# ---- design 1 ----
Design 1, zoomed window:
Region (42, 71) to (92, 121) um. Cells in grey, sequential cells in the stronger grey; small squares are vias.
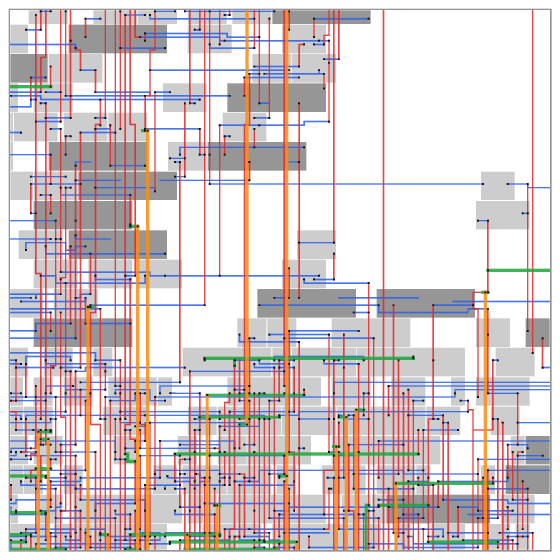
Design 1, routed metal per tile:
Drawn at 3 px/um. The die is cut into 27 by 27 equal tiles; dark purple is low, yellow is high, scaled to the fullest tile. Values are wire area over tile area, all layers added.
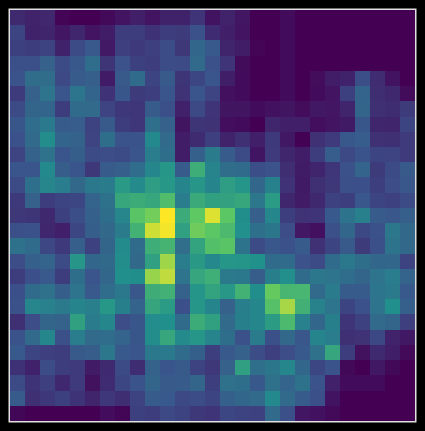
Design 1, placement view:
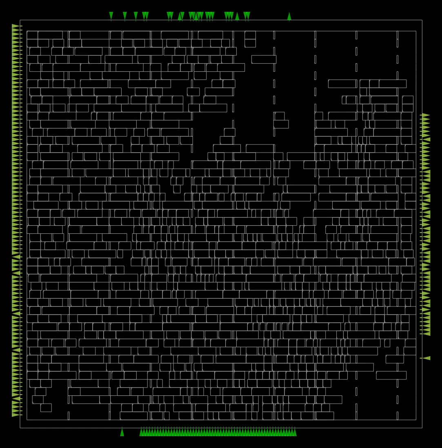
### config.mk
export PLATFORM = sky130hd
export DESIGN_NAME = arp_reply_ctrl_flat
export DESIGN_NICKNAME = d
export VERILOG_FILES = /design/src/rtl/arp_reply_ctrl_if.sv /design/src/rtl/arp_reply_ctrl.sv /design/src/flat_wrapper.sv
export SDC_FILE = /design/constraint.sdc
export NUM_CORES = 1
export LEC_CHECK = 0
export CAP_MARGIN = 30
export CORE_AREA = 2 2 133 135
export CTS_BUF_LIST = sky130_fd_sc_hd__clkbuf_8
export DETAILED_ROUTE_END_ITERATION = 12
export DIE_AREA = 0 0 135 137
export GPL_ROUTABILITY_DRIVEN = 0
export GPL_TIMING_DRIVEN = 0
export PLACE_DENSITY = 0.79
export SYNTH_ARGS = -nofsm -noshare
export SYNTH_HDL_FRONTEND = slang
export SYNTH_SLANG_ARGS = --single-unit
### constraint.sdc
create_clock -name clk -period 2.56 [get_ports clk]
set_input_delay 0.256 -clock clk [delete_from_list [all_inputs] [get_ports clk]]
set_output_delay 0.256 -clock clk [all_outputs]
set_load 0.02 [all_outputs]
### src/rtl/arp_reply_ctrl_if.sv
// Decoder result bundle and byte-serial TX path shared by the ARP reply sequencer.
// master = the sequencer (consumes decoder results, drives the TX stream);
// slave  = the surrounding decoder / arbiter / MAC side.
interface arp_reply_ctrl_if;
  logic [47:0] dec_sha;
  logic [31:0] dec_spa;
  logic [31:0] dec_tpa;
  logic        dec_done;
  logic        dec_err;

  logic        tx_req;
  logic        tx_gnt;
  logic        tx_valid;
  logic [7:0]  tx_data;
  logic        tx_last;
  logic        tx_ready;

  modport master (
    input  dec_sha, dec_spa, dec_tpa, dec_done, dec_err,
    output tx_req,
    input  tx_gnt,
    output tx_valid, tx_data, tx_last,
    input  tx_ready
  );

  modport slave (
    output dec_sha, dec_spa, dec_tpa, dec_done, dec_err,
    input  tx_req,
    output tx_gnt,
    input  tx_valid, tx_data, tx_last,
    output tx_ready
  );
endinterface

### src/rtl/arp_reply_ctrl.sv
// ARP reply sequencer: matches decoded requests, arbitrates for TX, streams a 42-byte reply.
// Latency: tx_req 1 cycle after an accepted dec_done; first byte valid 1 cycle after grant.
// Backpressure: tx_data/tx_last held while tx_ready=0; requests arriving while busy are dropped.
module arp_reply_ctrl #(
  parameter int GNT_TIMEOUT = 1024,
  parameter int CNT_W       = 16
) (
  input  logic                 clk,
  input  logic                 rst,
  input  logic                 en,
  input  logic [47:0]          local_mac,
  input  logic [31:0]          local_ip,
  arp_reply_ctrl_if.master     bus,
  output logic                 busy,
  output logic [CNT_W-1:0]     reply_cnt,
  output logic [7:0]           drop_cnt
);

  // GNT_TIMEOUT is at least 2, so the timer is always at least one bit wide.
  localparam int TMR_W    = $clog2(GNT_TIMEOUT);
  localparam int LAST_IDX = 41;

  typedef enum logic [1:0] {
    S_IDLE = 2'd0,
    S_REQ  = 2'd1,
    S_SEND = 2'd2
  } state_t;

  state_t             state_q, state_d;
  logic [47:0]        sha_q, sha_d;
  logic [31:0]        spa_q, spa_d;
  logic [5:0]         idx_q, idx_d;
  logic [TMR_W-1:0]   tmr_q, tmr_d;
  logic [CNT_W-1:0]   reply_cnt_q, reply_cnt_d;
  logic [7:0]         drop_cnt_q, drop_cnt_d;

  logic               accept;
  logic               xfer;
  logic               last_byte;
  logic [1:0]         drop_inc;
  logic [8:0]         drop_sum;
  logic [335:0]       frame;
  logic [8:0]         bit_off;

  // A request is only ours if it decoded cleanly and targets our IP.
  assign accept = bus.dec_done && !bus.dec_err && en && (bus.dec_tpa == local_ip);

  // Whole reply laid out MSB-first: byte 0 sits in frame[335:328].
  assign frame = {sha_q, local_mac,
                  16'h0806,             // ethertype ARP
                  16'h0001,             // htype Ethernet
                  16'h0800,             // ptype IPv4
                  8'h06, 8'h04,         // hlen, plen
                  16'h0002,             // opcode reply
                  local_mac, local_ip,
                  sha_q, spa_q};

  assign last_byte = (idx_q == 6'(LAST_IDX));
  // idx_q never exceeds LAST_IDX, so the subtraction cannot wrap.
  assign bit_off   = {6'(LAST_IDX) - idx_q, 3'b000};
  assign xfer      = (state_q == S_SEND) && bus.tx_ready;

  // Outputs are decoded straight from registered state, so they are glitch-free
  // and fall to zero the instant reset asserts.
  always_comb begin
    bus.tx_req   = (state_q != S_IDLE);
    bus.tx_valid = (state_q == S_SEND);
    bus.tx_last  = (state_q == S_SEND) && last_byte;
    bus.tx_data  = (state_q == S_SEND) ? frame[bit_off +: 8] : 8'h00;
  end

  assign busy      = (state_q != S_IDLE);
  assign reply_cnt = reply_cnt_q;
  assign drop_cnt  = drop_cnt_q;

  // Next-state, field latching, frame indexing, grant timer and statistics.
  always_comb begin
    state_d     = state_q;
    sha_d       = sha_q;
    spa_d       = spa_q;
    idx_d       = idx_q;
    tmr_d       = tmr_q;
    reply_cnt_d = reply_cnt_q;
    drop_inc    = 2'd0;

    // Any match while a reply is outstanding (including the final-byte cycle) is lost.
    if (accept && (state_q != S_IDLE)) begin
      drop_inc = drop_inc + 2'd1;
    end

    case (state_q)
      S_IDLE: begin
        if (accept) begin
          sha_d   = bus.dec_sha;
          spa_d   = bus.dec_spa;
          tmr_d   = '0;
          state_d = S_REQ;
        end
      end
      S_REQ: begin
        // Grant wins over a timeout landing in the same cycle.
        if (bus.tx_gnt) begin
          idx_d   = '0;
          tmr_d   = '0;
          state_d = S_SEND;
        end else if (tmr_q == TMR_W'(GNT_TIMEOUT - 1)) begin
          tmr_d    = '0;
          drop_inc = drop_inc + 2'd1;
          state_d  = S_IDLE;
        end else begin
          tmr_d = tmr_q + 1'b1;
        end
      end
      S_SEND: begin
        // Grant is not re-checked here: once the frame starts it runs to the end.
        if (xfer) begin
          if (last_byte) begin
            idx_d       = '0;
            reply_cnt_d = reply_cnt_q + 1'b1;
            state_d     = S_IDLE;
          end else begin
            idx_d = idx_q + 1'b1;
          end
        end
      end
      default: begin
        state_d = S_IDLE;
      end
    endcase

    drop_sum   = {1'b0, drop_cnt_q} + {7'd0, drop_inc};
    drop_cnt_d = drop_sum[8] ? 8'hFF : drop_sum[7:0];
  end

  // State and datapath registers; reset abandons any partial frame.
  always_ff @(posedge clk or negedge rst) begin
    if (!rst) begin
      state_q     <= S_IDLE;
      sha_q       <= '0;
      spa_q       <= '0;
      idx_q       <= '0;
      tmr_q       <= '0;
      reply_cnt_q <= '0;
      drop_cnt_q  <= '0;
    end else begin
      state_q     <= state_d;
      sha_q       <= sha_d;
      spa_q       <= spa_d;
      idx_q       <= idx_d;
      tmr_q       <= tmr_d;
      reply_cnt_q <= reply_cnt_d;
      drop_cnt_q  <= drop_cnt_d;
    end
  end

endmodule
### src/flat_wrapper.sv
// flat-port wrapper written by rule: the top's interface ports become plain ports
module arp_reply_ctrl_flat 
#(
  parameter int GNT_TIMEOUT = 1024,
  parameter int CNT_W       = 16
)
  (clk, rst, en, local_mac, local_ip, busy, reply_cnt, drop_cnt, bus_dec_sha, bus_dec_spa, bus_dec_tpa, bus_dec_done, bus_dec_err, bus_tx_req, bus_tx_gnt, bus_tx_valid, bus_tx_data, bus_tx_last, bus_tx_ready);
  arp_reply_ctrl_if bus_i ();
  input  logic clk;
  input  logic rst;
  input  logic en;
  input  logic [47:0] local_mac;
  input  logic [31:0] local_ip;
  output logic busy;
  output logic [CNT_W-1:0] reply_cnt;
  output logic [7:0] drop_cnt;
  input wire logic [$bits(bus_i.dec_sha)-1:0] bus_dec_sha;
  input wire logic [$bits(bus_i.dec_spa)-1:0] bus_dec_spa;
  input wire logic [$bits(bus_i.dec_tpa)-1:0] bus_dec_tpa;
  input wire logic [$bits(bus_i.dec_done)-1:0] bus_dec_done;
  input wire logic [$bits(bus_i.dec_err)-1:0] bus_dec_err;
  output wire logic [$bits(bus_i.tx_req)-1:0] bus_tx_req;
  input wire logic [$bits(bus_i.tx_gnt)-1:0] bus_tx_gnt;
  output wire logic [$bits(bus_i.tx_valid)-1:0] bus_tx_valid;
  output wire logic [$bits(bus_i.tx_data)-1:0] bus_tx_data;
  output wire logic [$bits(bus_i.tx_last)-1:0] bus_tx_last;
  input wire logic [$bits(bus_i.tx_ready)-1:0] bus_tx_ready;
  assign bus_i.dec_sha = bus_dec_sha;
  assign bus_i.dec_spa = bus_dec_spa;
  assign bus_i.dec_tpa = bus_dec_tpa;
  assign bus_i.dec_done = bus_dec_done;
  assign bus_i.dec_err = bus_dec_err;
  assign bus_tx_req = bus_i.tx_req;
  assign bus_i.tx_gnt = bus_tx_gnt;
  assign bus_tx_valid = bus_i.tx_valid;
  assign bus_tx_data = bus_i.tx_data;
  assign bus_tx_last = bus_i.tx_last;
  assign bus_i.tx_ready = bus_tx_ready;
  arp_reply_ctrl #(.GNT_TIMEOUT(GNT_TIMEOUT), .CNT_W(CNT_W)) u_core (.clk(clk), .rst(rst), .en(en), .local_mac(local_mac), .local_ip(local_ip), .bus(bus_i), .busy(busy), .reply_cnt(reply_cnt), .drop_cnt(drop_cnt));
endmodule
==> git commit body <==
Record implementation results from latest flow run

- The commonest register cell is dfrtp_1.
- Simple Share, Synth: 13.6%
- Per report_power, the Sequential row totals 1970 uW.
- After layout the clock buffers and inverters come to 3.41% of cell area.
- TritonCTS built the clock tree.
- Worst path max stage delay: 0.44 ns
* Non-Clock Buffer Count: 333
- Summed over all nets, wire length on met3 after detailed routing comes to 2370 um.
* Number of global-route vias before repair: 6,913
- Critical Path Fanout Max: 6
- Global-route wire length before repair: 38,200 um
- Final setup fails: 16
- Global route summary, busiest routing layer listed as met2.
- On the final layout, the worst hold slack is 0.333 ns.
* Reg-to-reg setup timing slack: -0.06 ns
* Routed length on met2: 13,000 um
- Per report_power, the top consumer among the power groups is combinational logic.
- Run status: finished, violations left
* Minimum setup slack in the final design: -0.359 ns
* Multi-input gates: 477
- Counting flops with a built-in enable in the synthesized netlist gives 0.
* Global Route met2 Usage: 47.4%
- Time the final worst path needs with I/O delays and setup: 2.92 ns
- Worst clock skew: 0.0121 ns
- The final timing report lists a max-slew violation count of 0.
* Critical path capture point type: output pin
* CTS sink count: 122
- The capture point of the critical path was reported as bus_tx_data[0].
- Mean post-synth cell area: 11.2 sq um
- The checks that failed: negative setup slack.
- The mapped netlist covers 0.00738 sq mm.
* Iteration-0 DRC count of the detailed router: 587
- Async set or reset register ratio after synthesis: 100%
- The internal power of the cells totals 4020 uW.
- Per the cell usage report, the commonest logic cells after layout are clkdlybuf4s50_1 (163), dfrtp_1 (119), mux2_2 (85).
- No sink is reached through more buffers than the 2 on the longest clock path.
* Cell types with the highest counts after synthesis: dfrtp_1 (122), mux2_2 (85), xnor2_1 (51)
- Cell depth of the worst flop-to-flop path: 12
- Vertical die dimension: 137 um
About 'zoomed window' of design 1:
| colour | layer |
|---|---|
| blue | metal 1 |
| orange | metal 4 |
| red | metal 2 |
| green | metal 3 |
cells with their middle in the window: 109
most frequent: mux2_2 (12), dfrtp_1 (10), buf_4 (7)
sequential cells in the window: 11
netlist names of flops here include: `u_core.sha_q` (9), `u_core.idx_q` (2)

About 'routed metal per tile' of design 1:
emptiest ninth of the die: upper right
tiles over half the peak: 9.7%
mean over tiles: 0.24
fullest tile: 0.91
densest ninth of the die: centre
nearly empty tiles: 10%
routed len/inst: 21.8 um
via count of the routed design: 6,995
aggregate routed wire length: 26,400 um

About 'placement view' of design 1:
standard-cell row count: 48
Tap Count: 225
non-filler instance count after layout: 1,213

[through the flow]
step                      TNS [ns]  setup slack [ns]
after floorplan              -1.28            -0.183
after detailed placement    -84.23             -1.12
final                        -3.06            -0.359
after CTS                    -3.16            -0.408
after global routing         -3.24            -0.399
after global placement     -526.70             -3.60
[sequential cells by signal, indices dropped and copies added, names as in the netlist]
signal,cells
u_core.drop_cnt,8
u_core.idx_q,6
u_core.reply_cnt,16
u_core.sha_q,48
u_core.spa_q,32
u_core.state_q,2
u_core.tmr_q,10

# ---- design 2 ----
Design 2, zoomed window:
Region (23, 42) to (73, 92) um. Cells in grey, sequential cells in the stronger grey; small squares are vias.
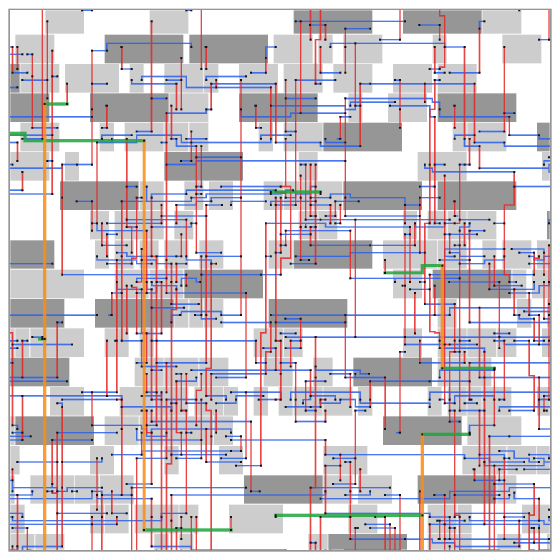
<file path="src/rtl/gray_to_rgb_packer.sv">
// Expands a stream of gray pixels into interleaved R,G,B bytes (R=G=B=gray)
// and writes them row-major into a byte-wide frame memory.
module gray_to_rgb_packer #(
    parameter int IMG_W  = 300,
    parameter int IMG_H  = 400,
    parameter int ADDR_W = 19
) (
    input  logic              clk,
    input  logic              rst,
    input  logic              start,
    input  logic [7:0]        gray_in,
    input  logic              pix_valid,
    output logic              pix_ready,
    output logic              wr_en,
    output logic [ADDR_W-1:0] wr_addr,
    output logic [7:0]        wr_data,
    output logic              eol,
    output logic              busy,
    output logic              done
);

    localparam int COL_W = (IMG_W > 1) ? $clog2(IMG_W) : 1;
    localparam int ROW_W = (IMG_H > 1) ? $clog2(IMG_H) : 1;
    localparam logic [COL_W-1:0] COL_LAST = COL_W'(IMG_W - 1);
    localparam logic [ROW_W-1:0] ROW_LAST = ROW_W'(IMG_H - 1);

    typedef enum logic [2:0] {
        S_IDLE,
        S_WAIT,
        S_EMIT_R,
        S_EMIT_G,
        S_EMIT_B,
        S_DONE
    } state_t;

    state_t            state_q, state_d;
    logic [COL_W-1:0]  col_q, col_d;
    logic [ROW_W-1:0]  row_q, row_d;
    logic [ADDR_W-1:0] addr_q, addr_d;
    logic [7:0]        gray_q, gray_d;
    logic              pix_ready_q, pix_ready_d;
    logic              wr_en_q, wr_en_d;
    logic [ADDR_W-1:0] wr_addr_q, wr_addr_d;
    logic [7:0]        wr_data_q, wr_data_d;
    logic              eol_q, eol_d;
    logic              busy_q, busy_d;
    logic              done_q, done_d;

    logic last_pix;
    logic xfer;

    assign last_pix = (col_q == COL_LAST) && (row_q == ROW_LAST);
    assign xfer     = pix_valid && pix_ready_q;

    // Registered outputs reflect the state being entered, so each output
    // is computed here alongside the next-state decision.
    always_comb begin
        state_d     = state_q;
        col_d       = col_q;
        row_d       = row_q;
        addr_d      = addr_q;
        gray_d      = gray_q;
        pix_ready_d = 1'b0;
        wr_en_d     = 1'b0;
        wr_addr_d   = wr_addr_q;
        wr_data_d   = wr_data_q;
        eol_d       = 1'b0;

        case (state_q)
            S_IDLE, S_DONE: begin
                if (start) begin
                    state_d     = S_WAIT;
                    col_d       = '0;
                    row_d       = '0;
                    addr_d      = '0;
                    pix_ready_d = 1'b1;
                end
            end
            S_WAIT: begin
                if (xfer) begin
                    state_d   = S_EMIT_R;
                    gray_d    = gray_in;
                    wr_en_d   = 1'b1;
                    wr_addr_d = addr_q;
                    wr_data_d = gray_in;
                    addr_d    = addr_q + ADDR_W'(1);
                end else begin
                    pix_ready_d = 1'b1;
                end
            end
            S_EMIT_R: begin
                state_d   = S_EMIT_G;
                wr_en_d   = 1'b1;
                wr_addr_d = addr_q;
                wr_data_d = gray_q;
                addr_d    = addr_q + ADDR_W'(1);
            end
            S_EMIT_G: begin
                state_d     = S_EMIT_B;
                wr_en_d     = 1'b1;
                wr_addr_d   = addr_q;
                wr_data_d   = gray_q;
                addr_d      = addr_q + ADDR_W'(1);
                eol_d       = (col_q == COL_LAST);
                pix_ready_d = !last_pix;
            end
            S_EMIT_B: begin
                if (last_pix) begin
                    state_d = S_DONE;
                end else begin
                    if (col_q == COL_LAST) begin
                        col_d = '0;
                        row_d = row_q + ROW_W'(1);
                    end else begin
                        col_d = col_q + COL_W'(1);
                    end
                    // A transfer here chains straight into the next pixel,
                    // sustaining one pixel every three cycles.
                    if (xfer) begin
                        state_d   = S_EMIT_R;
                        gray_d    = gray_in;
                        wr_en_d   = 1'b1;
                        wr_addr_d = addr_q;
                        wr_data_d = gray_in;
                        addr_d    = addr_q + ADDR_W'(1);
                    end else begin
                        state_d     = S_WAIT;
                        pix_ready_d = 1'b1;
                    end
                end
            end
            default: begin
                state_d = S_IDLE;
            end
        endcase

        busy_d = (state_d == S_WAIT) || (state_d == S_EMIT_R) ||
                 (state_d == S_EMIT_G) || (state_d == S_EMIT_B);
        done_d = (state_d == S_DONE);
    end

    always_ff @(posedge clk) begin
        if (rst) begin
            state_q     <= S_IDLE;
            col_q       <= '0;
            row_q       <= '0;
            addr_q      <= '0;
            gray_q      <= '0;
            pix_ready_q <= 1'b0;
            wr_en_q     <= 1'b0;
            wr_addr_q   <= '0;
            wr_data_q   <= '0;
            eol_q       <= 1'b0;
            busy_q      <= 1'b0;
            done_q      <= 1'b0;
        end else begin
            state_q     <= state_d;
            col_q       <= col_d;
            row_q       <= row_d;
            addr_q      <= addr_d;
            gray_q      <= gray_d;
            pix_ready_q <= pix_ready_d;
            wr_en_q     <= wr_en_d;
            wr_addr_q   <= wr_addr_d;
            wr_data_q   <= wr_data_d;
            eol_q       <= eol_d;
            busy_q      <= busy_d;
            done_q      <= done_d;
        end
    end

    assign pix_ready = pix_ready_q;
    assign wr_en     = wr_en_q;
    assign wr_addr   = wr_addr_q;
    assign wr_data   = wr_data_q;
    assign eol       = eol_q;
    assign busy      = busy_q;
    assign done      = done_q;

endmodule

</file>
<file path="config.mk">
export PLATFORM = sky130hd
export DESIGN_NAME = gray_to_rgb_packer
export DESIGN_NICKNAME = d
export VERILOG_FILES = /design/src/rtl/gray_to_rgb_packer.sv
export SDC_FILE = /design/constraint.sdc
export NUM_CORES = 1
export LEC_CHECK = 0
export CAP_MARGIN = 30
export CORE_MARGIN = 2
export CORE_UTILIZATION = 45
export DETAILED_ROUTE_END_ITERATION = 16
export PLACE_DENSITY = 0.66
export SETUP_SLACK_MARGIN = 0.3
export SLEW_MARGIN = 5
export SYNTH_ARGS = -nofsm -noshare
export SYNTH_HDL_FRONTEND = slang
export SYNTH_SLANG_ARGS = --single-unit
</file>
<file path="constraint.sdc">
create_clock -name clk -period 5.2 [get_ports clk]
set_input_delay 1.04 -clock clk [delete_from_list [all_inputs] [get_ports clk]]
set_output_delay 1.04 -clock clk [all_outputs]
set_load 0.02 [all_outputs]
</file>
==> git commit body <==
Record implementation results from latest flow run

- The worst setup path is of the in -> reg kind.
- Global routing finished with a remaining overflow of 0.
* Worst Path Required: 5.44 ns
* Via count of the routed design: 3,145
- Non-Clock Buffer Count: 46
- The flow ran to the end, and the final reports show no timing, DRC or antenna violations.
- Entering global routing, the biggest net connects 63 pins.
- Count of mapped cells out of synthesis: 413
- First element of the critical path: start
- CTS buffer count: 9
* Synthesized registers: 80
* Max-cap violations: 0
- Multi-input combinational cells in the finished layout were counted as 300.
- The synth_stat.txt file lists the number of cells as 413.
- Fp_density: 46.6%
* Number of I/O port buffers: 43
* Instance count along the most critical hold path: 2
- Multi-input logic area: 0.00203 sq mm
- Antenna diode instance count: 0
- Summing all multiplexer cells gives an area fraction of 9.93%.
* Post-layout total power: 1260 uW
* Critical register-to-register path endpoint: row_q[8]
- The flow inserted 105 tap cells.
- Cell depth of the worst flop-to-flop path: 5
- According to the dpl log, the detail-placed design has an HPWL of 5180 um.
## Picture notes: 'zoomed window' of design 2
| colour | layer |
|---|---|
| green | metal 3 |
| red | metal 2 |
| orange | metal 4 |
| blue | metal 1 |
cells with their middle in the window: 163
sequential cells in the window: 27
netlist names of flops here include: `addr_q` (13), `wr_addr` (8), `wr_data` (3)
most frequent: dfxtp_1 (27), nor2_1 (18)

==> cell families after synthesis <==
group	after synthesis
AOI/OAI and AO/OA	88
xor gates and xnor gates	7
adders and majority gates	3
buffers and inverters	33
DFF	80
muxes	38
and+or+nand+nor	164
==> through the flow <==
step	setup WS (ns)	hold slack (ns)
after floorplan	2.98	0.442
after global placement	1.85	0.458
after detailed placement	1.79	0.463
after CTS	2.17	0.475
after global routing	1.99	0.498
final	2.19	0.471
==> power by group <==
group	internal, uW	switching (uW)
clock	283	231
combinational	45.6	64.2
sequential	622	10.4
total	950	306

# ---- design 3 ----
## config.mk

```make
export PLATFORM = sky130hd
export DESIGN_NAME = layer_argmax
export DESIGN_NICKNAME = d
export VERILOG_FILES = /design/src/rtl/ecg_nn_pkg.sv /design/src/rtl/argmax_step.sv /design/src/rtl/layer_argmax.sv
export SDC_FILE = /design/constraint.sdc
export NUM_CORES = 1
export LEC_CHECK = 0
export CORE_MARGIN = 8
export CORE_UTILIZATION = 30
export DETAILED_ROUTE_END_ITERATION = 8
export PLACE_DENSITY_LB_ADDON = 0.15
export SKIP_LAST_GASP = 1
export SYNTH_ARGS = -nofsm -noshare
export SYNTH_HDL_FRONTEND = slang
export SYNTH_SLANG_ARGS = --single-unit
```

## constraint.sdc

```tcl
create_clock -name clk -period 10.1 [get_ports clk]
set_input_delay 2.525 -clock clk [delete_from_list [all_inputs] [get_ports clk]]
set_output_delay 2.525 -clock clk [all_outputs]
set_load 0.01 [all_outputs]
```

## src/rtl/ecg_nn_pkg.sv

```systemverilog
// Shared types and constants for the ECG network output stage.
// Holds the argmax FSM state encoding, the score width and the class-width helper.
package ecg_nn_pkg;

    localparam int SCORE_W = 8;

    typedef enum logic [2:0] {
        IDLE,
        WAIT,
        CAPTURE,
        SCAN,
        DONE
    } argmax_state_t;

    // A single-class layer still needs a one-bit index.
    function automatic int class_width(input int n);
        return (n < 2) ? 1 : $clog2(n);
    endfunction

endpackage

```

## src/rtl/argmax_step.sv

```systemverilog
// One compare-and-select step of the running maximum search.
// The compare is strictly greater-than, so the earliest index wins when scores tie.
module argmax_step
    import ecg_nn_pkg::*;
#(
    parameter int CLASS_W = 5
) (
    input  logic [SCORE_W-1:0] best,
    input  logic [CLASS_W-1:0] best_idx,
    input  logic [SCORE_W-1:0] elem,
    input  logic [CLASS_W-1:0] idx,
    output logic [SCORE_W-1:0] new_best,
    output logic [CLASS_W-1:0] new_idx
);

    always_comb begin
        new_best = best;
        new_idx  = best_idx;
        if (elem > best) begin
            new_best = elem;
            new_idx  = idx;
        end
    end

endmodule

```

## src/rtl/layer_argmax.sv

```systemverilog
// Output-stage classifier: captures the final layer after a fixed latency, scans
// the scores one per cycle and presents the winning class on a valid/ready port.
module layer_argmax
    import ecg_nn_pkg::*;
#(
    parameter int N_IN    = 32,
    parameter int LAT     = 3,
    parameter int CLASS_W = class_width(N_IN)
) (
    input  logic                    clk,
    input  logic                    reset,
    input  logic                    in_start,
    input  logic [8*N_IN-1:0]       layer_bus,
    input  logic                    out_ready,
    output logic                    out_valid,
    output logic [CLASS_W-1:0]      out_class,
    output logic [SCORE_W-1:0]      out_score,
    output logic                    busy,
    output logic                    overrun
);

    localparam logic [3:0]         WAIT_LOAD = 4'(LAT - 1);
    localparam logic [CLASS_W-1:0] LAST_IDX  = CLASS_W'(N_IN - 1);

    argmax_state_t state_reg, state_next;
    logic [3:0]         wait_cnt_reg, wait_cnt_next;
    logic [CLASS_W-1:0] scan_idx_reg, scan_idx_next;
    logic [CLASS_W-1:0] best_idx_reg, best_idx_next;
    logic [SCORE_W-1:0] best_reg, best_next;
    logic [CLASS_W-1:0] out_class_reg, out_class_next;
    logic [SCORE_W-1:0] out_score_reg, out_score_next;
    logic               overrun_reg, overrun_next;

    logic [SCORE_W-1:0] bus_elem [N_IN];
    logic [SCORE_W-1:0] cap_reg  [N_IN];
    logic [SCORE_W-1:0] step_best;
    logic [CLASS_W-1:0] step_idx;

    genvar gi;
    generate
        for (gi = 0; gi < N_IN; gi++) begin : g_unpack
            assign bus_elem[gi] = layer_bus[gi*SCORE_W +: SCORE_W];
        end
    endgenerate

    // The whole layer is frozen in one cycle; the bus is free to change afterwards.
    always_ff @(posedge clk or posedge reset) begin
        if (reset) begin
            for (int i = 0; i < N_IN; i++) cap_reg[i] <= '0;
        end else if (state_reg == CAPTURE) begin
            for (int i = 0; i < N_IN; i++) cap_reg[i] <= bus_elem[i];
        end
    end

    argmax_step #(
        .CLASS_W (CLASS_W)
    ) u_step (
        .best     (best_reg),
        .best_idx (best_idx_reg),
        .elem     (cap_reg[scan_idx_reg]),
        .idx      (scan_idx_reg),
        .new_best (step_best),
        .new_idx  (step_idx)
    );

    always_ff @(posedge clk or posedge reset) begin
        if (reset) begin
            state_reg     <= IDLE;
            wait_cnt_reg  <= '0;
            scan_idx_reg  <= '0;
            best_idx_reg  <= '0;
            best_reg      <= '0;
            out_class_reg <= '0;
            out_score_reg <= '0;
            overrun_reg   <= 1'b0;
        end else begin
            state_reg     <= state_next;
            wait_cnt_reg  <= wait_cnt_next;
            scan_idx_reg  <= scan_idx_next;
            best_idx_reg  <= best_idx_next;
            best_reg      <= best_next;
            out_class_reg <= out_class_next;
            out_score_reg <= out_score_next;
            overrun_reg   <= overrun_next;
        end
    end

    always_comb begin
        state_next     = state_reg;
        wait_cnt_next  = wait_cnt_reg;
        scan_idx_next  = scan_idx_reg;
        best_idx_next  = best_idx_reg;
        best_next      = best_reg;
        out_class_next = out_class_reg;
        out_score_next = out_score_reg;
        overrun_next   = overrun_reg;

        case (state_reg)
            IDLE: begin
                if (in_start) begin
                    // With a one-cycle latency the capture edge follows the start edge directly.
                    state_next    = (LAT == 1) ? CAPTURE : WAIT;
                    wait_cnt_next = WAIT_LOAD;
                end
            end
            WAIT: begin
                if (in_start) overrun_next = 1'b1;
                if (wait_cnt_reg <= 4'd1) begin
                    state_next    = CAPTURE;
                    wait_cnt_next = '0;
                end else begin
                    wait_cnt_next = wait_cnt_reg - 4'd1;
                end
            end
            CAPTURE: begin
                if (in_start) overrun_next = 1'b1;
                best_next     = bus_elem[0];
                best_idx_next = '0;
                scan_idx_next = CLASS_W'(1);
                state_next    = SCAN;
            end
            SCAN: begin
                if (in_start) overrun_next = 1'b1;
                best_next     = step_best;
                best_idx_next = step_idx;
                if (scan_idx_reg == LAST_IDX) begin
                    state_next     = DONE;
                    out_class_next = step_idx;
                    out_score_next = step_best;
                    scan_idx_next  = '0;
                end else begin
                    scan_idx_next = scan_idx_reg + CLASS_W'(1);
                end
            end
            DONE: begin
                if (out_ready) begin
                    if (in_start) begin
                        state_next    = (LAT == 1) ? CAPTURE : WAIT;
                        wait_cnt_next = WAIT_LOAD;
                    end else begin
                        state_next = IDLE;
                    end
                end else if (in_start) begin
                    overrun_next = 1'b1;
                end
            end
            default: state_next = IDLE;
        endcase
    end

    assign out_valid = (state_reg == DONE);
    assign busy      = (state_reg != IDLE);
    assign out_class = out_class_reg;
    assign out_score = out_score_reg;
    assign overrun   = overrun_reg;

endmodule

```

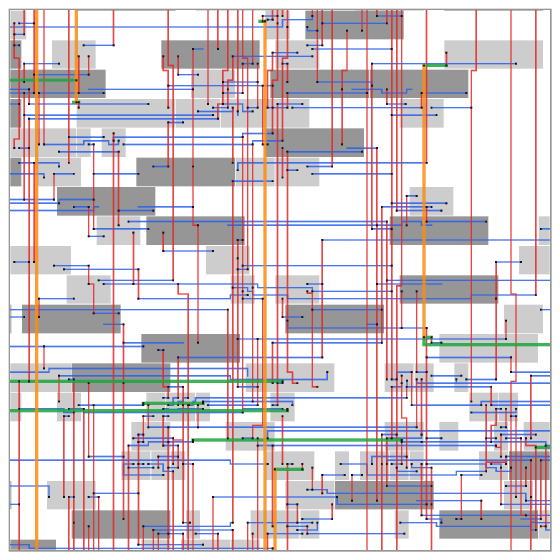
Design 3: zoomed window
Region (90, 135) to (140, 185) um. Cells in grey, sequential cells in the stronger grey; small squares are vias.
| colour | layer |
|---|---|
| orange | metal 4 |
| green | metal 3 |
| blue | metal 1 |
| red | metal 2 |
most frequent: dfrtp_1 (18), mux2_2 (12)
cells with their middle in the window: 78
sequential cells in the window: 18
netlist names of flops here include: `cap_reg` (12), `best_reg` (4), `out_score` (2)

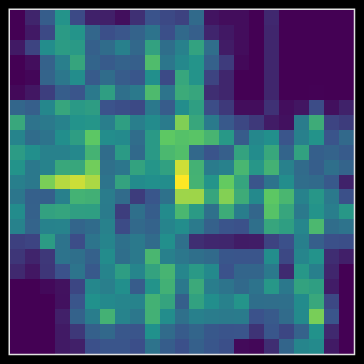
Design 3: routed metal per tile
Drawn at 1.5 px/um. The die is cut into 23 by 23 equal tiles; dark purple is low, yellow is high, scaled to the fullest tile. Values are wire area over tile area, all layers added.
fullest tile: 0.37
nearly empty tiles: 12%
mean over tiles: 0.12
tiles over half the peak: 22%

[worst paths after layout]
path / from / end / slack [ns] / cells after the start
worst max-delay path: scan_idx_reg[1] / best_reg[7] / 5.25 / 10
worst min-delay path: overrun / overrun / 0.45 / 1
worst max register to register: scan_idx_reg[1] / best_reg[7] / 5.25 / 10
worst min register to register: overrun / overrun / 0.45 / 1
max in group asynchronous: reset / cap_reg[146] / 5.83 / 4
min in group asynchronous: reset / cap_reg[174] / 2.47 / 2
[power by group]
group          switching [uW]  leakage, uW  internal [uW]
Sequential                368      0.00350           1790
Combinational            1170      0.00318           1590
Clock                     512     0.000575            769
==> git commit body <==
Record implementation results from latest flow run

* Global-route wire length before repair: 63,100 um
* Aggregate routed wire length: 41,200 um
- Final total negative setup slack: 0 ns
- Largest cells by area: dfrtp_1 (54%), mux2_2 (21%), mux4_2 (8.6%)
* Total non-filler cell area in the finished layout: 0.0181 sq mm
* Unrepaired setup endpoints after global routing: false
- The most common cell in the synthesized netlist is dfrtp_1.
- TritonCTS clock tree: done
* Dominant kind of cell by area: registers
- Iteration-0 DRC count of the detailed router: 537
- The die covers 0.0525 sq mm.
- Run status: complete, no violations
- CTS sink count: 295
- Based on the critical path, the design can be clocked at up to 0.206 GHz.
- Worst setup path class: reg -> reg
- In the final routing, the length of wire on met1 measures 18,400 um.
* Number of clock buffers in the layout: 58
- Ordered cell list for the critical path: buf_4, mux4_1, o22ai_1, nor4_2, ha_1, nand4_1, a21oi_1, o21ba_2, and3_1, a21o_1
* Post-CTS Resized: 0
- Initial antenna violation count: 3
* Max Root-Sink Buffers: 3
- Setup slack closes at 5.25 ns.
* Fp_density: 30.2%
- Measured on the final layout, the clock distribution area share stands at 6.47%.
- TritonCTS created 36 clock buffers.

# ---- design 4 ----
[src/rtl/sn74ls175_sertx_if.sv]
// Bus bundle for the sn74ls175 serial transmitter: load strobe and data in,
// then the captured word, serial line and status out.
interface sn74ls175_sertx_if #(
  parameter int WIDTH = 4
);
  logic             ld;
  logic [WIDTH-1:0] d;
  logic [WIDTH-1:0] q;
  logic             so;
  logic             so_;
  logic             busy;
  logic             done;

  modport master (
    output ld, d,
    input  q, so, so_, busy, done
  );

  modport slave (
    input  ld, d,
    output q, so, so_, busy, done
  );
endinterface

[src/rtl/sn74ls175_sertx.sv]
// Parallel-load, serial-out framer: captures a word on ld and sends
// a start bit, WIDTH data bits and a stop bit, each DIV clocks long.
module sn74ls175_sertx #(
  parameter int WIDTH     = 4,
  parameter int DIV       = 1,
  parameter int MSB_FIRST = 1
) (
  input  logic              clk,
  input  logic              clr,
  sn74ls175_sertx_if.slave  bus
);

  localparam int DIV_W = (DIV > 1) ? $clog2(DIV) : 1;
  localparam int BIT_W = (WIDTH > 1) ? $clog2(WIDTH) : 1;
  localparam logic [DIV_W-1:0] DIV_LAST = DIV_W'(DIV - 1);
  localparam logic [BIT_W-1:0] BIT_LAST = BIT_W'(WIDTH - 1);

  typedef enum logic [1:0] {
    IDLE  = 2'd0,
    START = 2'd1,
    DATA  = 2'd2,
    STOP  = 2'd3
  } state_t;

  state_t           state_q, state_d;
  logic [WIDTH-1:0] q_q, q_d;
  logic [WIDTH-1:0] sh_q, sh_d;
  logic [BIT_W-1:0] bit_q, bit_d;
  logic [DIV_W-1:0] div_q, div_d;
  logic             so_q, so_d;
  logic             busy_q, busy_d;
  logic             done_q, done_d;
  logic             div_last_s;

  function automatic logic head_bit(input logic [WIDTH-1:0] s);
    return (MSB_FIRST != 0) ? s[WIDTH-1] : s[0];
  endfunction

  function automatic logic [WIDTH-1:0] shift_out(input logic [WIDTH-1:0] s);
    return (MSB_FIRST != 0) ? (s << 1) : (s >> 1);
  endfunction

  assign div_last_s = (div_q == DIV_LAST);

  // Next-state and output decode for the frame sequencer.
  always_comb begin
    state_d = state_q;
    q_d     = q_q;
    sh_d    = sh_q;
    bit_d   = bit_q;
    div_d   = div_q;
    so_d    = so_q;
    busy_d  = busy_q;
    done_d  = 1'b0;
    case (state_q)
      IDLE: begin
        // Ternaries keep an unknown ld visible on q, so and busy.
        q_d    = bus.ld ? bus.d : q_q;
        sh_d   = bus.ld ? bus.d : sh_q;
        busy_d = bus.ld ? 1'b1 : 1'b0;
        so_d   = bus.ld ? 1'b0 : 1'b1;
        bit_d  = '0;
        div_d  = '0;
        if (bus.ld) begin
          state_d = START;
        end else begin
          state_d = IDLE;
        end
      end
      START: begin
        if (div_last_s) begin
          state_d = DATA;
          so_d    = head_bit(sh_q);
          sh_d    = shift_out(sh_q);
          bit_d   = '0;
          div_d   = '0;
        end else begin
          div_d = div_q + DIV_W'(1);
        end
      end
      DATA: begin
        if (div_last_s) begin
          div_d = '0;
          if (bit_q == BIT_LAST) begin
            state_d = STOP;
            so_d    = 1'b1;
          end else begin
            so_d  = head_bit(sh_q);
            sh_d  = shift_out(sh_q);
            bit_d = bit_q + BIT_W'(1);
          end
        end else begin
          div_d = div_q + DIV_W'(1);
        end
      end
      STOP: begin
        if (div_last_s) begin
          state_d = IDLE;
          so_d    = 1'b1;
          busy_d  = 1'b0;
          done_d  = 1'b1;
          div_d   = '0;
        end else begin
          div_d = div_q + DIV_W'(1);
        end
      end
      default: begin
        state_d = IDLE;
        so_d    = 1'b1;
        busy_d  = 1'b0;
        bit_d   = '0;
        div_d   = '0;
      end
    endcase
  end

  // State and output registers; clr clears everything without a clock.
  always_ff @(posedge clk or posedge clr) begin
    if (clr) begin
      state_q <= IDLE;
      q_q     <= '0;
      sh_q    <= '0;
      bit_q   <= '0;
      div_q   <= '0;
      so_q    <= 1'b1;
      busy_q  <= 1'b0;
      done_q  <= 1'b0;
    end else begin
      state_q <= state_d;
      q_q     <= q_d;
      sh_q    <= sh_d;
      bit_q   <= bit_d;
      div_q   <= div_d;
      so_q    <= so_d;
      busy_q  <= busy_d;
      done_q  <= done_d;
    end
  end

  assign bus.q    = q_q;
  assign bus.so   = so_q;
  assign bus.so_  = ~so_q;
  assign bus.busy = busy_q;
  assign bus.done = done_q;

endmodule

[src/flat_wrapper.sv]
// flat-port wrapper written by rule: the top's interface ports become plain ports
module sn74ls175_sertx_flat 
#(
  parameter int WIDTH     = 4,
  parameter int DIV       = 1,
  parameter int MSB_FIRST = 1
)
  (clk, clr, bus_ld, bus_d, bus_q, bus_so, bus_so_, bus_busy, bus_done);
  sn74ls175_sertx_if #(.WIDTH(WIDTH)) bus_i ();
  input  logic clk;
  input  logic clr;
  input wire logic [$bits(bus_i.ld)-1:0] bus_ld;
  input wire logic [$bits(bus_i.d)-1:0] bus_d;
  output wire logic [$bits(bus_i.q)-1:0] bus_q;
  output wire logic [$bits(bus_i.so)-1:0] bus_so;
  output wire logic [$bits(bus_i.so_)-1:0] bus_so_;
  output wire logic [$bits(bus_i.busy)-1:0] bus_busy;
  output wire logic [$bits(bus_i.done)-1:0] bus_done;
  assign bus_i.ld = bus_ld;
  assign bus_i.d = bus_d;
  assign bus_q = bus_i.q;
  assign bus_so = bus_i.so;
  assign bus_so_ = bus_i.so_;
  assign bus_busy = bus_i.busy;
  assign bus_done = bus_i.done;
  sn74ls175_sertx #(.WIDTH(WIDTH), .DIV(DIV), .MSB_FIRST(MSB_FIRST)) u_core (.clk(clk), .clr(clr), .bus(bus_i));
endmodule
[config.mk]
export PLATFORM = sky130hd
export DESIGN_NAME = sn74ls175_sertx_flat
export DESIGN_NICKNAME = d
export VERILOG_FILES = /design/src/rtl/sn74ls175_sertx_if.sv /design/src/rtl/sn74ls175_sertx.sv /design/src/flat_wrapper.sv
export SDC_FILE = /design/constraint.sdc
export NUM_CORES = 1
export LEC_CHECK = 0
export ABC_AREA = 1
export CAP_MARGIN = 30
export CORE_ASPECT_RATIO = 1.4
export CORE_MARGIN = 3
export CORE_UTILIZATION = 42
export CTS_CLUSTER_DIAMETER = 200
export DETAILED_ROUTE_END_ITERATION = 8
export GPL_ROUTABILITY_DRIVEN = 0
export PLACE_DENSITY = 0.71
export SKIP_CTS_REPAIR_TIMING = 1
export SLEW_MARGIN = 20
export SYNTH_ARGS = -nofsm -noshare
export SYNTH_HDL_FRONTEND = slang
export SYNTH_SLANG_ARGS = --single-unit
[constraint.sdc]
create_clock -name clk -period 1.4 [get_ports clk]
set_clock_uncertainty 0.15 [all_clocks]
set_input_delay 0.14 -clock clk [delete_from_list [all_inputs] [get_ports clk]]
set_output_delay 0.14 -clock clk [all_outputs]
set_load 0.01 [all_outputs]
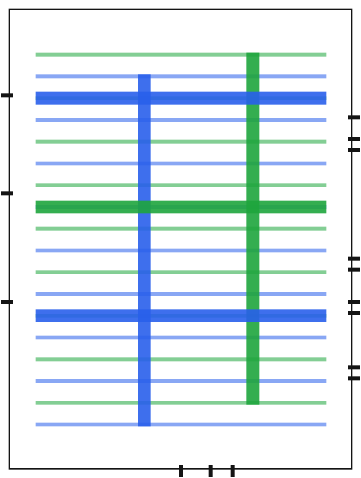
Design 4: PDN straps and rails
Drawn at 8 px/um. Pins as bars on the die edge.
| colour | net |
|---|---|
| green | VDD |
| blue | VSS |
rows: 17
met4 straps: 2
met5 straps: 3
core area: 0.00168 sq mm
horizontal die dimension: 42.6 um

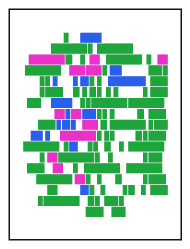
Design 4: sizing map
Drawn at 4 px/um.
| colour | size | cells | share | most used |
|---|---|---|---|---|
| magenta | _3 and _4 cells | 12 | 11% | buf_4 |
| blue | _2 cells | 16 | 14% | inv_2 |
| green | _0 and _1 cells | 86 | 75% | nand2_1 |
Non-Clock Buffer Count: 18
relative area change from synthesis to final layout: 33.7%

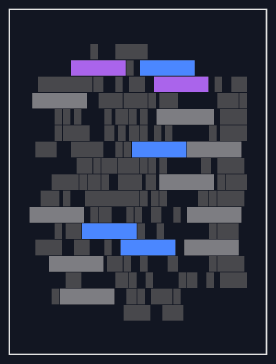
Design 4: register map, names as in the netlist
Drawn at 6 px/um.
| colour | netlist name | placed flops |
|---|---|---|
| purple | `u_core.bit_q` | 2 |
| blue | `u_core.sh_q` | 4 |

[logic make-up (layout without fill, tap and decap cells)]
logic type	count (synthesis)	count (layout)	share of synthesized area, %
and+or+nand+nor	44	44	26.2
buffers and inverters	17	38	8.25
DFF	15	15	47.8
AOI/OAI and AO/OA	11	11	8.25
adders and majority gates	6	6	9.52
[where the power goes]
part           switching (uW)  internal (uW)  total [uW]
combinational             683            605        1290
sequential                116            646         763
clock                     134            111         245
total                     934           1360        2300
[layer usage]
layer | wire length, um | GRT usage [%]
met1 | 637 | 16.5
met2 | 718 | 21.4
met3 | 71 | 1.89
met4 | 46 | 8.00
met5 | 0 | 0
==> git commit body <==
Record implementation results from latest flow run

- The run finished, with violations left.
* Failing checks: negative hold slack
* Overall die area: 0.00244 sq mm
- In this run the register-to-register setup slack is 0.07 ns.
* Number of pins exceeding their max-slew limit in the final report: 0
* Cell total after placement: 129
* Post-Place Worst Slack: -0.0580 ns
* Number of hold violations in the final report: 9
- Non-clock buffering overhead in the final layout: 18.1%
- Dominant kind of cell by area: registers
* Total non-filler cell area in the finished layout: 0.00105 sq mm
- Most numerous cell in the Yosys netlist: nand2_1
- Number of global-route vias before repair: 615
- Tightest hold margin: -0.00585 ns
- Worst ir drop on vdd: 1360 uV
- Count of library flops with an enable pin: 0
* Max-cap violations: 0
- The critical path runs through a total of 7 cells.

# ---- design 5 ----
Design 5, placement view:
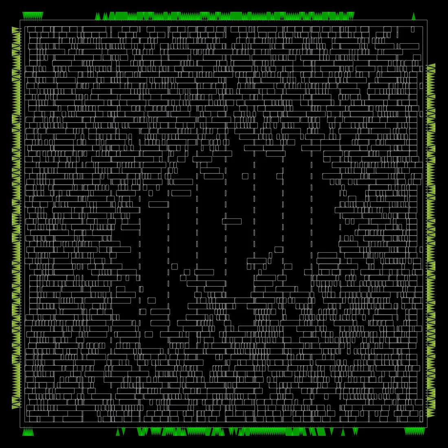
Design 5, PDN straps and rails:
Drawn at 2 px/um. Pins as bars on the die edge.
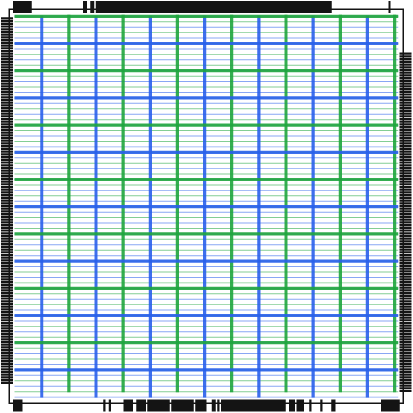
## src/rtl/thor2023_dcache_fill_ctrl_if.sv

```systemverilog
// thor2023_dcache_fill_ctrl_if: miss request, Wishbone read bus and cache write port of the fill controller
interface thor2023_dcache_fill_ctrl_if #(
  parameter int AWID = 32,
  parameter int BUS_WID = 128,
  parameter int LINE_WID = 256
);
  logic miss_req;
  logic [AWID-1:0] miss_adr;
  logic miss_both;
  logic miss_ack;
  logic busy;
  logic cyc_o;
  logic stb_o;
  logic [AWID-1:0] adr_o;
  logic [BUS_WID/8-1:0] sel_o;
  logic ack_i;
  logic err_i;
  logic [BUS_WID-1:0] dat_i;
  logic dc_wr;
  logic [AWID-1:0] dc_wadr;
  logic [LINE_WID-1:0] dc_wdat;
  logic fill_err;
  logic abort;
  modport master (
    input miss_req, miss_adr, miss_both, ack_i, err_i, dat_i, abort,
    output miss_ack, busy, cyc_o, stb_o, adr_o, sel_o, dc_wr, dc_wadr, dc_wdat, fill_err
  );
  modport slave (
    output miss_req, miss_adr, miss_both, ack_i, err_i, dat_i, abort,
    input miss_ack, busy, cyc_o, stb_o, adr_o, sel_o, dc_wr, dc_wadr, dc_wdat, fill_err
  );
endinterface

```

## src/rtl/thor2023_dcache_fill_ctrl.sv

```systemverilog
// thor2023_dcache_fill_ctrl: fetches one or two 32-byte half-lines over Wishbone classic and writes them into the dcache
module thor2023_dcache_fill_ctrl #(
  parameter int BUS_WID = 128,
  parameter int LINE_WID = 256,
  parameter int AWID = 32,
  parameter int TO_CYCLES = 1023
) (
  input logic clk,
  input logic rst,
  thor2023_dcache_fill_ctrl_if.master bus
);
  localparam int TW = $clog2(TO_CYCLES + 1);
  typedef enum logic [2:0] {IDLE, BEAT0, BEAT1, WRITE, ERR} state_t;
  state_t state_q, state_d;
  logic [1:0] ph_q, ph_d;
  logic [AWID-6:0] line_q, line_d;
  logic both_q, both_d, sec_q, sec_d, ferr_q, ferr_d;
  logic [LINE_WID-1:0] dat_q, dat_d;
  logic [TW-1:0] to_q, to_d;
  logic cyc, stb, fail, hit, wr;
  // ph_q: in BEAT1 0 is the strobe-low gap; in WRITE 0 settle, 1 write, 2 acknowledge
  assign cyc = !bus.abort && (state_q == BEAT0 || state_q == BEAT1);
  assign stb = cyc && (state_q == BEAT0 || ph_q != 2'd0);
  assign fail = stb && (bus.err_i || (!bus.ack_i && to_q == TW'(TO_CYCLES - 1)));
  assign hit = stb && bus.ack_i && !fail;
  assign wr = !bus.abort && state_q == WRITE && ph_q == 2'd1;
  assign to_d = (stb && !bus.ack_i) ? to_q + TW'(1) : '0;
  always_comb begin
    state_d = state_q;
    ph_d = ph_q;
    line_d = line_q;
    both_d = both_q;
    sec_d = sec_q;
    ferr_d = ferr_q;
    dat_d = dat_q;
    if (bus.abort && state_q != IDLE) begin
      state_d = IDLE;
      ph_d = '0;
    end else begin
      case (state_q)
        IDLE: if (bus.miss_req) begin
          line_d = bus.miss_adr[AWID-1:5];
          both_d = bus.miss_both;
          sec_d = 1'b0;
          ferr_d = 1'b0;
          ph_d = '0;
          state_d = BEAT0;
        end
        BEAT0, BEAT1: begin
          if (state_q == BEAT1) ph_d = 2'd1;
          if (fail) begin
            state_d = ERR;
            ferr_d = 1'b1;
            ph_d = '0;
          end else if (hit) begin
            if (state_q == BEAT0) dat_d[BUS_WID-1:0] = bus.dat_i;
            else dat_d[LINE_WID-1:BUS_WID] = bus.dat_i;
            state_d = (state_q == BEAT0) ? BEAT1 : WRITE;
            ph_d = '0;
          end
        end
        WRITE: begin
          ph_d = ph_q + 2'd1;
          if (ph_q == 2'd1 && both_q && !sec_q) begin
            line_d = line_q + (AWID-5)'(1);
            sec_d = 1'b1;
            ph_d = '0;
            state_d = BEAT0;
          end else if (ph_q == 2'd2) begin
            ph_d = '0;
            state_d = IDLE;
          end
        end
        default: begin
          ph_d = '0;
          state_d = IDLE;
        end
      endcase
    end
  end
  always_ff @(posedge clk or posedge rst) begin
    if (rst) begin
      state_q <= IDLE;
      ph_q <= '0;
      line_q <= '0;
      both_q <= 1'b0;
      sec_q <= 1'b0;
      ferr_q <= 1'b0;
      dat_q <= '0;
      to_q <= '0;
    end else begin
      state_q <= state_d;
      ph_q <= ph_d;
      line_q <= line_d;
      both_q <= both_d;
      sec_q <= sec_d;
      ferr_q <= ferr_d;
      dat_q <= dat_d;
      to_q <= to_d;
    end
  end
  assign bus.busy = state_q != IDLE;
  assign bus.cyc_o = cyc;
  assign bus.stb_o = stb;
  assign bus.sel_o = {(BUS_WID/8){stb}};
  assign bus.adr_o = cyc ? {line_q, state_q == BEAT1, 4'b0} : '0;
  assign bus.dc_wr = wr;
  assign bus.dc_wadr = wr ? {line_q, 5'b0} : '0;
  assign bus.dc_wdat = wr ? dat_q : '0;
  assign bus.miss_ack = !bus.abort && (state_q == ERR || (state_q == WRITE && ph_q == 2'd2));
  assign bus.fill_err = ferr_q;
endmodule

```

## src/flat_wrapper.sv

```systemverilog
// flat-port wrapper written by rule: the top's interface ports become plain ports
module thor2023_dcache_fill_ctrl_flat 
#(
  parameter int BUS_WID = 128,
  parameter int LINE_WID = 256,
  parameter int AWID = 32,
  parameter int TO_CYCLES = 1023
)
  (clk, rst, bus_miss_req, bus_miss_adr, bus_miss_both, bus_ack_i, bus_err_i, bus_dat_i, bus_abort, bus_miss_ack, bus_busy, bus_cyc_o, bus_stb_o, bus_adr_o, bus_sel_o, bus_dc_wr, bus_dc_wadr, bus_dc_wdat, bus_fill_err);
  thor2023_dcache_fill_ctrl_if #(.AWID(AWID), .BUS_WID(BUS_WID), .LINE_WID(LINE_WID)) bus_i ();
  input logic clk;
  input logic rst;
  input wire logic [$bits(bus_i.miss_req)-1:0] bus_miss_req;
  input wire logic [$bits(bus_i.miss_adr)-1:0] bus_miss_adr;
  input wire logic [$bits(bus_i.miss_both)-1:0] bus_miss_both;
  input wire logic [$bits(bus_i.ack_i)-1:0] bus_ack_i;
  input wire logic [$bits(bus_i.err_i)-1:0] bus_err_i;
  input wire logic [$bits(bus_i.dat_i)-1:0] bus_dat_i;
  input wire logic [$bits(bus_i.abort)-1:0] bus_abort;
  output wire logic [$bits(bus_i.miss_ack)-1:0] bus_miss_ack;
  output wire logic [$bits(bus_i.busy)-1:0] bus_busy;
  output wire logic [$bits(bus_i.cyc_o)-1:0] bus_cyc_o;
  output wire logic [$bits(bus_i.stb_o)-1:0] bus_stb_o;
  output wire logic [$bits(bus_i.adr_o)-1:0] bus_adr_o;
  output wire logic [$bits(bus_i.sel_o)-1:0] bus_sel_o;
  output wire logic [$bits(bus_i.dc_wr)-1:0] bus_dc_wr;
  output wire logic [$bits(bus_i.dc_wadr)-1:0] bus_dc_wadr;
  output wire logic [$bits(bus_i.dc_wdat)-1:0] bus_dc_wdat;
  output wire logic [$bits(bus_i.fill_err)-1:0] bus_fill_err;
  assign bus_i.miss_req = bus_miss_req;
  assign bus_i.miss_adr = bus_miss_adr;
  assign bus_i.miss_both = bus_miss_both;
  assign bus_i.ack_i = bus_ack_i;
  assign bus_i.err_i = bus_err_i;
  assign bus_i.dat_i = bus_dat_i;
  assign bus_i.abort = bus_abort;
  assign bus_miss_ack = bus_i.miss_ack;
  assign bus_busy = bus_i.busy;
  assign bus_cyc_o = bus_i.cyc_o;
  assign bus_stb_o = bus_i.stb_o;
  assign bus_adr_o = bus_i.adr_o;
  assign bus_sel_o = bus_i.sel_o;
  assign bus_dc_wr = bus_i.dc_wr;
  assign bus_dc_wadr = bus_i.dc_wadr;
  assign bus_dc_wdat = bus_i.dc_wdat;
  assign bus_fill_err = bus_i.fill_err;
  thor2023_dcache_fill_ctrl #(.BUS_WID(BUS_WID), .LINE_WID(LINE_WID), .AWID(AWID), .TO_CYCLES(TO_CYCLES)) u_core (.clk(clk), .rst(rst), .bus(bus_i));
endmodule
```

## config.mk

```make
export PLATFORM = sky130hd
export DESIGN_NAME = thor2023_dcache_fill_ctrl_flat
export DESIGN_NICKNAME = d
export VERILOG_FILES = /design/src/rtl/thor2023_dcache_fill_ctrl_if.sv /design/src/rtl/thor2023_dcache_fill_ctrl.sv /design/src/flat_wrapper.sv
export SDC_FILE = /design/constraint.sdc
export NUM_CORES = 1
export LEC_CHECK = 0
export ABC_AREA = 1
export CAP_MARGIN = 20
export CORE_MARGIN = 2
export CORE_UTILIZATION = 40
export CTS_CLUSTER_DIAMETER = 40
export DETAILED_ROUTE_END_ITERATION = 12
export PLACE_DENSITY = 0.72
export SYNTH_ARGS = -nofsm -noshare
export SYNTH_HDL_FRONTEND = slang
export SYNTH_SLANG_ARGS = --single-unit
export TNS_END_PERCENT = 10
```

## constraint.sdc

```tcl
create_clock -name clk -period 25.5 [get_ports clk]
set_clock_uncertainty 0.1 [all_clocks]
set_input_delay 3.825 -clock clk [delete_from_list [all_inputs] [get_ports clk]]
set_output_delay 3.825 -clock clk [all_outputs]
set_load 0.005 [all_outputs]
```

==> git commit body <==
Record implementation results from latest flow run

- GRT met1 Usage: 28.2%
* Multi-input logic area: 0.00499 sq mm
* Number of pins exceeding their max-slew limit in the final report: 0
* Yosys xor share: 0.474%
- Multi-input gates: 1,168
* Worst Tran Pin Value: 0.984 ns
* Clk pin slew, worst setup/hold paths: 0.05 ns
* H-tree lvl count: 2
* Non-Clock Buffer Count: 507
* Run status: complete, no violations
- Combined flip-flop and latch cell area: 0.00753 sq mm
* FF-to-FF Start: u_core.state_q[2]
- The die covers 0.0385 sq mm.
* Initial antenna violation count: 2
- In the final report, the number of endpoints failing setup comes to 0.
- In the global route stage, met2 resource usage came out at 38.4%.
* Routed length on met2: 21,200 um
- Leading cell types in the layout, fill and taps excluded: clkdlybuf4s50_1 (494), inv_1 (443), nor2_1 (393)
* Number of distinct library cells after synthesis: 29
About 'placement view' of design 5:
Tap Count: 468
non-filler instance count after layout: 2,977
layout sequential cell count: 301

About 'PDN straps and rails' of design 5:
| colour | net |
|---|---|
| green | VDD |
| blue | VSS |
signal pins: 509
rows: 70
core area: 0.0365 sq mm
vertical die dimension: 196 um
horizontal die dimension: 196 um
worst ir drop on vdd: 46.7 uV

## power groups by stage
stage	Combinational, uW	Clock [uW]	Sequential, uW
after floorplan	279	0	662
after global routing	474	717	693
after global placement	396	0	676
final	413	685	677
after CTS	412	696	676
after detailed placement	409	0	680
## state kept, by name (all words and copies together), names as in the netlist
name and cells:
u_core.dat_q 256, u_core.line_q 27, u_core.to_q 10, u_core.state_q 3
u_core.ph_q 2, u_core.both_q 1, u_core.bus.fill_err 1, u_core.sec_q 1
## worst max-delay path, delay by kind of cell
kind | cells | cell delay [ns]
simple gates | 3 | 0.42
buf+inv | 5 | 2.30

# ---- design 6 ----
Design 6, sizing map:
Drawn at 3 px/um.
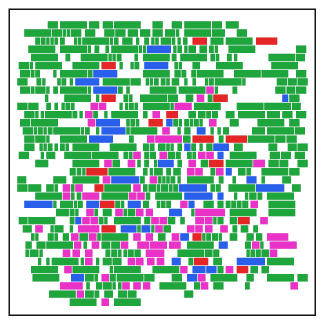
Design 6, PDN straps and rails:
Drawn at 4 px/um. Pins as bars on the die edge.
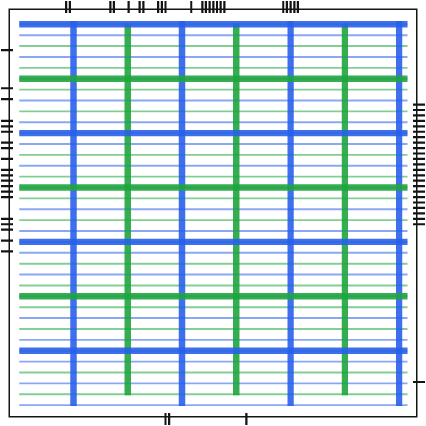
Design 6, zoomed window:
Region (26, 46) to (76, 96) um. Cells in grey, sequential cells in the stronger grey; small squares are vias.
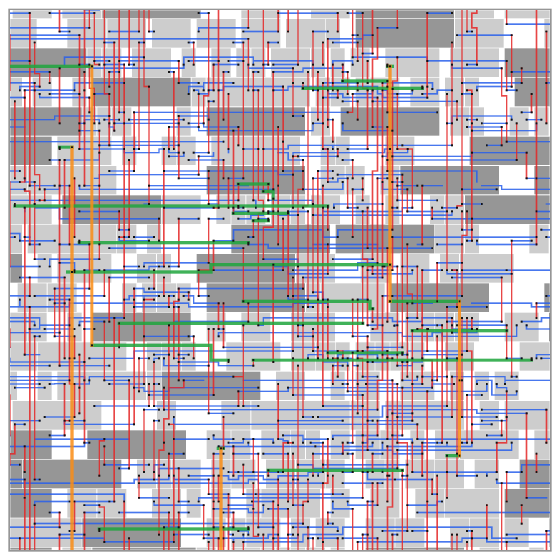
<file path="src/rtl/nand_read_sequencer.sv">
// NAND page-read sequencer: 00h, four address cycles, 30h,
// ready/busy wait, then PAGE_BYTES data-out cycles on the shared bus.
module nand_read_sequencer #(
    parameter int PAGE_BYTES  = 2048,
    parameter int TWB_CYC     = 4,
    parameter int TIMEOUT_CYC = 65535
) (
    input  logic        clk,
    input  logic        rst_n,
    input  logic        start,
    input  logic [31:0] addr,
    output logic        busy,
    output logic        done,
    output logic        error,
    output logic [7:0]  rd_data,
    output logic        rd_valid,
    output logic        ce_n,
    output logic        cle,
    output logic        ale,
    output logic        we_n,
    output logic        re_n,
    output logic [7:0]  io_out,
    output logic        io_oe,
    input  logic [7:0]  io_in,
    input  logic        rb_n
);

    localparam int BW = $clog2(PAGE_BYTES + 1);
    localparam int TW = $clog2(TIMEOUT_CYC + 1);
    localparam logic [BW-1:0] LAST_B = BW'(PAGE_BYTES - 1);
    localparam logic [TW-1:0] LAST_T = TW'(TIMEOUT_CYC - 1);
    localparam logic [TW-1:0] TWB_T  = TW'(TWB_CYC);

    typedef enum logic [2:0] {
        S_IDLE,
        S_CMD1,
        S_ADDR,
        S_CMD2,
        S_WAIT,
        S_READ,
        S_DONE
    } state_e;

    state_e        state_q, state_d;
    logic          ph_q, ph_d;
    logic [1:0]    aidx_q, aidx_d;
    logic [BW-1:0] bcnt_q, bcnt_d;
    logic [TW-1:0] tcnt_q, tcnt_d;
    logic [31:0]   addr_q, addr_d;
    logic          ce_n_q, ce_n_d;
    logic          cle_q, cle_d;
    logic          ale_q, ale_d;
    logic          we_n_q, we_n_d;
    logic          re_n_q, re_n_d;
    logic          io_oe_q, io_oe_d;
    logic [7:0]    io_out_q, io_out_d;
    logic          busy_q, busy_d;
    logic          done_q, done_d;
    logic          err_q, err_d;
    logic [7:0]    rd_data_q, rd_data_d;
    logic          rd_valid_q, rd_valid_d;
    logic [1:0]    nidx;

    assign nidx = aidx_q + 2'd1;

    always_ff @(posedge clk or negedge rst_n) begin
        if (!rst_n) begin
            state_q    <= S_IDLE;
            ph_q       <= 1'b0;
            aidx_q     <= '0;
            bcnt_q     <= '0;
            tcnt_q     <= '0;
            addr_q     <= '0;
            ce_n_q     <= 1'b1;
            cle_q      <= 1'b0;
            ale_q      <= 1'b0;
            we_n_q     <= 1'b1;
            re_n_q     <= 1'b1;
            io_oe_q    <= 1'b0;
            io_out_q   <= 8'h00;
            busy_q     <= 1'b0;
            done_q     <= 1'b0;
            err_q      <= 1'b0;
            rd_data_q  <= 8'h00;
            rd_valid_q <= 1'b0;
        end else begin
            state_q    <= state_d;
            ph_q       <= ph_d;
            aidx_q     <= aidx_d;
            bcnt_q     <= bcnt_d;
            tcnt_q     <= tcnt_d;
            addr_q     <= addr_d;
            ce_n_q     <= ce_n_d;
            cle_q      <= cle_d;
            ale_q      <= ale_d;
            we_n_q     <= we_n_d;
            re_n_q     <= re_n_d;
            io_oe_q    <= io_oe_d;
            io_out_q   <= io_out_d;
            busy_q     <= busy_d;
            done_q     <= done_d;
            err_q      <= err_d;
            rd_data_q  <= rd_data_d;
            rd_valid_q <= rd_valid_d;
        end
    end

    always_comb begin
        state_d    = state_q;
        ph_d       = ph_q;
        aidx_d     = aidx_q;
        bcnt_d     = bcnt_q;
        tcnt_d     = tcnt_q;
        addr_d     = addr_q;
        ce_n_d     = ce_n_q;
        cle_d      = cle_q;
        ale_d      = ale_q;
        we_n_d     = we_n_q;
        re_n_d     = re_n_q;
        io_oe_d    = io_oe_q;
        io_out_d   = io_out_q;
        busy_d     = busy_q;
        err_d      = err_q;
        rd_data_d  = rd_data_q;
        done_d     = 1'b0;
        rd_valid_d = 1'b0;

        case (state_q)
            S_IDLE: begin
                if (start) begin
                    state_d  = S_CMD1;
                    ph_d     = 1'b0;
                    addr_d   = addr;
                    busy_d   = 1'b1;
                    err_d    = 1'b0;
                    ce_n_d   = 1'b0;
                    cle_d    = 1'b1;
                    ale_d    = 1'b0;
                    we_n_d   = 1'b0;
                    io_oe_d  = 1'b1;
                    io_out_d = 8'h00;
                end
            end
            S_CMD1: begin
                ph_d = ~ph_q;
                if (!ph_q) begin
                    we_n_d = 1'b1;
                end else begin
                    state_d  = S_ADDR;
                    aidx_d   = 2'd0;
                    cle_d    = 1'b0;
                    ale_d    = 1'b1;
                    we_n_d   = 1'b0;
                    io_out_d = addr_q[7:0];
                end
            end
            S_ADDR: begin
                ph_d = ~ph_q;
                if (!ph_q) begin
                    we_n_d = 1'b1;
                end else if (aidx_q == 2'd3) begin
                    state_d  = S_CMD2;
                    ale_d    = 1'b0;
                    cle_d    = 1'b1;
                    we_n_d   = 1'b0;
                    io_out_d = 8'h30;
                end else begin
                    aidx_d   = nidx;
                    we_n_d   = 1'b0;
                    io_out_d = addr_q[{nidx, 3'b000} +: 8];
                end
            end
            S_CMD2: begin
                ph_d = ~ph_q;
                if (!ph_q) begin
                    we_n_d = 1'b1;
                end else begin
                    state_d  = S_WAIT;
                    cle_d    = 1'b0;
                    io_oe_d  = 1'b0;
                    io_out_d = 8'h00;
                    tcnt_d   = '0;
                end
            end
            S_WAIT: begin
                tcnt_d = tcnt_q + 1'b1;
                // ready wins over a timeout expiring on the same clock
                if (tcnt_q >= TWB_T && rb_n) begin
                    state_d = S_READ;
                    ph_d    = 1'b0;
                    bcnt_d  = '0;
                    re_n_d  = 1'b0;
                end else if (tcnt_q == LAST_T) begin
                    state_d = S_DONE;
                    err_d   = 1'b1;
                    done_d  = 1'b1;
                    busy_d  = 1'b0;
                    ce_n_d  = 1'b1;
                end
            end
            S_READ: begin
                ph_d = ~ph_q;
                if (!ph_q) begin
                    rd_data_d  = io_in;
                    rd_valid_d = 1'b1;
                    re_n_d     = 1'b1;
                end else if (bcnt_q == LAST_B) begin
                    state_d = S_DONE;
                    done_d  = 1'b1;
                    busy_d  = 1'b0;
                    ce_n_d  = 1'b1;
                end else begin
                    bcnt_d = bcnt_q + 1'b1;
                    re_n_d = 1'b0;
                end
            end
            S_DONE: begin
                state_d = S_IDLE;
            end
            default: begin
                state_d    = S_IDLE;
                ph_d       = 1'b0;
                aidx_d     = '0;
                bcnt_d     = '0;
                tcnt_d     = '0;
                addr_d     = '0;
                ce_n_d     = 1'b1;
                cle_d      = 1'b0;
                ale_d      = 1'b0;
                we_n_d     = 1'b1;
                re_n_d     = 1'b1;
                io_oe_d    = 1'b0;
                io_out_d   = 8'h00;
                busy_d     = 1'b0;
                err_d      = 1'b0;
                rd_data_d  = 8'h00;
            end
        endcase
    end

    assign busy     = busy_q;
    assign done     = done_q;
    assign error    = err_q;
    assign rd_data  = rd_data_q;
    assign rd_valid = rd_valid_q;
    assign ce_n     = ce_n_q;
    assign cle      = cle_q;
    assign ale      = ale_q;
    assign we_n     = we_n_q;
    assign re_n     = re_n_q;
    assign io_out   = io_out_q;
    assign io_oe    = io_oe_q;

endmodule

</file>
<file path="config.mk">
export PLATFORM = sky130hd
export DESIGN_NAME = nand_read_sequencer
export DESIGN_NICKNAME = d
export VERILOG_FILES = /design/src/rtl/nand_read_sequencer.sv
export SDC_FILE = /design/constraint.sdc
export NUM_CORES = 1
export LEC_CHECK = 0
export CORE_MARGIN = 2
export CORE_UTILIZATION = 49
export CTS_CLUSTER_SIZE = 14
export DETAILED_ROUTE_END_ITERATION = 10
export PLACE_DENSITY = 0.74
export SLEW_MARGIN = 20
export SYNTH_ARGS = -nofsm -noshare
export SYNTH_HDL_FRONTEND = slang
export SYNTH_SLANG_ARGS = --single-unit
</file>
<file path="constraint.sdc">
create_clock -name clk -period 1.8 [get_ports clk]
set_clock_uncertainty 0.05 [all_clocks]
set_input_delay 0.36 -clock clk [delete_from_list [all_inputs] [get_ports clk]]
set_output_delay 0.36 -clock clk [all_outputs]
set_load 0.02 [all_outputs]
</file>
==> git commit body <==
Record implementation results from latest flow run

* Relative area change from synthesis to final layout: 36.5%
- Max Root-Sink Buffers: 2
* Async set or reset register ratio after synthesis: 100%
- On the worst path, the slowest cell contributes a delay of 0.44 ns.
* Non-clock buffering overhead in the final layout: 21.3%
- Per the synthesis report, the single largest cell type by area occupies 47.8% of cell area.
- After detailed placement, the design holds a cell count of 732.
* Global Route met2 Usage: 35.2%
- The report lists the number of standard-cell rows as 35.
* End point of the critical path: bcnt_q[7]
* Count of mapped cells out of synthesis: 488
* Number of clock buffers in the layout: 10
- Dividing the detail-routed via count by the number of cells gives 5.50.
- Multi-input gates: 358
- Post-CTS Repair Setup Buffers: 2
- Unrepaired setup endpoints after global routing: true
* Most common cell after layout, fill and taps aside: nand2_1
- The synthesis report names the predominant flop master as dfrtp_1.
* Antenna diode instance count: 0
* Dpl cell area: 0.00602 sq mm
- Minimum setup slack in the final design: -0.0656 ns
* Via count of the routed design: 4,145
- Dominant kind of cell by area: combinational gates
* Overall die area: 0.0103 sq mm
- Sequential cells were found to cover 49.5% of the synthesized design area.
- The via count of the first global-routing pass came to 4,012.
- Final setup fails: 9
- Final Core Density: 68.8%
- Non-filler instance count after layout: 753
* Run status: finished, violations left
- Layout sequential cell count: 92
- STA reports a reg2reg setup slack of -0.07 ns.
- Vertical die dimension: 102 um
* Critical register-to-register path endpoint: bcnt_q[7]
- Total congestion overflow: 0
- Clk pin slew, worst setup/hold paths: 0.10 ns
* Number of hold buffers added after CTS: 1
* Synthesized registers: 92
- Post-CTS repair changed the size of 22 cells.
- Summed over all failing endpoints, the final setup total negative slack is -0.295 ns.
- The checks that failed: negative setup slack.
- In the synthesized netlist, the dominant kind of combinational cell is simple AND/OR/NAND/NOR gates.
* Post-synthesis instance area: 0.00466 sq mm
* Static leakage: 0.00290 uW
- Yosys xor share: 2.63%
## Picture notes: 'sizing map' of design 6
| colour | size | cells | share | most used |
|---|---|---|---|---|
| green | _0 and _1 cells | 478 | 77% | nand2_1 |
| magenta | _3 and _4 cells | 90 | 14% | buf_4 |
| blue | _2 cells | 38 | 6.1% | mux4_2 |
| red | _6 and larger | 18 | 2.9% | clkbuf_8 |
minimum setup slack in the final design: -0.0656 ns
Non-Clock Buffer Count: 148

## Picture notes: 'PDN straps and rails' of design 6
| colour | net |
|---|---|
| green | VDD |
| blue | VSS |
met1 rails: 36
rows: 35
met5 straps: 7
signal pins: 70
met4 straps: 7

## Picture notes: 'zoomed window' of design 6
| colour | layer |
|---|---|
| blue | metal 1 |
| orange | metal 4 |
| red | metal 2 |
| green | metal 3 |
cells with their middle in the window: 203
netlist names of flops here include: `addr_q` (14), `io_out` (3), `aidx_q` (2)
most frequent: nand2_1 (46), o21ai_0 (32), dfrtp_1 (21)
sequential cells in the window: 21

state kept, by name (all words and copies together) (netlist names), 2 cells and up:
signal and flops:
tcnt_q 16, rd_data 8, bcnt_q 12, io_out 8, state_q 3, aidx_q 2
addr_q 32
per-layer routing:
metal / vias up / part of all wire, %
met2: 109 / 45
met4: 0 / 1.7
li1: 1999 / -
met3: 17 / 4.7
met1: 2020 / 49
met5: - / 0
power by group:
group	internal, uW	switching (uW)	total, uW
clock	511	772	1280
combinational	2120	2450	4580
sequential	2720	510	3230
total	5360	3740	9100

# ---- design 7 ----
Design 7, zoomed window:
Region (44, 110) to (94, 160) um. Cells in grey, sequential cells in the stronger grey; small squares are vias.
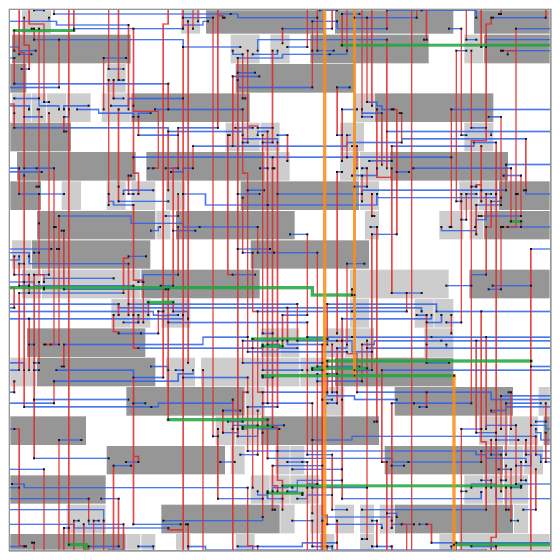
File: src/rtl/smash_vc_fifo.sv
// rtl/smash_vc_fifo.sv - multi-VC router input FIFO sharing one storage array
// Per-VC counts drive all flags, so every one of the DEPTH slots is usable.
module smash_vc_fifo #(
   parameter int ADDR_SIZE = 2,
   parameter int DATA_SIZE = 32,
   parameter int NUM_VC    = 2,
   parameter int VC_BITS   = (NUM_VC > 1) ? $clog2(NUM_VC) : 1,
   parameter int AF_LEVEL  = 3
) (
   input  logic                            i_clk,
   input  logic                            i_rst_n,
   input  logic [DATA_SIZE-1:0]            i_data,
   input  logic                            i_write,
   input  logic [VC_BITS-1:0]              i_write_vc,
   input  logic                            i_read,
   input  logic [VC_BITS-1:0]              i_read_vc,
   output logic [DATA_SIZE-1:0]            o_data,
   output logic [NUM_VC-1:0]               o_full,
   output logic [NUM_VC-1:0]               o_empty,
   output logic [NUM_VC-1:0]               o_almost_full,
   output logic [NUM_VC*(ADDR_SIZE+1)-1:0] o_count,
   output logic                            o_overflow,
   output logic                            o_underflow
);
   localparam int DEPTH = 1 << ADDR_SIZE;
   localparam int CW    = ADDR_SIZE + 1;
   localparam int MAW   = $clog2(NUM_VC * DEPTH);
   localparam logic [VC_BITS:0] NVC = (VC_BITS+1)'(NUM_VC);

   logic [DATA_SIZE-1:0] r_mem [NUM_VC*DEPTH];
   logic [ADDR_SIZE-1:0] r_wr_ptr [NUM_VC];
   logic [ADDR_SIZE-1:0] r_rd_ptr [NUM_VC];
   logic [CW-1:0]        r_count  [NUM_VC];
   logic                 r_overflow;
   logic                 r_underflow;

   logic [VC_BITS-1:0]           w_wvc;
   logic [VC_BITS-1:0]           w_rvc;
   logic                         w_wvc_ok;
   logic                         w_rvc_ok;
   logic [NUM_VC-1:0]            w_we_v;
   logic [NUM_VC-1:0]            w_re_v;
   logic                         w_we;
   logic                         w_ovf_evt;
   logic                         w_unf_evt;
   logic                         w_rhit;
   logic [VC_BITS+ADDR_SIZE-1:0] w_waddr;
   logic [VC_BITS+ADDR_SIZE-1:0] w_raddr;

   // With a single VC the index inputs carry no meaning and are forced to zero.
   assign w_wvc    = (NUM_VC == 1) ? '0 : i_write_vc;
   assign w_rvc    = (NUM_VC == 1) ? '0 : i_read_vc;
   assign w_wvc_ok = ({1'b0, w_wvc} < NVC);
   assign w_rvc_ok = ({1'b0, w_rvc} < NVC);

   always_comb begin
      o_full        = '0;
      o_empty       = '0;
      o_almost_full = '0;
      o_count       = '0;
      w_we_v        = '0;
      w_re_v        = '0;
      w_ovf_evt     = 1'b0;
      w_unf_evt     = 1'b0;
      w_rhit        = 1'b0;
      w_waddr       = '0;
      w_raddr       = '0;
      for (int v = 0; v < NUM_VC; v++) begin
         o_full[v]            = (r_count[v] == CW'(DEPTH));
         o_empty[v]           = (r_count[v] == '0);
         o_almost_full[v]     = (r_count[v] >= CW'(AF_LEVEL));
         o_count[v*CW +: CW]  = r_count[v];
         if (i_write && w_wvc_ok && (w_wvc == VC_BITS'(v))) begin
            w_we_v[v] = !o_full[v];
            w_ovf_evt = o_full[v];
            w_waddr   = {VC_BITS'(v), r_wr_ptr[v]};
         end
         if (i_read && w_rvc_ok && (w_rvc == VC_BITS'(v))) begin
            w_re_v[v] = !o_empty[v];
            w_unf_evt = o_empty[v];
         end
         if (w_rvc_ok && (w_rvc == VC_BITS'(v))) begin
            w_rhit  = !o_empty[v];
            w_raddr = {VC_BITS'(v), r_rd_ptr[v]};
         end
      end
      w_we   = |w_we_v;
      o_data = w_rhit ? r_mem[w_raddr[MAW-1:0]] : '0;
   end

   always_ff @(posedge i_clk) begin
      if (w_we) r_mem[w_waddr[MAW-1:0]] <= i_data;
   end

   always_ff @(posedge i_clk or negedge i_rst_n) begin
      if (!i_rst_n) begin
         for (int v = 0; v < NUM_VC; v++) begin
            r_wr_ptr[v] <= '0;
            r_rd_ptr[v] <= '0;
            r_count[v]  <= '0;
         end
         r_overflow  <= 1'b0;
         r_underflow <= 1'b0;
      end else begin
         for (int v = 0; v < NUM_VC; v++) begin
            if (w_we_v[v]) r_wr_ptr[v] <= r_wr_ptr[v] + 1'b1;
            if (w_re_v[v]) r_rd_ptr[v] <= r_rd_ptr[v] + 1'b1;
            if (w_we_v[v] && !w_re_v[v])      r_count[v] <= r_count[v] + CW'(1);
            else if (w_re_v[v] && !w_we_v[v]) r_count[v] <= r_count[v] - CW'(1);
         end
         if (w_ovf_evt) r_overflow  <= 1'b1;
         if (w_unf_evt) r_underflow <= 1'b1;
      end
   end

   assign o_overflow  = r_overflow;
   assign o_underflow = r_underflow;
endmodule

File: config.mk
export PLATFORM = sky130hd
export DESIGN_NAME = smash_vc_fifo
export DESIGN_NICKNAME = d
export VERILOG_FILES = /design/src/rtl/smash_vc_fifo.sv
export SDC_FILE = /design/constraint.sdc
export NUM_CORES = 1
export LEC_CHECK = 0
export CELL_PAD_IN_SITES_DETAIL_PLACEMENT = 0
export CELL_PAD_IN_SITES_GLOBAL_PLACEMENT = 1
export CORE_ASPECT_RATIO = 1.4
export CORE_MARGIN = 2
export CORE_UTILIZATION = 45
export DETAILED_ROUTE_END_ITERATION = 16
export GPL_TIMING_DRIVEN = 0
export PLACE_DENSITY_LB_ADDON = 0.1
export RECOVER_POWER = 100
export SLEW_MARGIN = 20
export SYNTH_ARGS = -nofsm -noshare
export SYNTH_HDL_FRONTEND = slang
export SYNTH_SLANG_ARGS = --single-unit
File: constraint.sdc
create_clock -name i_clk -period 5.5 [get_ports i_clk]
set_input_delay 0.825 -clock i_clk [delete_from_list [all_inputs] [get_ports i_clk]]
set_output_delay 0.825 -clock i_clk [all_outputs]
set_load 0.05 [all_outputs]
==> git commit body <==
Record implementation results from latest flow run

- Critical Path Fanout Max: 10
- Final layout net count: 976
* CTS Root Buffer Type: clkbuf_16
* Cell types with the highest counts after synthesis: edfxtp_1 (256), o21ai_0 (94), a21oi_1 (54)
- Fp_density: 45.3%
- The final weighted congestion recorded by global placement is 0.781.
* Crit path max-delay family: buffers and inverters
- Top Layer Used: met5
* Routed vias/inst: 5.79
- The initial antenna violation count came to 2.
- The floorplan step defined a core boundary enclosing 0.0252 sq mm.
* Standard-cell row count: 69
- Final routed DRC violation total: 0
- Summed over all combinational cells, the power is 3270 uW.
- The final layout report lists a non-clock buffer count of 156.
- The final design was reported to hold multi-input combinational gates totalling 448.
- Counting flops with an async set or reset pin after synthesis yields a share of 5.88%.
- Run status: finished, violations left
- For reference, the final report shows the max-slew violation count at 53.
* Ordered cell list for the critical path: dlygate4sd3_1, mux2i_2, clkbuf_1, o21ai_0, a311o_1, o21ai_0, dlygate4sd3_1
- Input and output buffers added on the ports amount to 83.
- Across the run, the number of max-cap violations was 4.
- Ranked by total area, the top cell class in this layout is registers.
* Launching element type of the critical path: primary input
- Per the detail_route report, the via count comes to 7,376.
- The number of cells reported by Yosys stat comes to 809.
* Routed len/inst: 23.7 um
- The via count of the first global-routing pass was 7,729.
* Worst path max stage delay: 0.94 ns
* End point of the critical path: o_data[31]
- Count of mapped cells out of synthesis: 809
- Tap Count: 319
* Multi-input gate share of total cell area: 21.7%
* Failing checks: max-capacitance violations, max-slew violations
* Sw power: 3160 uW
- Adder-cell area share of the yosys netlist: 0.570%
Notes on 'zoomed window' of design 7 above:
| colour | layer |
|---|---|
| orange | metal 4 |
| blue | metal 1 |
| red | metal 2 |
| green | metal 3 |
cells with their middle in the window: 117
sequential cells in the window: 34
most frequent: edfxtp_1 (34), o21ai_0 (18), a21oi_1 (14)
netlist names of flops here include: `r_mem` (34)

## per-stage QoR
| step | power [uW] | TNS [ns] |
|---|---|---|
| 4_1_cts | 7910 | 0 |
| 5_1_grt | 8080 | 0 |
| 2_1_floorplan | 4880 | 0 |
| 3_5_place_dp | 6130 | 0 |
| 6_report | 7720 | 0 |
| 3_3_place_gp | 6020 | -117.28 |
## routing by layer
metal,vias to the layer above,GRT usage (%)
li1,3377,-
met1,3695,27.0
met2,241,41.7
met3,61,2.98
met4,2,8.00
met5,-,0

# ---- design 8 ----
===== config.mk =====
export PLATFORM = sky130hd
export DESIGN_NAME = uart_tx
export DESIGN_NICKNAME = d
export VERILOG_FILES = /design/src/rtl/uart_tx.sv
export SDC_FILE = /design/constraint.sdc
export NUM_CORES = 1
export LEC_CHECK = 0
export CAP_MARGIN = 15
export CORE_UTILIZATION = 45
export CTS_BUF_LIST = sky130_fd_sc_hd__clkbuf_8
export CTS_CLUSTER_DIAMETER = 80
export CTS_CLUSTER_SIZE = 30
export DETAILED_ROUTE_END_ITERATION = 16
export GPL_TIMING_DRIVEN = 0
export HOLD_SLACK_MARGIN = 0.03
export PLACE_DENSITY = 0.83
export SLEW_MARGIN = 0
export SYNTH_ARGS = -nofsm -noshare
export SYNTH_HDL_FRONTEND = slang
export SYNTH_SLANG_ARGS = --single-unit

===== constraint.sdc =====
create_clock -name CLK -period 1.58 [get_ports CLK]
set_input_delay 0.237 -clock CLK [delete_from_list [all_inputs] [get_ports CLK]]
set_output_delay 0.237 -clock CLK [all_outputs]
set_load 0.1 [all_outputs]

===== src/rtl/uart_tx.sv =====
// UART serial transmitter: frames a parallel byte as start, LSB-first data,
// optional parity and stop bit, one bit per CLK (CLK is the bit clock).
module uart_tx #(
  parameter int DATA_WIDTH = 8
) (
  input  logic                  CLK,
  input  logic                  RST,
  input  logic [DATA_WIDTH-1:0] P_DATA,
  input  logic                  Data_Valid,
  input  logic                  PAR_EN,
  input  logic                  PAR_TYP,
  output logic                  TX_OUT,
  output logic                  Busy
);

  localparam int CNT_W = (DATA_WIDTH > 1) ? $clog2(DATA_WIDTH) : 1;
  localparam logic [CNT_W-1:0] CNT_LAST = CNT_W'(DATA_WIDTH - 1);

  typedef enum logic [2:0] {
    IDLE   = 3'd0,
    START  = 3'd1,
    DATA   = 3'd2,
    PARITY = 3'd3,
    STOP   = 3'd4
  } state_t;

  state_t                state, state_next;
  logic [DATA_WIDTH-1:0] shift_q, shift_next;
  logic [CNT_W-1:0]      cnt_q, cnt_next;
  logic                  par_en_q, par_en_next;
  logic                  par_bit_q, par_bit_next;
  logic                  tx_next, busy_next;

  function automatic logic parity_bit(input logic [DATA_WIDTH-1:0] data,
                                      input logic                  odd);
    return (^data) ^ odd;
  endfunction

  always_ff @(posedge CLK or negedge RST) begin
    if (!RST) begin
      state     <= IDLE;
      shift_q   <= '0;
      cnt_q     <= '0;
      par_en_q  <= 1'b0;
      par_bit_q <= 1'b0;
      TX_OUT    <= 1'b1;
      Busy      <= 1'b0;
    end else begin
      state     <= state_next;
      shift_q   <= shift_next;
      cnt_q     <= cnt_next;
      par_en_q  <= par_en_next;
      par_bit_q <= par_bit_next;
      TX_OUT    <= tx_next;
      Busy      <= busy_next;
    end
  end

  // Line value and Busy are decoded from the next state so both leave flops
  // aligned with the state they describe.
  always_comb begin
    state_next   = state;
    shift_next   = shift_q;
    cnt_next     = cnt_q;
    par_en_next  = par_en_q;
    par_bit_next = par_bit_q;
    tx_next      = 1'b1;
    busy_next    = 1'b1;

    case (state)
      IDLE, STOP: begin
        if (Data_Valid) begin
          state_next   = START;
          shift_next   = P_DATA;
          par_en_next  = PAR_EN;
          par_bit_next = parity_bit(P_DATA, PAR_TYP);
        end else begin
          state_next = IDLE;
        end
      end
      START: begin
        state_next = DATA;
        cnt_next   = '0;
      end
      DATA: begin
        if (cnt_q == CNT_LAST) begin
          state_next = par_en_q ? PARITY : STOP;
        end else begin
          cnt_next = cnt_q + 1'b1;
        end
      end
      PARITY: state_next = STOP;
      default: state_next = IDLE;
    endcase

    case (state_next)
      IDLE: begin
        tx_next   = 1'b1;
        busy_next = 1'b0;
      end
      START: tx_next = 1'b0;
      DATA: begin
        tx_next    = shift_q[0];
        shift_next = shift_q >> 1;
      end
      PARITY: tx_next = par_bit_q;
      default: tx_next = 1'b1;
    endcase
  end

endmodule

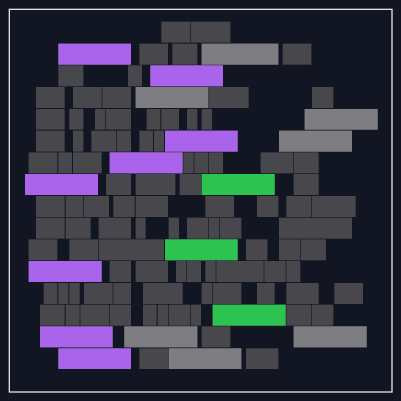
Design 8: register map, names as in the netlist
Drawn at 8 px/um.
| colour | netlist name | placed flops |
|---|---|---|
| purple | `shift_q` | 8 |
| green | `state` | 3 |

==> git commit body <==
Record implementation results from latest flow run

* Run status: finished, violations left
- Failing checks: negative setup slack
* Pwr dens: 1930 mW/mm^2
- Minimum setup slack in the final design: -0.110 ns
- Horizontal die dimension: 47.7 um
- Measured on the final layout, the clock distribution area share stands at 4.37%.
- Unrepaired setup endpoints after global routing: true
- The power report puts the leakage power at 0.000563 uW.
- In the per-layer summary, the met1 wirelength comes to 797 um.
- After floorplanning, the core was sized to cover 0.00196 sq mm.
- After synthesis, the largest area contributor takes up 45.3% of total cell area.
- Standard-cell row count: 16
- Worst clock skew: 0.00522 ns
- TritonCTS clock tree: done
* Post-Place Worst Slack: -0.268 ns
- The final layout report lists a non-clock inverter count of 3.
- Global routing consumed, over all layers together, 20.6% of the routing resources.
- Dominant kind of cell by area: combinational gates
- Looking at the power breakdown, the clock network takes 15.4% of the total.
* Async set or reset register ratio after synthesis: 100%
- Mux cell area share: 8.67%
* Mean post-synth cell area: 10.8 sq um
* H-tree lvl count: 1
- The area growth from synthesis to layout is 34.1%.
- Per report_power, the top consumer among the power groups is combinational logic.
- The most critical setup path has its startpoint at cnt_q[0].
- In the final report, the number of hold violations comes to 0.
- Routed length on met2: 1030 um
- Synthesis instantiated 25 different standard cells from the library.
* Post-layout total power: 2430 uW
* IO Pins: 15
* Number of filler cells placed in the layout: 177
- Critical Path Fanout Max: 5
- The first routing iteration left 7 violations.
* Clock network latency to the later pin of the worst-skew pair: 0.25 ns
- The die covers 0.00227 sq mm.
- Largest cells by area: dfrtp_1 (45%), mux2i_1 (7.5%), nand2_1 (5.6%)
* Post-synthesis instance area: 938 sq um
- STA classifies the critical path endpoint as a flop.
- Cell type of the slowest stage on the worst timing path: dfrtp_1
- The capture point of the worst register-to-register path is recorded as shift_q[5].
- Final setup fails: 10
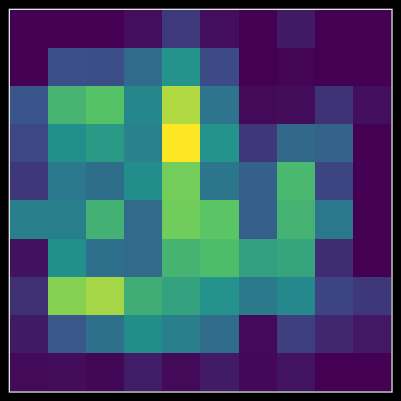
Design 8: routed metal per tile
Drawn at 8 px/um. The die is cut into 10 by 10 equal tiles; dark purple is low, yellow is high, scaled to the fullest tile. Values are wire area over tile area, all layers added.
fullest tile: 0.44
emptiest ninth of the die: upper right
nearly empty tiles: 18%
densest ninth of the die: centre
tiles over half the peak: 22%

-- registers in the layout, indices dropped and copies added, names as in the netlist --
name       count
TX_OUT         1
par_bit_q      1
state          3
Busy           1
shift_q        8
par_en_q       1
cnt_q          3
-- what timing repair did --
item                                    CTS  global route
endpoints found under the hold margin     0             0
pin swaps                                 2             2
cloned                                    1             0
resized                                   8            14
endpoints found under the setup margin   12            14
setup buffers                             6             0
-- per-layer routing --
metal | track usage, % | vias to the layer above
li1 | - | 351
met1 | 23.0 | 363
met2 | 39.5 | 18
met3 | 3.40 | 2
met4 | 6.67 | 0
met5 | 0 | -

# ---- design 9 ----
Design 9, routed metal per tile:
Drawn at 6 px/um. The die is cut into 14 by 14 equal tiles; dark purple is low, yellow is high, scaled to the fullest tile. Values are wire area over tile area, all layers added.
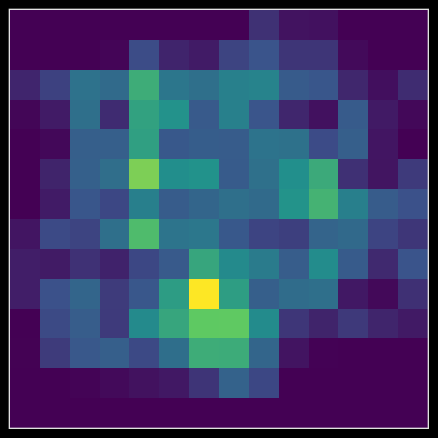
Design 9, PDN straps and rails:
Drawn at 6 px/um. Pins as bars on the die edge.
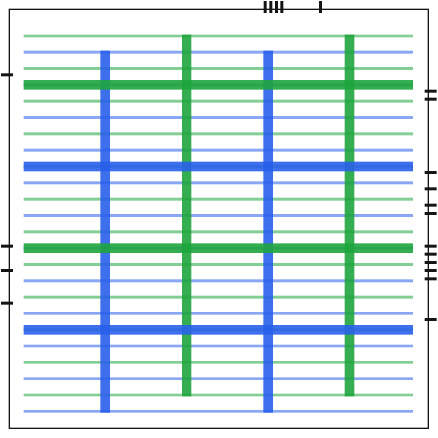
Design 9, register map, names as in the netlist:
Drawn at 6 px/um.
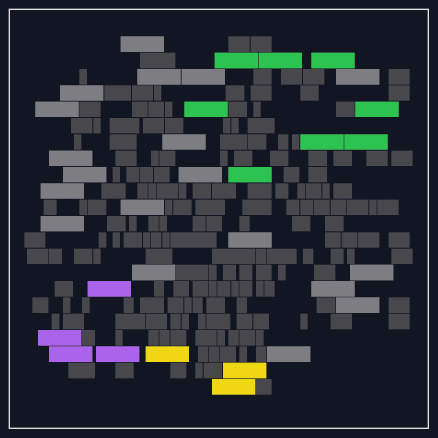
**src/rtl/uart_pkg.sv**
```systemverilog
// rtl/uart_pkg.sv - shared types, constants and helpers for the UART receive path
//
// Contents:
//   OSR_DEFAULT    baud_pulse ticks per bit
//   rx_state_e     receiver FSM states
//   WLS_*          LCR word-length encodings
//   data_bits()    number of data bits for a wls encoding
//   exp_parity()   parity bit value the line should carry for a character

package uart_pkg;

    localparam int OSR_DEFAULT = 16;

    typedef enum logic [2:0] {
        IDLE,
        START,
        DATA,
        PARITY,
        STOP
    } rx_state_e;

    localparam logic [1:0] WLS_5 = 2'b00;
    localparam logic [1:0] WLS_6 = 2'b01;
    localparam logic [1:0] WLS_7 = 2'b10;
    localparam logic [1:0] WLS_8 = 2'b11;

    function automatic logic [3:0] data_bits(input logic [1:0] wls);
        return 4'd5 + {2'b00, wls};
    endfunction

    // Unused MSBs are masked so a stale upper bit can never skew parity.
    function automatic logic exp_parity(input logic [7:0] data,
                                        input logic [1:0] wls,
                                        input logic       eps,
                                        input logic       sticky);
        logic [7:0] mask;
        case (wls)
            WLS_5:   mask = 8'h1F;
            WLS_6:   mask = 8'h3F;
            WLS_7:   mask = 8'h7F;
            default: mask = 8'hFF;
        endcase
        if (sticky)
            return ~eps;
        else if (eps)
            return ^(data & mask);
        else
            return ~^(data & mask);
    endfunction

endpackage

```
**src/rtl/uart_rx_if.sv**
```systemverilog
// rtl/uart_rx_if.sv - character push bundle from the receiver to the RX FIFO
//
// Signals:
//   push    one-clk strobe, the fields below are valid
//   rx_out  received character, unused MSBs zero
//   pe      parity error
//   fe      framing error
//   bi      break indication
// Modports: master = receiver (drives), slave = FIFO (consumes)

interface uart_rx_if;
    logic       push;
    logic [7:0] rx_out;
    logic       pe;
    logic       fe;
    logic       bi;

    modport master (output push, output rx_out, output pe, output fe, output bi);
    modport slave  (input  push, input  rx_out, input  pe, input  fe, input  bi);
endinterface

```
**src/rtl/uart_rx_sampler.sv**
```systemverilog
// rtl/uart_rx_sampler.sv - rx synchronizer with optional 2-of-3 majority bit filter
//
// Build option: RX_MAJORITY_VOTE_EN selects the majority filter over the
// last three baud_pulse captures; otherwise the bit decision is rx_s itself.
// Ports:
//   clk, rst      system clock, synchronous active-low reset
//   baud_pulse    16x strobe (majority build only)
//   rx            asynchronous serial input
//   rx_s          synchronized line level
//   rx_bit        bit decision used at the sample point

module uart_rx_sampler #(
    parameter int SYNC_STAGES = 2
) (
    input  logic clk,
    input  logic rst,
`ifdef RX_MAJORITY_VOTE_EN
    input  logic baud_pulse,
`endif
    input  logic rx,
    output logic rx_s,
    output logic rx_bit
);

    logic [SYNC_STAGES-1:0] sync_q;

    // Loaded with 1s so the line looks idle coming out of reset.
    always_ff @(posedge clk) begin
        if (!rst)
            sync_q <= '1;
        else
            sync_q <= {sync_q[SYNC_STAGES-2:0], rx};
    end

    assign rx_s = sync_q[SYNC_STAGES-1];

`ifdef RX_MAJORITY_VOTE_EN
    // Captures from the two previous baud_pulses; combined with the current
    // rx_s they outvote a single-tick glitch at the sample point.
    logic [1:0] hist_q;

    always_ff @(posedge clk) begin
        if (!rst)
            hist_q <= 2'b11;
        else if (baud_pulse)
            hist_q <= {hist_q[0], rx_s};
    end

    assign rx_bit = (rx_s & hist_q[0]) | (rx_s & hist_q[1]) | (hist_q[0] & hist_q[1]);
`else
    assign rx_bit = rx_s;
`endif

endmodule

```
**src/rtl/uart_rx.sv**
```systemverilog
// rtl/uart_rx.sv - 16x oversampling UART receiver: deframes start, 5-8 data, parity, stop
//
// Build option: RX_MAJORITY_VOTE_EN enables majority filtering in uart_rx_sampler.
// Ports:
//   clk, rst        system clock, synchronous active-low reset
//   baud_pulse      one-clk strobe at OSR x bit rate
//   rx              asynchronous serial input, idle high
//   pen, eps        parity enable, even parity select
//   sticky_parity   stick parity
//   wls             word length 00=5 .. 11=8 bits
//   rxo             push bundle to the RX FIFO (push, rx_out, pe, fe, bi)

module uart_rx
    import uart_pkg::*;
#(
    parameter int OSR         = OSR_DEFAULT,
    parameter int SYNC_STAGES = 2
) (
    input  logic             clk,
    input  logic             rst,
    input  logic             baud_pulse,
    input  logic             rx,
    input  logic             pen,
    input  logic             eps,
    input  logic             sticky_parity,
    input  logic [1:0]       wls,
    uart_rx_if.master        rxo
);

    localparam int OSR_W = $clog2(OSR);
    localparam logic [OSR_W-1:0] HALF_TICK = OSR_W'(OSR / 2 - 1);
    localparam logic [OSR_W-1:0] LAST_TICK = OSR_W'(OSR - 1);

    logic rx_s;
    logic rx_bit;

    uart_rx_sampler #(
        .SYNC_STAGES (SYNC_STAGES)
    ) u_sampler (
        .clk        (clk),
        .rst        (rst),
`ifdef RX_MAJORITY_VOTE_EN
        .baud_pulse (baud_pulse),
`endif
        .rx         (rx),
        .rx_s       (rx_s),
        .rx_bit     (rx_bit)
    );

    rx_state_e        state_q, state_d;
    logic [OSR_W-1:0] os_cnt;
    logic [2:0]       bit_cnt;
    logic [7:0]       data_q;
    logic             par_s;
    logic             line_armed;

    logic             push_q;
    logic [7:0]       rx_out_q;
    logic             pe_q, fe_q, bi_q;

    logic             half_hit;
    logic             mid_hit;
    logic             last_bit;

    logic             frame_start;
    logic             os_clr;
    logic             arm_set;
    logic             shift_en;
    logic             par_en;
    logic             stop_en;

    assign half_hit = baud_pulse && (os_cnt == HALF_TICK);
    assign mid_hit  = baud_pulse && (os_cnt == LAST_TICK);
    assign last_bit = ({1'b0, bit_cnt} == data_bits(wls) - 4'd1);

    always_ff @(posedge clk) begin
        if (!rst)
            state_q <= IDLE;
        else
            state_q <= state_d;
    end

    always_comb begin
        state_d = state_q;
        case (state_q)
            IDLE:   if (baud_pulse && line_armed && !rx_s) state_d = START;
            START:  if (half_hit) state_d = rx_bit ? IDLE : DATA;
            DATA:   if (mid_hit && last_bit) state_d = pen ? PARITY : STOP;
            PARITY: if (mid_hit) state_d = STOP;
            STOP:   if (mid_hit) state_d = IDLE;
            default: state_d = IDLE;
        endcase
    end

    always_comb begin
        frame_start = 1'b0;
        os_clr      = 1'b0;
        arm_set     = 1'b0;
        shift_en    = 1'b0;
        par_en      = 1'b0;
        stop_en     = 1'b0;
        case (state_q)
            IDLE: begin
                arm_set     = rx_s;
                frame_start = baud_pulse && line_armed && !rx_s;
                os_clr      = frame_start;
            end
            START:  os_clr   = half_hit;
            DATA:   shift_en = mid_hit;
            PARITY: par_en   = mid_hit;
            STOP:   stop_en  = mid_hit;
            default: ;
        endcase
    end

    always_ff @(posedge clk) begin
        if (!rst) begin
            os_cnt     <= '0;
            bit_cnt    <= '0;
            data_q     <= '0;
            par_s      <= 1'b0;
            line_armed <= 1'b0;
            push_q     <= 1'b0;
            rx_out_q   <= '0;
            pe_q       <= 1'b0;
            fe_q       <= 1'b0;
            bi_q       <= 1'b0;
        end else begin
            push_q <= 1'b0;

            // Disarming after every frame keeps a held break from retriggering.
            if (stop_en)
                line_armed <= 1'b0;
            else if (arm_set)
                line_armed <= 1'b1;

            if (os_clr)
                os_cnt <= '0;
            else if (baud_pulse)
                os_cnt <= os_cnt + 1'b1;

            if (frame_start) begin
                data_q  <= '0;
                bit_cnt <= '0;
                par_s   <= 1'b0;
            end

            if (shift_en) begin
                data_q[bit_cnt] <= rx_bit;
                bit_cnt         <= bit_cnt + 3'd1;
            end

            if (par_en)
                par_s <= rx_bit;

            if (stop_en) begin
                push_q   <= 1'b1;
                rx_out_q <= data_q;
                pe_q     <= pen && (par_s != exp_parity(data_q, wls, eps, sticky_parity));
                fe_q     <= ~rx_bit;
                bi_q     <= (data_q == 8'd0) && (!par_s || !pen) && !rx_bit;
            end
        end
    end

    assign rxo.push   = push_q;
    assign rxo.rx_out = rx_out_q;
    assign rxo.pe     = pe_q;
    assign rxo.fe     = fe_q;
    assign rxo.bi     = bi_q;

endmodule

```
**src/flat_wrapper.sv**
```systemverilog
// flat-port wrapper written by rule: the top's interface ports become plain ports
module uart_rx_flat import uart_pkg::*;
#(
    parameter int OSR         = OSR_DEFAULT,
    parameter int SYNC_STAGES = 2
)
  (clk, rst, baud_pulse, rx, pen, eps, sticky_parity, wls, rxo_push, rxo_rx_out, rxo_pe, rxo_fe, rxo_bi);
  uart_rx_if rxo_i ();
  input  logic clk;
  input  logic rst;
  input  logic baud_pulse;
  input  logic rx;
  input  logic pen;
  input  logic eps;
  input  logic sticky_parity;
  input  logic [1:0] wls;
  output wire logic [$bits(rxo_i.push)-1:0] rxo_push;
  output wire logic [$bits(rxo_i.rx_out)-1:0] rxo_rx_out;
  output wire logic [$bits(rxo_i.pe)-1:0] rxo_pe;
  output wire logic [$bits(rxo_i.fe)-1:0] rxo_fe;
  output wire logic [$bits(rxo_i.bi)-1:0] rxo_bi;
  assign rxo_push = rxo_i.push;
  assign rxo_rx_out = rxo_i.rx_out;
  assign rxo_pe = rxo_i.pe;
  assign rxo_fe = rxo_i.fe;
  assign rxo_bi = rxo_i.bi;
  uart_rx #(.OSR(OSR), .SYNC_STAGES(SYNC_STAGES)) u_core (.clk(clk), .rst(rst), .baud_pulse(baud_pulse), .rx(rx), .pen(pen), .eps(eps), .sticky_parity(sticky_parity), .wls(wls), .rxo(rxo_i));
endmodule
```
**config.mk**
```make
export PLATFORM = sky130hd
export DESIGN_NAME = uart_rx_flat
export DESIGN_NICKNAME = d
export VERILOG_FILES = /design/src/rtl/uart_pkg.sv /design/src/rtl/uart_rx_if.sv /design/src/rtl/uart_rx_sampler.sv /design/src/rtl/uart_rx.sv /design/src/flat_wrapper.sv
export SDC_FILE = /design/constraint.sdc
export NUM_CORES = 1
export LEC_CHECK = 0
export CORE_MARGIN = 2
export CORE_UTILIZATION = 40
export CTS_CLUSTER_DIAMETER = 200
export DETAILED_ROUTE_END_ITERATION = 8
export GPL_TIMING_DRIVEN = 0
export PLACE_DENSITY = 0.62
export SKIP_CTS_REPAIR_TIMING = 1
export SYNTH_ARGS = -nofsm -noshare
export SYNTH_HDL_FRONTEND = slang
export SYNTH_HIERARCHICAL = 1
export SYNTH_SLANG_ARGS = --single-unit
export TNS_END_PERCENT = 10
```
**constraint.sdc**
```tcl
create_clock -name clk -period 2.2 [get_ports clk]
set_clock_uncertainty 0.15 [all_clocks]
set_input_delay 0.44 -clock clk [delete_from_list [all_inputs] [get_ports clk]]
set_output_delay 0.44 -clock clk [all_outputs]
set_load 0.005 [all_outputs]
```
==> git commit body <==
Record implementation results from latest flow run

* Unrepaired setup endpoints after global routing: false
* Cell total after placement: 252
- Count of mapped cells out of synthesis: 183
- Antenna diode instance count: 0
* Register share after synthesis: 39.5%
- Mean post-synth cell area: 9.41 sq um
- Horizontal die dimension: 69.6 um
* Crit path max-delay family: buffers and inverters
- Core area: 0.00406 sq mm
* Number of clock buffers in the layout: 5
- The power report lists cell-internal power as 867 uW.
- Met3 track utilization from global routing: 3.92%
- Per the detailed-route log, wirelength across all metal layers totals 3690 um.
- The floorplan has 23 rows.
* Run status: complete, no violations
* Overall die area: 0.00484 sq mm
* Period utilisation layout: 95.9%
- Largest cells by area: dfxtp_1 (40%), mux2i_1 (4.7%), a22o_1 (4.6%)
* Pre-antenna DRT Iters: 4
- Sw power: 258 uW
* Number of I/O port buffers: 19
- Clock buf/inv share: 3.84%
About 'routed metal per tile' of design 9:
fullest tile: 0.55
nearly empty tiles: 26%
emptiest ninth of the die: lower right
mean over tiles: 0.12
densest ninth of the die: centre
tiles over half the peak: 9.7%

About 'PDN straps and rails' of design 9:
| colour | net |
|---|---|
| blue | VSS |
| green | VDD |
signal pins: 21
met5 straps: 4
met4 straps: 4

About 'register map, names as in the netlist' of design 9:
| colour | netlist name | placed flops |
|---|---|---|
| yellow | `u_core/state_q` | 3 |
| green | `u_core/rxo.rx_out` | 8 |
| purple | `u_core/os_cnt` | 4 |
combined flip-flop and latch cell area: 681 sq um
power in sequential cells: 630 uW

[per-stage QoR]
stage               worst slack, ns  utilization (%)  TNS [ns]
finish                       0.0892             50.6         0
global route                0.00251             50.6         0
CTS                          0.0331             50.6         0
detailed placement           -0.275             48.7     -2.75
global placement             -0.247             48.7     -2.48
floorplan                     0.382                -         0
[power by group through the flow]
stage / sequential (uW) / clock, uW / combinational (uW)
after floorplan: 642 / 0 / 40.6
after global placement: 643 / 0 / 65.4
after detailed placement: 644 / 0 / 67.6
after CTS: 629 / 443 / 67.7
after global routing: 630 / 478 / 74.5
final: 630 / 427 / 67.4

# ---- design 10 ----
Design 10, PDN straps and rails:
Drawn at 2 px/um. Pins as bars on the die edge.
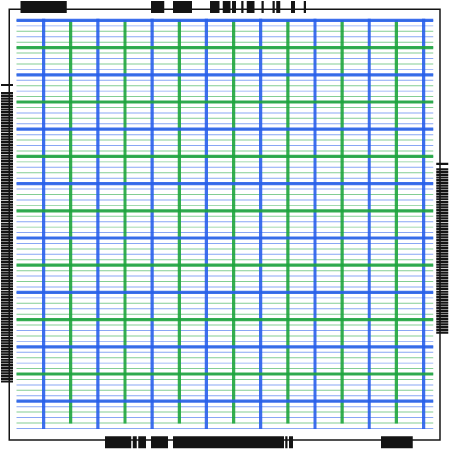
Design 10, placement view:
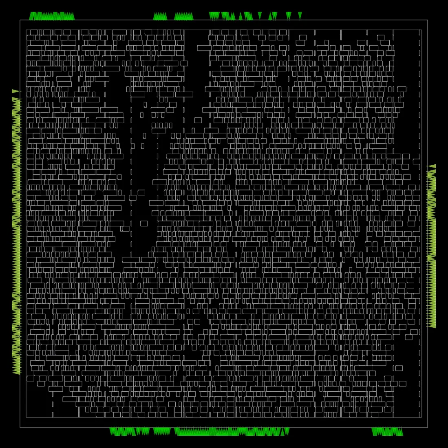
$ cat config.mk
export PLATFORM = sky130hd
export DESIGN_NAME = jtdd_rom_arb_flat
export DESIGN_NICKNAME = d
export VERILOG_FILES = /design/src/rtl/jtdd_pkg.sv /design/src/rtl/jtdd_rom_arb_if.sv /design/src/rtl/jtdd_rom_slot.sv /design/src/rtl/jtdd_rom_arb.sv /design/src/flat_wrapper.sv
export SDC_FILE = /design/constraint.sdc
export NUM_CORES = 1
export LEC_CHECK = 0
export CELL_PAD_IN_SITES_DETAIL_PLACEMENT = 1
export CELL_PAD_IN_SITES_GLOBAL_PLACEMENT = 1
export CORE_MARGIN = 3
export CORE_UTILIZATION = 37
export DETAILED_ROUTE_END_ITERATION = 10
export GPL_TIMING_DRIVEN = 0
export PLACE_DENSITY = 0.85
export RECOVER_POWER = 100
export SYNTH_ARGS = -nofsm -noshare
export SYNTH_HDL_FRONTEND = slang
export SYNTH_HIERARCHICAL = 1
export SYNTH_SLANG_ARGS = --single-unit
$ cat constraint.sdc
create_clock -name clk -period 6.9 [get_ports clk]
set_input_delay 1.38 -clock clk [delete_from_list [all_inputs] [get_ports clk]]
set_output_delay 1.38 -clock clk [all_outputs]
set_load 0.02 [all_outputs]
$ cat src/rtl/jtdd_pkg.sv
// Shared constants, FSM encoding and the round-robin helper for the ROM arbiter.
package jtdd_pkg;

   localparam int NCLIENTS = 5;
   localparam int AW       = 22;
   localparam int DW       = 32;

   // Client indices
   localparam int MAIN = 0;
   localparam int MCU  = 1;
   localparam int CHAR = 2;
   localparam int SCR  = 3;
   localparam int OBJ  = 4;

   typedef enum logic [1:0] {
      IDLE      = 2'd0,
      WAIT_ACK  = 2'd1,
      WAIT_DATA = 2'd2
   } state_t;

   // First pending client found when walking forward from the one after 'last'.
   // The walk runs from the far end back, so the nearest pending client is
   // the one written last.
   function automatic logic [2:0] rr_next(input logic [NCLIENTS-1:0] pend,
                                          input logic [2:0]          last);
      logic [2:0] pick;
      int         idx;
      pick = last;
      for (int k = NCLIENTS; k >= 1; k--) begin
         idx = (int'(last) + k) % NCLIENTS;
         if (pend[idx]) pick = 3'(idx);
      end
      return pick;
   endfunction

endpackage

$ cat src/rtl/jtdd_rom_arb_if.sv
// SDRAM-side request bus of the ROM arbiter.
// Handshake: the arbiter raises sdram_req with sdram_addr stable and holds both
// until the controller answers with a one-cycle sdram_ack; the request is
// accepted on that edge and sdram_req drops in the same edge. The read word
// comes later as a one-cycle data_rdy strobe with data_read valid alongside it.
// refresh_en tells the controller the arbiter has nothing to ask for.
interface jtdd_rom_arb_if;
   import jtdd_pkg::*;

   logic          sdram_req;
   logic [AW-1:0] sdram_addr;
   logic          sdram_ack;
   logic          data_rdy;
   logic [DW-1:0] data_read;
   logic          refresh_en;

   modport master (
      output sdram_req, sdram_addr, refresh_en,
      input  sdram_ack, data_rdy, data_read
   );

   modport slave (
      input  sdram_req, sdram_addr, refresh_en,
      output sdram_ack, data_rdy, data_read
   );

endinterface

$ cat src/rtl/jtdd_rom_slot.sv
// One-entry read cache for a single ROM client: tag, data, valid and the
// registered ok flag.
module jtdd_rom_slot
   import jtdd_pkg::*;
(
   input  logic          clk,
   input  logic          rst,
   input  logic          clr,
   input  logic          cs,
   input  logic [AW-1:0] addr,
   input  logic          we,
   input  logic [AW-1:0] wtag,
   input  logic [DW-1:0] wdata,
   output logic          hit,
   output logic          ok,
   output logic [DW-1:0] data
);

   logic          valid;
   logic [AW-1:0] tag;

   assign hit = valid && (tag == addr);

   // Cache entry update: clear wipes validity, a fill overrides any hit.
   always_ff @(posedge clk) begin
      if (rst) begin
         valid <= 1'b0;
         tag   <= '0;
         data  <= '0;
         ok    <= 1'b0;
      end else if (clr) begin
         valid <= 1'b0;
         ok    <= 1'b0;
      end else begin
         ok <= cs && hit;
         if (we) begin
            tag   <= wtag;
            data  <= wdata;
            valid <= 1'b1;
         end
      end
   end

endmodule

$ cat src/rtl/jtdd_rom_arb.sv
// Five-client SDRAM ROM arbiter with a one-word cache per client, fixed or
// round-robin priority and a data-wait watchdog.
module jtdd_rom_arb
   import jtdd_pkg::*;
#(
   parameter int TOUT  = 63,
   parameter int PRIO0 = 1
) (
   input  logic                   clk,
   input  logic                   rst,
   input  logic                   downloading,
   input  logic [NCLIENTS-1:0]    cs,
   input  logic [NCLIENTS*AW-1:0] addr,
   output logic [NCLIENTS*DW-1:0] dout,
   output logic [NCLIENTS-1:0]    ok,
   output logic                   ready,
   output state_t                 fsm_state,
   jtdd_rom_arb_if.master         sdram
);

   localparam int WDW = (TOUT < 2) ? 1 : $clog2(TOUT + 1);

   state_t                state, state_nxt;
   logic [2:0]            winner, rr_last, pick;
   logic                  pick_rr;
   logic                  req_r;
   logic [AW-1:0]         req_addr;
   logic [WDW-1:0]        wd;
   logic                  seen_idle;
   logic [NCLIENTS-1:0]   hit, pending;
   logic                  issue, take_ack, fill, wd_run;
   logic [AW-1:0]         addr_a [NCLIENTS];

   genvar g;
   generate
      for (g = 0; g < NCLIENTS; g++) begin : g_slot
         assign addr_a[g] = addr[g*AW +: AW];

         jtdd_rom_slot u_slot (
            .clk   (clk),
            .rst   (rst),
            .clr   (downloading),
            .cs    (cs[g]),
            .addr  (addr_a[g]),
            .we    (fill && (winner == 3'(g))),
            .wtag  (req_addr),
            .wdata (sdram.data_read),
            .hit   (hit[g]),
            .ok    (ok[g]),
            .data  (dout[g*DW +: DW])
         );
      end
   endgenerate

   assign pending          = cs & ~hit;
   assign sdram.sdram_req  = req_r && !downloading;
   assign sdram.sdram_addr = req_addr;
   assign sdram.refresh_en = (state == IDLE) && (pending == '0);
   assign ready            = !rst && !downloading && (seen_idle || state == IDLE);
   assign fsm_state        = state;

   // Winner selection: client 0 pre-empts the rotation when it has top priority.
   always_comb begin
      pick_rr = 1'b1;
      pick    = rr_next(pending, rr_last);
      if (PRIO0 != 0 && pending[MAIN]) begin
         pick    = 3'(MAIN);
         pick_rr = 1'b0;
      end
   end

   // State register.
   always_ff @(posedge clk) begin
      if (rst) state <= IDLE;
      else     state <= state_nxt;
   end

   // Next-state logic and the one-cycle control strobes for the datapath.
   always_comb begin
      state_nxt = state;
      issue     = 1'b0;
      take_ack  = 1'b0;
      fill      = 1'b0;
      wd_run    = 1'b0;
      case (state)
         IDLE: begin
            if (!downloading && pending != '0) begin
               state_nxt = WAIT_ACK;
               issue     = 1'b1;
            end
         end
         WAIT_ACK: begin
            // A request never accepted is dropped when a download starts.
            if (sdram.sdram_ack) begin
               state_nxt = WAIT_DATA;
               take_ack  = 1'b1;
            end else if (downloading) begin
               state_nxt = IDLE;
            end
         end
         WAIT_DATA: begin
            // Data arriving during a download completes the cycle but is not cached.
            if (sdram.data_rdy) begin
               state_nxt = IDLE;
               fill      = !downloading;
            end else if (wd == WDW'(TOUT - 1)) begin
               state_nxt = IDLE;
            end else begin
               wd_run = 1'b1;
            end
         end
         default: state_nxt = IDLE;
      endcase
   end

   // Request datapath: latch the winner, drive the request, run the watchdog.
   always_ff @(posedge clk) begin
      if (rst) begin
         req_r    <= 1'b0;
         req_addr <= '0;
         winner   <= '0;
         rr_last  <= '0;
         wd       <= '0;
      end else begin
         if (issue) begin
            req_r    <= 1'b1;
            req_addr <= addr_a[pick];
            winner   <= pick;
            if (pick_rr) rr_last <= pick;
         end
         if (take_ack) begin
            req_r <= 1'b0;
            wd    <= '0;
         end
         if (wd_run) wd <= wd + 1'b1;
         if (state_nxt == IDLE) req_r <= 1'b0;
      end
   end

   // Remember that the arbiter has been idle since the last reset or download.
   always_ff @(posedge clk) begin
      if (rst || downloading)  seen_idle <= 1'b0;
      else if (state == IDLE)  seen_idle <= 1'b1;
   end

endmodule

$ cat src/flat_wrapper.sv
// flat-port wrapper written by rule: the top's interface ports become plain ports
module jtdd_rom_arb_flat import jtdd_pkg::*;
#(
   parameter int TOUT  = 63,
   parameter int PRIO0 = 1
)
  (clk, rst, downloading, cs, addr, dout, ok, ready, fsm_state, sdram_sdram_req, sdram_sdram_addr, sdram_refresh_en, sdram_sdram_ack, sdram_data_rdy, sdram_data_read);
  jtdd_rom_arb_if sdram_i ();
  input  logic clk;
  input  logic rst;
  input  logic downloading;
  input  logic [NCLIENTS-1:0] cs;
  input  logic [NCLIENTS*AW-1:0] addr;
  output logic [NCLIENTS*DW-1:0] dout;
  output logic [NCLIENTS-1:0] ok;
  output logic ready;
  output state_t fsm_state;
  output wire logic [$bits(sdram_i.sdram_req)-1:0] sdram_sdram_req;
  output wire logic [$bits(sdram_i.sdram_addr)-1:0] sdram_sdram_addr;
  output wire logic [$bits(sdram_i.refresh_en)-1:0] sdram_refresh_en;
  input wire logic [$bits(sdram_i.sdram_ack)-1:0] sdram_sdram_ack;
  input wire logic [$bits(sdram_i.data_rdy)-1:0] sdram_data_rdy;
  input wire logic [$bits(sdram_i.data_read)-1:0] sdram_data_read;
  assign sdram_sdram_req = sdram_i.sdram_req;
  assign sdram_sdram_addr = sdram_i.sdram_addr;
  assign sdram_refresh_en = sdram_i.refresh_en;
  assign sdram_i.sdram_ack = sdram_sdram_ack;
  assign sdram_i.data_rdy = sdram_data_rdy;
  assign sdram_i.data_read = sdram_data_read;
  jtdd_rom_arb #(.TOUT(TOUT), .PRIO0(PRIO0)) u_core (.clk(clk), .rst(rst), .downloading(downloading), .cs(cs), .addr(addr), .dout(dout), .ok(ok), .ready(ready), .fsm_state(fsm_state), .sdram(sdram_i));
endmodule
==> git commit body <==
Record implementation results from latest flow run

- The run finished with clean final reports.
- The layout stage reports a final design area of 0.0215 sq mm.
- TritonRoute output was used to compute an average wire per cell of 23.6 um.
* IO Pins: 344
- Per the GRT congestion report, total overflow comes to 0.
- After technology mapping, the gate count stands at 2,107.
- Looking at the clock tree report, the maximum root-to-sink buffer count equals 3.
* Critical register-to-register path endpoint: u_core/sdram.sdram_addr[3]
* Instance count along the most critical hold path: 2
* Final ANT Viol Nets: 0
- Final total negative setup slack: 0 ns
- H-tree lvl count: 2
* Overall routing resource usage: 30.4%
- Count of library flops with an enable pin: 0
* Pin count of the biggest net entering global routing: 23
- Iteration-0 DRC count of the detailed router: 1,182
* Most used flip-flop cell: dfxtp_1
- 1,616 cells are multi-input combinational gates.
- Antenna diode instance count: 2
* Met3 track utilization from global routing: 7.77%
- After synthesis the netlist holds a flip-flop and latch count of 318.
* Cell depth of the worst flop-to-flop path: 20
## Picture notes: 'PDN straps and rails' of design 10
| colour | net |
|---|---|
| green | VDD |
| blue | VSS |
met4 straps: 15
met1 rails: 76
signal pins: 344
met5 straps: 15
rows: 75

## Picture notes: 'placement view' of design 10
number of filler cells placed in the layout: 5,203
layout sequential cell count: 318
Tap Count: 577

-- power by group --
part,switching (uW),total [uW],internal (uW)
combinational,982,1530,550
clock,791,1990,1200
sequential,77.3,1940,1860
-- cells in the mapped netlist (all sizes together) (17+ instances only) --
cell type  number
xnor2         120
nand2         646
a21boi         24
o211ai         50
o21ai          57
clkbuf        106
inv            19
nor2           47
nand3          38
a21oi         317
dfxtp         318
nand2b         17
buf            45
mux2i          32
a311oi         23
and3           23
ha             28
nor3           23
nand4          27

# ---- design 11 ----
Design 11, routed metal per tile:
Drawn at 4 px/um. The die is cut into 16 by 16 equal tiles; dark purple is low, yellow is high, scaled to the fullest tile. Values are wire area over tile area, all layers added.
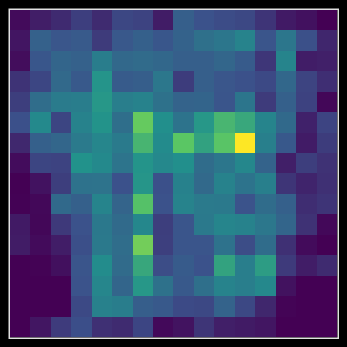
Design 11, sizing map:
Drawn at 3 px/um.
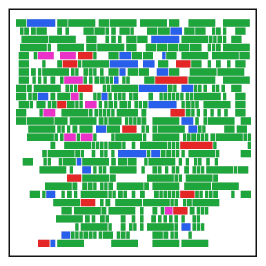
Design 11, placement view:
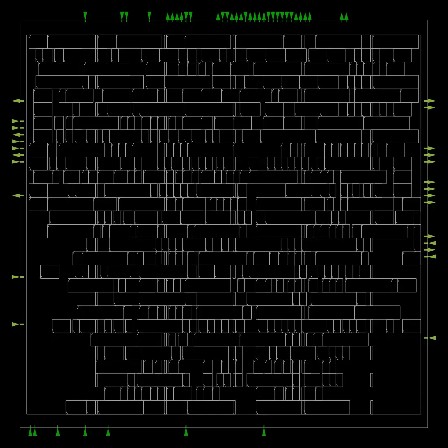
==> src/rtl/uart_pkg.sv <==
// Shared definitions for the UART receive controller: register map, bit positions
// and the default baud divisor.
package uart_pkg;

   localparam logic [1:0] UART_ADDR_CTRL   = 2'd0;
   localparam logic [1:0] UART_ADDR_BAUD   = 2'd1;
   localparam logic [1:0] UART_ADDR_STATUS = 2'd2;
   localparam logic [1:0] UART_ADDR_DATA   = 2'd3;

   localparam int CTRL_RX_EN  = 0;
   localparam int CTRL_IRQ_EN = 1;

   localparam int STAT_NOT_EMPTY = 0;
   localparam int STAT_FULL      = 1;
   localparam int STAT_OVERRUN   = 2;
   localparam int STAT_FRAME_ERR = 3;
   localparam int STAT_COUNT_LSB = 4;

   localparam int UART_DIV_9600_100M = 10416;

   // The STATUS count field is three bits wide, so deeper FIFOs report 7.
   function automatic logic [2:0] sat_count(input logic [31:0] c);
      return (c > 32'd7) ? 3'd7 : c[2:0];
   endfunction

endpackage

==> src/rtl/uart_rx_fifo.sv <==
// Synchronous receive FIFO. Push and pop must already be qualified by the caller
// (no push when full without a pop, no pop when empty).
module uart_rx_fifo #(
   parameter int DEPTH = 4,
   parameter int WIDTH = 8
) (
   input  logic                       clk,
   input  logic                       reset,
   input  logic                       i_push,
   input  logic                       i_pop,
   input  logic [WIDTH-1:0]           i_wdata,
   output logic [WIDTH-1:0]           o_head,
   output logic                       o_full,
   output logic                       o_empty,
   output logic [$clog2(DEPTH):0]     o_count
);

   localparam int AW = $clog2(DEPTH);

   logic [WIDTH-1:0] r_mem [DEPTH];
   logic [AW:0]      r_wr_ptr;
   logic [AW:0]      r_rd_ptr;

   always_ff @(posedge clk or negedge reset) begin
      if (!reset) begin
         r_wr_ptr <= '0;
         r_rd_ptr <= '0;
         for (int i = 0; i < DEPTH; i++) r_mem[i] <= '0;
      end else begin
         if (i_push) begin
            r_mem[r_wr_ptr[AW-1:0]] <= i_wdata;
            r_wr_ptr                <= r_wr_ptr + 1'b1;
         end
         if (i_pop) r_rd_ptr <= r_rd_ptr + 1'b1;
      end
   end

   // Pointers carry one extra wrap bit: equal indices with differing wrap bits means full.
   assign o_head  = r_mem[r_rd_ptr[AW-1:0]];
   assign o_empty = (r_wr_ptr == r_rd_ptr);
   assign o_full  = (r_wr_ptr[AW] != r_rd_ptr[AW]) && (r_wr_ptr[AW-1:0] == r_rd_ptr[AW-1:0]);
   assign o_count = r_wr_ptr - r_rd_ptr;

endmodule

==> src/rtl/uart_rx_ctrl.sv <==
// Register-mapped UART receive controller: CTRL/BAUD configuration, receive FIFO,
// sticky overrun/framing status and a registered level interrupt.
module uart_rx_ctrl
   import uart_pkg::*;
#(
   parameter int FIFO_DEPTH = 4,
   parameter int DIV_RESET  = UART_DIV_9600_100M
) (
   input  logic        clk,
   input  logic        reset,
   input  logic        wr_en,
   input  logic        rd_en,
   input  logic [1:0]  addr,
   input  logic [15:0] wr_data,
   output logic [15:0] rd_data,
   output logic        rd_valid,
   input  logic [7:0]  rx_byte,
   input  logic        rx_done,
   input  logic        rx_frame_err,
   output logic        rx_enable,
   output logic [13:0] baud_tick_max,
   output logic        irq
);

   localparam int AW = $clog2(FIFO_DEPTH);

   logic        r_rx_en;
   logic        r_irq_en;
   logic [13:0] r_baud;
   logic        r_overrun;
   logic        r_frame_err;
   logic [15:0] r_rd_data;
   logic        r_rd_valid;
   logic        r_irq;

   logic [7:0]  w_head;
   logic        w_full;
   logic        w_empty;
   logic [AW:0] w_count;
   logic        w_pop;
   logic        w_push_req;
   logic        w_push;
   logic        w_overrun_set;
   logic        w_frame_set;
   logic        w_wr_ctrl;
   logic        w_wr_baud;
   logic        w_wr_status;
   logic [15:0] w_status;
   logic [15:0] w_rd_mux;

   assign w_wr_ctrl   = wr_en && (addr == UART_ADDR_CTRL);
   assign w_wr_baud   = wr_en && (addr == UART_ADDR_BAUD);
   assign w_wr_status = wr_en && (addr == UART_ADDR_STATUS);

   // A pop on an empty FIFO is dropped so a same-cycle push still lands.
   assign w_pop         = rd_en && (addr == UART_ADDR_DATA) && !w_empty;
   assign w_push_req    = rx_done && r_rx_en && !rx_frame_err;
   assign w_push        = w_push_req && (!w_full || w_pop);
   assign w_overrun_set = w_push_req && w_full && !w_pop;
   assign w_frame_set   = rx_done && r_rx_en && rx_frame_err;

   uart_rx_fifo #(.DEPTH(FIFO_DEPTH), .WIDTH(8)) u_fifo (
      .clk     (clk),
      .reset   (reset),
      .i_push  (w_push),
      .i_pop   (w_pop),
      .i_wdata (rx_byte),
      .o_head  (w_head),
      .o_full  (w_full),
      .o_empty (w_empty),
      .o_count (w_count)
   );

   assign w_status = {9'd0, sat_count(32'(w_count)), r_frame_err, r_overrun, w_full, !w_empty};

   always_comb begin
      w_rd_mux = '0;
      case (addr)
         UART_ADDR_CTRL:   w_rd_mux = {14'd0, r_irq_en, r_rx_en};
         UART_ADDR_BAUD:   w_rd_mux = {2'b00, r_baud};
         UART_ADDR_STATUS: w_rd_mux = w_status;
         UART_ADDR_DATA:   w_rd_mux = w_empty ? 16'd0 : {8'd0, w_head};
         default:          w_rd_mux = '0;
      endcase
   end

   always_ff @(posedge clk or negedge reset) begin
      if (!reset) begin
         r_rx_en     <= 1'b0;
         r_irq_en    <= 1'b0;
         r_baud      <= 14'(DIV_RESET);
         r_overrun   <= 1'b0;
         r_frame_err <= 1'b0;
         r_rd_data   <= '0;
         r_rd_valid  <= 1'b0;
         r_irq       <= 1'b0;
      end else begin
         if (w_wr_ctrl) begin
            r_rx_en  <= wr_data[CTRL_RX_EN];
            r_irq_en <= wr_data[CTRL_IRQ_EN];
         end
         // Divisor is locked while the receiver runs.
         if (w_wr_baud && !r_rx_en) r_baud <= wr_data[13:0];
         r_overrun   <= w_overrun_set | (r_overrun & ~(w_wr_status & wr_data[STAT_OVERRUN]));
         r_frame_err <= w_frame_set | (r_frame_err & ~(w_wr_status & wr_data[STAT_FRAME_ERR]));
         r_rd_valid  <= rd_en;
         if (rd_en) r_rd_data <= w_rd_mux;
         r_irq <= r_irq_en & (!w_empty | r_overrun | r_frame_err);
      end
   end

   assign rd_data       = r_rd_data;
   assign rd_valid      = r_rd_valid;
   assign rx_enable     = r_rx_en;
   assign baud_tick_max = r_baud;
   assign irq           = r_irq;

endmodule

==> config.mk <==
export PLATFORM = sky130hd
export DESIGN_NAME = uart_rx_ctrl
export DESIGN_NICKNAME = d
export VERILOG_FILES = /design/src/rtl/uart_pkg.sv /design/src/rtl/uart_rx_fifo.sv /design/src/rtl/uart_rx_ctrl.sv
export SDC_FILE = /design/constraint.sdc
export NUM_CORES = 1
export LEC_CHECK = 0
export ABC_AREA = 1
export CORE_UTILIZATION = 55
export DETAILED_ROUTE_END_ITERATION = 12
export PLACE_DENSITY = 0.83
export SETUP_SLACK_MARGIN = 0.02
export SLEW_MARGIN = 40
export SYNTH_ARGS = -nofsm -noshare
export SYNTH_HDL_FRONTEND = slang
export SYNTH_SLANG_ARGS = --single-unit
==> constraint.sdc <==
create_clock -name clk -period 6.2 [get_ports clk]
set_clock_uncertainty 0.2 [all_clocks]
set_input_delay 0.62 -clock clk [delete_from_list [all_inputs] [get_ports clk]]
set_output_delay 0.62 -clock clk [all_outputs]
set_load 0.02 [all_outputs]
==> git commit body <==
Record implementation results from latest flow run

- Critical register-to-register path endpoint: u_fifo.r_mem[5]
- For the final routed database, the setup TNS stands at 0 ns.
- TritonCTS created 9 clock buffers.
* Simple Share, Synth: 23.6%
* Routed length on met1: 3510 um
- Clock latency on the worst-skew pair, taken at its later pin, is 0.34 ns.
- Fill cells in the final layout number 459.
* Sw power: 708 uW
- The script logs the ratio of routed vias to standard cells as 5.21.
- Of the total power, the clock network draws 22.0%.
- Part of the power in combinational logic: 36.9%
- Number of distinct library cells after synthesis: 32
* Run status: complete, no violations
* Count of mapped cells out of synthesis: 416
* Post-layout total power: 1880 uW
Notes on 'routed metal per tile' of design 11 above:
densest ninth of the die: centre
nearly empty tiles: 9.0%
mean over tiles: 0.18
fullest tile: 0.67
tiles over half the peak: 8.2%

Notes on 'sizing map' of design 11 above:
| colour | size | cells | share |
|---|---|---|---|
| blue | _2 cells | 26 | 5.4% |
| red | _6 and larger | 14 | 2.9% |
| green | _0 and _1 cells | 431 | 90% |
| magenta | _3 and _4 cells | 9 | 1.9% |

Notes on 'placement view' of design 11 above:
sequential share of cell area: 41.7%
standard-cell row count: 28

[state kept, by name, summed over array words and instances (netlist names)]
register	count
baud_tick_max	14
irq	1
r_frame_err	1
r_irq_en	1
r_overrun	1
rd_data	14
rd_valid	1
rx_enable	1
u_fifo.r_mem	32
u_fifo.r_rd_ptr	3
u_fifo.r_wr_ptr	3
[routing by layer]
metal	GRT usage [%]	vias to the layer above
li1	-	1408
met1	33.3	1395
met2	40.0	74
met3	6.11	16
met4	9.65	0
met5	0	-

# ---- design 12 ----
$ cat config.mk
export PLATFORM = sky130hd
export DESIGN_NAME = hbm_wt_group_fetch
export DESIGN_NICKNAME = d
export VERILOG_FILES = /design/src/rtl/hbm_wt_pkg.sv /design/src/rtl/hbm_burst_split.sv /design/src/rtl/hbm_wt_group_fetch.sv
export SDC_FILE = /design/constraint.sdc
export NUM_CORES = 1
export LEC_CHECK = 0
export ABC_AREA = 1
export CORE_AREA = 2 2 270 272
export DETAILED_ROUTE_END_ITERATION = 16
export DIE_AREA = 0 0 272 274
export PLACE_DENSITY = 0.56
export SLEW_MARGIN = 10
export SYNTH_ARGS = -nofsm -noshare
export SYNTH_HDL_FRONTEND = slang
export SYNTH_HIERARCHICAL = 1
export SYNTH_SLANG_ARGS = --single-unit
$ cat constraint.sdc
create_clock -name clk -period 4.25 [get_ports clk]
set_input_delay 1.0625 -clock clk [delete_from_list [all_inputs] [get_ports clk]]
set_output_delay 1.0625 -clock clk [all_outputs]
set_load 0.01 [all_outputs]
$ cat src/rtl/hbm_wt_pkg.sv
// rtl/hbm_wt_pkg.sv - shared constants, FSM encoding and beat-count helpers
package hbm_wt_pkg;

  localparam int unsigned PAGE_BYTES = 4096;

  typedef enum logic [1:0] {
    ST_IDLE,
    ST_CHECK,
    ST_RUN,
    ST_DRAIN
  } fsm_state_e;

  function automatic int unsigned group_wt_beats(input int unsigned tgroup,
                                                 input int unsigned wt_dw,
                                                 input int unsigned dw);
    return tgroup * wt_dw / dw;
  endfunction

  // one scale beat per (possibly partial) group plus all weight beats
  function automatic int unsigned row_beat_count(input int unsigned chin,
                                                 input int unsigned tgroup,
                                                 input int unsigned wt_dw,
                                                 input int unsigned dw);
    return (chin + tgroup - 1) / tgroup + chin * wt_dw / dw;
  endfunction

endpackage

$ cat src/rtl/hbm_burst_split.sv
// rtl/hbm_burst_split.sv - splits each row into AR bursts bounded by burst size, row end and 4 KB pages
module hbm_burst_split
  import hbm_wt_pkg::*;
#(
  parameter int DW        = 256,
  parameter int AW        = 32,
  parameter int CW        = 16,
  parameter int MAX_BURST = 16
) (
  input  logic          clk,
  input  logic          rst_n,
  input  logic          init,
  input  logic [AW-1:0] base_addr,
  input  logic [AW-1:0] row_stride,
  input  logic [CW:0]   row_beats,
  input  logic [CW-1:0] rows,
  input  logic          can_issue,
  output logic          arvalid,
  input  logic          arready,
  output logic [AW-1:0] araddr,
  output logic [7:0]    arlen,
  output logic          last_ar
);

  localparam int LB  = $clog2(DW / 8);
  localparam int PB  = $clog2(PAGE_BYTES);
  localparam int PBW = PB - LB + 1;

  logic            active;
  logic [AW-1:0]   row_addr;
  logic [AW-1:0]   cur_addr;
  logic [CW:0]     rem;
  logic [CW-1:0]   row_idx;
  logic [PBW-1:0]  page_beats;
  logic [CW:0]     len;
  logic            hs;
  logic            row_end;

  always_comb begin
    page_beats = PBW'(PAGE_BYTES / (DW / 8)) - PBW'(cur_addr[PB-1:LB]);
    len = rem;
    if (len > (CW+1)'(MAX_BURST)) len = (CW+1)'(MAX_BURST);
    if ((CW+1)'(page_beats) < len) len = (CW+1)'(page_beats);
  end

  // address and length only move on a handshake, so they stay stable while stalled
  assign arvalid = active && can_issue;
  assign araddr  = cur_addr;
  assign arlen   = 8'(len - (CW+1)'(1));
  assign hs      = arvalid && arready;
  assign row_end = (rem == len);
  assign last_ar = hs && row_end && (row_idx == rows - CW'(1));

  always_ff @(posedge clk) begin
    if (!rst_n) begin
      active   <= 1'b0;
      row_addr <= '0;
      cur_addr <= '0;
      rem      <= '0;
      row_idx  <= '0;
    end else if (init) begin
      active   <= 1'b1;
      row_addr <= base_addr;
      cur_addr <= base_addr;
      rem      <= row_beats;
      row_idx  <= '0;
    end else if (hs) begin
      if (row_end) begin
        if (row_idx == rows - CW'(1)) begin
          active <= 1'b0;
        end else begin
          row_idx  <= row_idx + CW'(1);
          row_addr <= row_addr + row_stride;
          cur_addr <= row_addr + row_stride;
          rem      <= row_beats;
        end
      end else begin
        cur_addr <= cur_addr + (AW'(len) << LB);
        rem      <= rem - len;
      end
    end
  end

endmodule

$ cat src/rtl/hbm_wt_group_fetch.sv
// rtl/hbm_wt_group_fetch.sv - HBM weight fetch with per-quant-group scale beat tagging
module hbm_wt_group_fetch
  import hbm_wt_pkg::*;
#(
  parameter int DW              = 256,
  parameter int WT_DW           = 4,
  parameter int WT_CH_TGROUP    = 2048,
  parameter int AW              = 32,
  parameter int CW              = 16,
  parameter int MAX_BURST       = 16,
  parameter int MAX_OUTSTANDING = 4
) (
  input  logic          clk,
  input  logic          rst_n,
  input  logic          start,
  output logic          busy,
  input  logic [AW-1:0] base_addr,
  input  logic [CW-1:0] chin_pad,
  input  logic [CW-1:0] rows,
  input  logic [AW-1:0] row_stride,
  output logic          arvalid,
  input  logic          arready,
  output logic [AW-1:0] araddr,
  output logic [7:0]    arlen,
  output logic [2:0]    arsize,
  output logic [1:0]    arburst,
  input  logic          rvalid,
  output logic          rready,
  input  logic [DW-1:0] rdata,
  input  logic [1:0]    rresp,
  input  logic          rlast,
  output logic          out_valid,
  input  logic          out_ready,
  output logic [DW-1:0] out_data,
  output logic          out_is_scale,
  output logic [CW-1:0] out_group,
  output logic          out_row_last,
  output logic          out_last,
  output logic          done,
  output logic          err_cfg,
  output logic          err_resp
);

  localparam int LB  = $clog2(DW / 8);
  localparam int GWB = int'(group_wt_beats(WT_CH_TGROUP, WT_DW, DW));
  localparam int OW  = $clog2(MAX_OUTSTANDING + 1);

  fsm_state_e    state, state_nxt;
  logic [AW-1:0] base_q, stride_q;
  logic [CW-1:0] chin_q, rows_q;
  logic [31:0]   chin_w, n_full, lc, last_wb, n_groups, cur_wb;
  logic [CW:0]   row_beats;
  logic          cfg_bad, cfg_empty;
  logic [CW-1:0] beat_in_grp, grp, row_idx;
  logic [OW-1:0] outstanding;
  logic          is_scale_raw, row_last_raw, last_raw;
  logic          out_hs, ar_hs, r_end, last_ar, can_issue, tagging;
  logic          split_init, done_set, cfg_err_set;

  assign out_valid = rvalid;
  assign rready    = out_ready;
  assign out_data  = rdata;
  assign arsize    = 3'(LB);
  assign arburst   = 2'b01;
  assign busy      = (state != ST_IDLE);
  assign tagging   = (state == ST_RUN) || (state == ST_DRAIN);
  assign out_hs    = rvalid && out_ready;
  assign ar_hs     = arvalid && arready;
  assign r_end     = out_hs && rlast;
  assign can_issue = (outstanding < OW'(MAX_OUTSTANDING));

  always_comb begin
    chin_w    = 32'(chin_q);
    n_full    = chin_w / 32'(WT_CH_TGROUP);
    lc        = chin_w % 32'(WT_CH_TGROUP);
    last_wb   = lc * 32'(WT_DW) / 32'(DW);
    n_groups  = n_full + ((lc != 32'd0) ? 32'd1 : 32'd0);
    row_beats = (CW+1)'(row_beat_count(chin_w, WT_CH_TGROUP, WT_DW, DW));
    cfg_bad   = (((chin_w * 32'(WT_DW)) % 32'(DW)) != 32'd0)
                || (base_q[LB-1:0] != '0) || (stride_q[LB-1:0] != '0);
    cfg_empty = (rows_q == '0) || (chin_q == '0);
  end

  // only the trailing partial group (grp == n_full) has a short weight run
  always_comb begin
    cur_wb       = (32'(grp) == n_full) ? last_wb : 32'(GWB);
    is_scale_raw = (32'(beat_in_grp) == cur_wb);
    row_last_raw = is_scale_raw && (32'(grp) == n_groups - 32'd1);
    last_raw     = row_last_raw && (row_idx == rows_q - CW'(1));
  end

  assign out_is_scale = tagging && is_scale_raw;
  assign out_row_last = tagging && row_last_raw;
  assign out_last     = tagging && last_raw;
  assign out_group    = tagging ? grp : '0;

  hbm_burst_split #(
    .DW        (DW),
    .AW        (AW),
    .CW        (CW),
    .MAX_BURST (MAX_BURST)
  ) u_split (
    .clk        (clk),
    .rst_n      (rst_n),
    .init       (split_init),
    .base_addr  (base_q),
    .row_stride (stride_q),
    .row_beats  (row_beats),
    .rows       (rows_q),
    .can_issue  (can_issue),
    .arvalid    (arvalid),
    .arready    (arready),
    .araddr     (araddr),
    .arlen      (arlen),
    .last_ar    (last_ar)
  );

  always_ff @(posedge clk) begin
    if (!rst_n) state <= ST_IDLE;
    else        state <= state_nxt;
  end

  always_comb begin
    state_nxt   = state;
    split_init  = 1'b0;
    done_set    = 1'b0;
    cfg_err_set = 1'b0;
    case (state)
      ST_IDLE:  if (start) state_nxt = ST_CHECK;
      ST_CHECK: begin
        if (cfg_bad) begin
          cfg_err_set = 1'b1;
          done_set    = 1'b1;
          state_nxt   = ST_IDLE;
        end else if (cfg_empty) begin
          done_set  = 1'b1;
          state_nxt = ST_IDLE;
        end else begin
          split_init = 1'b1;
          state_nxt  = ST_RUN;
        end
      end
      ST_RUN:   if (last_ar) state_nxt = ST_DRAIN;
      ST_DRAIN: begin
        if (out_hs && last_raw) begin
          done_set  = 1'b1;
          state_nxt = ST_IDLE;
        end
      end
      default:  state_nxt = ST_IDLE;
    endcase
  end

  always_ff @(posedge clk) begin
    if (!rst_n) begin
      base_q      <= '0;
      stride_q    <= '0;
      chin_q      <= '0;
      rows_q      <= '0;
      done        <= 1'b0;
      err_cfg     <= 1'b0;
      err_resp    <= 1'b0;
      outstanding <= '0;
    end else begin
      done <= done_set;
      if (state == ST_IDLE && start) begin
        base_q   <= base_addr;
        stride_q <= row_stride;
        chin_q   <= chin_pad;
        rows_q   <= rows;
        err_cfg  <= 1'b0;
        err_resp <= 1'b0;
      end else begin
        if (cfg_err_set) err_cfg <= 1'b1;
        if (out_hs && tagging && rresp != 2'b00) err_resp <= 1'b1;
      end
      // a simultaneous issue and burst completion cancel out
      case ({ar_hs, r_end})
        2'b10:   outstanding <= outstanding + OW'(1);
        2'b01:   outstanding <= outstanding - OW'(1);
        default: outstanding <= outstanding;
      endcase
    end
  end

  always_ff @(posedge clk) begin
    if (!rst_n) begin
      beat_in_grp <= '0;
      grp         <= '0;
      row_idx     <= '0;
    end else if (state == ST_IDLE && start) begin
      beat_in_grp <= '0;
      grp         <= '0;
      row_idx     <= '0;
    end else if (out_hs && tagging) begin
      if (is_scale_raw) begin
        beat_in_grp <= '0;
        if (row_last_raw) begin
          grp     <= '0;
          row_idx <= row_idx + CW'(1);
        end else begin
          grp <= grp + CW'(1);
        end
      end else begin
        beat_in_grp <= beat_in_grp + CW'(1);
      end
    end
  end

endmodule

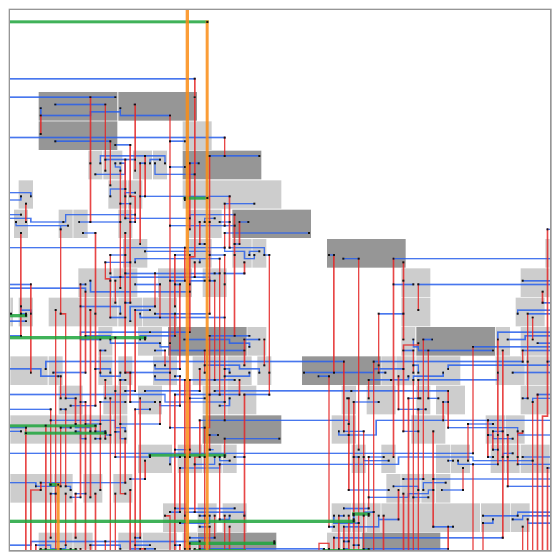
Design 12: zoomed window
Region (111, 167) to (161, 217) um. Cells in grey, sequential cells in the stronger grey; small squares are vias.
| colour | layer |
|---|---|
| red | metal 2 |
| blue | metal 1 |
| green | metal 3 |
| orange | metal 4 |
cells with their middle in the window: 114
netlist names of flops here include: `u_split/row_idx` (8), `u_split/rem` (4)
sequential cells in the window: 12
most frequent: nand2_1 (23), nand4_1 (13), dfxtp_1 (12)

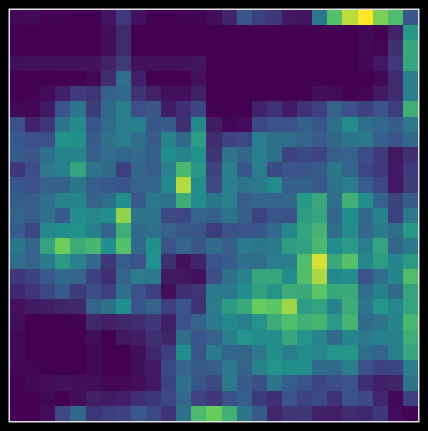
Design 12: routed metal per tile
Drawn at 1.5 px/um. The die is cut into 27 by 27 equal tiles; dark purple is low, yellow is high, scaled to the fullest tile. Values are wire area over tile area, all layers added.
mean over tiles: 0.17
nearly empty tiles: 17%
fullest tile: 0.66
tiles over half the peak: 12%
overall routing resource usage: 20.0%
routed len/inst: 17.2 um
via count of the routed design: 21,567

==> git commit body <==
Record implementation results from latest flow run

* Pwr dens: 291 mW/mm^2
- Detailed Place HPWL: 60,500 um
* Worst setup path class: reg -> out
- Time the final worst path needs with I/O delays and setup: 4.50 ns
- The final timing report gives a worst setup slack of -0.246 ns.
- H-tree lvl count: 1
- nand2_1 is the most common cell in the netlist.
- The number of cells on the worst hold path is listed as 2.
* Max frequency: 0.222 GHz
- Cell type of the slowest stage on the worst timing path: dfxtp_1
- The DRC violation total left in the routed layout is recorded as 0.
* Number of global-route vias before repair: 20,981
- Failing checks: negative setup slack
- In this run the post-CTS setup repair buffer count came out at 29.
- The power report attributes to the combinational group a share of 27.5%.
- The placement summary gives the final routability congestion estimate as 0.983.
* Simple Share, Synth: 37.3%
- Number of clock buffers in the layout: 38
- The flow ran to the end, but the final reports show violations.
- Worst Hold End: err_resp
- The Yosys step of the flow raised 6 warnings.
- CTS buffer count: 30
- STA puts the critical path data required time at 3.19 ns.
- The timing report gives the biggest stage delay along the critical path as 0.32 ns.
- Per the finish-stage timing summary, setup violations number 55.
* Met3 track utilization from global routing: 4.20%
- Among the non-sequential cells, simple AND/OR/NAND/NOR gates take the most area.
- Critical register-to-register path endpoint: u_split/araddr[26]
* Yosys stat area: 0.0214 sq mm
- The path class of the tightest hold or removal check is reg -> reg.
- In the final report, the number of pins over their slew limit comes to 0.
- Overall die area: 0.0745 sq mm
- In this run the horizontal extent of the chip is 272 um.
- Pwr top: the clock network
- In the final timing run, aggregate negative setup slack is -3.69 ns.
- The final antenna diode tally reported by the flow is 1.
- After clock tree synthesis, the repair step resized 136 gates.
- Cell internal power dissipation: 4970 uW
* Critical path capture point type: output pin
* Cell depth of the worst flop-to-flop path: 29
- Crit path max-delay family: simple AND/OR/NAND/NOR gates
- Final ANT Viol Nets: 0
- Clock latency on the worst-skew pair, taken at its later pin, is 0.59 ns.
[worst max path at each step]
stage,startpoint,to,slack [ns],cells after the start
2_1_floorplan,u_split/araddr[6],arlen[4],0.06,19
3_3_place_gp,u_split/araddr[5],arlen[3],-0.38,19
3_5_place_dp,u_split/araddr[5],u_split/rem[15],-0.32,27
4_1_cts,u_split/araddr[7],arlen[3],-0.27,21
5_1_grt,u_split/rem[12],arlen[7],-0.47,20
6_report,u_split/rem[7],arlen[7],-0.25,22
[tightest hold or removal path: stages, from the launching register on]
cell	delay, ns
dfxtp_1	0.31
inv_1	0.05
a21oi_1	0.05

# ---- design 13 ----
Design 13, zoomed window:
Region (27, 48) to (77, 98) um. Cells in grey, sequential cells in the stronger grey; small squares are vias.
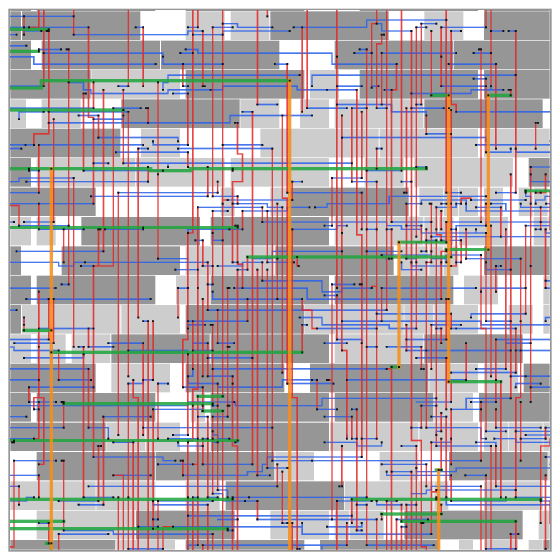
[src/rtl/dfc_mc_receiver.sv]
// Multi-channel delayed-flow-control receiver.
// N virtual channels share one vld/data link; each channel has its own FIFO
// and fc_n back-pressure line. Channels merge onto one registered srdy/drdy
// output through a round-robin arbiter. Overflow and illegal-channel errors
// are sticky until err_clr.
module dfc_mc_receiver #(
   parameter int width    = 8,
   parameter int depth    = 8,
   parameter int channels = 2,
   parameter int skid     = 4,
   parameter int cw       = (channels > 1) ? $clog2(channels) : 1
) (
   input  logic                clk,
   input  logic                reset,
   input  logic                c_vld,
   input  logic [cw-1:0]       c_chan,
   input  logic [width-1:0]    c_data,
   output logic [channels-1:0] c_fc_n,
   output logic                p_srdy,
   output logic [cw-1:0]       p_chan,
   output logic [width-1:0]    p_data,
   input  logic                p_drdy,
   output logic [channels-1:0] ovf,
   output logic                bad_chan,
   input  logic                err_clr
);

   localparam int asz = $clog2(depth);

   logic [width-1:0]    mem        [channels][depth];
   logic [asz:0]        wp         [channels];
   logic [asz:0]        rp         [channels];
   logic [asz:0]        count      [channels];
   logic [asz:0]        count_next [channels];
   logic [cw-1:0]       arb_ptr;
   logic [cw-1:0]       cand;
   logic [cw-1:0]       sel;
   logic [channels-1:0] push;
   logic [channels-1:0] pop;
   logic [channels-1:0] full_hit;
   logic [channels-1:0] fc_next;
   logic                load;
   logic                found;
   logic                bad_hit;

   // Occupancy, push/drop decisions, round-robin pick and next flow control
   always_comb begin
      load     = !p_srdy || p_drdy;
      bad_hit  = c_vld && (int'(c_chan) >= channels);
      found    = 1'b0;
      sel      = '0;
      cand     = '0;
      push     = '0;
      pop      = '0;
      full_hit = '0;
      fc_next  = '0;
      for (int unsigned i = 0; i < channels; i++) begin
         count[i]      = wp[i] - rp[i];
         count_next[i] = '0;
      end
      // Search from arb_ptr upward with wrap; only pre-edge contents count.
      for (int unsigned off = 0; off < channels; off++) begin
         cand = cw'((int'(arb_ptr) + int'(off)) % channels);
         if (!found && count[cand] != '0) begin
            found = 1'b1;
            sel   = cand;
         end
      end
      for (int unsigned i = 0; i < channels; i++) begin
         // Fullness uses the pre-edge count even when the same edge pops.
         push[i]       = c_vld && (c_chan == cw'(i)) && (count[i] != (asz+1)'(depth));
         full_hit[i]   = c_vld && (c_chan == cw'(i)) && (count[i] == (asz+1)'(depth));
         pop[i]        = load && found && (sel == cw'(i));
         count_next[i] = count[i] + (asz+1)'(push[i]) - (asz+1)'(pop[i]);
         fc_next[i]    = (depth - int'(count_next[i])) > skid;
      end
   end

   // Channel FIFO storage (data only, not reset)
   always_ff @(posedge clk) begin
      for (int unsigned i = 0; i < channels; i++) begin
         if (push[i]) begin
            mem[i][wp[i][asz-1:0]] <= c_data;
         end
      end
   end

   // Pointers, output register, arbiter pointer, flow control and error flags
   always_ff @(posedge clk or negedge reset) begin
      if (!reset) begin
         for (int unsigned i = 0; i < channels; i++) begin
            wp[i] <= '0;
            rp[i] <= '0;
         end
         arb_ptr  <= '0;
         p_srdy   <= 1'b0;
         p_chan   <= '0;
         p_data   <= '0;
         c_fc_n   <= '0;
         ovf      <= '0;
         bad_chan <= 1'b0;
      end else begin
         for (int unsigned i = 0; i < channels; i++) begin
            if (push[i]) wp[i] <= wp[i] + 1'b1;
            if (pop[i])  rp[i] <= rp[i] + 1'b1;
         end
         if (load) begin
            if (found) begin
               p_srdy  <= 1'b1;
               p_chan  <= sel;
               p_data  <= mem[sel][rp[sel][asz-1:0]];
               arb_ptr <= cw'((int'(sel) + 1) % channels);
            end else begin
               p_srdy  <= 1'b0;
            end
         end
         c_fc_n   <= fc_next;
         ovf      <= (ovf & ~{channels{err_clr}}) | full_hit;
         bad_chan <= (bad_chan & ~err_clr) | bad_hit;
      end
   end

endmodule

[config.mk]
export PLATFORM = sky130hd
export DESIGN_NAME = dfc_mc_receiver
export DESIGN_NICKNAME = d
export VERILOG_FILES = /design/src/rtl/dfc_mc_receiver.sv
export SDC_FILE = /design/constraint.sdc
export NUM_CORES = 1
export LEC_CHECK = 0
export CORE_UTILIZATION = 65
export CTS_CLUSTER_DIAMETER = 200
export CTS_CLUSTER_SIZE = 40
export DETAILED_ROUTE_END_ITERATION = 16
export PLACE_DENSITY = 0.85
export SETUP_SLACK_MARGIN = 0.02
export SYNTH_ARGS = -nofsm -noshare
export SYNTH_HDL_FRONTEND = slang
export SYNTH_SLANG_ARGS = --single-unit
export TNS_END_PERCENT = 20
[constraint.sdc]
create_clock -name clk -period 7.9 [get_ports clk]
set_input_delay 0.79 -clock clk [delete_from_list [all_inputs] [get_ports clk]]
set_output_delay 0.79 -clock clk [all_outputs]
set_load 0.005 [all_outputs]
==> git commit body <==
Record implementation results from latest flow run

- The worst setup path is captured at a flop.
* Antenna diode instance count: 0
- Non-Clock Buffer Count: 37
- Summed over all layers, the global routing overflow is 0.
- Looking at the reg2reg group, the worst path ends at mem[1][48].
* CTS Root Buffer Type: clkbuf_8
- The placement summary gives the final routability congestion estimate as 0.762.
* Run status: complete, no violations
- Per the breakdown, switching nets consume 33.7% of all power.
- Arrival time worst endpoint: 4.31 ns
- Cell total after placement: 542
- Dividing the detail-routed wire length by the instance count gives 22.3 um.
* Number of distinct library cells after synthesis: 40
- Largest cells by area: edfxtp_1 (57%), dfrtp_1 (12%), mux4_2 (11%)
* Period utilisation layout: 52.9%
* Combined flip-flop and latch cell area: 0.00464 sq mm
- The floorplan has 36 rows.
- In the hold timing report, the worst path depth is 1.
Notes on 'zoomed window' of design 13 above:
| colour | layer |
|---|---|
| red | metal 2 |
| blue | metal 1 |
| orange | metal 4 |
| green | metal 3 |
sequential cells in the window: 43
netlist names of flops here include: `mem` (35), `p_data` (4), `rp` (3)
most frequent: edfxtp_1 (35), mux4_2 (10)
cells with their middle in the window: 115

-- registers in the layout, indices dropped and copies added, names as in the netlist --
| name | flops |
|---|---|
| wp | 8 |
| mem | 128 |
| p_chan | 1 |
| p_srdy | 1 |
| p_data | 8 |
| arb_ptr | 1 |
| ovf | 2 |
| rp | 8 |
| c_fc_n | 2 |
| bad_chan | 1 |
-- logic make-up after synthesis --
group	after synthesis
buf+inv	29
xor+xnor	17
flops	160
simple gates	76
compound gates	25
mux	57
fa+ha+maj	20

# ---- design 14 ----
Design 14, placement view:
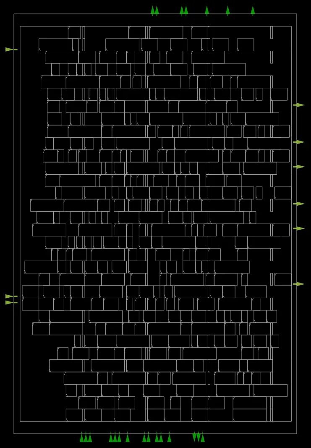
$ cat src/rtl/arith_pkg.sv
// Shared constants and state encoding for the sequential arithmetic unit.
package arith_pkg;

  localparam int unsigned DVD_W  = 8;
  localparam int unsigned DVS_W  = 4;
  localparam int unsigned ITER_N = 8;
  localparam int unsigned CNT_W  = $clog2(ITER_N);

  typedef enum logic [2:0] {
    StIdle,
    StPrep,
    StDiv,
    StFix,
    StDone
  } div_state_e;

endpackage

$ cat src/rtl/seq_divider_ctrl.sv
// Divider controller: sequences PREP, DIV iterations and FIX, and owns the iteration counter.
module seq_divider_ctrl
  import arith_pkg::*;
(
  input  logic             clk,
  input  logic             reset,
  input  logic             start,
  input  logic             zero_dvs,
  input  logic             last_iter,
  output logic             load,
  output logic             prep,
  output logic             shift_sub,
  output logic             fix,
  output logic             ready,
  output logic [CNT_W-1:0] iter
);

  div_state_e       state_q, state_d;
  logic [CNT_W-1:0] iter_q, iter_d;

  assign iter = iter_q;

  // State and iteration counter registers with synchronous active-low reset.
  always_ff @(posedge clk) begin
    if (!reset) begin
      state_q <= StIdle;
      iter_q  <= '0;
    end else begin
      state_q <= state_d;
      iter_q  <= iter_d;
    end
  end

  // Next-state decode and datapath strobes.
  always_comb begin
    state_d   = state_q;
    iter_d    = iter_q;
    load      = 1'b0;
    prep      = 1'b0;
    shift_sub = 1'b0;
    fix       = 1'b0;
    ready     = 1'b0;
    case (state_q)
      StIdle: begin
        if (start) begin
          load    = 1'b1;
          state_d = StPrep;
        end
      end
      StPrep: begin
        prep    = 1'b1;
        iter_d  = '0;
        state_d = zero_dvs ? StDone : StDiv;
      end
      StDiv: begin
        shift_sub = 1'b1;
        iter_d    = iter_q + 1'b1;
        if (last_iter) begin
          state_d = StFix;
        end
      end
      StFix: begin
        fix     = 1'b1;
        state_d = StDone;
      end
      StDone: begin
        ready = 1'b1;
        // A new start leaves DONE immediately, so ready drops on this edge.
        if (start) begin
          load    = 1'b1;
          state_d = StPrep;
        end
      end
      default: state_d = StIdle;
    endcase
  end

endmodule

$ cat src/rtl/seq_divider.sv
// Sequential restoring divider datapath: 8-bit dividend / 4-bit divisor, signed or unsigned.
module seq_divider
  import arith_pkg::*;
(
  input  logic             clk,
  input  logic             reset,
  input  logic             start,
  input  logic             sign,
  input  logic [DVD_W-1:0] dividend,
  input  logic [DVS_W-1:0] divisor,
  output logic [DVD_W-1:0] quotient,
  output logic [DVS_W-1:0] remainder,
  output logic             ready,
  output logic             div_zero,
  output logic             overflow
);

  logic             load, prep, shift_sub, fix;
  logic             zero_dvs, last_iter;
  logic [CNT_W-1:0] iter;

  // Operands latched on start; the working registers only change while busy.
  logic             sign_q;
  logic [DVD_W-1:0] dvd_in_q;
  logic [DVS_W-1:0] dvs_in_q;
  logic [DVD_W-1:0] work_q;
  logic [DVS_W-1:0] prem_q;
  logic [DVS_W-1:0] dvs_mag_q;
  logic             q_neg_q, r_neg_q;
  logic [DVD_W-1:0] quotient_q;
  logic [DVS_W-1:0] remainder_q;
  logic             div_zero_q, overflow_q;

  logic             dvd_neg, dvs_neg, ovf_case;
  logic [DVD_W-1:0] dvd_mag;
  logic [DVS_W-1:0] dvs_mag;
  logic [DVS_W:0]   shifted;
  logic [DVS_W+1:0] trial;
  logic             trial_ok;
  logic [DVS_W-1:0] prem_next;
  logic [DVD_W-1:0] quo_fix;
  logic [DVS_W-1:0] rem_fix;

  seq_divider_ctrl u_ctrl (
    .clk       (clk),
    .reset     (reset),
    .start     (start),
    .zero_dvs  (zero_dvs),
    .last_iter (last_iter),
    .load      (load),
    .prep      (prep),
    .shift_sub (shift_sub),
    .fix       (fix),
    .ready     (ready),
    .iter      (iter)
  );

  assign zero_dvs  = (dvs_in_q == '0);
  assign last_iter = (iter == CNT_W'(ITER_N - 1));

  assign quotient  = quotient_q;
  assign remainder = remainder_q;
  assign div_zero  = div_zero_q;
  assign overflow  = overflow_q;

  // Operand magnitudes, one restoring step and the final sign correction.
  always_comb begin
    dvd_neg  = sign_q & dvd_in_q[DVD_W-1];
    dvs_neg  = sign_q & dvs_in_q[DVS_W-1];
    // -128 and -8 still fit as unsigned magnitudes in 8 and 4 bits.
    dvd_mag  = dvd_neg ? (~dvd_in_q + 1'b1) : dvd_in_q;
    dvs_mag  = dvs_neg ? (~dvs_in_q + 1'b1) : dvs_in_q;
    ovf_case = sign_q & (dvd_in_q == 8'h80) & (dvs_in_q == 4'hF);

    shifted  = {prem_q, work_q[DVD_W-1]};
    // 5-bit subtract with its borrow kept in the extra top bit.
    trial    = {1'b0, shifted} - {2'b00, dvs_mag_q};
    trial_ok = ~trial[DVS_W+1];
    // Either way the kept value is below the divisor, so it fits 4 bits.
    prem_next = trial_ok ? trial[DVS_W-1:0] : shifted[DVS_W-1:0];

    quo_fix  = q_neg_q ? (~work_q + 1'b1) : work_q;
    rem_fix  = r_neg_q ? (~prem_q + 1'b1) : prem_q;
  end

  // Operand latch, iteration datapath and result registers.
  always_ff @(posedge clk) begin
    if (!reset) begin
      sign_q      <= 1'b0;
      dvd_in_q    <= '0;
      dvs_in_q    <= '0;
      work_q      <= '0;
      prem_q      <= '0;
      dvs_mag_q   <= '0;
      q_neg_q     <= 1'b0;
      r_neg_q     <= 1'b0;
      quotient_q  <= '0;
      remainder_q <= '0;
      div_zero_q  <= 1'b0;
      overflow_q  <= 1'b0;
    end else begin
      if (load) begin
        sign_q     <= sign;
        dvd_in_q   <= dividend;
        dvs_in_q   <= divisor;
        div_zero_q <= 1'b0;
        overflow_q <= 1'b0;
      end
      if (prep) begin
        if (zero_dvs) begin
          quotient_q  <= '1;
          remainder_q <= dvd_in_q[DVS_W-1:0];
          div_zero_q  <= 1'b1;
        end else begin
          work_q    <= dvd_mag;
          dvs_mag_q <= dvs_mag;
          prem_q    <= '0;
          q_neg_q   <= dvd_neg ^ dvs_neg;
          r_neg_q   <= dvd_neg;
        end
      end
      if (shift_sub) begin
        work_q <= {work_q[DVD_W-2:0], trial_ok};
        prem_q <= prem_next;
      end
      if (fix) begin
        if (ovf_case) begin
          quotient_q  <= 8'h80;
          remainder_q <= '0;
          overflow_q  <= 1'b1;
        end else begin
          quotient_q  <= quo_fix;
          remainder_q <= rem_fix;
        end
      end
    end
  end

endmodule

$ cat config.mk
export PLATFORM = sky130hd
export DESIGN_NAME = seq_divider
export DESIGN_NICKNAME = d
export VERILOG_FILES = /design/src/rtl/arith_pkg.sv /design/src/rtl/seq_divider_ctrl.sv /design/src/rtl/seq_divider.sv
export SDC_FILE = /design/constraint.sdc
export NUM_CORES = 1
export LEC_CHECK = 0
export CAP_MARGIN = 20
export CORE_ASPECT_RATIO = 1.5
export CORE_UTILIZATION = 51
export DETAILED_ROUTE_END_ITERATION = 16
export PLACE_DENSITY = 0.78
export SLEW_MARGIN = 20
export SYNTH_ARGS = -nofsm -noshare
export SYNTH_HDL_FRONTEND = slang
export SYNTH_HIERARCHICAL = 1
export SYNTH_SLANG_ARGS = --single-unit
$ cat constraint.sdc
create_clock -name clk -period 1.9 [get_ports clk]
set_clock_uncertainty 0.15 [all_clocks]
set_input_delay 0.19 -clock clk [delete_from_list [all_inputs] [get_ports clk]]
set_output_delay 0.19 -clock clk [all_outputs]
set_load 0.05 [all_outputs]
==> git commit body <==
Record implementation results from latest flow run

* Run status: complete, no violations
- Per the synthesis report, the AND-OR/OR-AND share of the synthesized area is 17.8%.
* Origin of the worst min-delay path: dvs_mag_q[0]
- Among logic cells in the layout, the one with the most instances is dfxtp_1.
- Total congestion overflow: 0
- In this run the VDD rail shows a maximum IR drop of 476 uV.
- Critical register-to-register path endpoint: prem_q[0]
- Per the post-CTS timing run, clock transition at the registers of the reported paths is 0.09 ns.
- Post-CTS Repair Setup Buffers: 0
- Final layout net count: 382
* Launching element type of the critical path: flop
- CTS built an H-tree with a depth of 2.
* Non-filler instance count after layout: 423
* Yosys xor share: 5.03%
- CTS sink count: 51
* Final routed DRC violation total: 0
- Number of I/O port buffers: 30
- CTS buffer count: 5
- The number of different library cells used by synthesis comes to 54.
- Switch share: 29.9%
* IO Pins: 31
- The cell-mix breakdown from Yosys lists the simple-gate area share as 22.5%.
* Detailed Place HPWL: 4700 um
- Time the final worst path needs with I/O delays and setup: 1.82 ns
- Setup slack on the worst path after placement came out at -0.0166 ns.
- Number of global-route vias before repair: 2,346
* Unrepaired setup endpoints after global routing: true
- The number of cells on the worst hold path is listed as 2.
- Total number of warnings across the stage logs: 28
- Final ANT Viol Nets: 0
- Cells with a size suffix above 1 make up 13.8% of the layout.
- Counting tap cells, the placed design contains a total of 415 instances.
- Worst Path Required: 2.00 ns
- There are 51 flip-flops and latches.
* Routability congestion estimate from global placement: 0.922
- Static leakage: 0.00126 uW
* Count of mapped cells out of synthesis: 315
- Period utilisation layout: 95.6%
- Per the OpenROAD power report, switching power amounts to 710 uW.
* Routed len/inst: 15.3 um
Notes on 'placement view' of design 14 above:
Final Core Density: 65.3%
number of filler cells placed in the layout: 461
sequential share of cell area: 30.1%

worst max-delay path, cell delays in order (launching register included):
cell	delay, ns
dfxtp_1	0.37
buf_4	0.18
nor3_1	0.06
buf_4	0.18
nand2b_1	0.21
a21oi_1	0.41
a32o_1	0.19
metal layers:
metal / GRT usage [%] / share of wire (%)
met1: 24.3 / 39
met2: 44.6 / 53
met3: 4.43 / 3.3
met4: 13.2 / 4.7
met5: 0 / 0
logic make-up after synthesis:
kind of cell,count (synthesis)
buffers and inverters,39
muxes,18
and+or+nand+nor,111
xor gates and xnor gates,16
AOI/OAI and AO/OA,69
DFF,51
adders and majority gates,11

# ---- design 15 ----
$ cat config.mk
export PLATFORM = sky130hd
export DESIGN_NAME = esp32_osd_spi_writer
export DESIGN_NICKNAME = d
export VERILOG_FILES = /design/src/rtl/esp32_osd_spi_writer.sv
export SDC_FILE = /design/constraint.sdc
export NUM_CORES = 1
export LEC_CHECK = 0
export ABC_AREA = 0
export CAP_MARGIN = 10
export CORE_MARGIN = 8
export CORE_UTILIZATION = 54
export CTS_CLUSTER_DIAMETER = 120
export DETAILED_ROUTE_END_ITERATION = 8
export PLACE_DENSITY = 0.85
export SLEW_MARGIN = 20
export SYNTH_ARGS = -nofsm -noshare
export SYNTH_HDL_FRONTEND = slang
export SYNTH_SLANG_ARGS = --single-unit
$ cat constraint.sdc
create_clock -name clk_sys -period 2.3 [get_ports clk_sys]
set_input_delay 0.46 -clock clk_sys [delete_from_list [all_inputs] [get_ports clk_sys]]
set_output_delay 0.46 -clock clk_sys [all_outputs]
set_load 0.005 [all_outputs]
$ cat src/rtl/esp32_osd_spi_writer.sv
// Decodes the SPI byte stream from the ESP32 into OSD buffer writes: enable/disable,
// auto-incrementing block writes and a full-buffer clear.
module esp32_osd_spi_writer #(
   parameter logic [7:0] FILL_CHAR = 8'h20,
   parameter int         ADDR_W    = 12
) (
   input  logic              clk_sys,
   input  logic              rst_n,
   input  logic              spi_cs_active,
   input  logic [7:0]        rx_data,
   input  logic              rx_valid,
   output logic [ADDR_W-1:0] wr_addr,
   output logic [7:0]        wr_data,
   output logic              wr_en,
   output logic              osd_enable,
   output logic              busy,
   output logic              cmd_error
);

   localparam logic [2:0] ST_IDLE    = 3'd0;
   localparam logic [2:0] ST_ADDR_HI = 3'd1;
   localparam logic [2:0] ST_ADDR_LO = 3'd2;
   localparam logic [2:0] ST_DATA    = 3'd3;
   localparam logic [2:0] ST_IGNORE  = 3'd4;
   localparam logic [2:0] ST_CLEAR   = 3'd5;

   localparam logic [ADDR_W-1:0] PTR_ZERO = '0;
   localparam logic [ADDR_W-1:0] PTR_ONE  = {{(ADDR_W-1){1'b0}}, 1'b1};
   localparam logic [ADDR_W-1:0] PTR_LAST = '1;

   logic [2:0]        r_state;
   logic [ADDR_W-1:0] r_ptr;
   logic [ADDR_W-9:0] r_addr_hi;
   logic              w_accept;

   assign w_accept = rx_valid & spi_cs_active;

   // CLEAR reuses wr_addr as its sweep counter; every other state tracks
   // the transaction and falls back to IDLE as soon as chip-select drops.
   always_ff @(posedge clk_sys or negedge rst_n) begin
      if (!rst_n) begin
         r_state    <= ST_IDLE;
         r_ptr      <= PTR_ZERO;
         r_addr_hi  <= '0;
         wr_addr    <= PTR_ZERO;
         wr_data    <= 8'h00;
         wr_en      <= 1'b0;
         osd_enable <= 1'b0;
         busy       <= 1'b0;
         cmd_error  <= 1'b0;
      end else begin
         wr_en     <= 1'b0;
         cmd_error <= 1'b0;
         if (r_state == ST_CLEAR) begin
            if (wr_addr == PTR_LAST) begin
               busy    <= 1'b0;
               r_state <= spi_cs_active ? ST_IGNORE : ST_IDLE;
            end else begin
               wr_en   <= 1'b1;
               wr_addr <= wr_addr + PTR_ONE;
            end
         end else if (!spi_cs_active) begin
            r_state <= ST_IDLE;
            r_ptr   <= PTR_ZERO;
         end else if (w_accept) begin
            case (r_state)
               ST_IDLE: begin
                  case (rx_data)
                     8'h40: begin
                        osd_enable <= 1'b0;
                        r_state    <= ST_IGNORE;
                     end
                     8'h41: begin
                        osd_enable <= 1'b1;
                        r_state    <= ST_IGNORE;
                     end
                     8'h42: r_state <= ST_ADDR_HI;
                     8'h43: begin
                        busy    <= 1'b1;
                        wr_en   <= 1'b1;
                        wr_addr <= PTR_ZERO;
                        wr_data <= FILL_CHAR;
                        r_state <= ST_CLEAR;
                     end
                     default: begin
                        cmd_error <= 1'b1;
                        r_state   <= ST_IGNORE;
                     end
                  endcase
               end
               ST_ADDR_HI: begin
                  r_addr_hi <= rx_data[ADDR_W-9:0];
                  r_state   <= ST_ADDR_LO;
               end
               ST_ADDR_LO: begin
                  r_ptr   <= {r_addr_hi, rx_data};
                  r_state <= ST_DATA;
               end
               ST_DATA: begin
                  wr_en   <= 1'b1;
                  wr_addr <= r_ptr;
                  wr_data <= rx_data;
                  r_ptr   <= r_ptr + PTR_ONE;
               end
               default: r_state <= ST_IGNORE;
            endcase
         end
      end
   end

endmodule

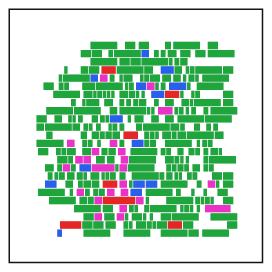
Design 15: sizing map
Drawn at 3 px/um.
| colour | size | cells | share | most used |
|---|---|---|---|---|
| green | _0 and _1 cells | 277 | 86% | dfrtp_1 |
| magenta | _3 and _4 cells | 24 | 7.5% | buf_4 |
| red | _6 and larger | 7 | 2.2% | clkbuf_8 |
| blue | _2 cells | 14 | 4.3% | mux2_2 |

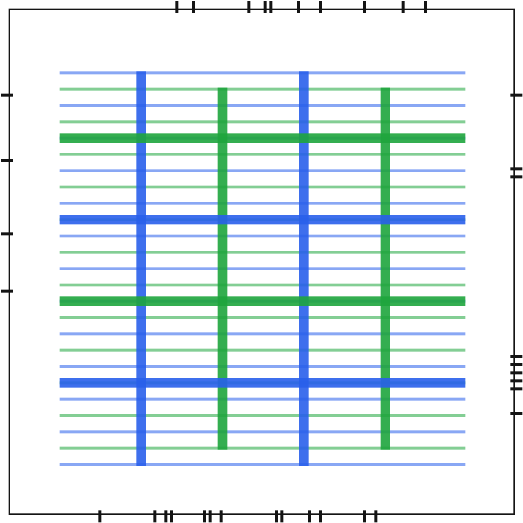
Design 15: PDN straps and rails
Drawn at 6 px/um. Pins as bars on the die edge.
| colour | net |
|---|---|
| green | VDD |
| blue | VSS |
met5 straps: 4
signal pins: 36
rows: 24
met4 straps: 4
core area: 0.00441 sq mm
worst ir drop on vdd: 311 uV
vertical die dimension: 83.9 um
horizontal die dimension: 83.9 um

==> git commit body <==
Record implementation results from latest flow run

- The run finished with clean final reports.
- CTS buffer count: 5
- Synthesized registers: 43
- The smallest clock period supported by the final layout is computed as 2.05 ns.
- Synthesis produced 274 cells.
- Per the final report, the share of cell area in clock cells is 3.34%.
- STA lists the endpoint of the worst register-to-register path as wr_addr[6].
* Final total negative setup slack: 0 ns
- Min-delay worst type: in -> async
- Multi-input gate share of total cell area: 41.7%
* Final Core Density: 69.6%
- The area fraction of the largest cell type after synthesis is 43.2%.
- Of all power groups, the one with the highest power is sequential cells.
- Cell types with the highest counts after synthesis: dfrtp_1 (43), nand2_1 (32), o21ai_0 (32)
- Power in sequential cells: 804 uW
* Overall die area: 0.00704 sq mm
- End point of the critical path: wr_addr[6]
* Overall routing resource usage: 18.6%
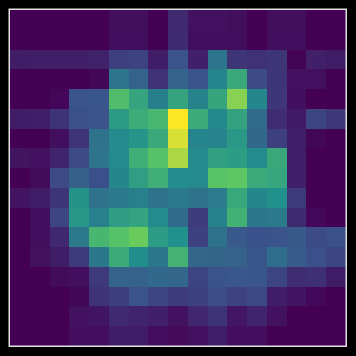
Design 15: routed metal per tile
Drawn at 4 px/um. The die is cut into 17 by 17 equal tiles; dark purple is low, yellow is high, scaled to the fullest tile. Values are wire area over tile area, all layers added.
nearly empty tiles: 23%
densest ninth of the die: centre
fullest tile: 0.65
emptiest ninth of the die: upper left
mean over tiles: 0.14
aggregate routed wire length: 6370 um
routed len/inst: 17.0 um

## flip-flops by register name (all words and copies together) (netlist names)
register    count
wr_addr        12
cmd_error       1
r_state         3
busy            1
wr_data         8
r_addr_hi       4
osd_enable      1
r_ptr          12
wr_en           1
## worst max-delay path: stages (launching register included)
cell and delay [ns]:
dfrtp_1 0.42, ha_1 0.24, nand2_1 0.15, nor4_2 0.45, o211ai_2 0.24, buf_4 0.24
a22o_1 0.21
## cells by family after synthesis
kind of cell / synth area share, %
compound gates: 20.5
buf+inv: 5.33
fa+ha+maj: 1.00
flops: 43.2
mux: 2.71
xor+xnor: 2.76
simple gates: 24.5

# ---- design 16 ----
Design 16, routed metal per tile:
Drawn at 2 px/um. The die is cut into 39 by 39 equal tiles; dark purple is low, yellow is high, scaled to the fullest tile. Values are wire area over tile area, all layers added.
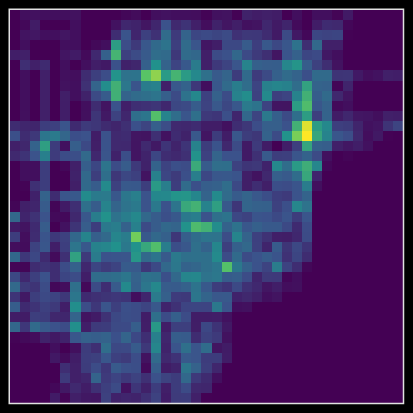
Design 16, zoomed window:
Region (73, 112) to (123, 162) um. Cells in grey, sequential cells in the stronger grey; small squares are vias.
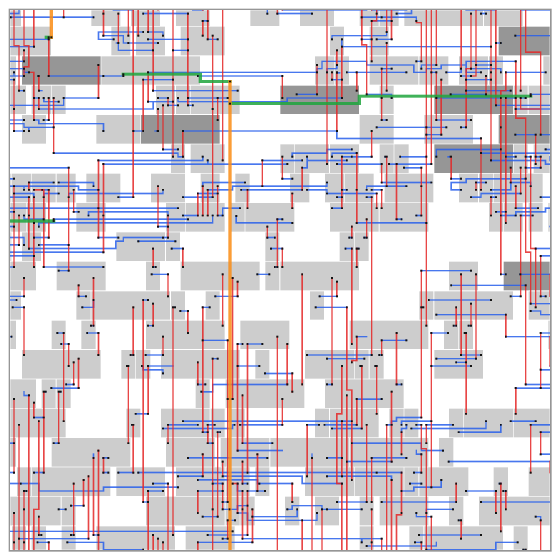
Design 16, placement view:
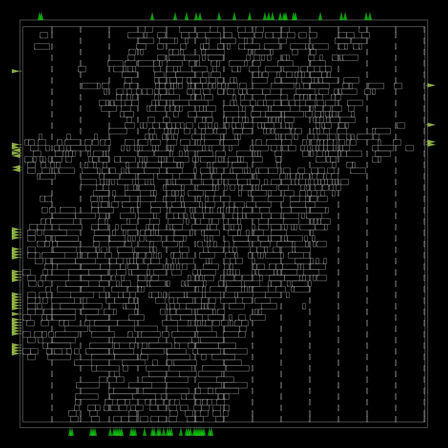
### src/rtl/qft_pkg.sv
// ---------------------------------------------------------------------------
// qft_pkg : widths, Q2.10 twiddle ROM and FSM states for the QFT sequencers.
// Revision: 1.0
// ---------------------------------------------------------------------------
`default_nettype none

package qft_pkg;

   localparam int DATA_W  = 8;
   localparam int TW_W    = 12;
   localparam int FRAC_W  = 10;
   localparam int OUT_W   = 13;
   localparam int Q10_ONE = 1024;

   // Powers of w = e^(+i*pi/2); index is (j*k) mod 4.
   localparam logic signed [TW_W-1:0] TW_COS [4] = '{
      TW_W'(Q10_ONE), TW_W'(0), TW_W'(-Q10_ONE), TW_W'(0)
   };
   localparam logic signed [TW_W-1:0] TW_SIN [4] = '{
      TW_W'(0), TW_W'(Q10_ONE), TW_W'(0), TW_W'(-Q10_ONE)
   };

   typedef enum logic [1:0] {
      IDLE = 2'd0,
      MAC  = 2'd1,
      OUT  = 2'd2
   } state_e;

endpackage

`default_nettype wire

### src/rtl/qft_cmul_q10.sv
// ---------------------------------------------------------------------------
// qft_cmul_q10 : combinational complex multiply by a Q2.10 twiddle, >>> FRAC_W.
// Revision: 1.0
// ---------------------------------------------------------------------------
`default_nettype none

module qft_cmul_q10
   import qft_pkg::*;
(
   input  logic signed [DATA_W-1:0] a_i,
   input  logic signed [DATA_W-1:0] b_i,
   input  logic signed [TW_W-1:0]   c_i,
   input  logic signed [TW_W-1:0]   s_i,
   output logic signed [OUT_W-1:0]  pr_o,
   output logic signed [OUT_W-1:0]  pi_o
);

   localparam int PROD_W = DATA_W + TW_W;
   localparam int SUM_W  = PROD_W + 1;
   localparam int SHR_W  = SUM_W - FRAC_W;

   logic signed [PROD_W-1:0] w_ac, w_bs, w_as, w_bc;
   logic signed [SUM_W-1:0]  w_sr, w_si;
   logic                     w_unused_frac;

   assign w_ac = PROD_W'(a_i) * PROD_W'(c_i);
   assign w_bs = PROD_W'(b_i) * PROD_W'(s_i);
   assign w_as = PROD_W'(a_i) * PROD_W'(s_i);
   assign w_bc = PROD_W'(b_i) * PROD_W'(c_i);

   assign w_sr = SUM_W'(w_ac) - SUM_W'(w_bs);
   assign w_si = SUM_W'(w_as) + SUM_W'(w_bc);

   // Arithmetic shift by slicing off the fraction, then sign-extend.
   assign pr_o = {{(OUT_W-SHR_W){w_sr[SUM_W-1]}}, w_sr[SUM_W-1:FRAC_W]};
   assign pi_o = {{(OUT_W-SHR_W){w_si[SUM_W-1]}}, w_si[SUM_W-1:FRAC_W]};

   assign w_unused_frac = ^{w_sr[FRAC_W-1:0], w_si[FRAC_W-1:0]};

endmodule

`default_nettype wire

### src/rtl/qft4_sequencer.sv
// ---------------------------------------------------------------------------
// qft4_sequencer : 4-point QFT using one shared complex MAC, one row per handshake.
// Optional: QFT_NORM_EN halves each row (1/sqrt(4) normalisation).
// Revision: 1.0
// ---------------------------------------------------------------------------
`default_nettype none

module qft4_sequencer
   import qft_pkg::*;
(
   input  logic                     clk,
   input  logic                     rst,
   input  logic                     start,
   input  logic signed [DATA_W-1:0] in_r0,
   input  logic signed [DATA_W-1:0] in_r1,
   input  logic signed [DATA_W-1:0] in_r2,
   input  logic signed [DATA_W-1:0] in_r3,
   input  logic signed [DATA_W-1:0] in_i0,
   input  logic signed [DATA_W-1:0] in_i1,
   input  logic signed [DATA_W-1:0] in_i2,
   input  logic signed [DATA_W-1:0] in_i3,
   output logic                     busy,
   output logic                     out_valid,
   input  logic                     out_ready,
   output logic [1:0]               out_idx,
   output logic signed [OUT_W-1:0]  out_r,
   output logic signed [OUT_W-1:0]  out_i,
   output logic                     done
);

   state_e                   state_q, state_d;
   logic [1:0]               j_q, j_d, k_q, k_d;
   logic signed [DATA_W-1:0] xr_q [4];
   logic signed [DATA_W-1:0] xi_q [4];
   logic signed [OUT_W-1:0]  acc_r_q, acc_r_d, acc_i_q, acc_i_d;
   logic signed [OUT_W-1:0]  out_r_q, out_r_d, out_i_q, out_i_d;
   logic                     done_q, done_d;
   logic                     w_capture;

   logic [1:0]               w_m;
   logic signed [OUT_W-1:0]  w_pr, w_pi, w_row_r, w_row_i, w_norm_r, w_norm_i;

   assign w_m = j_q * k_q;

   qft_cmul_q10 u_cmul (
      .a_i  (xr_q[j_q]),
      .b_i  (xi_q[j_q]),
      .c_i  (TW_COS[w_m]),
      .s_i  (TW_SIN[w_m]),
      .pr_o (w_pr),
      .pi_o (w_pi)
   );

   assign w_row_r = (j_q == 2'd0) ? w_pr : acc_r_q + w_pr;
   assign w_row_i = (j_q == 2'd0) ? w_pi : acc_i_q + w_pi;

`ifdef QFT_NORM_EN
   assign w_norm_r = w_row_r >>> 1;
   assign w_norm_i = w_row_i >>> 1;
`else
   assign w_norm_r = w_row_r;
   assign w_norm_i = w_row_i;
`endif

   always_comb begin
      state_d   = state_q;
      j_d       = j_q;
      k_d       = k_q;
      acc_r_d   = acc_r_q;
      acc_i_d   = acc_i_q;
      out_r_d   = out_r_q;
      out_i_d   = out_i_q;
      done_d    = 1'b0;
      w_capture = 1'b0;
      case (state_q)
         IDLE: begin
            if (start) begin
               w_capture = 1'b1;
               j_d       = 2'd0;
               k_d       = 2'd0;
               state_d   = MAC;
            end
         end
         MAC: begin
            acc_r_d = w_row_r;
            acc_i_d = w_row_i;
            j_d     = j_q + 2'd1;
            // The last term goes straight into the output register so the
            // row is presented the cycle after its fourth MAC.
            if (j_q == 2'd3) begin
               out_r_d = w_norm_r;
               out_i_d = w_norm_i;
               state_d = OUT;
            end
         end
         OUT: begin
            if (out_ready) begin
               if (k_q == 2'd3) begin
                  state_d = IDLE;
                  done_d  = 1'b1;
               end else begin
                  k_d     = k_q + 2'd1;
                  j_d     = 2'd0;
                  state_d = MAC;
               end
            end
         end
         default: state_d = IDLE;
      endcase
   end

   always_ff @(posedge clk) begin
      if (rst) begin
         state_q <= IDLE;
         j_q     <= 2'd0;
         k_q     <= 2'd0;
         acc_r_q <= '0;
         acc_i_q <= '0;
         out_r_q <= '0;
         out_i_q <= '0;
         done_q  <= 1'b0;
         for (int n = 0; n < 4; n++) begin
            xr_q[n] <= '0;
            xi_q[n] <= '0;
         end
      end else begin
         state_q <= state_d;
         j_q     <= j_d;
         k_q     <= k_d;
         acc_r_q <= acc_r_d;
         acc_i_q <= acc_i_d;
         out_r_q <= out_r_d;
         out_i_q <= out_i_d;
         done_q  <= done_d;
         if (w_capture) begin
            xr_q[0] <= in_r0;
            xr_q[1] <= in_r1;
            xr_q[2] <= in_r2;
            xr_q[3] <= in_r3;
            xi_q[0] <= in_i0;
            xi_q[1] <= in_i1;
            xi_q[2] <= in_i2;
            xi_q[3] <= in_i3;
         end
      end
   end

   assign busy      = (state_q != IDLE);
   assign out_valid = (state_q == OUT);
   assign out_idx   = k_q;
   assign out_r     = out_r_q;
   assign out_i     = out_i_q;
   assign done      = done_q;

endmodule

`default_nettype wire

### config.mk
export PLATFORM = sky130hd
export DESIGN_NAME = qft4_sequencer
export DESIGN_NICKNAME = d
export VERILOG_FILES = /design/src/rtl/qft_pkg.sv /design/src/rtl/qft_cmul_q10.sv /design/src/rtl/qft4_sequencer.sv
export SDC_FILE = /design/constraint.sdc
export NUM_CORES = 1
export LEC_CHECK = 0
export CORE_UTILIZATION = 32
export DETAILED_ROUTE_END_ITERATION = 16
export PLACE_DENSITY = 0.59
export SETUP_SLACK_MARGIN = 0.1
export SYNTH_ARGS = -nofsm -noshare
export SYNTH_HDL_FRONTEND = slang
export SYNTH_SLANG_ARGS = --single-unit
### constraint.sdc
create_clock -name clk -period 11.89 [get_ports clk]
set_clock_uncertainty 0.2 [all_clocks]
set_input_delay 1.189 -clock clk [delete_from_list [all_inputs] [get_ports clk]]
set_output_delay 1.189 -clock clk [all_outputs]
set_load 0.1 [all_outputs]
==> git commit body <==
Record implementation results from latest flow run

- The flow ran to the end, and the final reports show no timing, DRC or antenna violations.
- Buffer-and-inverter tally for the worst setup path: 6
* Combined flip-flop and latch cell area: 0.00314 sq mm
- Per the post-synthesis report, the number of cells in the design is 1,217.
- Of all nets on the critical path, the largest fanout is 18.
- Routed vias/inst: 4.57
* Total number of warnings across the stage logs: 36
- IO Pins: 99
- CTS buffer count: 17
* Clk pin slew, worst setup/hold paths: 0.07 ns
- Switching power as a fraction of the total was reported as 44.9%.
- Pin count of the biggest net entering global routing: 65
- Time the final worst path needs with I/O delays and setup: 8.78 ns
* Cell types with the highest counts after synthesis: inv_1 (202), fa_1 (126), ha_1 (117)
- Number of hold violations in the final report: 0
- Worst Tran Pin Value: 0.995 ns
- The STA report counts the stages on the worst setup path as 28.
- Origin of the worst min-delay path: out_i[0]
- TritonCTS built the clock tree.
* Worst Hold End: out_i[0]
* Post-layout total power: 3150 uW
* Number of I/O port buffers: 98
- The synthesized netlist contains 63 unique library cells.
* Detailed Place HPWL: 20,200 um
Notes on 'routed metal per tile' of design 16 above:
tiles over half the peak: 3.4%
fullest tile: 0.63
mean over tiles: 0.10
emptiest ninth of the die: lower right
densest ninth of the die: centre

Notes on 'zoomed window' of design 16 above:
| colour | layer |
|---|---|
| orange | metal 4 |
| green | metal 3 |
| blue | metal 1 |
| red | metal 2 |
cells with their middle in the window: 168
sequential cells in the window: 8
netlist names of flops here include: `acc_r_q` (4), `acc_i_q` (3)
most frequent: inv_1 (46), ha_1 (27), fa_1 (21)

Notes on 'placement view' of design 16 above:
Tap Count: 504
sequential share of cell area: 22.2%
non-filler instance count after layout: 1,819
standard-cell row count: 70
layout sequential cell count: 125

[area by class of cell]
cell class | count | share of cell area, %
Tap cell | 504 | 4.45
Sequential cell | 125 | 22.2
Clock buffer | 17 | 3.00
Timing Repair Buffer | 107 | 7.36
Clock inverter | 15 | 1.14
Inverter | 202 | 5.35
Multi-Input combinational cell | 849 | 56.6
[registers in the layout, summed over array words and instances (netlist names), named ones only]
register and count:
acc_i_q 13, out_i 13, done 1, out_r 13
xi_q 32, acc_r_q 13, out_idx 2, state_q 2
xr_q 32, j_q 2

# ---- design 17 ----
## src/rtl/cpu_mem_access_ctrl.sv

```systemverilog
// Bus initiator between the CPU core and the test memory.
// Accepts one 8/16-bit read or write from the core, holds the memory request
// stable until the memory answers (or a timeout expires) and returns a
// one-cycle completion with error flag and read data to the core.

package pkg_cpu;
  localparam logic cpu_data_acc_sz_8  = 1'b0;
  localparam logic cpu_data_acc_sz_16 = 1'b1;
endpackage

module cpu_mem_access_ctrl #(
  parameter int ADDR_WIDTH     = 16,
  parameter int TIMEOUT_CYCLES = 15
) (
  input  logic                  clk,
  input  logic                  reset,
  input  logic                  core_start,
  input  logic [ADDR_WIDTH-1:0] core_addr,
  input  logic                  core_we,
  input  logic                  core_sz,
  input  logic [15:0]           core_wdata,
  output logic                  core_busy,
  output logic                  core_done,
  output logic                  core_err,
  output logic [15:0]           core_rdata,
  output logic                  mem_req_rdwr,
  output logic [ADDR_WIDTH-1:0] mem_addr,
  output logic                  mem_data_acc_sz,
  output logic [7:0]            mem_write_data_8,
  output logic [15:0]           mem_write_data_16,
  output logic                  mem_write_we_8,
  output logic                  mem_write_we_16,
  input  logic [7:0]            mem_read_data_8,
  input  logic [15:0]           mem_read_data_16,
  input  logic                  mem_data_ready
);

  // Counter is wide enough to hold TIMEOUT_CYCLES itself, so it never wraps
  // before the timeout compare fires.
  localparam int              CW     = $clog2(TIMEOUT_CYCLES + 1);
  localparam logic [CW-1:0]   C_LAST = CW'(TIMEOUT_CYCLES - 1);

  typedef enum logic [1:0] {
    S_IDLE   = 2'd0,
    S_ACCESS = 2'd1,
    S_DONE   = 2'd2
  } state_t;

  state_t                r_state, w_state_nxt;
  logic [CW-1:0]         r_cnt, w_cnt_nxt;
  logic                  w_busy_nxt, w_done_nxt, w_err_nxt, w_req_nxt;
  logic                  w_we8_nxt, w_we16_nxt, w_sz_nxt;
  logic [15:0]           w_rdata_nxt, w_wd16_nxt;
  logic [7:0]            w_wd8_nxt;
  logic [ADDR_WIDTH-1:0] w_addr_nxt;
  logic                  w_is_write;

  // A request is a write exactly when one of the latched write enables is set.
  assign w_is_write = mem_write_we_8 | mem_write_we_16;

  // Next-state and next-output logic; every register holds by default.
  always_comb begin
    w_state_nxt = r_state;
    w_cnt_nxt   = r_cnt;
    w_busy_nxt  = core_busy;
    w_done_nxt  = 1'b0;
    w_err_nxt   = core_err;
    w_rdata_nxt = core_rdata;
    w_req_nxt   = mem_req_rdwr;
    w_we8_nxt   = mem_write_we_8;
    w_we16_nxt  = mem_write_we_16;
    w_addr_nxt  = mem_addr;
    w_sz_nxt    = mem_data_acc_sz;
    w_wd8_nxt   = mem_write_data_8;
    w_wd16_nxt  = mem_write_data_16;
    case (r_state)
      S_IDLE: begin
        w_err_nxt = 1'b0;
        if (core_start) begin
          w_addr_nxt  = core_addr;
          w_sz_nxt    = core_sz;
          w_wd8_nxt   = core_wdata[7:0];
          w_wd16_nxt  = core_wdata;
          w_req_nxt   = 1'b1;
          w_we8_nxt   = core_we & (core_sz == pkg_cpu::cpu_data_acc_sz_8);
          w_we16_nxt  = core_we & (core_sz == pkg_cpu::cpu_data_acc_sz_16);
          w_cnt_nxt   = {CW{1'b0}};
          w_busy_nxt  = 1'b1;
          w_state_nxt = S_ACCESS;
        end else begin
          w_state_nxt = S_IDLE;
        end
      end
      S_ACCESS: begin
        w_cnt_nxt = r_cnt + CW'(1'b1);
        if (mem_data_ready) begin
          if (!w_is_write) begin
            w_rdata_nxt = (mem_data_acc_sz == pkg_cpu::cpu_data_acc_sz_8) ?
                          {8'h00, mem_read_data_8} : mem_read_data_16;
          end else begin
            w_rdata_nxt = core_rdata;
          end
          w_req_nxt   = 1'b0;
          w_we8_nxt   = 1'b0;
          w_we16_nxt  = 1'b0;
          w_err_nxt   = 1'b0;
          w_done_nxt  = 1'b1;
          w_state_nxt = S_DONE;
        end else if (r_cnt == C_LAST) begin
          w_req_nxt   = 1'b0;
          w_we8_nxt   = 1'b0;
          w_we16_nxt  = 1'b0;
          w_rdata_nxt = 16'h0000;
          w_err_nxt   = 1'b1;
          w_done_nxt  = 1'b1;
          w_state_nxt = S_DONE;
        end else begin
          w_state_nxt = S_ACCESS;
        end
      end
      S_DONE: begin
        w_busy_nxt  = 1'b0;
        w_err_nxt   = 1'b0;
        w_state_nxt = S_IDLE;
      end
      default: begin
        w_busy_nxt  = 1'b0;
        w_err_nxt   = 1'b0;
        w_req_nxt   = 1'b0;
        w_we8_nxt   = 1'b0;
        w_we16_nxt  = 1'b0;
        w_state_nxt = S_IDLE;
      end
    endcase
  end

  // State, counter and all outputs registered; reset clears everything.
  always_ff @(posedge clk) begin
    if (reset) begin
      r_state           <= S_IDLE;
      r_cnt             <= {CW{1'b0}};
      core_busy         <= 1'b0;
      core_done         <= 1'b0;
      core_err          <= 1'b0;
      core_rdata        <= 16'h0000;
      mem_req_rdwr      <= 1'b0;
      mem_addr          <= {ADDR_WIDTH{1'b0}};
      mem_data_acc_sz   <= 1'b0;
      mem_write_data_8  <= 8'h00;
      mem_write_data_16 <= 16'h0000;
      mem_write_we_8    <= 1'b0;
      mem_write_we_16   <= 1'b0;
    end else begin
      r_state           <= w_state_nxt;
      r_cnt             <= w_cnt_nxt;
      core_busy         <= w_busy_nxt;
      core_done         <= w_done_nxt;
      core_err          <= w_err_nxt;
      core_rdata        <= w_rdata_nxt;
      mem_req_rdwr      <= w_req_nxt;
      mem_addr          <= w_addr_nxt;
      mem_data_acc_sz   <= w_sz_nxt;
      mem_write_data_8  <= w_wd8_nxt;
      mem_write_data_16 <= w_wd16_nxt;
      mem_write_we_8    <= w_we8_nxt;
      mem_write_we_16   <= w_we16_nxt;
    end
  end

endmodule

```

## config.mk

```make
export PLATFORM = sky130hd
export DESIGN_NAME = cpu_mem_access_ctrl
export DESIGN_NICKNAME = d
export VERILOG_FILES = /design/src/rtl/cpu_mem_access_ctrl.sv
export SDC_FILE = /design/constraint.sdc
export NUM_CORES = 1
export LEC_CHECK = 0
export CORE_MARGIN = 5
export CORE_UTILIZATION = 40
export DETAILED_ROUTE_END_ITERATION = 10
export GPL_ROUTABILITY_DRIVEN = 0
export PLACE_DENSITY = 0.9
export SLEW_MARGIN = 20
export SYNTH_ARGS = -nofsm -noshare
export SYNTH_HDL_FRONTEND = slang
export SYNTH_SLANG_ARGS = --single-unit
export TNS_END_PERCENT = 30
```

## constraint.sdc

```tcl
create_clock -name clk -period 1.56 [get_ports clk]
set_input_delay 0.156 -clock clk [delete_from_list [all_inputs] [get_ports clk]]
set_output_delay 0.156 -clock clk [all_outputs]
set_load 0.02 [all_outputs]
```

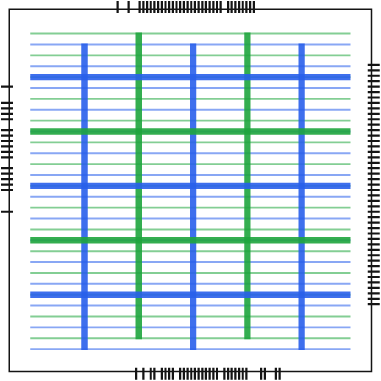
Design 17: PDN straps and rails
Drawn at 4 px/um. Pins as bars on the die edge.
| colour | net |
|---|---|
| green | VDD |
| blue | VSS |
signal pins: 125
rows: 29
met5 straps: 5
met4 straps: 5
met1 rails: 30
worst ir drop on vdd: 789 uV
core area: 0.00631 sq mm
vertical die dimension: 90.2 um

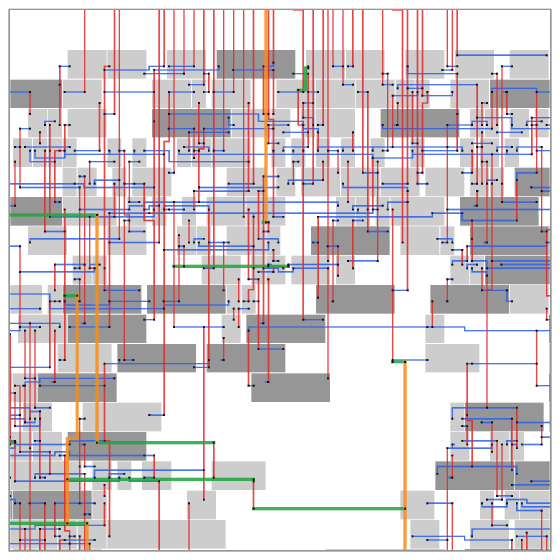
Design 17: zoomed window
Region (20, 38) to (70, 88) um. Cells in grey, sequential cells in the stronger grey; small squares are vias.
| colour | layer |
|---|---|
| red | metal 2 |
| orange | metal 4 |
| blue | metal 1 |
| green | metal 3 |
sequential cells in the window: 24
netlist names of flops here include: `mem_addr` (13), `mem_write_data_16` (4), `mem_write_data_8` (4)
most frequent: nand2_1 (42), clkdlybuf4s50_1 (37), dfxtp_1 (24)
cells with their middle in the window: 147

==> git commit body <==
Record implementation results from latest flow run

- Run status: complete, no violations
* Synthesized registers: 61
- Standard-cell row count: 29
- Worst Path Required: 1.40 ns
- In the global route stage, met2 resource usage came out at 29.9%.
- Entering global routing, the biggest net connects 36 pins.
* Post-synthesis net count: 355
* Routed vias/inst: 4.88
- After synthesis the cells add up to 0.00257 sq mm.
- Initial antenna violation count: 0
- For the finished layout, the period the worst path requires is 1.47 ns.
* Most numerous cell in the Yosys netlist: nand2_1
- Met3 track utilization from global routing: 4.59%
- Top Registers: core_rdata: 16 flops, mem_addr: 16 flops, mem_write_data_16: 9 flops
- Summed over its instances, the top area cell type makes up 47.4% of the synthesized netlist area.
* Area leader, netlist: dfxtp_1
- Most used flip-flop cell: dfxtp_1
* Number of pins exceeding their max-slew limit in the final report: 0
* Post-CTS Repair Setup Buffers: 0
- TritonCTS built the clock tree.
* Iteration-0 DRC count of the detailed router: 92
- The first TritonRoute pass finished after 4 iterations.
- Static leakage: 0.00157 uW
* Max-cap violations: 0
* Cells in synth_stat.txt: 291
- Fp_density: 40.8%
==> stage by stage <==
step | setup WS (ns) | setup TNS, ns | cells
after CTS | 0.0396 | 0 | 488
final | 0.0866 | 0 | 488
after global routing | 0.0136 | 0 | 488
after floorplan | 0.166 | 0 | 291
after detailed placement | -0.000708 | -0.000708 | 472
after global placement | 0.0420 | 0 | 472
==> power breakdown <==
group	leakage [uW]	total [uW]	switching [uW]	internal, uW
sequential	0.000499	1680	49.7	1630
combinational	0.000955	715	326	389
clock	0.000116	1690	624	1060

# ---- design 18 ----
Design 18, sizing map:
Drawn at 2 px/um.
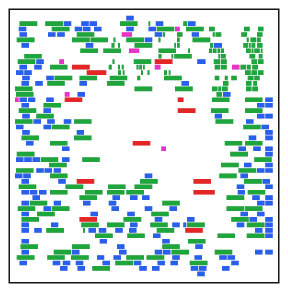
Design 18, routed metal per tile:
Drawn at 3 px/um. The die is cut into 27 by 27 equal tiles; dark purple is low, yellow is high, scaled to the fullest tile. Values are wire area over tile area, all layers added.
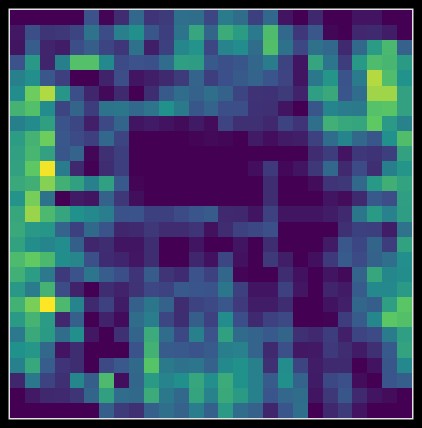
### src/rtl/ex_operand_stage_pkg.sv
// Shared ALU operation codes and register-file conventions for the EX operand stage.
// ALU_ADD doubles as the control value parked in bubble slots.
package ex_operand_stage_pkg;

    localparam int ALU_CTRL_W = 5;

    typedef enum logic [ALU_CTRL_W-1:0] {
        ALU_ADD  = 5'd0,
        ALU_SUB  = 5'd1,
        ALU_AND  = 5'd2,
        ALU_OR   = 5'd3,
        ALU_XOR  = 5'd4,
        ALU_SLL  = 5'd5,
        ALU_SRL  = 5'd6,
        ALU_SRA  = 5'd7,
        ALU_SLT  = 5'd8,
        ALU_SLTU = 5'd9
    } alu_op_e;

    localparam int REG_ZERO = 0;

endpackage

### src/rtl/ex_fwd_mux.sv
// Operand forwarding mux, present only when RISCX_FWD_EN is defined: x0 reads zero, EX/MEM beats MEM/WB beats regfile.
// Purely combinational (0 cycles); no flow control of its own.
`ifdef RISCX_FWD_EN
module ex_fwd_mux
    import ex_operand_stage_pkg::*;
#(
    parameter int DATA_W = 32,
    parameter int REG_AW = 5
) (
    input  logic [REG_AW-1:0] rs,
    input  logic [DATA_W-1:0] rs_data,
    input  logic [REG_AW-1:0] fwd1_rd,
    input  logic              fwd1_we,
    input  logic [DATA_W-1:0] fwd1_data,
    input  logic [REG_AW-1:0] fwd2_rd,
    input  logic              fwd2_we,
    input  logic [DATA_W-1:0] fwd2_data,
    output logic [DATA_W-1:0] data
);

    always_comb begin
        data = rs_data;
        if (rs == REG_AW'(REG_ZERO))
            data = '0;
        else if (fwd1_we && (fwd1_rd == rs))
            data = fwd1_data;
        else if (fwd2_we && (fwd2_rd == rs))
            data = fwd2_data;
    end

endmodule
`endif

### src/rtl/ex_operand_stage.sv
// ID/EX register feeding the ALU: forwarding (RISCX_FWD_EN) or interlock, A/B source select, 1-cycle latency.
// Holds on iReady=0 while valid; load-use / RAW hazards drop oReady and insert a bubble; iFlush kills even when stalled.
module ex_operand_stage
    import ex_operand_stage_pkg::*;
#(
    parameter int DATA_W = 32,
    parameter int CTRL_W = 5,
    parameter int REG_AW = 5
) (
    input  logic              iCLK,
    input  logic              iRST,
    input  logic              iValid,
    output logic              oReady,
    input  logic [REG_AW-1:0] iRs1,
    input  logic [REG_AW-1:0] iRs2,
    input  logic [DATA_W-1:0] iRs1Data,
    input  logic [DATA_W-1:0] iRs2Data,
    input  logic [DATA_W-1:0] iImm,
    input  logic [DATA_W-1:0] iPC,
    input  logic              iUsePC,
    input  logic              iUseImm,
    input  logic [CTRL_W-1:0] iAluCtrl,
    input  logic [REG_AW-1:0] iRd,
    input  logic              iRegWrite,
    input  logic              iMemRead,
    input  logic [REG_AW-1:0] iFwd1Rd,
    input  logic              iFwd1We,
    input  logic [DATA_W-1:0] iFwd1Data,
    input  logic [REG_AW-1:0] iFwd2Rd,
    input  logic              iFwd2We,
    input  logic [DATA_W-1:0] iFwd2Data,
    input  logic              iFlush,
    input  logic              iReady,
    output logic              oValid,
    output logic [DATA_W-1:0] oA,
    output logic [DATA_W-1:0] oB,
    output logic [DATA_W-1:0] oStoreData,
    output logic [CTRL_W-1:0] oAluCtrl,
    output logic [REG_AW-1:0] oRd,
    output logic              oRegWrite,
    output logic              oMemRead
);

    localparam logic [REG_AW-1:0] X0          = REG_AW'(REG_ZERO);
    localparam logic [CTRL_W-1:0] BUBBLE_CTRL = CTRL_W'(ALU_ADD);

    logic              advance;
    logic              load_use;
    logic              hazard;
    logic [DATA_W-1:0] rs1_val;
    logic [DATA_W-1:0] rs2_val;

    assign advance  = iReady | ~oValid;
    // rs2 counts as a source even with iUseImm: stores still need it as data.
    assign load_use = oValid & oMemRead & (oRd != X0) &
                      (((oRd == iRs1) & ~iUsePC) | (oRd == iRs2));

`ifdef RISCX_FWD_EN
    ex_fwd_mux #(.DATA_W(DATA_W), .REG_AW(REG_AW)) u_fwd_rs1 (
        .rs        (iRs1),
        .rs_data   (iRs1Data),
        .fwd1_rd   (iFwd1Rd),
        .fwd1_we   (iFwd1We),
        .fwd1_data (iFwd1Data),
        .fwd2_rd   (iFwd2Rd),
        .fwd2_we   (iFwd2We),
        .fwd2_data (iFwd2Data),
        .data      (rs1_val)
    );

    ex_fwd_mux #(.DATA_W(DATA_W), .REG_AW(REG_AW)) u_fwd_rs2 (
        .rs        (iRs2),
        .rs_data   (iRs2Data),
        .fwd1_rd   (iFwd1Rd),
        .fwd1_we   (iFwd1We),
        .fwd1_data (iFwd1Data),
        .fwd2_rd   (iFwd2Rd),
        .fwd2_we   (iFwd2We),
        .fwd2_data (iFwd2Data),
        .data      (rs2_val)
    );

    assign hazard = load_use;
`else
    logic rs1_busy;
    logic rs2_busy;
    logic unused_fwd_data;

    // Without bypass paths any in-flight writer of a used source must drain first.
    assign rs1_busy = (oValid & oRegWrite & (oRd == iRs1)) |
                      (iFwd1We & (iFwd1Rd == iRs1)) |
                      (iFwd2We & (iFwd2Rd == iRs1));
    assign rs2_busy = (oValid & oRegWrite & (oRd == iRs2)) |
                      (iFwd1We & (iFwd1Rd == iRs2)) |
                      (iFwd2We & (iFwd2Rd == iRs2));

    assign hazard = load_use |
                    ((iRs1 != X0) & ~iUsePC & rs1_busy) |
                    ((iRs2 != X0) & rs2_busy);

    assign rs1_val         = iRs1Data;
    assign rs2_val         = iRs2Data;
    assign unused_fwd_data = ^{iFwd1Data, iFwd2Data};
`endif

    assign oReady = advance & ~hazard & ~iFlush;

    always_ff @(posedge iCLK or posedge iRST) begin
        if (iRST) begin
            oValid     <= 1'b0;
            oA         <= '0;
            oB         <= '0;
            oStoreData <= '0;
            oAluCtrl   <= '0;
            oRd        <= '0;
            oRegWrite  <= 1'b0;
            oMemRead   <= 1'b0;
        end else if (iFlush || (advance && hazard)) begin
            // Killed slots must not look like writers to later forwarding logic.
            oValid    <= 1'b0;
            oRegWrite <= 1'b0;
            oMemRead  <= 1'b0;
            oAluCtrl  <= BUBBLE_CTRL;
        end else if (advance) begin
            oValid     <= iValid;
            oA         <= iUsePC  ? iPC  : rs1_val;
            oB         <= iUseImm ? iImm : rs2_val;
            oStoreData <= rs2_val;
            oAluCtrl   <= iAluCtrl;
            oRd        <= iRd;
            oRegWrite  <= iValid & iRegWrite;
            oMemRead   <= iValid & iMemRead;
        end
    end

endmodule

### config.mk
export PLATFORM = sky130hd
export DESIGN_NAME = ex_operand_stage
export DESIGN_NICKNAME = d
export VERILOG_FILES = /design/src/rtl/ex_operand_stage_pkg.sv /design/src/rtl/ex_fwd_mux.sv /design/src/rtl/ex_operand_stage.sv
export SDC_FILE = /design/constraint.sdc
export NUM_CORES = 1
export LEC_CHECK = 0
export CAP_MARGIN = 20
export CELL_PAD_IN_SITES_DETAIL_PLACEMENT = 0
export CELL_PAD_IN_SITES_GLOBAL_PLACEMENT = 1
export CORE_AREA = 2 2 132 134
export DETAILED_ROUTE_END_ITERATION = 7
export DIE_AREA = 0 0 134 136
export DONT_BUFFER_PORTS = 1
export PLACE_DENSITY_LB_ADDON = 0.1
export SYNTH_ARGS = -nofsm -noshare
export SYNTH_HDL_FRONTEND = slang
export SYNTH_SLANG_ARGS = --single-unit
### constraint.sdc
create_clock -name iCLK -period 6.6 [get_ports iCLK]
set_input_delay 0.99 -clock iCLK [delete_from_list [all_inputs] [get_ports iCLK]]
set_output_delay 0.99 -clock iCLK [all_outputs]
set_load 0.1 [all_outputs]
==> git commit body <==
Record implementation results from latest flow run

- After filler insertion, the fill cell instance count of the layout stands at 1,678.
- Routed vias/inst: 4.94
- Final total negative setup slack: 0 ns
- The run finished with clean final reports.
- Worst setup path class: reg -> out
* Pin count of the biggest net entering global routing: 80
- In this run, power in flip-flops and latches comes to 1690 uW.
- Number of global-route vias before repair: 3,265
- Pwr top: sequential cells
- FF-to-FF Start: oRd[2]
- Register share after synthesis: 51.9%
- Synthesized registers: 109
- The cell-mix breakdown from Yosys lists the XOR/XNOR area share as 5.00%.
* Critical register-to-register path endpoint: oStoreData[4]
* GR peak layer: met2
* Global Route met2 Usage: 22.3%
* Number of hold buffers added after CTS: 0
- Vertical die dimension: 136 um
- Total number of warnings across the stage logs: 90
- The most common logic cell in the final layout is mux2_2.
## Picture notes: 'sizing map' of design 18
| colour | size | cells | share | most used |
|---|---|---|---|---|
| blue | _2 cells | 166 | 44% | mux2_2 |
| green | _0 and _1 cells | 191 | 51% | dfrtp_1 |
| magenta | _3 and _4 cells | 9 | 2.4% | buf_4 |
| red | _6 and larger | 12 | 3.2% | clkbuf_16 |
Non-Clock Buffer Count: 4
minimum setup slack in the final design: 2.25 ns
relative area change from synthesis to final layout: 9.83%
total non-filler cell area in the finished layout: 0.00577 sq mm

## Picture notes: 'routed metal per tile' of design 18
mean over tiles: 0.12
fullest tile: 0.45
tiles over half the peak: 16%

[critical path, stage by stage (launching register included)]
cell	delay, ns
dfrtp_1	0.80
or4_1	0.71
o211ai_2	0.18
a2111oi_1	0.13
nor4_2	0.35
nand4b_1	0.19
inv_1	0.65
[per-stage QoR]
step / util [%] / total power, uW / cells / worst slack, ns
finish: 34.2 / 2470 / 603 / 2.25
global placement: 32.3 / 1940 / 587 / 2.52
CTS: 34.0 / 2500 / 602 / 2.21
floorplan: - / 1890 / 380 / 2.45
global route: 34.2 / 2560 / 603 / 2.04
detailed placement: 32.3 / 1950 / 587 / 2.57

# ---- design 19 ----
--- src/rtl/int_to_fp_encoder_if.sv ---
// Handshake and data bundle between an operand producer and the
// integer-to-float encoder.
interface int_to_fp_encoder_if;
    logic        start;
    logic [31:0] int_in;
    logic        busy;
    logic        done;
    logic [31:0] data_out;
    logic [3:0]  status_out;

    modport master (
        output start,
        output int_in,
        input  busy,
        input  done,
        input  data_out,
        input  status_out
    );

    modport slave (
        input  start,
        input  int_in,
        output busy,
        output done,
        output data_out,
        output status_out
    );
endinterface

--- src/rtl/int_to_fp_encoder.sv ---
// Multi-cycle 32-bit integer to FPU operand encoder.
// Normalises one bit per clock and rounds to nearest even.
module int_to_fp_encoder #(
    parameter int BIAS      = 31,
    parameter bit SIGNED_IN = 1'b1
) (
    input logic                clock100KHz,
    input logic                reset,
    int_to_fp_encoder_if.slave bus
);

    typedef enum logic [1:0] {
        IDLE,
        ABS,
        NORM,
        ROUND
    } state_t;

    localparam logic [5:0] EXP_TOP    = 6'(BIAS + 31);
    localparam logic [3:0] ST_EXACT   = 4'd0;
    localparam logic [3:0] ST_INEXACT = 4'd1;

    state_t      state;
    logic [31:0] mag;
    logic [5:0]  exp;
    logic        sign;

    logic [24:0] frac;
    logic        guard;
    logic        sticky;
    logic        round_up;
    logic [25:0] frac_sum;
    logic        negate;

    // Rounding fields of the normalised magnitude; bit 31 is the hidden one.
    assign frac     = mag[30:6];
    assign guard    = mag[5];
    assign sticky   = |mag[4:0];
    assign round_up = guard & (sticky | frac[0]);
    assign frac_sum = {1'b0, frac} + 26'(round_up);
    assign negate   = SIGNED_IN & mag[31];

    // Conversion FSM with registered handshake and result outputs.
    always_ff @(posedge clock100KHz or negedge reset) begin
        if (!reset) begin
            state          <= IDLE;
            mag            <= 32'd0;
            exp            <= 6'd0;
            sign           <= 1'b0;
            bus.busy       <= 1'b0;
            bus.done       <= 1'b0;
            bus.data_out   <= 32'd0;
            bus.status_out <= ST_EXACT;
        end else begin
            bus.done <= 1'b0;
            case (state)
                IDLE: begin
                    if (bus.start) begin
                        mag      <= bus.int_in;
                        bus.busy <= 1'b1;
                        state    <= ABS;
                    end
                end
                ABS: begin
                    sign  <= negate;
                    mag   <= negate ? -mag : mag;
                    exp   <= EXP_TOP;
                    state <= NORM;
                end
                NORM: begin
                    if (mag == 32'd0) begin
                        bus.data_out   <= 32'd0;
                        bus.status_out <= ST_EXACT;
                        bus.done       <= 1'b1;
                        bus.busy       <= 1'b0;
                        state          <= IDLE;
                    end else if (mag[31]) begin
                        state <= ROUND;
                    end else begin
                        mag <= mag << 1;
                        exp <= exp - 6'd1;
                    end
                end
                ROUND: begin
                    // A carry out of the fraction bumps the exponent and
                    // leaves the fraction at zero.
                    bus.data_out <= {sign,
                                     exp + 6'(frac_sum[25]),
                                     frac_sum[24:0]};
                    bus.status_out <= (guard | sticky) ? ST_INEXACT
                                                       : ST_EXACT;
                    bus.done       <= 1'b1;
                    bus.busy       <= 1'b0;
                    state          <= IDLE;
                end
                default: state <= IDLE;
            endcase
        end
    end

endmodule
--- src/flat_wrapper.sv ---
// flat-port wrapper written by rule: the top's interface ports become plain ports
module int_to_fp_encoder_flat 
#(
    parameter int BIAS      = 31,
    parameter bit SIGNED_IN = 1'b1
)
  (clock100KHz, reset, bus_start, bus_int_in, bus_busy, bus_done, bus_data_out, bus_status_out);
  int_to_fp_encoder_if bus_i ();
  input logic clock100KHz;
  input logic reset;
  input wire logic [$bits(bus_i.start)-1:0] bus_start;
  input wire logic [$bits(bus_i.int_in)-1:0] bus_int_in;
  output wire logic [$bits(bus_i.busy)-1:0] bus_busy;
  output wire logic [$bits(bus_i.done)-1:0] bus_done;
  output wire logic [$bits(bus_i.data_out)-1:0] bus_data_out;
  output wire logic [$bits(bus_i.status_out)-1:0] bus_status_out;
  assign bus_i.start = bus_start;
  assign bus_i.int_in = bus_int_in;
  assign bus_busy = bus_i.busy;
  assign bus_done = bus_i.done;
  assign bus_data_out = bus_i.data_out;
  assign bus_status_out = bus_i.status_out;
  int_to_fp_encoder #(.BIAS(BIAS), .SIGNED_IN(SIGNED_IN)) u_core (.clock100KHz(clock100KHz), .reset(reset), .bus(bus_i));
endmodule
--- config.mk ---
export PLATFORM = sky130hd
export DESIGN_NAME = int_to_fp_encoder_flat
export DESIGN_NICKNAME = d
export VERILOG_FILES = /design/src/rtl/int_to_fp_encoder_if.sv /design/src/rtl/int_to_fp_encoder.sv /design/src/flat_wrapper.sv
export SDC_FILE = /design/constraint.sdc
export NUM_CORES = 1
export LEC_CHECK = 0
export ABC_AREA = 1
export CAP_MARGIN = 20
export CORE_MARGIN = 1
export CORE_UTILIZATION = 56
export DETAILED_ROUTE_END_ITERATION = 10
export MAX_ROUTING_LAYER = met4
export PLACE_DENSITY = 0.81
export SETUP_SLACK_MARGIN = 0.2
export SLEW_MARGIN = 40
export SYNTH_ARGS = -nofsm -noshare
export SYNTH_HDL_FRONTEND = slang
export SYNTH_SLANG_ARGS = --single-unit
--- constraint.sdc ---
create_clock -name clock100KHz -period 2.7 [get_ports clock100KHz]
set_input_delay 0.54 -clock clock100KHz [delete_from_list [all_inputs] [get_ports clock100KHz]]
set_output_delay 0.54 -clock clock100KHz [all_outputs]
set_load 0.02 [all_outputs]
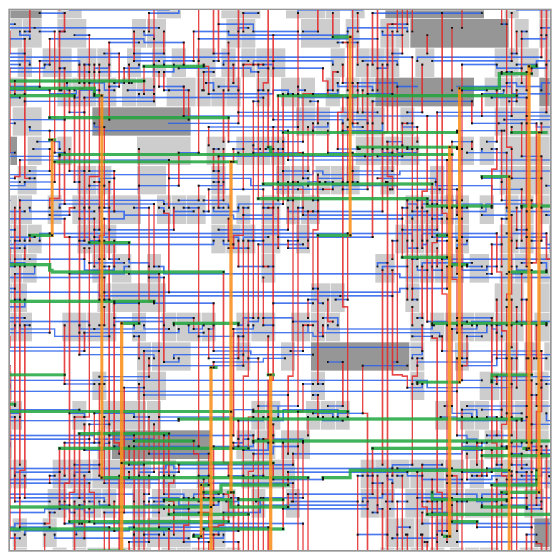
Design 19: zoomed window
Region (26, 46) to (76, 96) um. Cells in grey, sequential cells in the stronger grey; small squares are vias.
| colour | layer |
|---|---|
| blue | metal 1 |
| red | metal 2 |
| green | metal 3 |
| orange | metal 4 |
sequential cells in the window: 5
cells with their middle in the window: 252
netlist names of flops here include: `u_core.mag` (4), `u_core.bus.data_out` (1)
most frequent: nand2_1 (87), nor2_1 (53), nand3_1 (27)

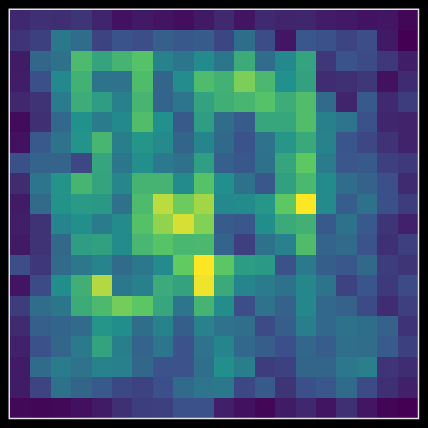
Design 19: routed metal per tile
Drawn at 4 px/um. The die is cut into 20 by 20 equal tiles; dark purple is low, yellow is high, scaled to the fullest tile. Values are wire area over tile area, all layers added.
densest ninth of the die: centre
fullest tile: 0.75
tiles over half the peak: 22%
nearly empty tiles: 1.5%

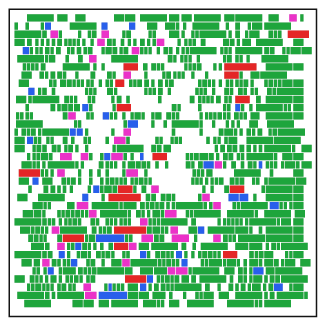
Design 19: sizing map
Drawn at 3 px/um.
| colour | size | cells | share | most used |
|---|---|---|---|---|
| green | _0 and _1 cells | 848 | 90% | nand2_1 |
| blue | _2 cells | 37 | 3.9% | or2_2 |
| red | _6 and larger | 17 | 1.8% | clkbuf_8 |
| magenta | _3 and _4 cells | 37 | 3.9% | buf_4 |

==> git commit body <==
Record implementation results from latest flow run

- Per the OpenROAD power report, leakage power amounts to 0.00318 uW.
* Count of library flops with an enable pin: 0
- Final routed DRC violation total: 0
- Crit path max-delay family: simple AND/OR/NAND/NOR gates
- Count of inverters not on the clock network in the layout: 84
* Comb power: 5520 uW
- Per the layout area report, the combinational fraction of cell area is 47.0%.
- Per report_power, the clock group accounts for 12.3% of the total.
* Final layout net count: 980
- Clock tree synthesis found a total of 76 sinks.
- In this run the mean area of a mapped cell was 6.43 sq um.
- The registers reported with the highest flop counts are u_core.bus.data_out: 32 flops, u_core.mag: 32 flops, u_core.exp: 6 flops.
- Standard-cell row count: 36
- The worst path in the final design needs a cycle of 2.28 ns, including I/O delays and setup.
- The tightest hold path in the finished design has a slack of 0.191 ns.
* Number of global-route vias before repair: 5,433
* Relative slew slack: 49.0%
- Cells fill 69.0% of the core in the end.
- Leaving out fill and tap cells, the most frequent cell in the layout is nand2_1.
* Routability congestion estimate from global placement: 1.01
- Iteration-0 DRC count of the detailed router: 472
* IO Pins: 73
* Total number of warnings across the stage logs: 31
* Worst Path Required: 2.95 ns
- The power report lists the sequential group at 2210 uW.
- Run status: complete, no violations
* Overall routing resource usage: 35.2%
- The region available for standard cell placement spans 0.00973 sq mm.
- Max-cap violations: 0
- Sequential share of cell area: 28.4%
- Arrival time worst endpoint: 2.53 ns
* Pwr dens: 1310 mW/mm^2
## logic make-up (layout without fill, tap and decap cells)
kind of cell | after synthesis | after routing | share of synthesized area (%)
AND/OR/NAND/NOR | 541 | 541 | 41.3
buffers and inverters | 127 | 195 | 10.1
AND-OR/OR-AND | 99 | 99 | 9.85
flip-flops | 76 | 76 | 34.0
XOR/XNOR | 14 | 14 | 2.19
adder cells (fa/ha/maj) | 11 | 11 | 2.46
other | 1 | 3 | 0.0671
## what timing repair did
action                     in CTS  in global routing
pin swaps                       0                  0
setup endpoints to repair       1                  5
buffers inserted                0                  2
resized                         1                  8
gates cloned                    0                  1

# ---- design 20 ----
Design 20, placement view:
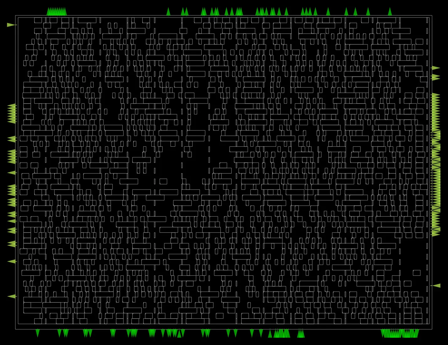
Design 20, PDN straps and rails:
Drawn at 2 px/um. Pins as bars on the die edge.
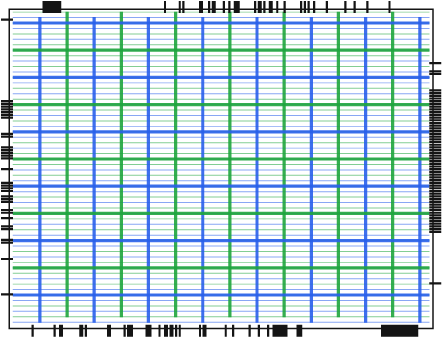
Design 20, routed metal per tile:
Drawn at 2 px/um. The die is cut into 21 by 16 equal tiles; dark purple is low, yellow is high, scaled to the fullest tile. Values are wire area over tile area, all layers added.
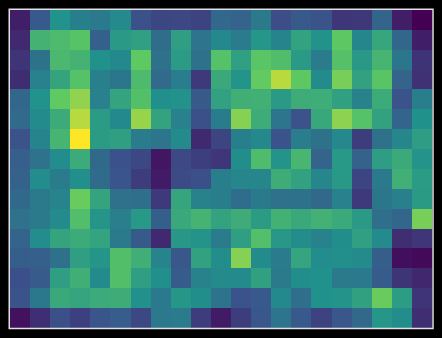
$ cat config.mk
export PLATFORM = sky130hd
export DESIGN_NAME = ucsbece154b_hazard_ctrl_flat
export DESIGN_NICKNAME = d
export VERILOG_FILES = /design/src/rtl/ucsbece154b_hazard_ctrl_pkg.sv /design/src/rtl/ucsbece154b_hazard_ctrl_if.sv /design/src/rtl/ucsbece154b_perf_counters.sv /design/src/rtl/ucsbece154b_hazard_ctrl.sv /design/src/flat_wrapper.sv
export SDC_FILE = /design/constraint.sdc
export NUM_CORES = 1
export LEC_CHECK = 0
export ABC_AREA = 1
export CAP_MARGIN = 15
export CELL_PAD_IN_SITES_DETAIL_PLACEMENT = 2
export CELL_PAD_IN_SITES_GLOBAL_PLACEMENT = 2
export CORE_ASPECT_RATIO = 0.75
export CORE_UTILIZATION = 28
export DETAILED_ROUTE_END_ITERATION = 10
export GPL_ROUTABILITY_DRIVEN = 0
export PLACE_DENSITY_LB_ADDON = 0.12
export SKIP_CTS_REPAIR_TIMING = 1
export SYNTH_ARGS = -nofsm -noshare
export SYNTH_HDL_FRONTEND = slang
export SYNTH_SLANG_ARGS = --single-unit
$ cat constraint.sdc
create_clock -name clk -period 7.25 [get_ports clk]
set_input_delay 1.0875 -clock clk [delete_from_list [all_inputs] [get_ports clk]]
set_output_delay 1.0875 -clock clk [all_outputs]
set_load 0.01 [all_outputs]
$ cat src/rtl/ucsbece154b_hazard_ctrl_pkg.sv
// Shared encodings for the hazard controller: forwarding selects,
// FSM states and the per-cycle pipeline control bundle.
package ucsbece154b_hazard_ctrl_pkg;

    localparam logic [1:0] forward_ex  = 2'b00;
    localparam logic [1:0] forward_wb  = 2'b01;
    localparam logic [1:0] forward_mem = 2'b10;

    typedef enum logic {
        S_RUN     = 1'b0,
        S_MEMWAIT = 1'b1
    } state_t;

    typedef struct packed {
        logic [1:0] fwd_a;
        logic [1:0] fwd_b;
        logic       stall_f;
        logic       stall_d;
        logic       stall_e;
        logic       stall_m;
        logic       flush_d;
        logic       flush_e;
        logic       flush_w;
        logic       redirect;
        logic       recover_sel;
    } ctrl_t;

    // Memory-stage result is younger than Writeback, so it wins.
    function automatic logic [1:0] fwd_sel(
        input logic [4:0] rs,
        input logic [4:0] rd_m,
        input logic       we_m,
        input logic [4:0] rd_w,
        input logic       we_w
    );
        if (we_m && (rd_m != 5'd0) && (rd_m == rs))
            return forward_mem;
        else if (we_w && (rd_w != 5'd0) && (rd_w == rs))
            return forward_wb;
        else
            return forward_ex;
    endfunction

endpackage

$ cat src/rtl/ucsbece154b_hazard_ctrl_if.sv
// Datapath <-> hazard controller bundle: pipeline register numbers,
// branch resolution, memory handshake and the returned controls.
interface ucsbece154b_hazard_ctrl_if;

    logic [4:0] Rs1D_i;
    logic [4:0] Rs2D_i;
    logic [4:0] Rs1E_i;
    logic [4:0] Rs2E_i;
    logic [4:0] RdE_i;
    logic [4:0] RdM_i;
    logic [4:0] RdW_i;
    logic       RegWriteM_i;
    logic       RegWriteW_i;
    logic       LoadE_i;
    logic       BranchE_i;
    logic       JumpE_i;
    logic       PCSrcE_i;
    logic       BranchTakenE_i;
    logic       TargetMatchE_i;
    logic       MemReqM_i;
    logic       MemReadyM_i;
    logic       ValidW_i;
    logic       CounterClear_i;

    logic [1:0] ForwardAE_o;
    logic [1:0] ForwardBE_o;
    logic       StallF_o;
    logic       StallD_o;
    logic       StallE_o;
    logic       StallM_o;
    logic       FlushD_o;
    logic       FlushE_o;
    logic       FlushW_o;
    logic       RedirectE_o;
    logic       RecoverSelE_o;

    modport master (
        output Rs1D_i, Rs2D_i, Rs1E_i, Rs2E_i, RdE_i, RdM_i, RdW_i,
        output RegWriteM_i, RegWriteW_i, LoadE_i,
        output BranchE_i, JumpE_i, PCSrcE_i,
        output BranchTakenE_i, TargetMatchE_i,
        output MemReqM_i, MemReadyM_i, ValidW_i, CounterClear_i,
        input  ForwardAE_o, ForwardBE_o,
        input  StallF_o, StallD_o, StallE_o, StallM_o,
        input  FlushD_o, FlushE_o, FlushW_o,
        input  RedirectE_o, RecoverSelE_o
    );

    modport slave (
        input  Rs1D_i, Rs2D_i, Rs1E_i, Rs2E_i, RdE_i, RdM_i, RdW_i,
        input  RegWriteM_i, RegWriteW_i, LoadE_i,
        input  BranchE_i, JumpE_i, PCSrcE_i,
        input  BranchTakenE_i, TargetMatchE_i,
        input  MemReqM_i, MemReadyM_i, ValidW_i, CounterClear_i,
        output ForwardAE_o, ForwardBE_o,
        output StallF_o, StallD_o, StallE_o, StallM_o,
        output FlushD_o, FlushE_o, FlushW_o,
        output RedirectE_o, RecoverSelE_o
    );

endinterface

$ cat src/rtl/ucsbece154b_perf_counters.sv
// Cycle / retired / branch / mispredict counters, wrapping, with a
// synchronous clear that beats any increment in the same cycle.
module ucsbece154b_perf_counters #(
    parameter int CNT_W = 32
) (
    input  logic             clk,
    input  logic             reset,
    input  logic             clear,
    input  logic             instret_en,
    input  logic             branch_en,
    input  logic             mispred_en,
    output logic [CNT_W-1:0] cycle_cnt,
    output logic [CNT_W-1:0] instret_cnt,
    output logic [CNT_W-1:0] branch_cnt,
    output logic [CNT_W-1:0] mispred_cnt
);

    localparam logic [CNT_W-1:0] ONE = CNT_W'(1);

    always_ff @(posedge clk or posedge reset) begin
        if (reset) begin
            cycle_cnt   <= '0;
            instret_cnt <= '0;
            branch_cnt  <= '0;
            mispred_cnt <= '0;
        end else if (clear) begin
            cycle_cnt   <= '0;
            instret_cnt <= '0;
            branch_cnt  <= '0;
            mispred_cnt <= '0;
        end else begin
            cycle_cnt <= cycle_cnt + ONE;
            if (instret_en)
                instret_cnt <= instret_cnt + ONE;
            if (branch_en)
                branch_cnt <= branch_cnt + ONE;
            if (mispred_en)
                mispred_cnt <= mispred_cnt + ONE;
        end
    end

endmodule

$ cat src/rtl/ucsbece154b_hazard_ctrl.sv
// Hazard/recovery controller: forwarding, load-use and mispredict
// recovery, data-memory wait FSM with watchdog, performance counters.
module ucsbece154b_hazard_ctrl
    import ucsbece154b_hazard_ctrl_pkg::*;
#(
    parameter int CNT_W       = 32,
    parameter int MEM_TIMEOUT = 255,
    parameter int TO_W        = 8
) (
    input  logic                      clk,
    input  logic                      reset,
    ucsbece154b_hazard_ctrl_if.slave  hz,
    output logic                      MemTimeout_o,
    output logic [CNT_W-1:0]          CycleCnt_o,
    output logic [CNT_W-1:0]          InstretCnt_o,
    output logic [CNT_W-1:0]          BranchCnt_o,
    output logic [CNT_W-1:0]          MispredCnt_o
);

    localparam logic [TO_W-1:0] TO_MAX = TO_W'(MEM_TIMEOUT);

    state_t          state;
    state_t          state_nxt;
    logic [TO_W-1:0] to_cnt;
    logic [TO_W-1:0] to_cnt_nxt;
    logic            to_set;
    logic            mem_stall;
    logic            lu;
    logic            mis;
    logic            mis_act;
    ctrl_t           c;

    // First wait cycle stalls from RUN directly, so no slip.
    always_comb begin
        state_nxt = state;
        mem_stall = 1'b0;
        unique case (state)
            S_RUN: begin
                if (hz.MemReqM_i && !hz.MemReadyM_i) begin
                    state_nxt = S_MEMWAIT;
                    mem_stall = 1'b1;
                end
            end
            S_MEMWAIT: begin
                if (hz.MemReadyM_i)
                    state_nxt = S_RUN;
                else
                    mem_stall = 1'b1;
            end
        endcase
    end

    always_comb begin
        to_cnt_nxt = '0;
        to_set     = 1'b0;
        if (state == S_MEMWAIT && !hz.MemReadyM_i) begin
            if (to_cnt == TO_MAX)
                to_cnt_nxt = to_cnt;
            else
                to_cnt_nxt = to_cnt + TO_W'(1);
            to_set = (to_cnt_nxt == TO_MAX);
        end
    end

    always_ff @(posedge clk or posedge reset) begin
        if (reset) begin
            state        <= S_RUN;
            to_cnt       <= '0;
            MemTimeout_o <= 1'b0;
        end else begin
            state  <= state_nxt;
            to_cnt <= to_cnt_nxt;
            if (to_set)
                MemTimeout_o <= 1'b1;
        end
    end

    always_comb begin
        lu = hz.LoadE_i && (hz.RdE_i != 5'd0) &&
             ((hz.RdE_i == hz.Rs1D_i) || (hz.RdE_i == hz.Rs2D_i));
        mis = (hz.BranchE_i || hz.JumpE_i) &&
              ((hz.PCSrcE_i != hz.BranchTakenE_i) ||
               (hz.PCSrcE_i && hz.BranchTakenE_i && !hz.TargetMatchE_i));
        mis_act = mis && !mem_stall;
    end

    // Memory wait freezes everything; a mispredict squashes Decode,
    // which makes any load-use stall on it moot.
    always_comb begin
        c = '0;
        if (!reset) begin
            c.fwd_a = fwd_sel(hz.Rs1E_i, hz.RdM_i, hz.RegWriteM_i,
                              hz.RdW_i, hz.RegWriteW_i);
            c.fwd_b = fwd_sel(hz.Rs2E_i, hz.RdM_i, hz.RegWriteM_i,
                              hz.RdW_i, hz.RegWriteW_i);
            priority case (1'b1)
                mem_stall: begin
                    c.stall_f = 1'b1;
                    c.stall_d = 1'b1;
                    c.stall_e = 1'b1;
                    c.stall_m = 1'b1;
                    c.flush_w = 1'b1;
                end
                mis: begin
                    c.redirect    = 1'b1;
                    c.recover_sel = hz.PCSrcE_i;
                    c.flush_d     = 1'b1;
                    c.flush_e     = 1'b1;
                end
                lu: begin
                    c.stall_f = 1'b1;
                    c.stall_d = 1'b1;
                    c.flush_e = 1'b1;
                end
                default: ;
            endcase
        end
    end

    assign hz.ForwardAE_o   = c.fwd_a;
    assign hz.ForwardBE_o   = c.fwd_b;
    assign hz.StallF_o      = c.stall_f;
    assign hz.StallD_o      = c.stall_d;
    assign hz.StallE_o      = c.stall_e;
    assign hz.StallM_o      = c.stall_m;
    assign hz.FlushD_o      = c.flush_d;
    assign hz.FlushE_o      = c.flush_e;
    assign hz.FlushW_o      = c.flush_w;
    assign hz.RedirectE_o   = c.redirect;
    assign hz.RecoverSelE_o = c.recover_sel;

    ucsbece154b_perf_counters #(
        .CNT_W (CNT_W)
    ) u_perf (
        .clk         (clk),
        .reset       (reset),
        .clear       (hz.CounterClear_i),
        .instret_en  (hz.ValidW_i),
        .branch_en   (hz.BranchE_i && !c.stall_e),
        .mispred_en  (mis_act),
        .cycle_cnt   (CycleCnt_o),
        .instret_cnt (InstretCnt_o),
        .branch_cnt  (BranchCnt_o),
        .mispred_cnt (MispredCnt_o)
    );

endmodule

$ cat src/flat_wrapper.sv
// flat-port wrapper written by rule: the top's interface ports become plain ports
module ucsbece154b_hazard_ctrl_flat import ucsbece154b_hazard_ctrl_pkg::*;
#(
    parameter int CNT_W       = 32,
    parameter int MEM_TIMEOUT = 255,
    parameter int TO_W        = 8
)
  (clk, reset, MemTimeout_o, CycleCnt_o, InstretCnt_o, BranchCnt_o, MispredCnt_o, hz_Rs1D_i, hz_Rs2D_i, hz_Rs1E_i, hz_Rs2E_i, hz_RdE_i, hz_RdM_i, hz_RdW_i, hz_RegWriteM_i, hz_RegWriteW_i, hz_LoadE_i, hz_BranchE_i, hz_JumpE_i, hz_PCSrcE_i, hz_BranchTakenE_i, hz_TargetMatchE_i, hz_MemReqM_i, hz_MemReadyM_i, hz_ValidW_i, hz_CounterClear_i, hz_ForwardAE_o, hz_ForwardBE_o, hz_StallF_o, hz_StallD_o, hz_StallE_o, hz_StallM_o, hz_FlushD_o, hz_FlushE_o, hz_FlushW_o, hz_RedirectE_o, hz_RecoverSelE_o);
  ucsbece154b_hazard_ctrl_if hz_i ();
  input  logic clk;
  input  logic reset;
  output logic MemTimeout_o;
  output logic [CNT_W-1:0] CycleCnt_o;
  output logic [CNT_W-1:0] InstretCnt_o;
  output logic [CNT_W-1:0] BranchCnt_o;
  output logic [CNT_W-1:0] MispredCnt_o;
  input wire logic [$bits(hz_i.Rs1D_i)-1:0] hz_Rs1D_i;
  input wire logic [$bits(hz_i.Rs2D_i)-1:0] hz_Rs2D_i;
  input wire logic [$bits(hz_i.Rs1E_i)-1:0] hz_Rs1E_i;
  input wire logic [$bits(hz_i.Rs2E_i)-1:0] hz_Rs2E_i;
  input wire logic [$bits(hz_i.RdE_i)-1:0] hz_RdE_i;
  input wire logic [$bits(hz_i.RdM_i)-1:0] hz_RdM_i;
  input wire logic [$bits(hz_i.RdW_i)-1:0] hz_RdW_i;
  input wire logic [$bits(hz_i.RegWriteM_i)-1:0] hz_RegWriteM_i;
  input wire logic [$bits(hz_i.RegWriteW_i)-1:0] hz_RegWriteW_i;
  input wire logic [$bits(hz_i.LoadE_i)-1:0] hz_LoadE_i;
  input wire logic [$bits(hz_i.BranchE_i)-1:0] hz_BranchE_i;
  input wire logic [$bits(hz_i.JumpE_i)-1:0] hz_JumpE_i;
  input wire logic [$bits(hz_i.PCSrcE_i)-1:0] hz_PCSrcE_i;
  input wire logic [$bits(hz_i.BranchTakenE_i)-1:0] hz_BranchTakenE_i;
  input wire logic [$bits(hz_i.TargetMatchE_i)-1:0] hz_TargetMatchE_i;
  input wire logic [$bits(hz_i.MemReqM_i)-1:0] hz_MemReqM_i;
  input wire logic [$bits(hz_i.MemReadyM_i)-1:0] hz_MemReadyM_i;
  input wire logic [$bits(hz_i.ValidW_i)-1:0] hz_ValidW_i;
  input wire logic [$bits(hz_i.CounterClear_i)-1:0] hz_CounterClear_i;
  output wire logic [$bits(hz_i.ForwardAE_o)-1:0] hz_ForwardAE_o;
  output wire logic [$bits(hz_i.ForwardBE_o)-1:0] hz_ForwardBE_o;
  output wire logic [$bits(hz_i.StallF_o)-1:0] hz_StallF_o;
  output wire logic [$bits(hz_i.StallD_o)-1:0] hz_StallD_o;
  output wire logic [$bits(hz_i.StallE_o)-1:0] hz_StallE_o;
  output wire logic [$bits(hz_i.StallM_o)-1:0] hz_StallM_o;
  output wire logic [$bits(hz_i.FlushD_o)-1:0] hz_FlushD_o;
  output wire logic [$bits(hz_i.FlushE_o)-1:0] hz_FlushE_o;
  output wire logic [$bits(hz_i.FlushW_o)-1:0] hz_FlushW_o;
  output wire logic [$bits(hz_i.RedirectE_o)-1:0] hz_RedirectE_o;
  output wire logic [$bits(hz_i.RecoverSelE_o)-1:0] hz_RecoverSelE_o;
  assign hz_i.Rs1D_i = hz_Rs1D_i;
  assign hz_i.Rs2D_i = hz_Rs2D_i;
  assign hz_i.Rs1E_i = hz_Rs1E_i;
  assign hz_i.Rs2E_i = hz_Rs2E_i;
  assign hz_i.RdE_i = hz_RdE_i;
  assign hz_i.RdM_i = hz_RdM_i;
  assign hz_i.RdW_i = hz_RdW_i;
  assign hz_i.RegWriteM_i = hz_RegWriteM_i;
  assign hz_i.RegWriteW_i = hz_RegWriteW_i;
  assign hz_i.LoadE_i = hz_LoadE_i;
  assign hz_i.BranchE_i = hz_BranchE_i;
  assign hz_i.JumpE_i = hz_JumpE_i;
  assign hz_i.PCSrcE_i = hz_PCSrcE_i;
  assign hz_i.BranchTakenE_i = hz_BranchTakenE_i;
  assign hz_i.TargetMatchE_i = hz_TargetMatchE_i;
  assign hz_i.MemReqM_i = hz_MemReqM_i;
  assign hz_i.MemReadyM_i = hz_MemReadyM_i;
  assign hz_i.ValidW_i = hz_ValidW_i;
  assign hz_i.CounterClear_i = hz_CounterClear_i;
  assign hz_ForwardAE_o = hz_i.ForwardAE_o;
  assign hz_ForwardBE_o = hz_i.ForwardBE_o;
  assign hz_StallF_o = hz_i.StallF_o;
  assign hz_StallD_o = hz_i.StallD_o;
  assign hz_StallE_o = hz_i.StallE_o;
  assign hz_StallM_o = hz_i.StallM_o;
  assign hz_FlushD_o = hz_i.FlushD_o;
  assign hz_FlushE_o = hz_i.FlushE_o;
  assign hz_FlushW_o = hz_i.FlushW_o;
  assign hz_RedirectE_o = hz_i.RedirectE_o;
  assign hz_RecoverSelE_o = hz_i.RecoverSelE_o;
  ucsbece154b_hazard_ctrl #(.CNT_W(CNT_W), .MEM_TIMEOUT(MEM_TIMEOUT), .TO_W(TO_W)) u_core (.clk(clk), .reset(reset), .hz(hz_i), .MemTimeout_o(MemTimeout_o), .CycleCnt_o(CycleCnt_o), .InstretCnt_o(InstretCnt_o), .BranchCnt_o(BranchCnt_o), .MispredCnt_o(MispredCnt_o));
endmodule
==> git commit body <==
Record implementation results from latest flow run

* Minimum setup slack in the final design: 2.71 ns
- Per the CTS log, the root buffer master is clkbuf_16.
* Instance count along the most critical hold path: 2
- Counting distinct cell types in the post-synthesis netlist gives 41.
* CTS sink count: 138
- Post-layout total power: 1880 uW
- The routed design uses 16,600 um of met2 wire.
* Run status: complete, no violations
* Sequential share of cell area: 28.4%
* Number of global-route vias before repair: 10,925
- Counting buffers and inverters, the worst setup path is 7 cells deep.
- In the final layout, clock buffers and inverters account for 5.06% of the cell area.
- The most critical hold endpoint after final layout shows a slack of 0.482 ns.
- Total congestion overflow: 0
- The cell type that accounts for the most area after synthesis is dfrtp_1.
- Synthesis inferred 138 register bits.
* Period utilisation layout: 62.6%
- Derived from the worst setup path, the maximum achievable clock frequency is 0.220 GHz.
- Post-Place Worst Slack: 2.59 ns
- Largest cells by area: dfrtp_1 (38%), nand2_1 (16%), nor2_1 (10%)
- Counting flops with a built-in enable in the synthesized netlist gives 0.
- Aggregate routed wire length: 36,700 um
- Final total negative setup slack: 0 ns
## Picture notes: 'placement view' of design 20
core area: 0.0323 sq mm
layout sequential cell count: 138

## Picture notes: 'PDN straps and rails' of design 20
| colour | net |
|---|---|
| blue | VSS |
| green | VDD |
met5 straps: 11
met4 straps: 15

## Picture notes: 'routed metal per tile' of design 20
nearly empty tiles: 0.30%
mean over tiles: 0.17
fullest tile: 0.37
tiles over half the peak: 38%
overall routing resource usage: 22.5%
routed len/inst: 18.2 um

## sequential cells by signal (all words and copies together) (netlist names)
register,count
u_core.MemTimeout_o,1
u_core.u_perf.branch_cnt,32
u_core.u_perf.mispred_cnt,32
u_core.u_perf.instret_cnt,32
u_core.to_cnt,8
u_core.u_perf.cycle_cnt,32
u_core.state,1
## power breakdown
group | total, uW | leakage [uW] | switching (uW) | internal (uW)
combinational | 155 | 0.00250 | 95.2 | 59.4
sequential | 785 | 0.00192 | 9.72 | 775
clock | 943 | 0.000291 | 376 | 567
total | 1880 | 0.00471 | 481 | 1400

# ---- design 21 ----
==> src/rtl/vga_sync_decoder.sv <==
// Recovers pixel coordinates, line/frame periods and a lock flag from the
// hsync/vsync pair of a same-clock VGA timing source.
module vga_sync_decoder #(
    parameter int   CX         = 11,
    parameter int   CY         = 10,
    parameter logic HS_POL     = 1'b0,
    parameter logic VS_POL     = 1'b0,
    parameter int   LOCK_LINES = 4
) (
    input  logic          clk,
    input  logic          rst,
    input  logic          hsync_in,
    input  logic          vsync_in,
    output logic [CX-1:0] h_pos,
    output logic [CY-1:0] v_pos,
    output logic [CX-1:0] line_len,
    output logic [CY-1:0] frame_lines,
    output logic          line_start,
    output logic          frame_start,
    output logic          locked
);

    // state  | meaning
    // SEARCH | waiting for LOCK_LINES consecutive equal-length lines
    // HLOCK  | line length stable, waiting for two equal frame heights
    // LOCKED | full timing stable, locked asserted
    typedef enum logic [1:0] {SEARCH, HLOCK, LOCKED} state_t;

    localparam logic [CX-1:0] H_MAX  = '1;
    localparam logic [CY-1:0] V_MAX  = '1;
    localparam logic [CX-1:0] H_ONE  = CX'(1);
    localparam logic [CY-1:0] V_ONE  = CY'(1);
    localparam logic [3:0]    LOCK_N = 4'(LOCK_LINES);

    state_t state, state_nxt;
    logic fref, fref_nxt;
    logic hs, vs, hs_q1, hs_q2, vs_q1, vs_q2;
    logic h_edge, v_edge, vpend, frame_evt;
    logic line_match, frame_match;
    logic [CX-1:0] h_inc;
    logic [CY-1:0] v_inc;
    logic [3:0] mcnt, mcnt_nxt;

    // Internally both syncs are active-high regardless of source polarity.
    assign hs = hsync_in ^ ~HS_POL;
    assign vs = vsync_in ^ ~VS_POL;

    assign h_edge      = hs_q1 & ~hs_q2;
    assign v_edge      = vs_q1 & ~vs_q2;
    assign frame_evt   = h_edge & (vpend | v_edge);
    assign h_inc       = h_pos + H_ONE;
    assign v_inc       = v_pos + V_ONE;
    assign line_match  = (h_inc == line_len);
    assign frame_match = (v_inc == frame_lines);

    always_comb begin
        mcnt_nxt = 4'd0;
        if (line_match)
            mcnt_nxt = (mcnt == LOCK_N) ? mcnt : mcnt + 4'd1;
    end

    always_ff @(posedge clk or posedge rst) begin
        if (rst) begin
            state <= SEARCH;
            fref  <= 1'b0;
        end else begin
            state <= state_nxt;
            fref  <= fref_nxt;
        end
    end

    // fref marks that a reference frame height was captured inside HLOCK.
    always_comb begin
        state_nxt = state;
        fref_nxt  = fref;
        case (state)
            SEARCH: begin
                fref_nxt = 1'b0;
                if (h_edge && mcnt_nxt == LOCK_N)
                    state_nxt = HLOCK;
            end
            HLOCK: begin
                if (h_edge && !line_match) begin
                    state_nxt = SEARCH;
                    fref_nxt  = 1'b0;
                end else if (frame_evt) begin
                    fref_nxt = 1'b1;
                    if (fref && frame_match && v_inc != '0)
                        state_nxt = LOCKED;
                end
            end
            LOCKED: begin
                fref_nxt = 1'b0;
                if ((h_edge && !line_match) || (frame_evt && !frame_match) || h_pos == H_MAX)
                    state_nxt = SEARCH;
            end
            default: begin
                state_nxt = SEARCH;
                fref_nxt  = 1'b0;
            end
        endcase
    end

    always_ff @(posedge clk or posedge rst) begin
        if (rst) begin
            hs_q1       <= 1'b0;
            hs_q2       <= 1'b0;
            vs_q1       <= 1'b0;
            vs_q2       <= 1'b0;
            h_pos       <= '0;
            v_pos       <= '0;
            line_len    <= '0;
            frame_lines <= '0;
            line_start  <= 1'b0;
            frame_start <= 1'b0;
            vpend       <= 1'b0;
            mcnt        <= 4'd0;
            locked      <= 1'b0;
        end else begin
            hs_q1       <= hs;
            hs_q2       <= hs_q1;
            vs_q1       <= vs;
            vs_q2       <= vs_q1;
            line_start  <= h_edge;
            frame_start <= frame_evt;
            locked      <= (state_nxt == LOCKED);

            if (h_edge) begin
                h_pos    <= '0;
                line_len <= h_inc;
                mcnt     <= mcnt_nxt;
            end else if (h_pos != H_MAX) begin
                h_pos <= h_inc;
            end

            // A vsync edge is held until the next line start consumes it.
            if (frame_evt) begin
                v_pos       <= '0;
                frame_lines <= v_inc;
                vpend       <= 1'b0;
            end else begin
                if (h_edge && v_pos != V_MAX)
                    v_pos <= v_inc;
                if (v_edge)
                    vpend <= 1'b1;
            end
        end
    end

endmodule

==> config.mk <==
export PLATFORM = sky130hd
export DESIGN_NAME = vga_sync_decoder
export DESIGN_NICKNAME = d
export VERILOG_FILES = /design/src/rtl/vga_sync_decoder.sv
export SDC_FILE = /design/constraint.sdc
export NUM_CORES = 1
export LEC_CHECK = 0
export ABC_CLOCK_PERIOD_IN_PS = 3500
export CAP_MARGIN = 25
export CORE_AREA = 4 4 110 112
export DETAILED_ROUTE_END_ITERATION = 8
export DIE_AREA = 0 0 114 116
export GPL_ROUTABILITY_DRIVEN = 0
export PLACE_DENSITY = 0.46
export SYNTH_ARGS = -nofsm -noshare
export SYNTH_HDL_FRONTEND = slang
export SYNTH_SLANG_ARGS = --single-unit
export TNS_END_PERCENT = 30
==> constraint.sdc <==
create_clock -name clk -period 3.5 [get_ports clk]
set_input_delay 0.525 -clock clk [delete_from_list [all_inputs] [get_ports clk]]
set_output_delay 0.525 -clock clk [all_outputs]
set_load 0.02 [all_outputs]
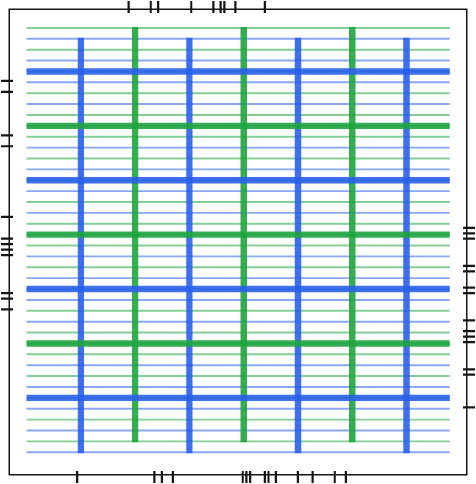
Design 21: PDN straps and rails
Drawn at 4 px/um. Pins as bars on the die edge.
| colour | net |
|---|---|
| green | VDD |
| blue | VSS |
signal pins: 49
met4 straps: 7
rows: 39
met5 straps: 7
met1 rails: 40

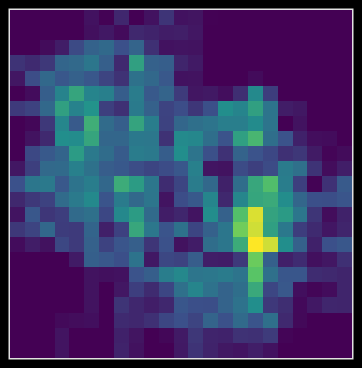
Design 21: routed metal per tile
Drawn at 3 px/um. The die is cut into 23 by 23 equal tiles; dark purple is low, yellow is high, scaled to the fullest tile. Values are wire area over tile area, all layers added.
emptiest ninth of the die: lower left
mean over tiles: 0.10
nearly empty tiles: 26%
tiles over half the peak: 6.0%
aggregate routed wire length: 8440 um
routed len/inst: 15.0 um

==> git commit body <==
Record implementation results from latest flow run

- The run finished with clean final reports.
- In the finished design the tool counted flip-flops and latches totalling 57.
- Number of distinct library cells after synthesis: 51
- Worst path max stage delay: 0.62 ns
* Cell internal power dissipation: 1510 uW
- Most used flip-flop cell: dfrtp_1
- The transition time recorded at the tightest slew-check pin is 0.751 ns.
* Reg-to-reg setup timing slack: 0.28 ns
- Non-clock inverters in the final layout number 13.
- For reference, the final report shows the max-slew violation count at 0.
* FF-to-FF Start: h_pos[0]
- The path class of the tightest hold or removal check is reg -> reg.
- At the end of the flow the core is filled with cells to 37.3%.
- The most common logic cell in the final layout is dfrtp_1.
- In the synthesized netlist, the cells that appear most often are dfrtp_1 (57), nand2_1 (53), o21ai_0 (43).
* Fp_density: 29.3%
- Number of clock buffers in the layout: 14
* IO Pins: 49
- Registers are responsible for 36.5% of the overall power.
- Cells with a size suffix above 1 make up 7.66% of the layout.
- For this run the detailed placement stage logged an HPWL of 5850 um.
- The floorplan has 39 rows.
- In this run the maximum-capacitance check reported violations numbering 0.
- Of the total standard cell area in the layout, the sequential portion is 34.1%.
- Number of I/O port buffers: 48
- Per the placement report, the placed cell count is 545.
* Buffer-and-inverter tally for the worst setup path: 0
- The clock network burns 38.8% of the power.
- Clock network latency to the later pin of the worst-skew pair: 0.32 ns
- Final total negative setup slack: 0 ns
- The layout report gives the multi-input gate share of total cell area as 40.2%.
- Adder-cell area share of the yosys netlist: 1.52%
* Yosys stat area: 0.00328 sq mm
- Horizontal die dimension: 114 um
- Along the worst hold path, the cell count comes to 0.
- Relative to the synthesized area, the layout overhead comes to 27.5%.
* TritonCTS clock tree: done
* Post-CTS Resized: 0
* Overall routing resource usage: 13.6%
- Ordered cell list for the critical path: ha_1, and3_1, a311oi_1, nand3_1, a21o_1, or4_1, or4_1, a221oi_1
- Clk pin slew, worst setup/hold paths: 0.05 ns
- Among cell families on the critical path, the largest total delay comes from simple AND/OR/NAND/NOR gates.
[per-layer routing]
| layer | vias up | track usage, % | part of all wire, % |
|---|---|---|---|
| met2 | 61 | 22.1 | 48 |
| li1 | 1394 | - | - |
| met4 | 0 | 6.10 | 1.7 |
| met5 | - | 0 | 0 |
| met1 | 1365 | 17.1 | 46 |
| met3 | 11 | 3.66 | 4.6 |
[worst register-to-register path, stage by stage, from the launching register on]
cell	delay [ns]
dfrtp_1	0.46
ha_1	0.27
and3_1	0.28
a311oi_1	0.38
nand3_1	0.13
a21o_1	0.16
or4_1	0.49
or4_1	0.62
a221oi_1	0.33

# ---- design 22 ----
Design 22, routed metal per tile:
Drawn at 4 px/um. The die is cut into 19 by 19 equal tiles; dark purple is low, yellow is high, scaled to the fullest tile. Values are wire area over tile area, all layers added.
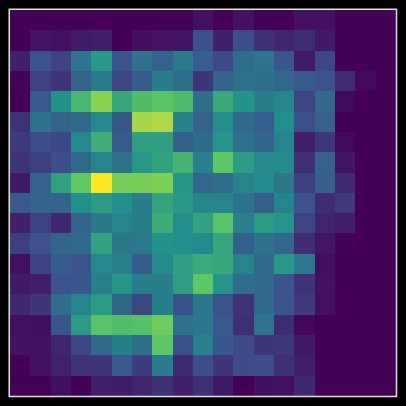
Design 22, PDN straps and rails:
Drawn at 4 px/um. Pins as bars on the die edge.
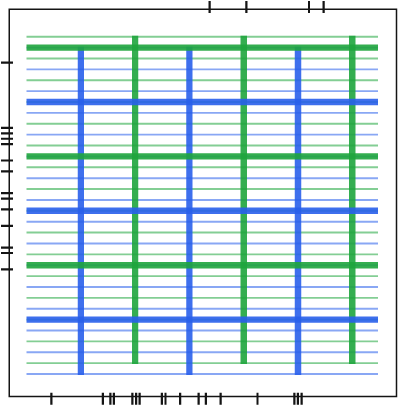
Design 22, zoomed window:
Region (23, 43) to (73, 93) um. Cells in grey, sequential cells in the stronger grey; small squares are vias.
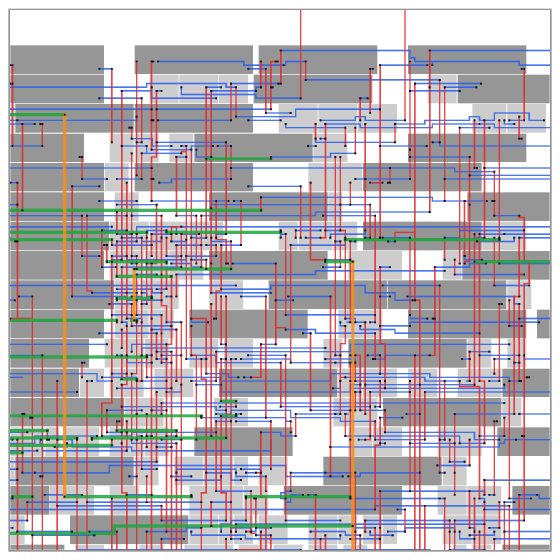
[src/rtl/flop_array_rf.sv]
// Flip-flop register file with per-entry valid bits, independent read/write ports,
// optional read-and-invalidate, occupancy count and access-error classification.
module flop_array_rf #(
    parameter int DATA_W = 8,
    parameter int DEPTH  = 8,
    parameter int ADDR_W = $clog2(DEPTH),
    parameter bit RD_CLR = 1'b0
) (
    input  logic                       clk,
    input  logic                       resetn,
    input  logic                       clr,
    input  logic                       wr,
    input  logic [ADDR_W-1:0]          waddr,
    input  logic [DATA_W-1:0]          din,
    input  logic                       rd,
    input  logic [ADDR_W-1:0]          raddr,
    output logic [DATA_W-1:0]          dout,
    output logic                       rd_valid,
    output logic                       error,
    output logic [1:0]                 err_code,
    output logic [$clog2(DEPTH+1)-1:0] count
);

    localparam int CNT_W = $clog2(DEPTH+1);

    localparam logic [1:0] ERR_NONE  = 2'b00;
    localparam logic [1:0] ERR_EMPTY = 2'b01;
    localparam logic [1:0] ERR_WADDR = 2'b10;
    localparam logic [1:0] ERR_RADDR = 2'b11;

    logic [DATA_W-1:0] mem [DEPTH];
    logic [DEPTH-1:0]  valid;

    // Requests are single-cycle strobes: wr/rd are accepted on every edge they are
    // high, there is no ready/backpressure, and results appear one cycle later.
    logic [DEPTH-1:0]  wsel;
    logic [DEPTH-1:0]  rsel;
    logic [DEPTH-1:0]  rd_clear;
    logic [DEPTH-1:0]  valid_nxt;
    logic              wr_ok;
    logic              rd_ok;
    logic              same;
    logic              rd_hit;
    logic              set;
    logic              cleared;
    logic [DATA_W-1:0] rdata;
    logic [CNT_W-1:0]  count_nxt;
    logic [1:0]        err_nxt;

    always_comb begin
        wsel = '0;
        rsel = '0;
        for (int i = 0; i < DEPTH; i++) begin
            wsel[i] = wr && (waddr == ADDR_W'(i));
            rsel[i] = rd && (raddr == ADDR_W'(i));
        end
        wr_ok  = |wsel;
        rd_ok  = |rsel;
        same   = wr_ok && rd_ok && (waddr == raddr);
        rd_hit = rd_ok && ((|(rsel & valid)) || same);

        // Same-address write and read: the read sees the incoming data.
        rdata = din;
        for (int i = 0; i < DEPTH; i++) begin
            if (rsel[i] && !same) begin
                rdata = mem[i];
            end
        end

        // The write wins over read-and-invalidate on the same entry.
        rd_clear  = (RD_CLR && rd_hit && !same) ? rsel : '0;
        valid_nxt = (valid | wsel) & ~rd_clear;
        set       = |(wsel & ~valid);
        cleared   = |rd_clear;
        count_nxt = count + CNT_W'(set) - CNT_W'(cleared);

        if (rd && !rd_ok) begin
            err_nxt = ERR_RADDR;
        end else if (rd && !rd_hit) begin
            err_nxt = ERR_EMPTY;
        end else if (wr && !wr_ok) begin
            err_nxt = ERR_WADDR;
        end else begin
            err_nxt = ERR_NONE;
        end
    end

    // Storage is deliberately left without reset.
    always_ff @(posedge clk) begin
        if (!clr) begin
            for (int i = 0; i < DEPTH; i++) begin
                if (wsel[i]) begin
                    mem[i] <= din;
                end
            end
        end
    end

    always_ff @(posedge clk or negedge resetn) begin
        if (!resetn) begin
            valid    <= '0;
            count    <= '0;
            dout     <= '0;
            rd_valid <= 1'b0;
            error    <= 1'b0;
            err_code <= ERR_NONE;
        end else if (clr) begin
            valid    <= '0;
            count    <= '0;
            rd_valid <= 1'b0;
            error    <= 1'b0;
            err_code <= ERR_NONE;
        end else begin
            valid    <= valid_nxt;
            count    <= count_nxt;
            rd_valid <= rd_hit;
            if (rd_hit) begin
                dout <= rdata;
            end
            error    <= (err_nxt != ERR_NONE);
            err_code <= err_nxt;
        end
    end

endmodule

[config.mk]
export PLATFORM = sky130hd
export DESIGN_NAME = flop_array_rf
export DESIGN_NICKNAME = d
export VERILOG_FILES = /design/src/rtl/flop_array_rf.sv
export SDC_FILE = /design/constraint.sdc
export NUM_CORES = 1
export LEC_CHECK = 0
export CORE_MARGIN = 4
export CORE_UTILIZATION = 50
export DETAILED_ROUTE_END_ITERATION = 16
export PLACE_DENSITY = 0.71
export SKIP_CTS_REPAIR_TIMING = 1
export SYNTH_ARGS = -nofsm -noshare
export SYNTH_HDL_FRONTEND = slang
export SYNTH_SLANG_ARGS = --single-unit
[constraint.sdc]
create_clock -name clk -period 2.05 [get_ports clk]
set_input_delay 0.3075 -clock clk [delete_from_list [all_inputs] [get_ports clk]]
set_output_delay 0.3075 -clock clk [all_outputs]
set_load 0.005 [all_outputs]
==> git commit body <==
Record implementation results from latest flow run

* Run status: complete, no violations
- Comb power: 633 uW
- Clk pin slew, worst setup/hold paths: 0.09 ns
- Dominant kind of cell by area: registers
- Relative to the synthesized area, the layout overhead comes to 27.8%.
* H-tree lvl count: 3
* Via count of the routed design: 2,675
- Cells in synth_stat.txt: 272
- In this run the register-to-register setup slack is 0.17 ns.
- Min-delay worst type: in -> async
* Proportion of power drawn by the clock network: 28.7%
* Sequential share of cell area: 50.5%
* Crit path max-delay family: AND-OR/OR-AND gates
- Post-Place Worst Slack: -0.392 ns
- Relative slew slack: 65.3%
- Most used flip-flop cell: edfxtp_1
- Most flop-heavy register: mem
- Number of global-route vias before repair: 2,667
- Power attributed to the clock group is 1080 uW.
- The number of different library cells used by synthesis comes to 54.
* Horizontal die dimension: 96.4 um
- According to the finish report, the design has a final net count of 379.
* Largest register FFs: 64
- Non-clock buffering overhead in the final layout: 16.8%
* Non-Clock Buffer Count: 92
* Sw power: 959 uW
- Yosys reports the multiplexer fraction of the synthesized area as 4.13%.
- Leading cell types in the layout, fill and taps excluded: edfxtp_1 (64), buf_4 (52), clkdlybuf4s50_1 (31)
* Post-synthesis instance area: 0.00391 sq mm
- Clock cells make up 3.58% of the layout cell area.
- Pin count of the biggest net entering global routing: 26
- Worst path max stage delay: 0.50 ns
* Critical Path Fanout Max: 8
- In the routed layout, each cell is associated on average with a via count of 5.79.
* Final Core Density: 67.5%
* Final ANT Viol Nets: 0
- The power report lists cell-internal power as 2830 uW.
- Port buffering added 34 buffers.
- The largest registers in the layout are mem: 64 flops, dout: 8 flops, valid: 8 flops.
* Post-layout total power: 3780 uW
- Counting both buffers and inverters, the worst setup path holds a total of 3.
* Global Route met2 Usage: 31.6%
About 'routed metal per tile' of design 22:
tiles over half the peak: 15%
densest ninth of the die: centre
mean over tiles: 0.15
fullest tile: 0.59
nearly empty tiles: 21%

About 'PDN straps and rails' of design 22:
| colour | net |
|---|---|
| green | VDD |
| blue | VSS |
signal pins: 35
rows: 31
worst ir drop on vdd: 625 uV
core area: 0.00741 sq mm
vertical die dimension: 96.4 um

About 'zoomed window' of design 22:
| colour | layer |
|---|---|
| red | metal 2 |
| blue | metal 1 |
| green | metal 3 |
| orange | metal 4 |
netlist names of flops here include: `mem` (38), `dout` (2)
cells with their middle in the window: 124
sequential cells in the window: 40
most frequent: edfxtp_1 (38), buf_4 (14), a32oi_1 (7)

[cell families (layout without fill, tap and decap cells)]
family,count (synthesis),in the layout
muxes,13,13
buffers and inverters,24,115
xor gates and xnor gates,5,5
AOI/OAI and AO/OA,73,73
adders and majority gates,2,2
and+or+nand+nor,66,66
DFF,88,88
other,1,1
[worst paths after layout]
check | start | to | depth (start not counted)
max in group asynchronous | resetn | dout[0] | 2
min in group clk | dout[3] | dout[3] | 1
setup reg to reg | valid[6] | count[2] | 7
hold reg to reg | dout[3] | dout[3] | 1
hold / removal | resetn | dout[7] | 2
setup / recovery | waddr[2] | dout[0] | 8

# ---- design 23 ----
Design 23, routed metal per tile:
Drawn at 2 px/um. The die is cut into 29 by 20 equal tiles; dark purple is low, yellow is high, scaled to the fullest tile. Values are wire area over tile area, all layers added.
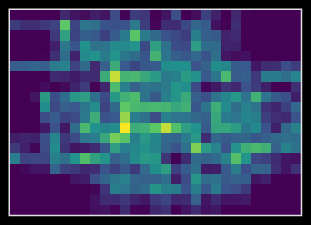
Design 23, placement view:
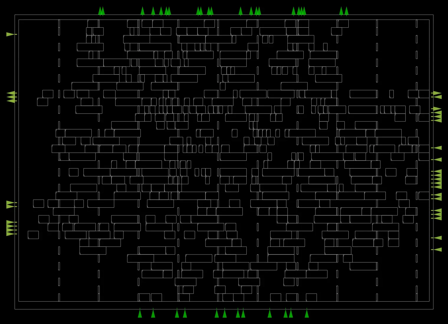
--- config.mk ---
export PLATFORM = sky130hd
export DESIGN_NAME = la_csa_accum
export DESIGN_NICKNAME = d
export VERILOG_FILES = /design/src/rtl/la_csa_pkg.sv /design/src/rtl/la_csa42_row.sv /design/src/rtl/la_csa_accum.sv
export SDC_FILE = /design/constraint.sdc
export NUM_CORES = 1
export LEC_CHECK = 0
export CAP_MARGIN = 20
export CORE_ASPECT_RATIO = 0.7
export CORE_UTILIZATION = 30
export CTS_CLUSTER_DIAMETER = 200
export CTS_CLUSTER_SIZE = 16
export DETAILED_ROUTE_END_ITERATION = 10
export GPL_TIMING_DRIVEN = 1
export PLACE_DENSITY_LB_ADDON = 0.15
export SYNTH_ARGS = -nofsm -noshare
export SYNTH_HDL_FRONTEND = slang
export SYNTH_SLANG_ARGS = --single-unit
--- constraint.sdc ---
create_clock -name clk -period 4.29 [get_ports clk]
set_clock_uncertainty 0.1 [all_clocks]
set_input_delay 1.287 -clock clk [delete_from_list [all_inputs] [get_ports clk]]
set_output_delay 1.287 -clock clk [all_outputs]
set_load 0.02 [all_outputs]
--- src/rtl/la_csa_pkg.sv ---
// Shared definitions for the carry-save accumulator: state encoding and
// resolve-cycle helper.
package la_csa_pkg;

  // Accumulator control states (IDLE and ACCUM share one encoding)
  localparam logic [1:0] ST_ACC     = 2'd0;
  localparam logic [1:0] ST_RESOLVE = 2'd1;
  localparam logic [1:0] ST_DONE    = 2'd2;

  // Number of chunked carry-propagate cycles needed to resolve an AW-bit pair
  function automatic int unsigned resolve_cycles(input int unsigned aw,
                                                 input int unsigned cw);
    return aw / cw;
  endfunction

endpackage

--- src/rtl/la_csa42_row.sv ---
// Row of N 4:2 carry-save compressor cells with the cout->cin chain.
// The carry output is already weighted (shifted left by one, bit 0 = 0);
// the carry and cout leaving the top cell are dropped, so results wrap mod 2^N.
module la_csa42_row #(
  parameter int unsigned N = 24
) (
  input  logic [N-1:0] a,
  input  logic [N-1:0] b,
  input  logic [N-1:0] c,
  input  logic [N-1:0] d,
  output logic [N-1:0] sum,
  output logic [N-1:0] carry
);

  logic [N-1:0] cin_chain;

  assign cin_chain[0] = 1'b0;
  assign carry[0]     = 1'b0;

  // Each cell: first full adder on a,b,c; second on its sum, d and cin
  for (genvar i = 0; i < int'(N); i++) begin : g_cell
    logic s1;
    assign s1     = a[i] ^ b[i] ^ c[i];
    assign sum[i] = s1 ^ d[i] ^ cin_chain[i];
    if (i < int'(N) - 1) begin : g_chain
      assign cin_chain[i+1] = (a[i] & b[i]) | (a[i] & c[i]) | (b[i] & c[i]);
      assign carry[i+1]     = (s1 & d[i]) | (s1 & cin_chain[i]) | (d[i] & cin_chain[i]);
    end
  end

endmodule

--- src/rtl/la_csa_accum.sv ---
// Streaming multi-operand accumulator. Beats are folded into a redundant
// sum/carry pair through a 4:2 compressor row; on the last beat the pair is
// resolved to binary CW bits per cycle and held on a valid/ready output.
// Optional build macro: LA_CSAACC_SIGNED_EN (two's-complement operands,
// sign-extended to AW bits); default build zero-extends.
module la_csa_accum
  import la_csa_pkg::*;
#(
  parameter int unsigned W  = 16,
  parameter int unsigned AW = 24,
  parameter int unsigned CW = 8
) (
  input  logic          clk,
  input  logic          reset,
  input  logic          in_valid,
  output logic          in_ready,
  input  logic [W-1:0]  in_a,
  input  logic [W-1:0]  in_b,
  input  logic          in_last,
  output logic          out_valid,
  input  logic          out_ready,
  output logic [AW-1:0] out_sum
);

  localparam int unsigned K    = resolve_cycles(AW, CW);
  localparam int unsigned CNTW = (K > 1) ? $clog2(K) : 1;

  logic [1:0]      state_q;
  logic [1:0]      state_nx;
  logic [AW-1:0]   s_q;
  logic [AW-1:0]   c_q;
  logic [AW-1:0]   a_ext;
  logic [AW-1:0]   b_ext;
  logic [AW-1:0]   row_sum;
  logic [AW-1:0]   row_carry;
  logic [CNTW-1:0] cnt_q;
  logic            carry_q;
  logic [CW-1:0]   s_ch;
  logic [CW-1:0]   c_ch;
  logic [CW:0]     chunk_res;
  logic            accept;
  logic            out_fire;
  logic            last_chunk;

  assign accept     = in_valid & in_ready;
  assign out_fire   = out_valid & out_ready;
  assign last_chunk = (cnt_q == CNTW'(K - 1));

  // Operand extension to accumulator width
`ifdef LA_CSAACC_SIGNED_EN
  assign a_ext = {{(AW-W){in_a[W-1]}}, in_a};
  assign b_ext = {{(AW-W){in_b[W-1]}}, in_b};
`else
  assign a_ext = {{(AW-W){1'b0}}, in_a};
  assign b_ext = {{(AW-W){1'b0}}, in_b};
`endif

  // Fold the two operands into the running redundant pair
  la_csa42_row #(
    .N (AW)
  ) u_row (
    .a     (s_q),
    .b     (c_q),
    .c     (a_ext),
    .d     (b_ext),
    .sum   (row_sum),
    .carry (row_carry)
  );

  // Select the sum/carry chunk addressed by the resolve counter
  always_comb begin
    s_ch = '0;
    c_ch = '0;
    for (int unsigned k = 0; k < K; k++) begin
      if (cnt_q == CNTW'(k)) begin
        s_ch = s_q[k*CW +: CW];
        c_ch = c_q[k*CW +: CW];
      end
    end
    chunk_res = (CW+1)'(s_ch) + (CW+1)'(c_ch) + (CW+1)'(carry_q);
  end

  // State register
  always_ff @(posedge clk or posedge reset) begin
    if (reset) begin
      state_q <= ST_ACC;
    end else begin
      state_q <= state_nx;
    end
  end

  // Next-state logic
  always_comb begin
    state_nx = state_q;
    case (state_q)
      ST_ACC:     if (accept && in_last) state_nx = ST_RESOLVE;
      ST_RESOLVE: if (last_chunk)        state_nx = ST_DONE;
      ST_DONE:    if (out_fire)          state_nx = ST_ACC;
      default:                           state_nx = ST_ACC;
    endcase
  end

  // Handshake flags follow the state being entered
  always_ff @(posedge clk or posedge reset) begin
    if (reset) begin
      in_ready  <= 1'b1;
      out_valid <= 1'b0;
    end else begin
      in_ready  <= (state_nx == ST_ACC);
      out_valid <= (state_nx == ST_DONE);
    end
  end

  // Accumulator pair, resolve chain and result register
  always_ff @(posedge clk or posedge reset) begin
    if (reset) begin
      s_q     <= '0;
      c_q     <= '0;
      cnt_q   <= '0;
      carry_q <= 1'b0;
      out_sum <= '0;
    end else begin
      case (state_q)
        ST_ACC: begin
          if (accept) begin
            s_q <= row_sum;
            c_q <= row_carry;
            if (in_last) begin
              cnt_q   <= '0;
              carry_q <= 1'b0;
            end
          end
        end
        ST_RESOLVE: begin
          for (int unsigned k = 0; k < K; k++) begin
            if (cnt_q == CNTW'(k)) out_sum[k*CW +: CW] <= chunk_res[CW-1:0];
          end
          carry_q <= chunk_res[CW];
          cnt_q   <= last_chunk ? '0 : cnt_q + CNTW'(1);
        end
        ST_DONE: begin
          if (out_fire) begin
            s_q <= '0;
            c_q <= '0;
          end
        end
        default: ;
      endcase
    end
  end

endmodule

==> git commit body <==
Record implementation results from latest flow run

- The flow ran to the end, and the final reports show no timing, DRC or antenna violations.
- First element of the critical path: cnt_q[1]
* Arrival time worst endpoint: 3.75 ns
- Number of I/O port buffers: 62
* Cell types with the highest counts after synthesis: dfrtp_1 (77), nand2_1 (49), a22o_1 (44)
- Post-CTS Resized: 0
* Adder-cell area share of the yosys netlist: 21.5%
- Async set or reset register ratio after synthesis: 100%
- Routed length on met1: 5640 um
- Total number of warnings across the stage logs: 26
- Once the floorplan was initialized, standard cells occupied 30.9% of the core.
- Cell internal power dissipation: 2560 uW
- For reference, the most critical setup path is categorized as reg -> reg.
- Pins over their slew limit in the final report were tallied at 0.
- The routed design shows a via density per instance of 4.83.
- Dominant kind of cell by area: combinational gates
- Sw power: 1740 uW
- The CTS report gives the tree buffer count as 9.
* Met3 wirelength from detailed routing: 450 um
- Top Registers: out_sum: 24 flops, s_q: 24 flops, c_q: 23 flops
* Multi-input gate share of total cell area: 40.5%
## Picture notes: 'routed metal per tile' of design 23
densest ninth of the die: centre
nearly empty tiles: 23%
mean over tiles: 0.11
tiles over half the peak: 14%
fullest tile: 0.43

## Picture notes: 'placement view' of design 23
core area: 0.0140 sq mm
number of filler cells placed in the layout: 1,365
Final Core Density: 39.0%

[critical path, delay by kind of cell, from the launching register on]
kind	cells	cell delay [ns]
AND/OR/NAND/NOR	3	1.08
AND-OR/OR-AND	4	0.66
flip-flops	1	0.79
adder cells (fa/ha/maj)	2	0.88
[power groups by stage]
stage / logic [uW] / clock network (uW) / registers (uW)
after floorplan: 1410 / 0 / 1350
after global placement: 2090 / 0 / 1360
after detailed placement: 2120 / 0 / 1360
after CTS: 2130 / 909 / 1350
after global routing: 2400 / 931 / 1400
final: 2080 / 882 / 1340


==> layout pictures side by side <==
PDN straps and rails.
panel A
Drawn at 6 px/um. Pins as bars on the die edge.
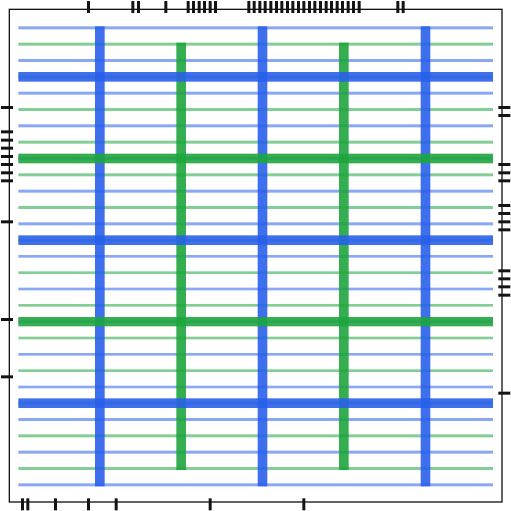
panel B
Drawn at 4 px/um. Pins as bars on the die edge.
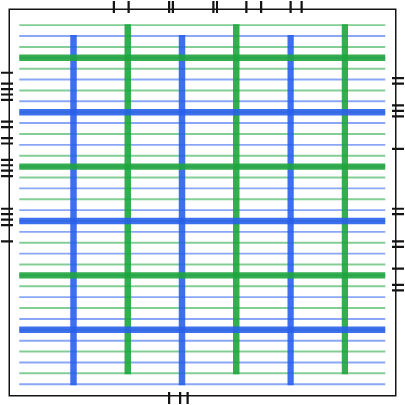
panel C
Drawn at 4 px/um. Pins as bars on the die edge.
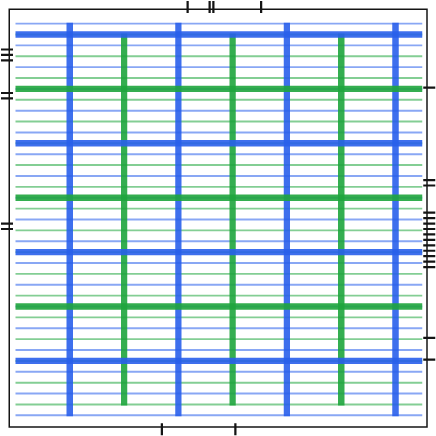
panel D
Drawn at 1.5 px/um. Pins as bars on the die edge.
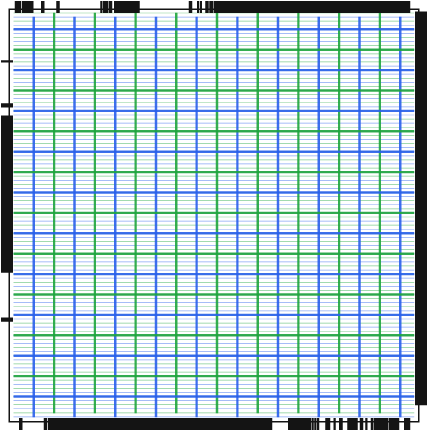
panel E
Drawn at 2 px/um. Pins as bars on the die edge.
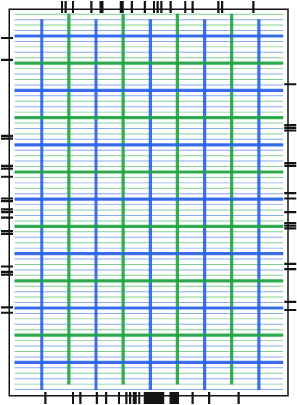
panel F
Drawn at 4 px/um. Pins as bars on the die edge.
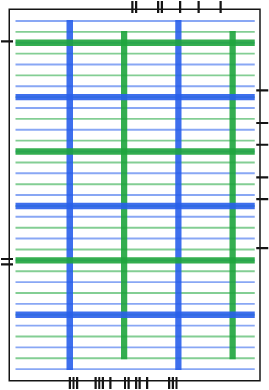
The one with the largest die is panel D.
The one with the smallest die is panel F.
- panel C = design 13
- panel B = design 2
- panel E = design 7
- panel F = design 14
- panel A = design 11
- panel D = design 12

Key to panel F:
| colour | net |
|---|---|
| green | VDD |
| blue | VSS |
signal pins: 31
met1 rails: 33


==> layout pictures side by side <==
Placement view.
image #1
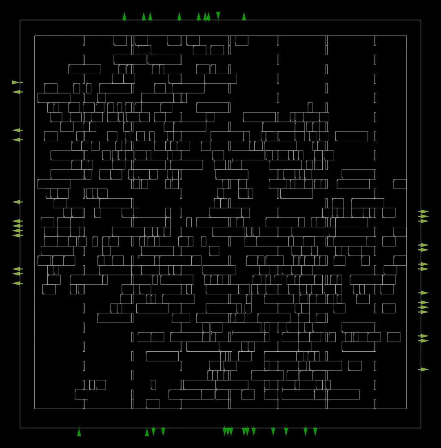
image #2
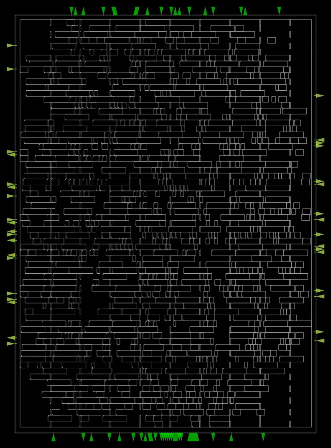
image #3
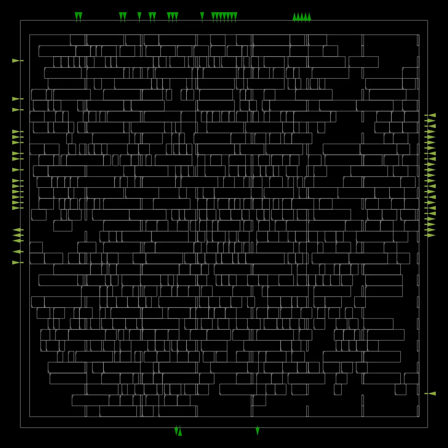
image #4
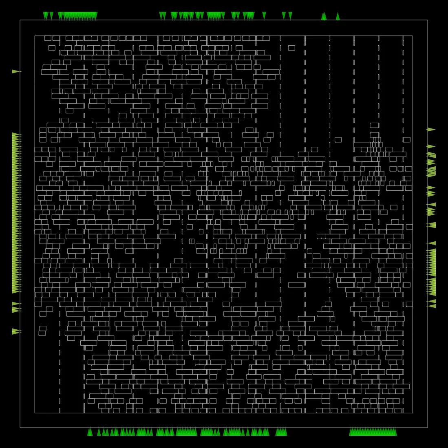
image #5
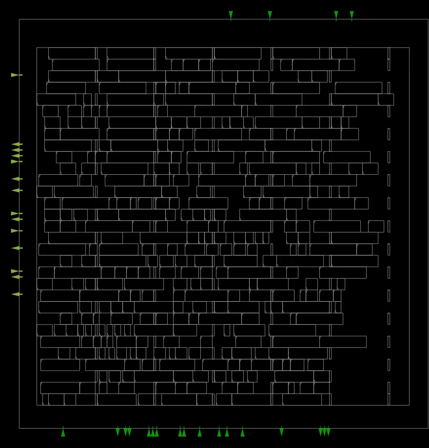
image #6
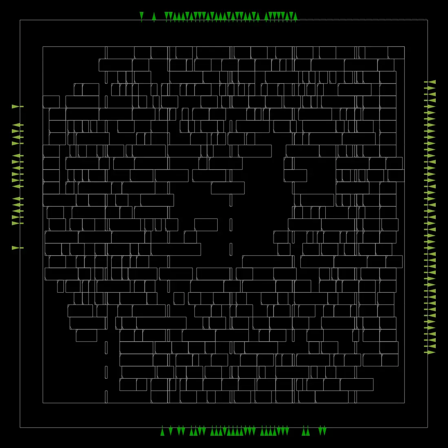
| picture | from |
|---|---|
| image #2 | design 7 |
| image #6 | design 17 |
| image #4 | design 3 |
| image #3 | design 6 |
| image #5 | design 22 |
| image #1 | design 21 |
The one with the most cells is image #4.

No activity file was given, so power comes from the tool's default toggle rates.
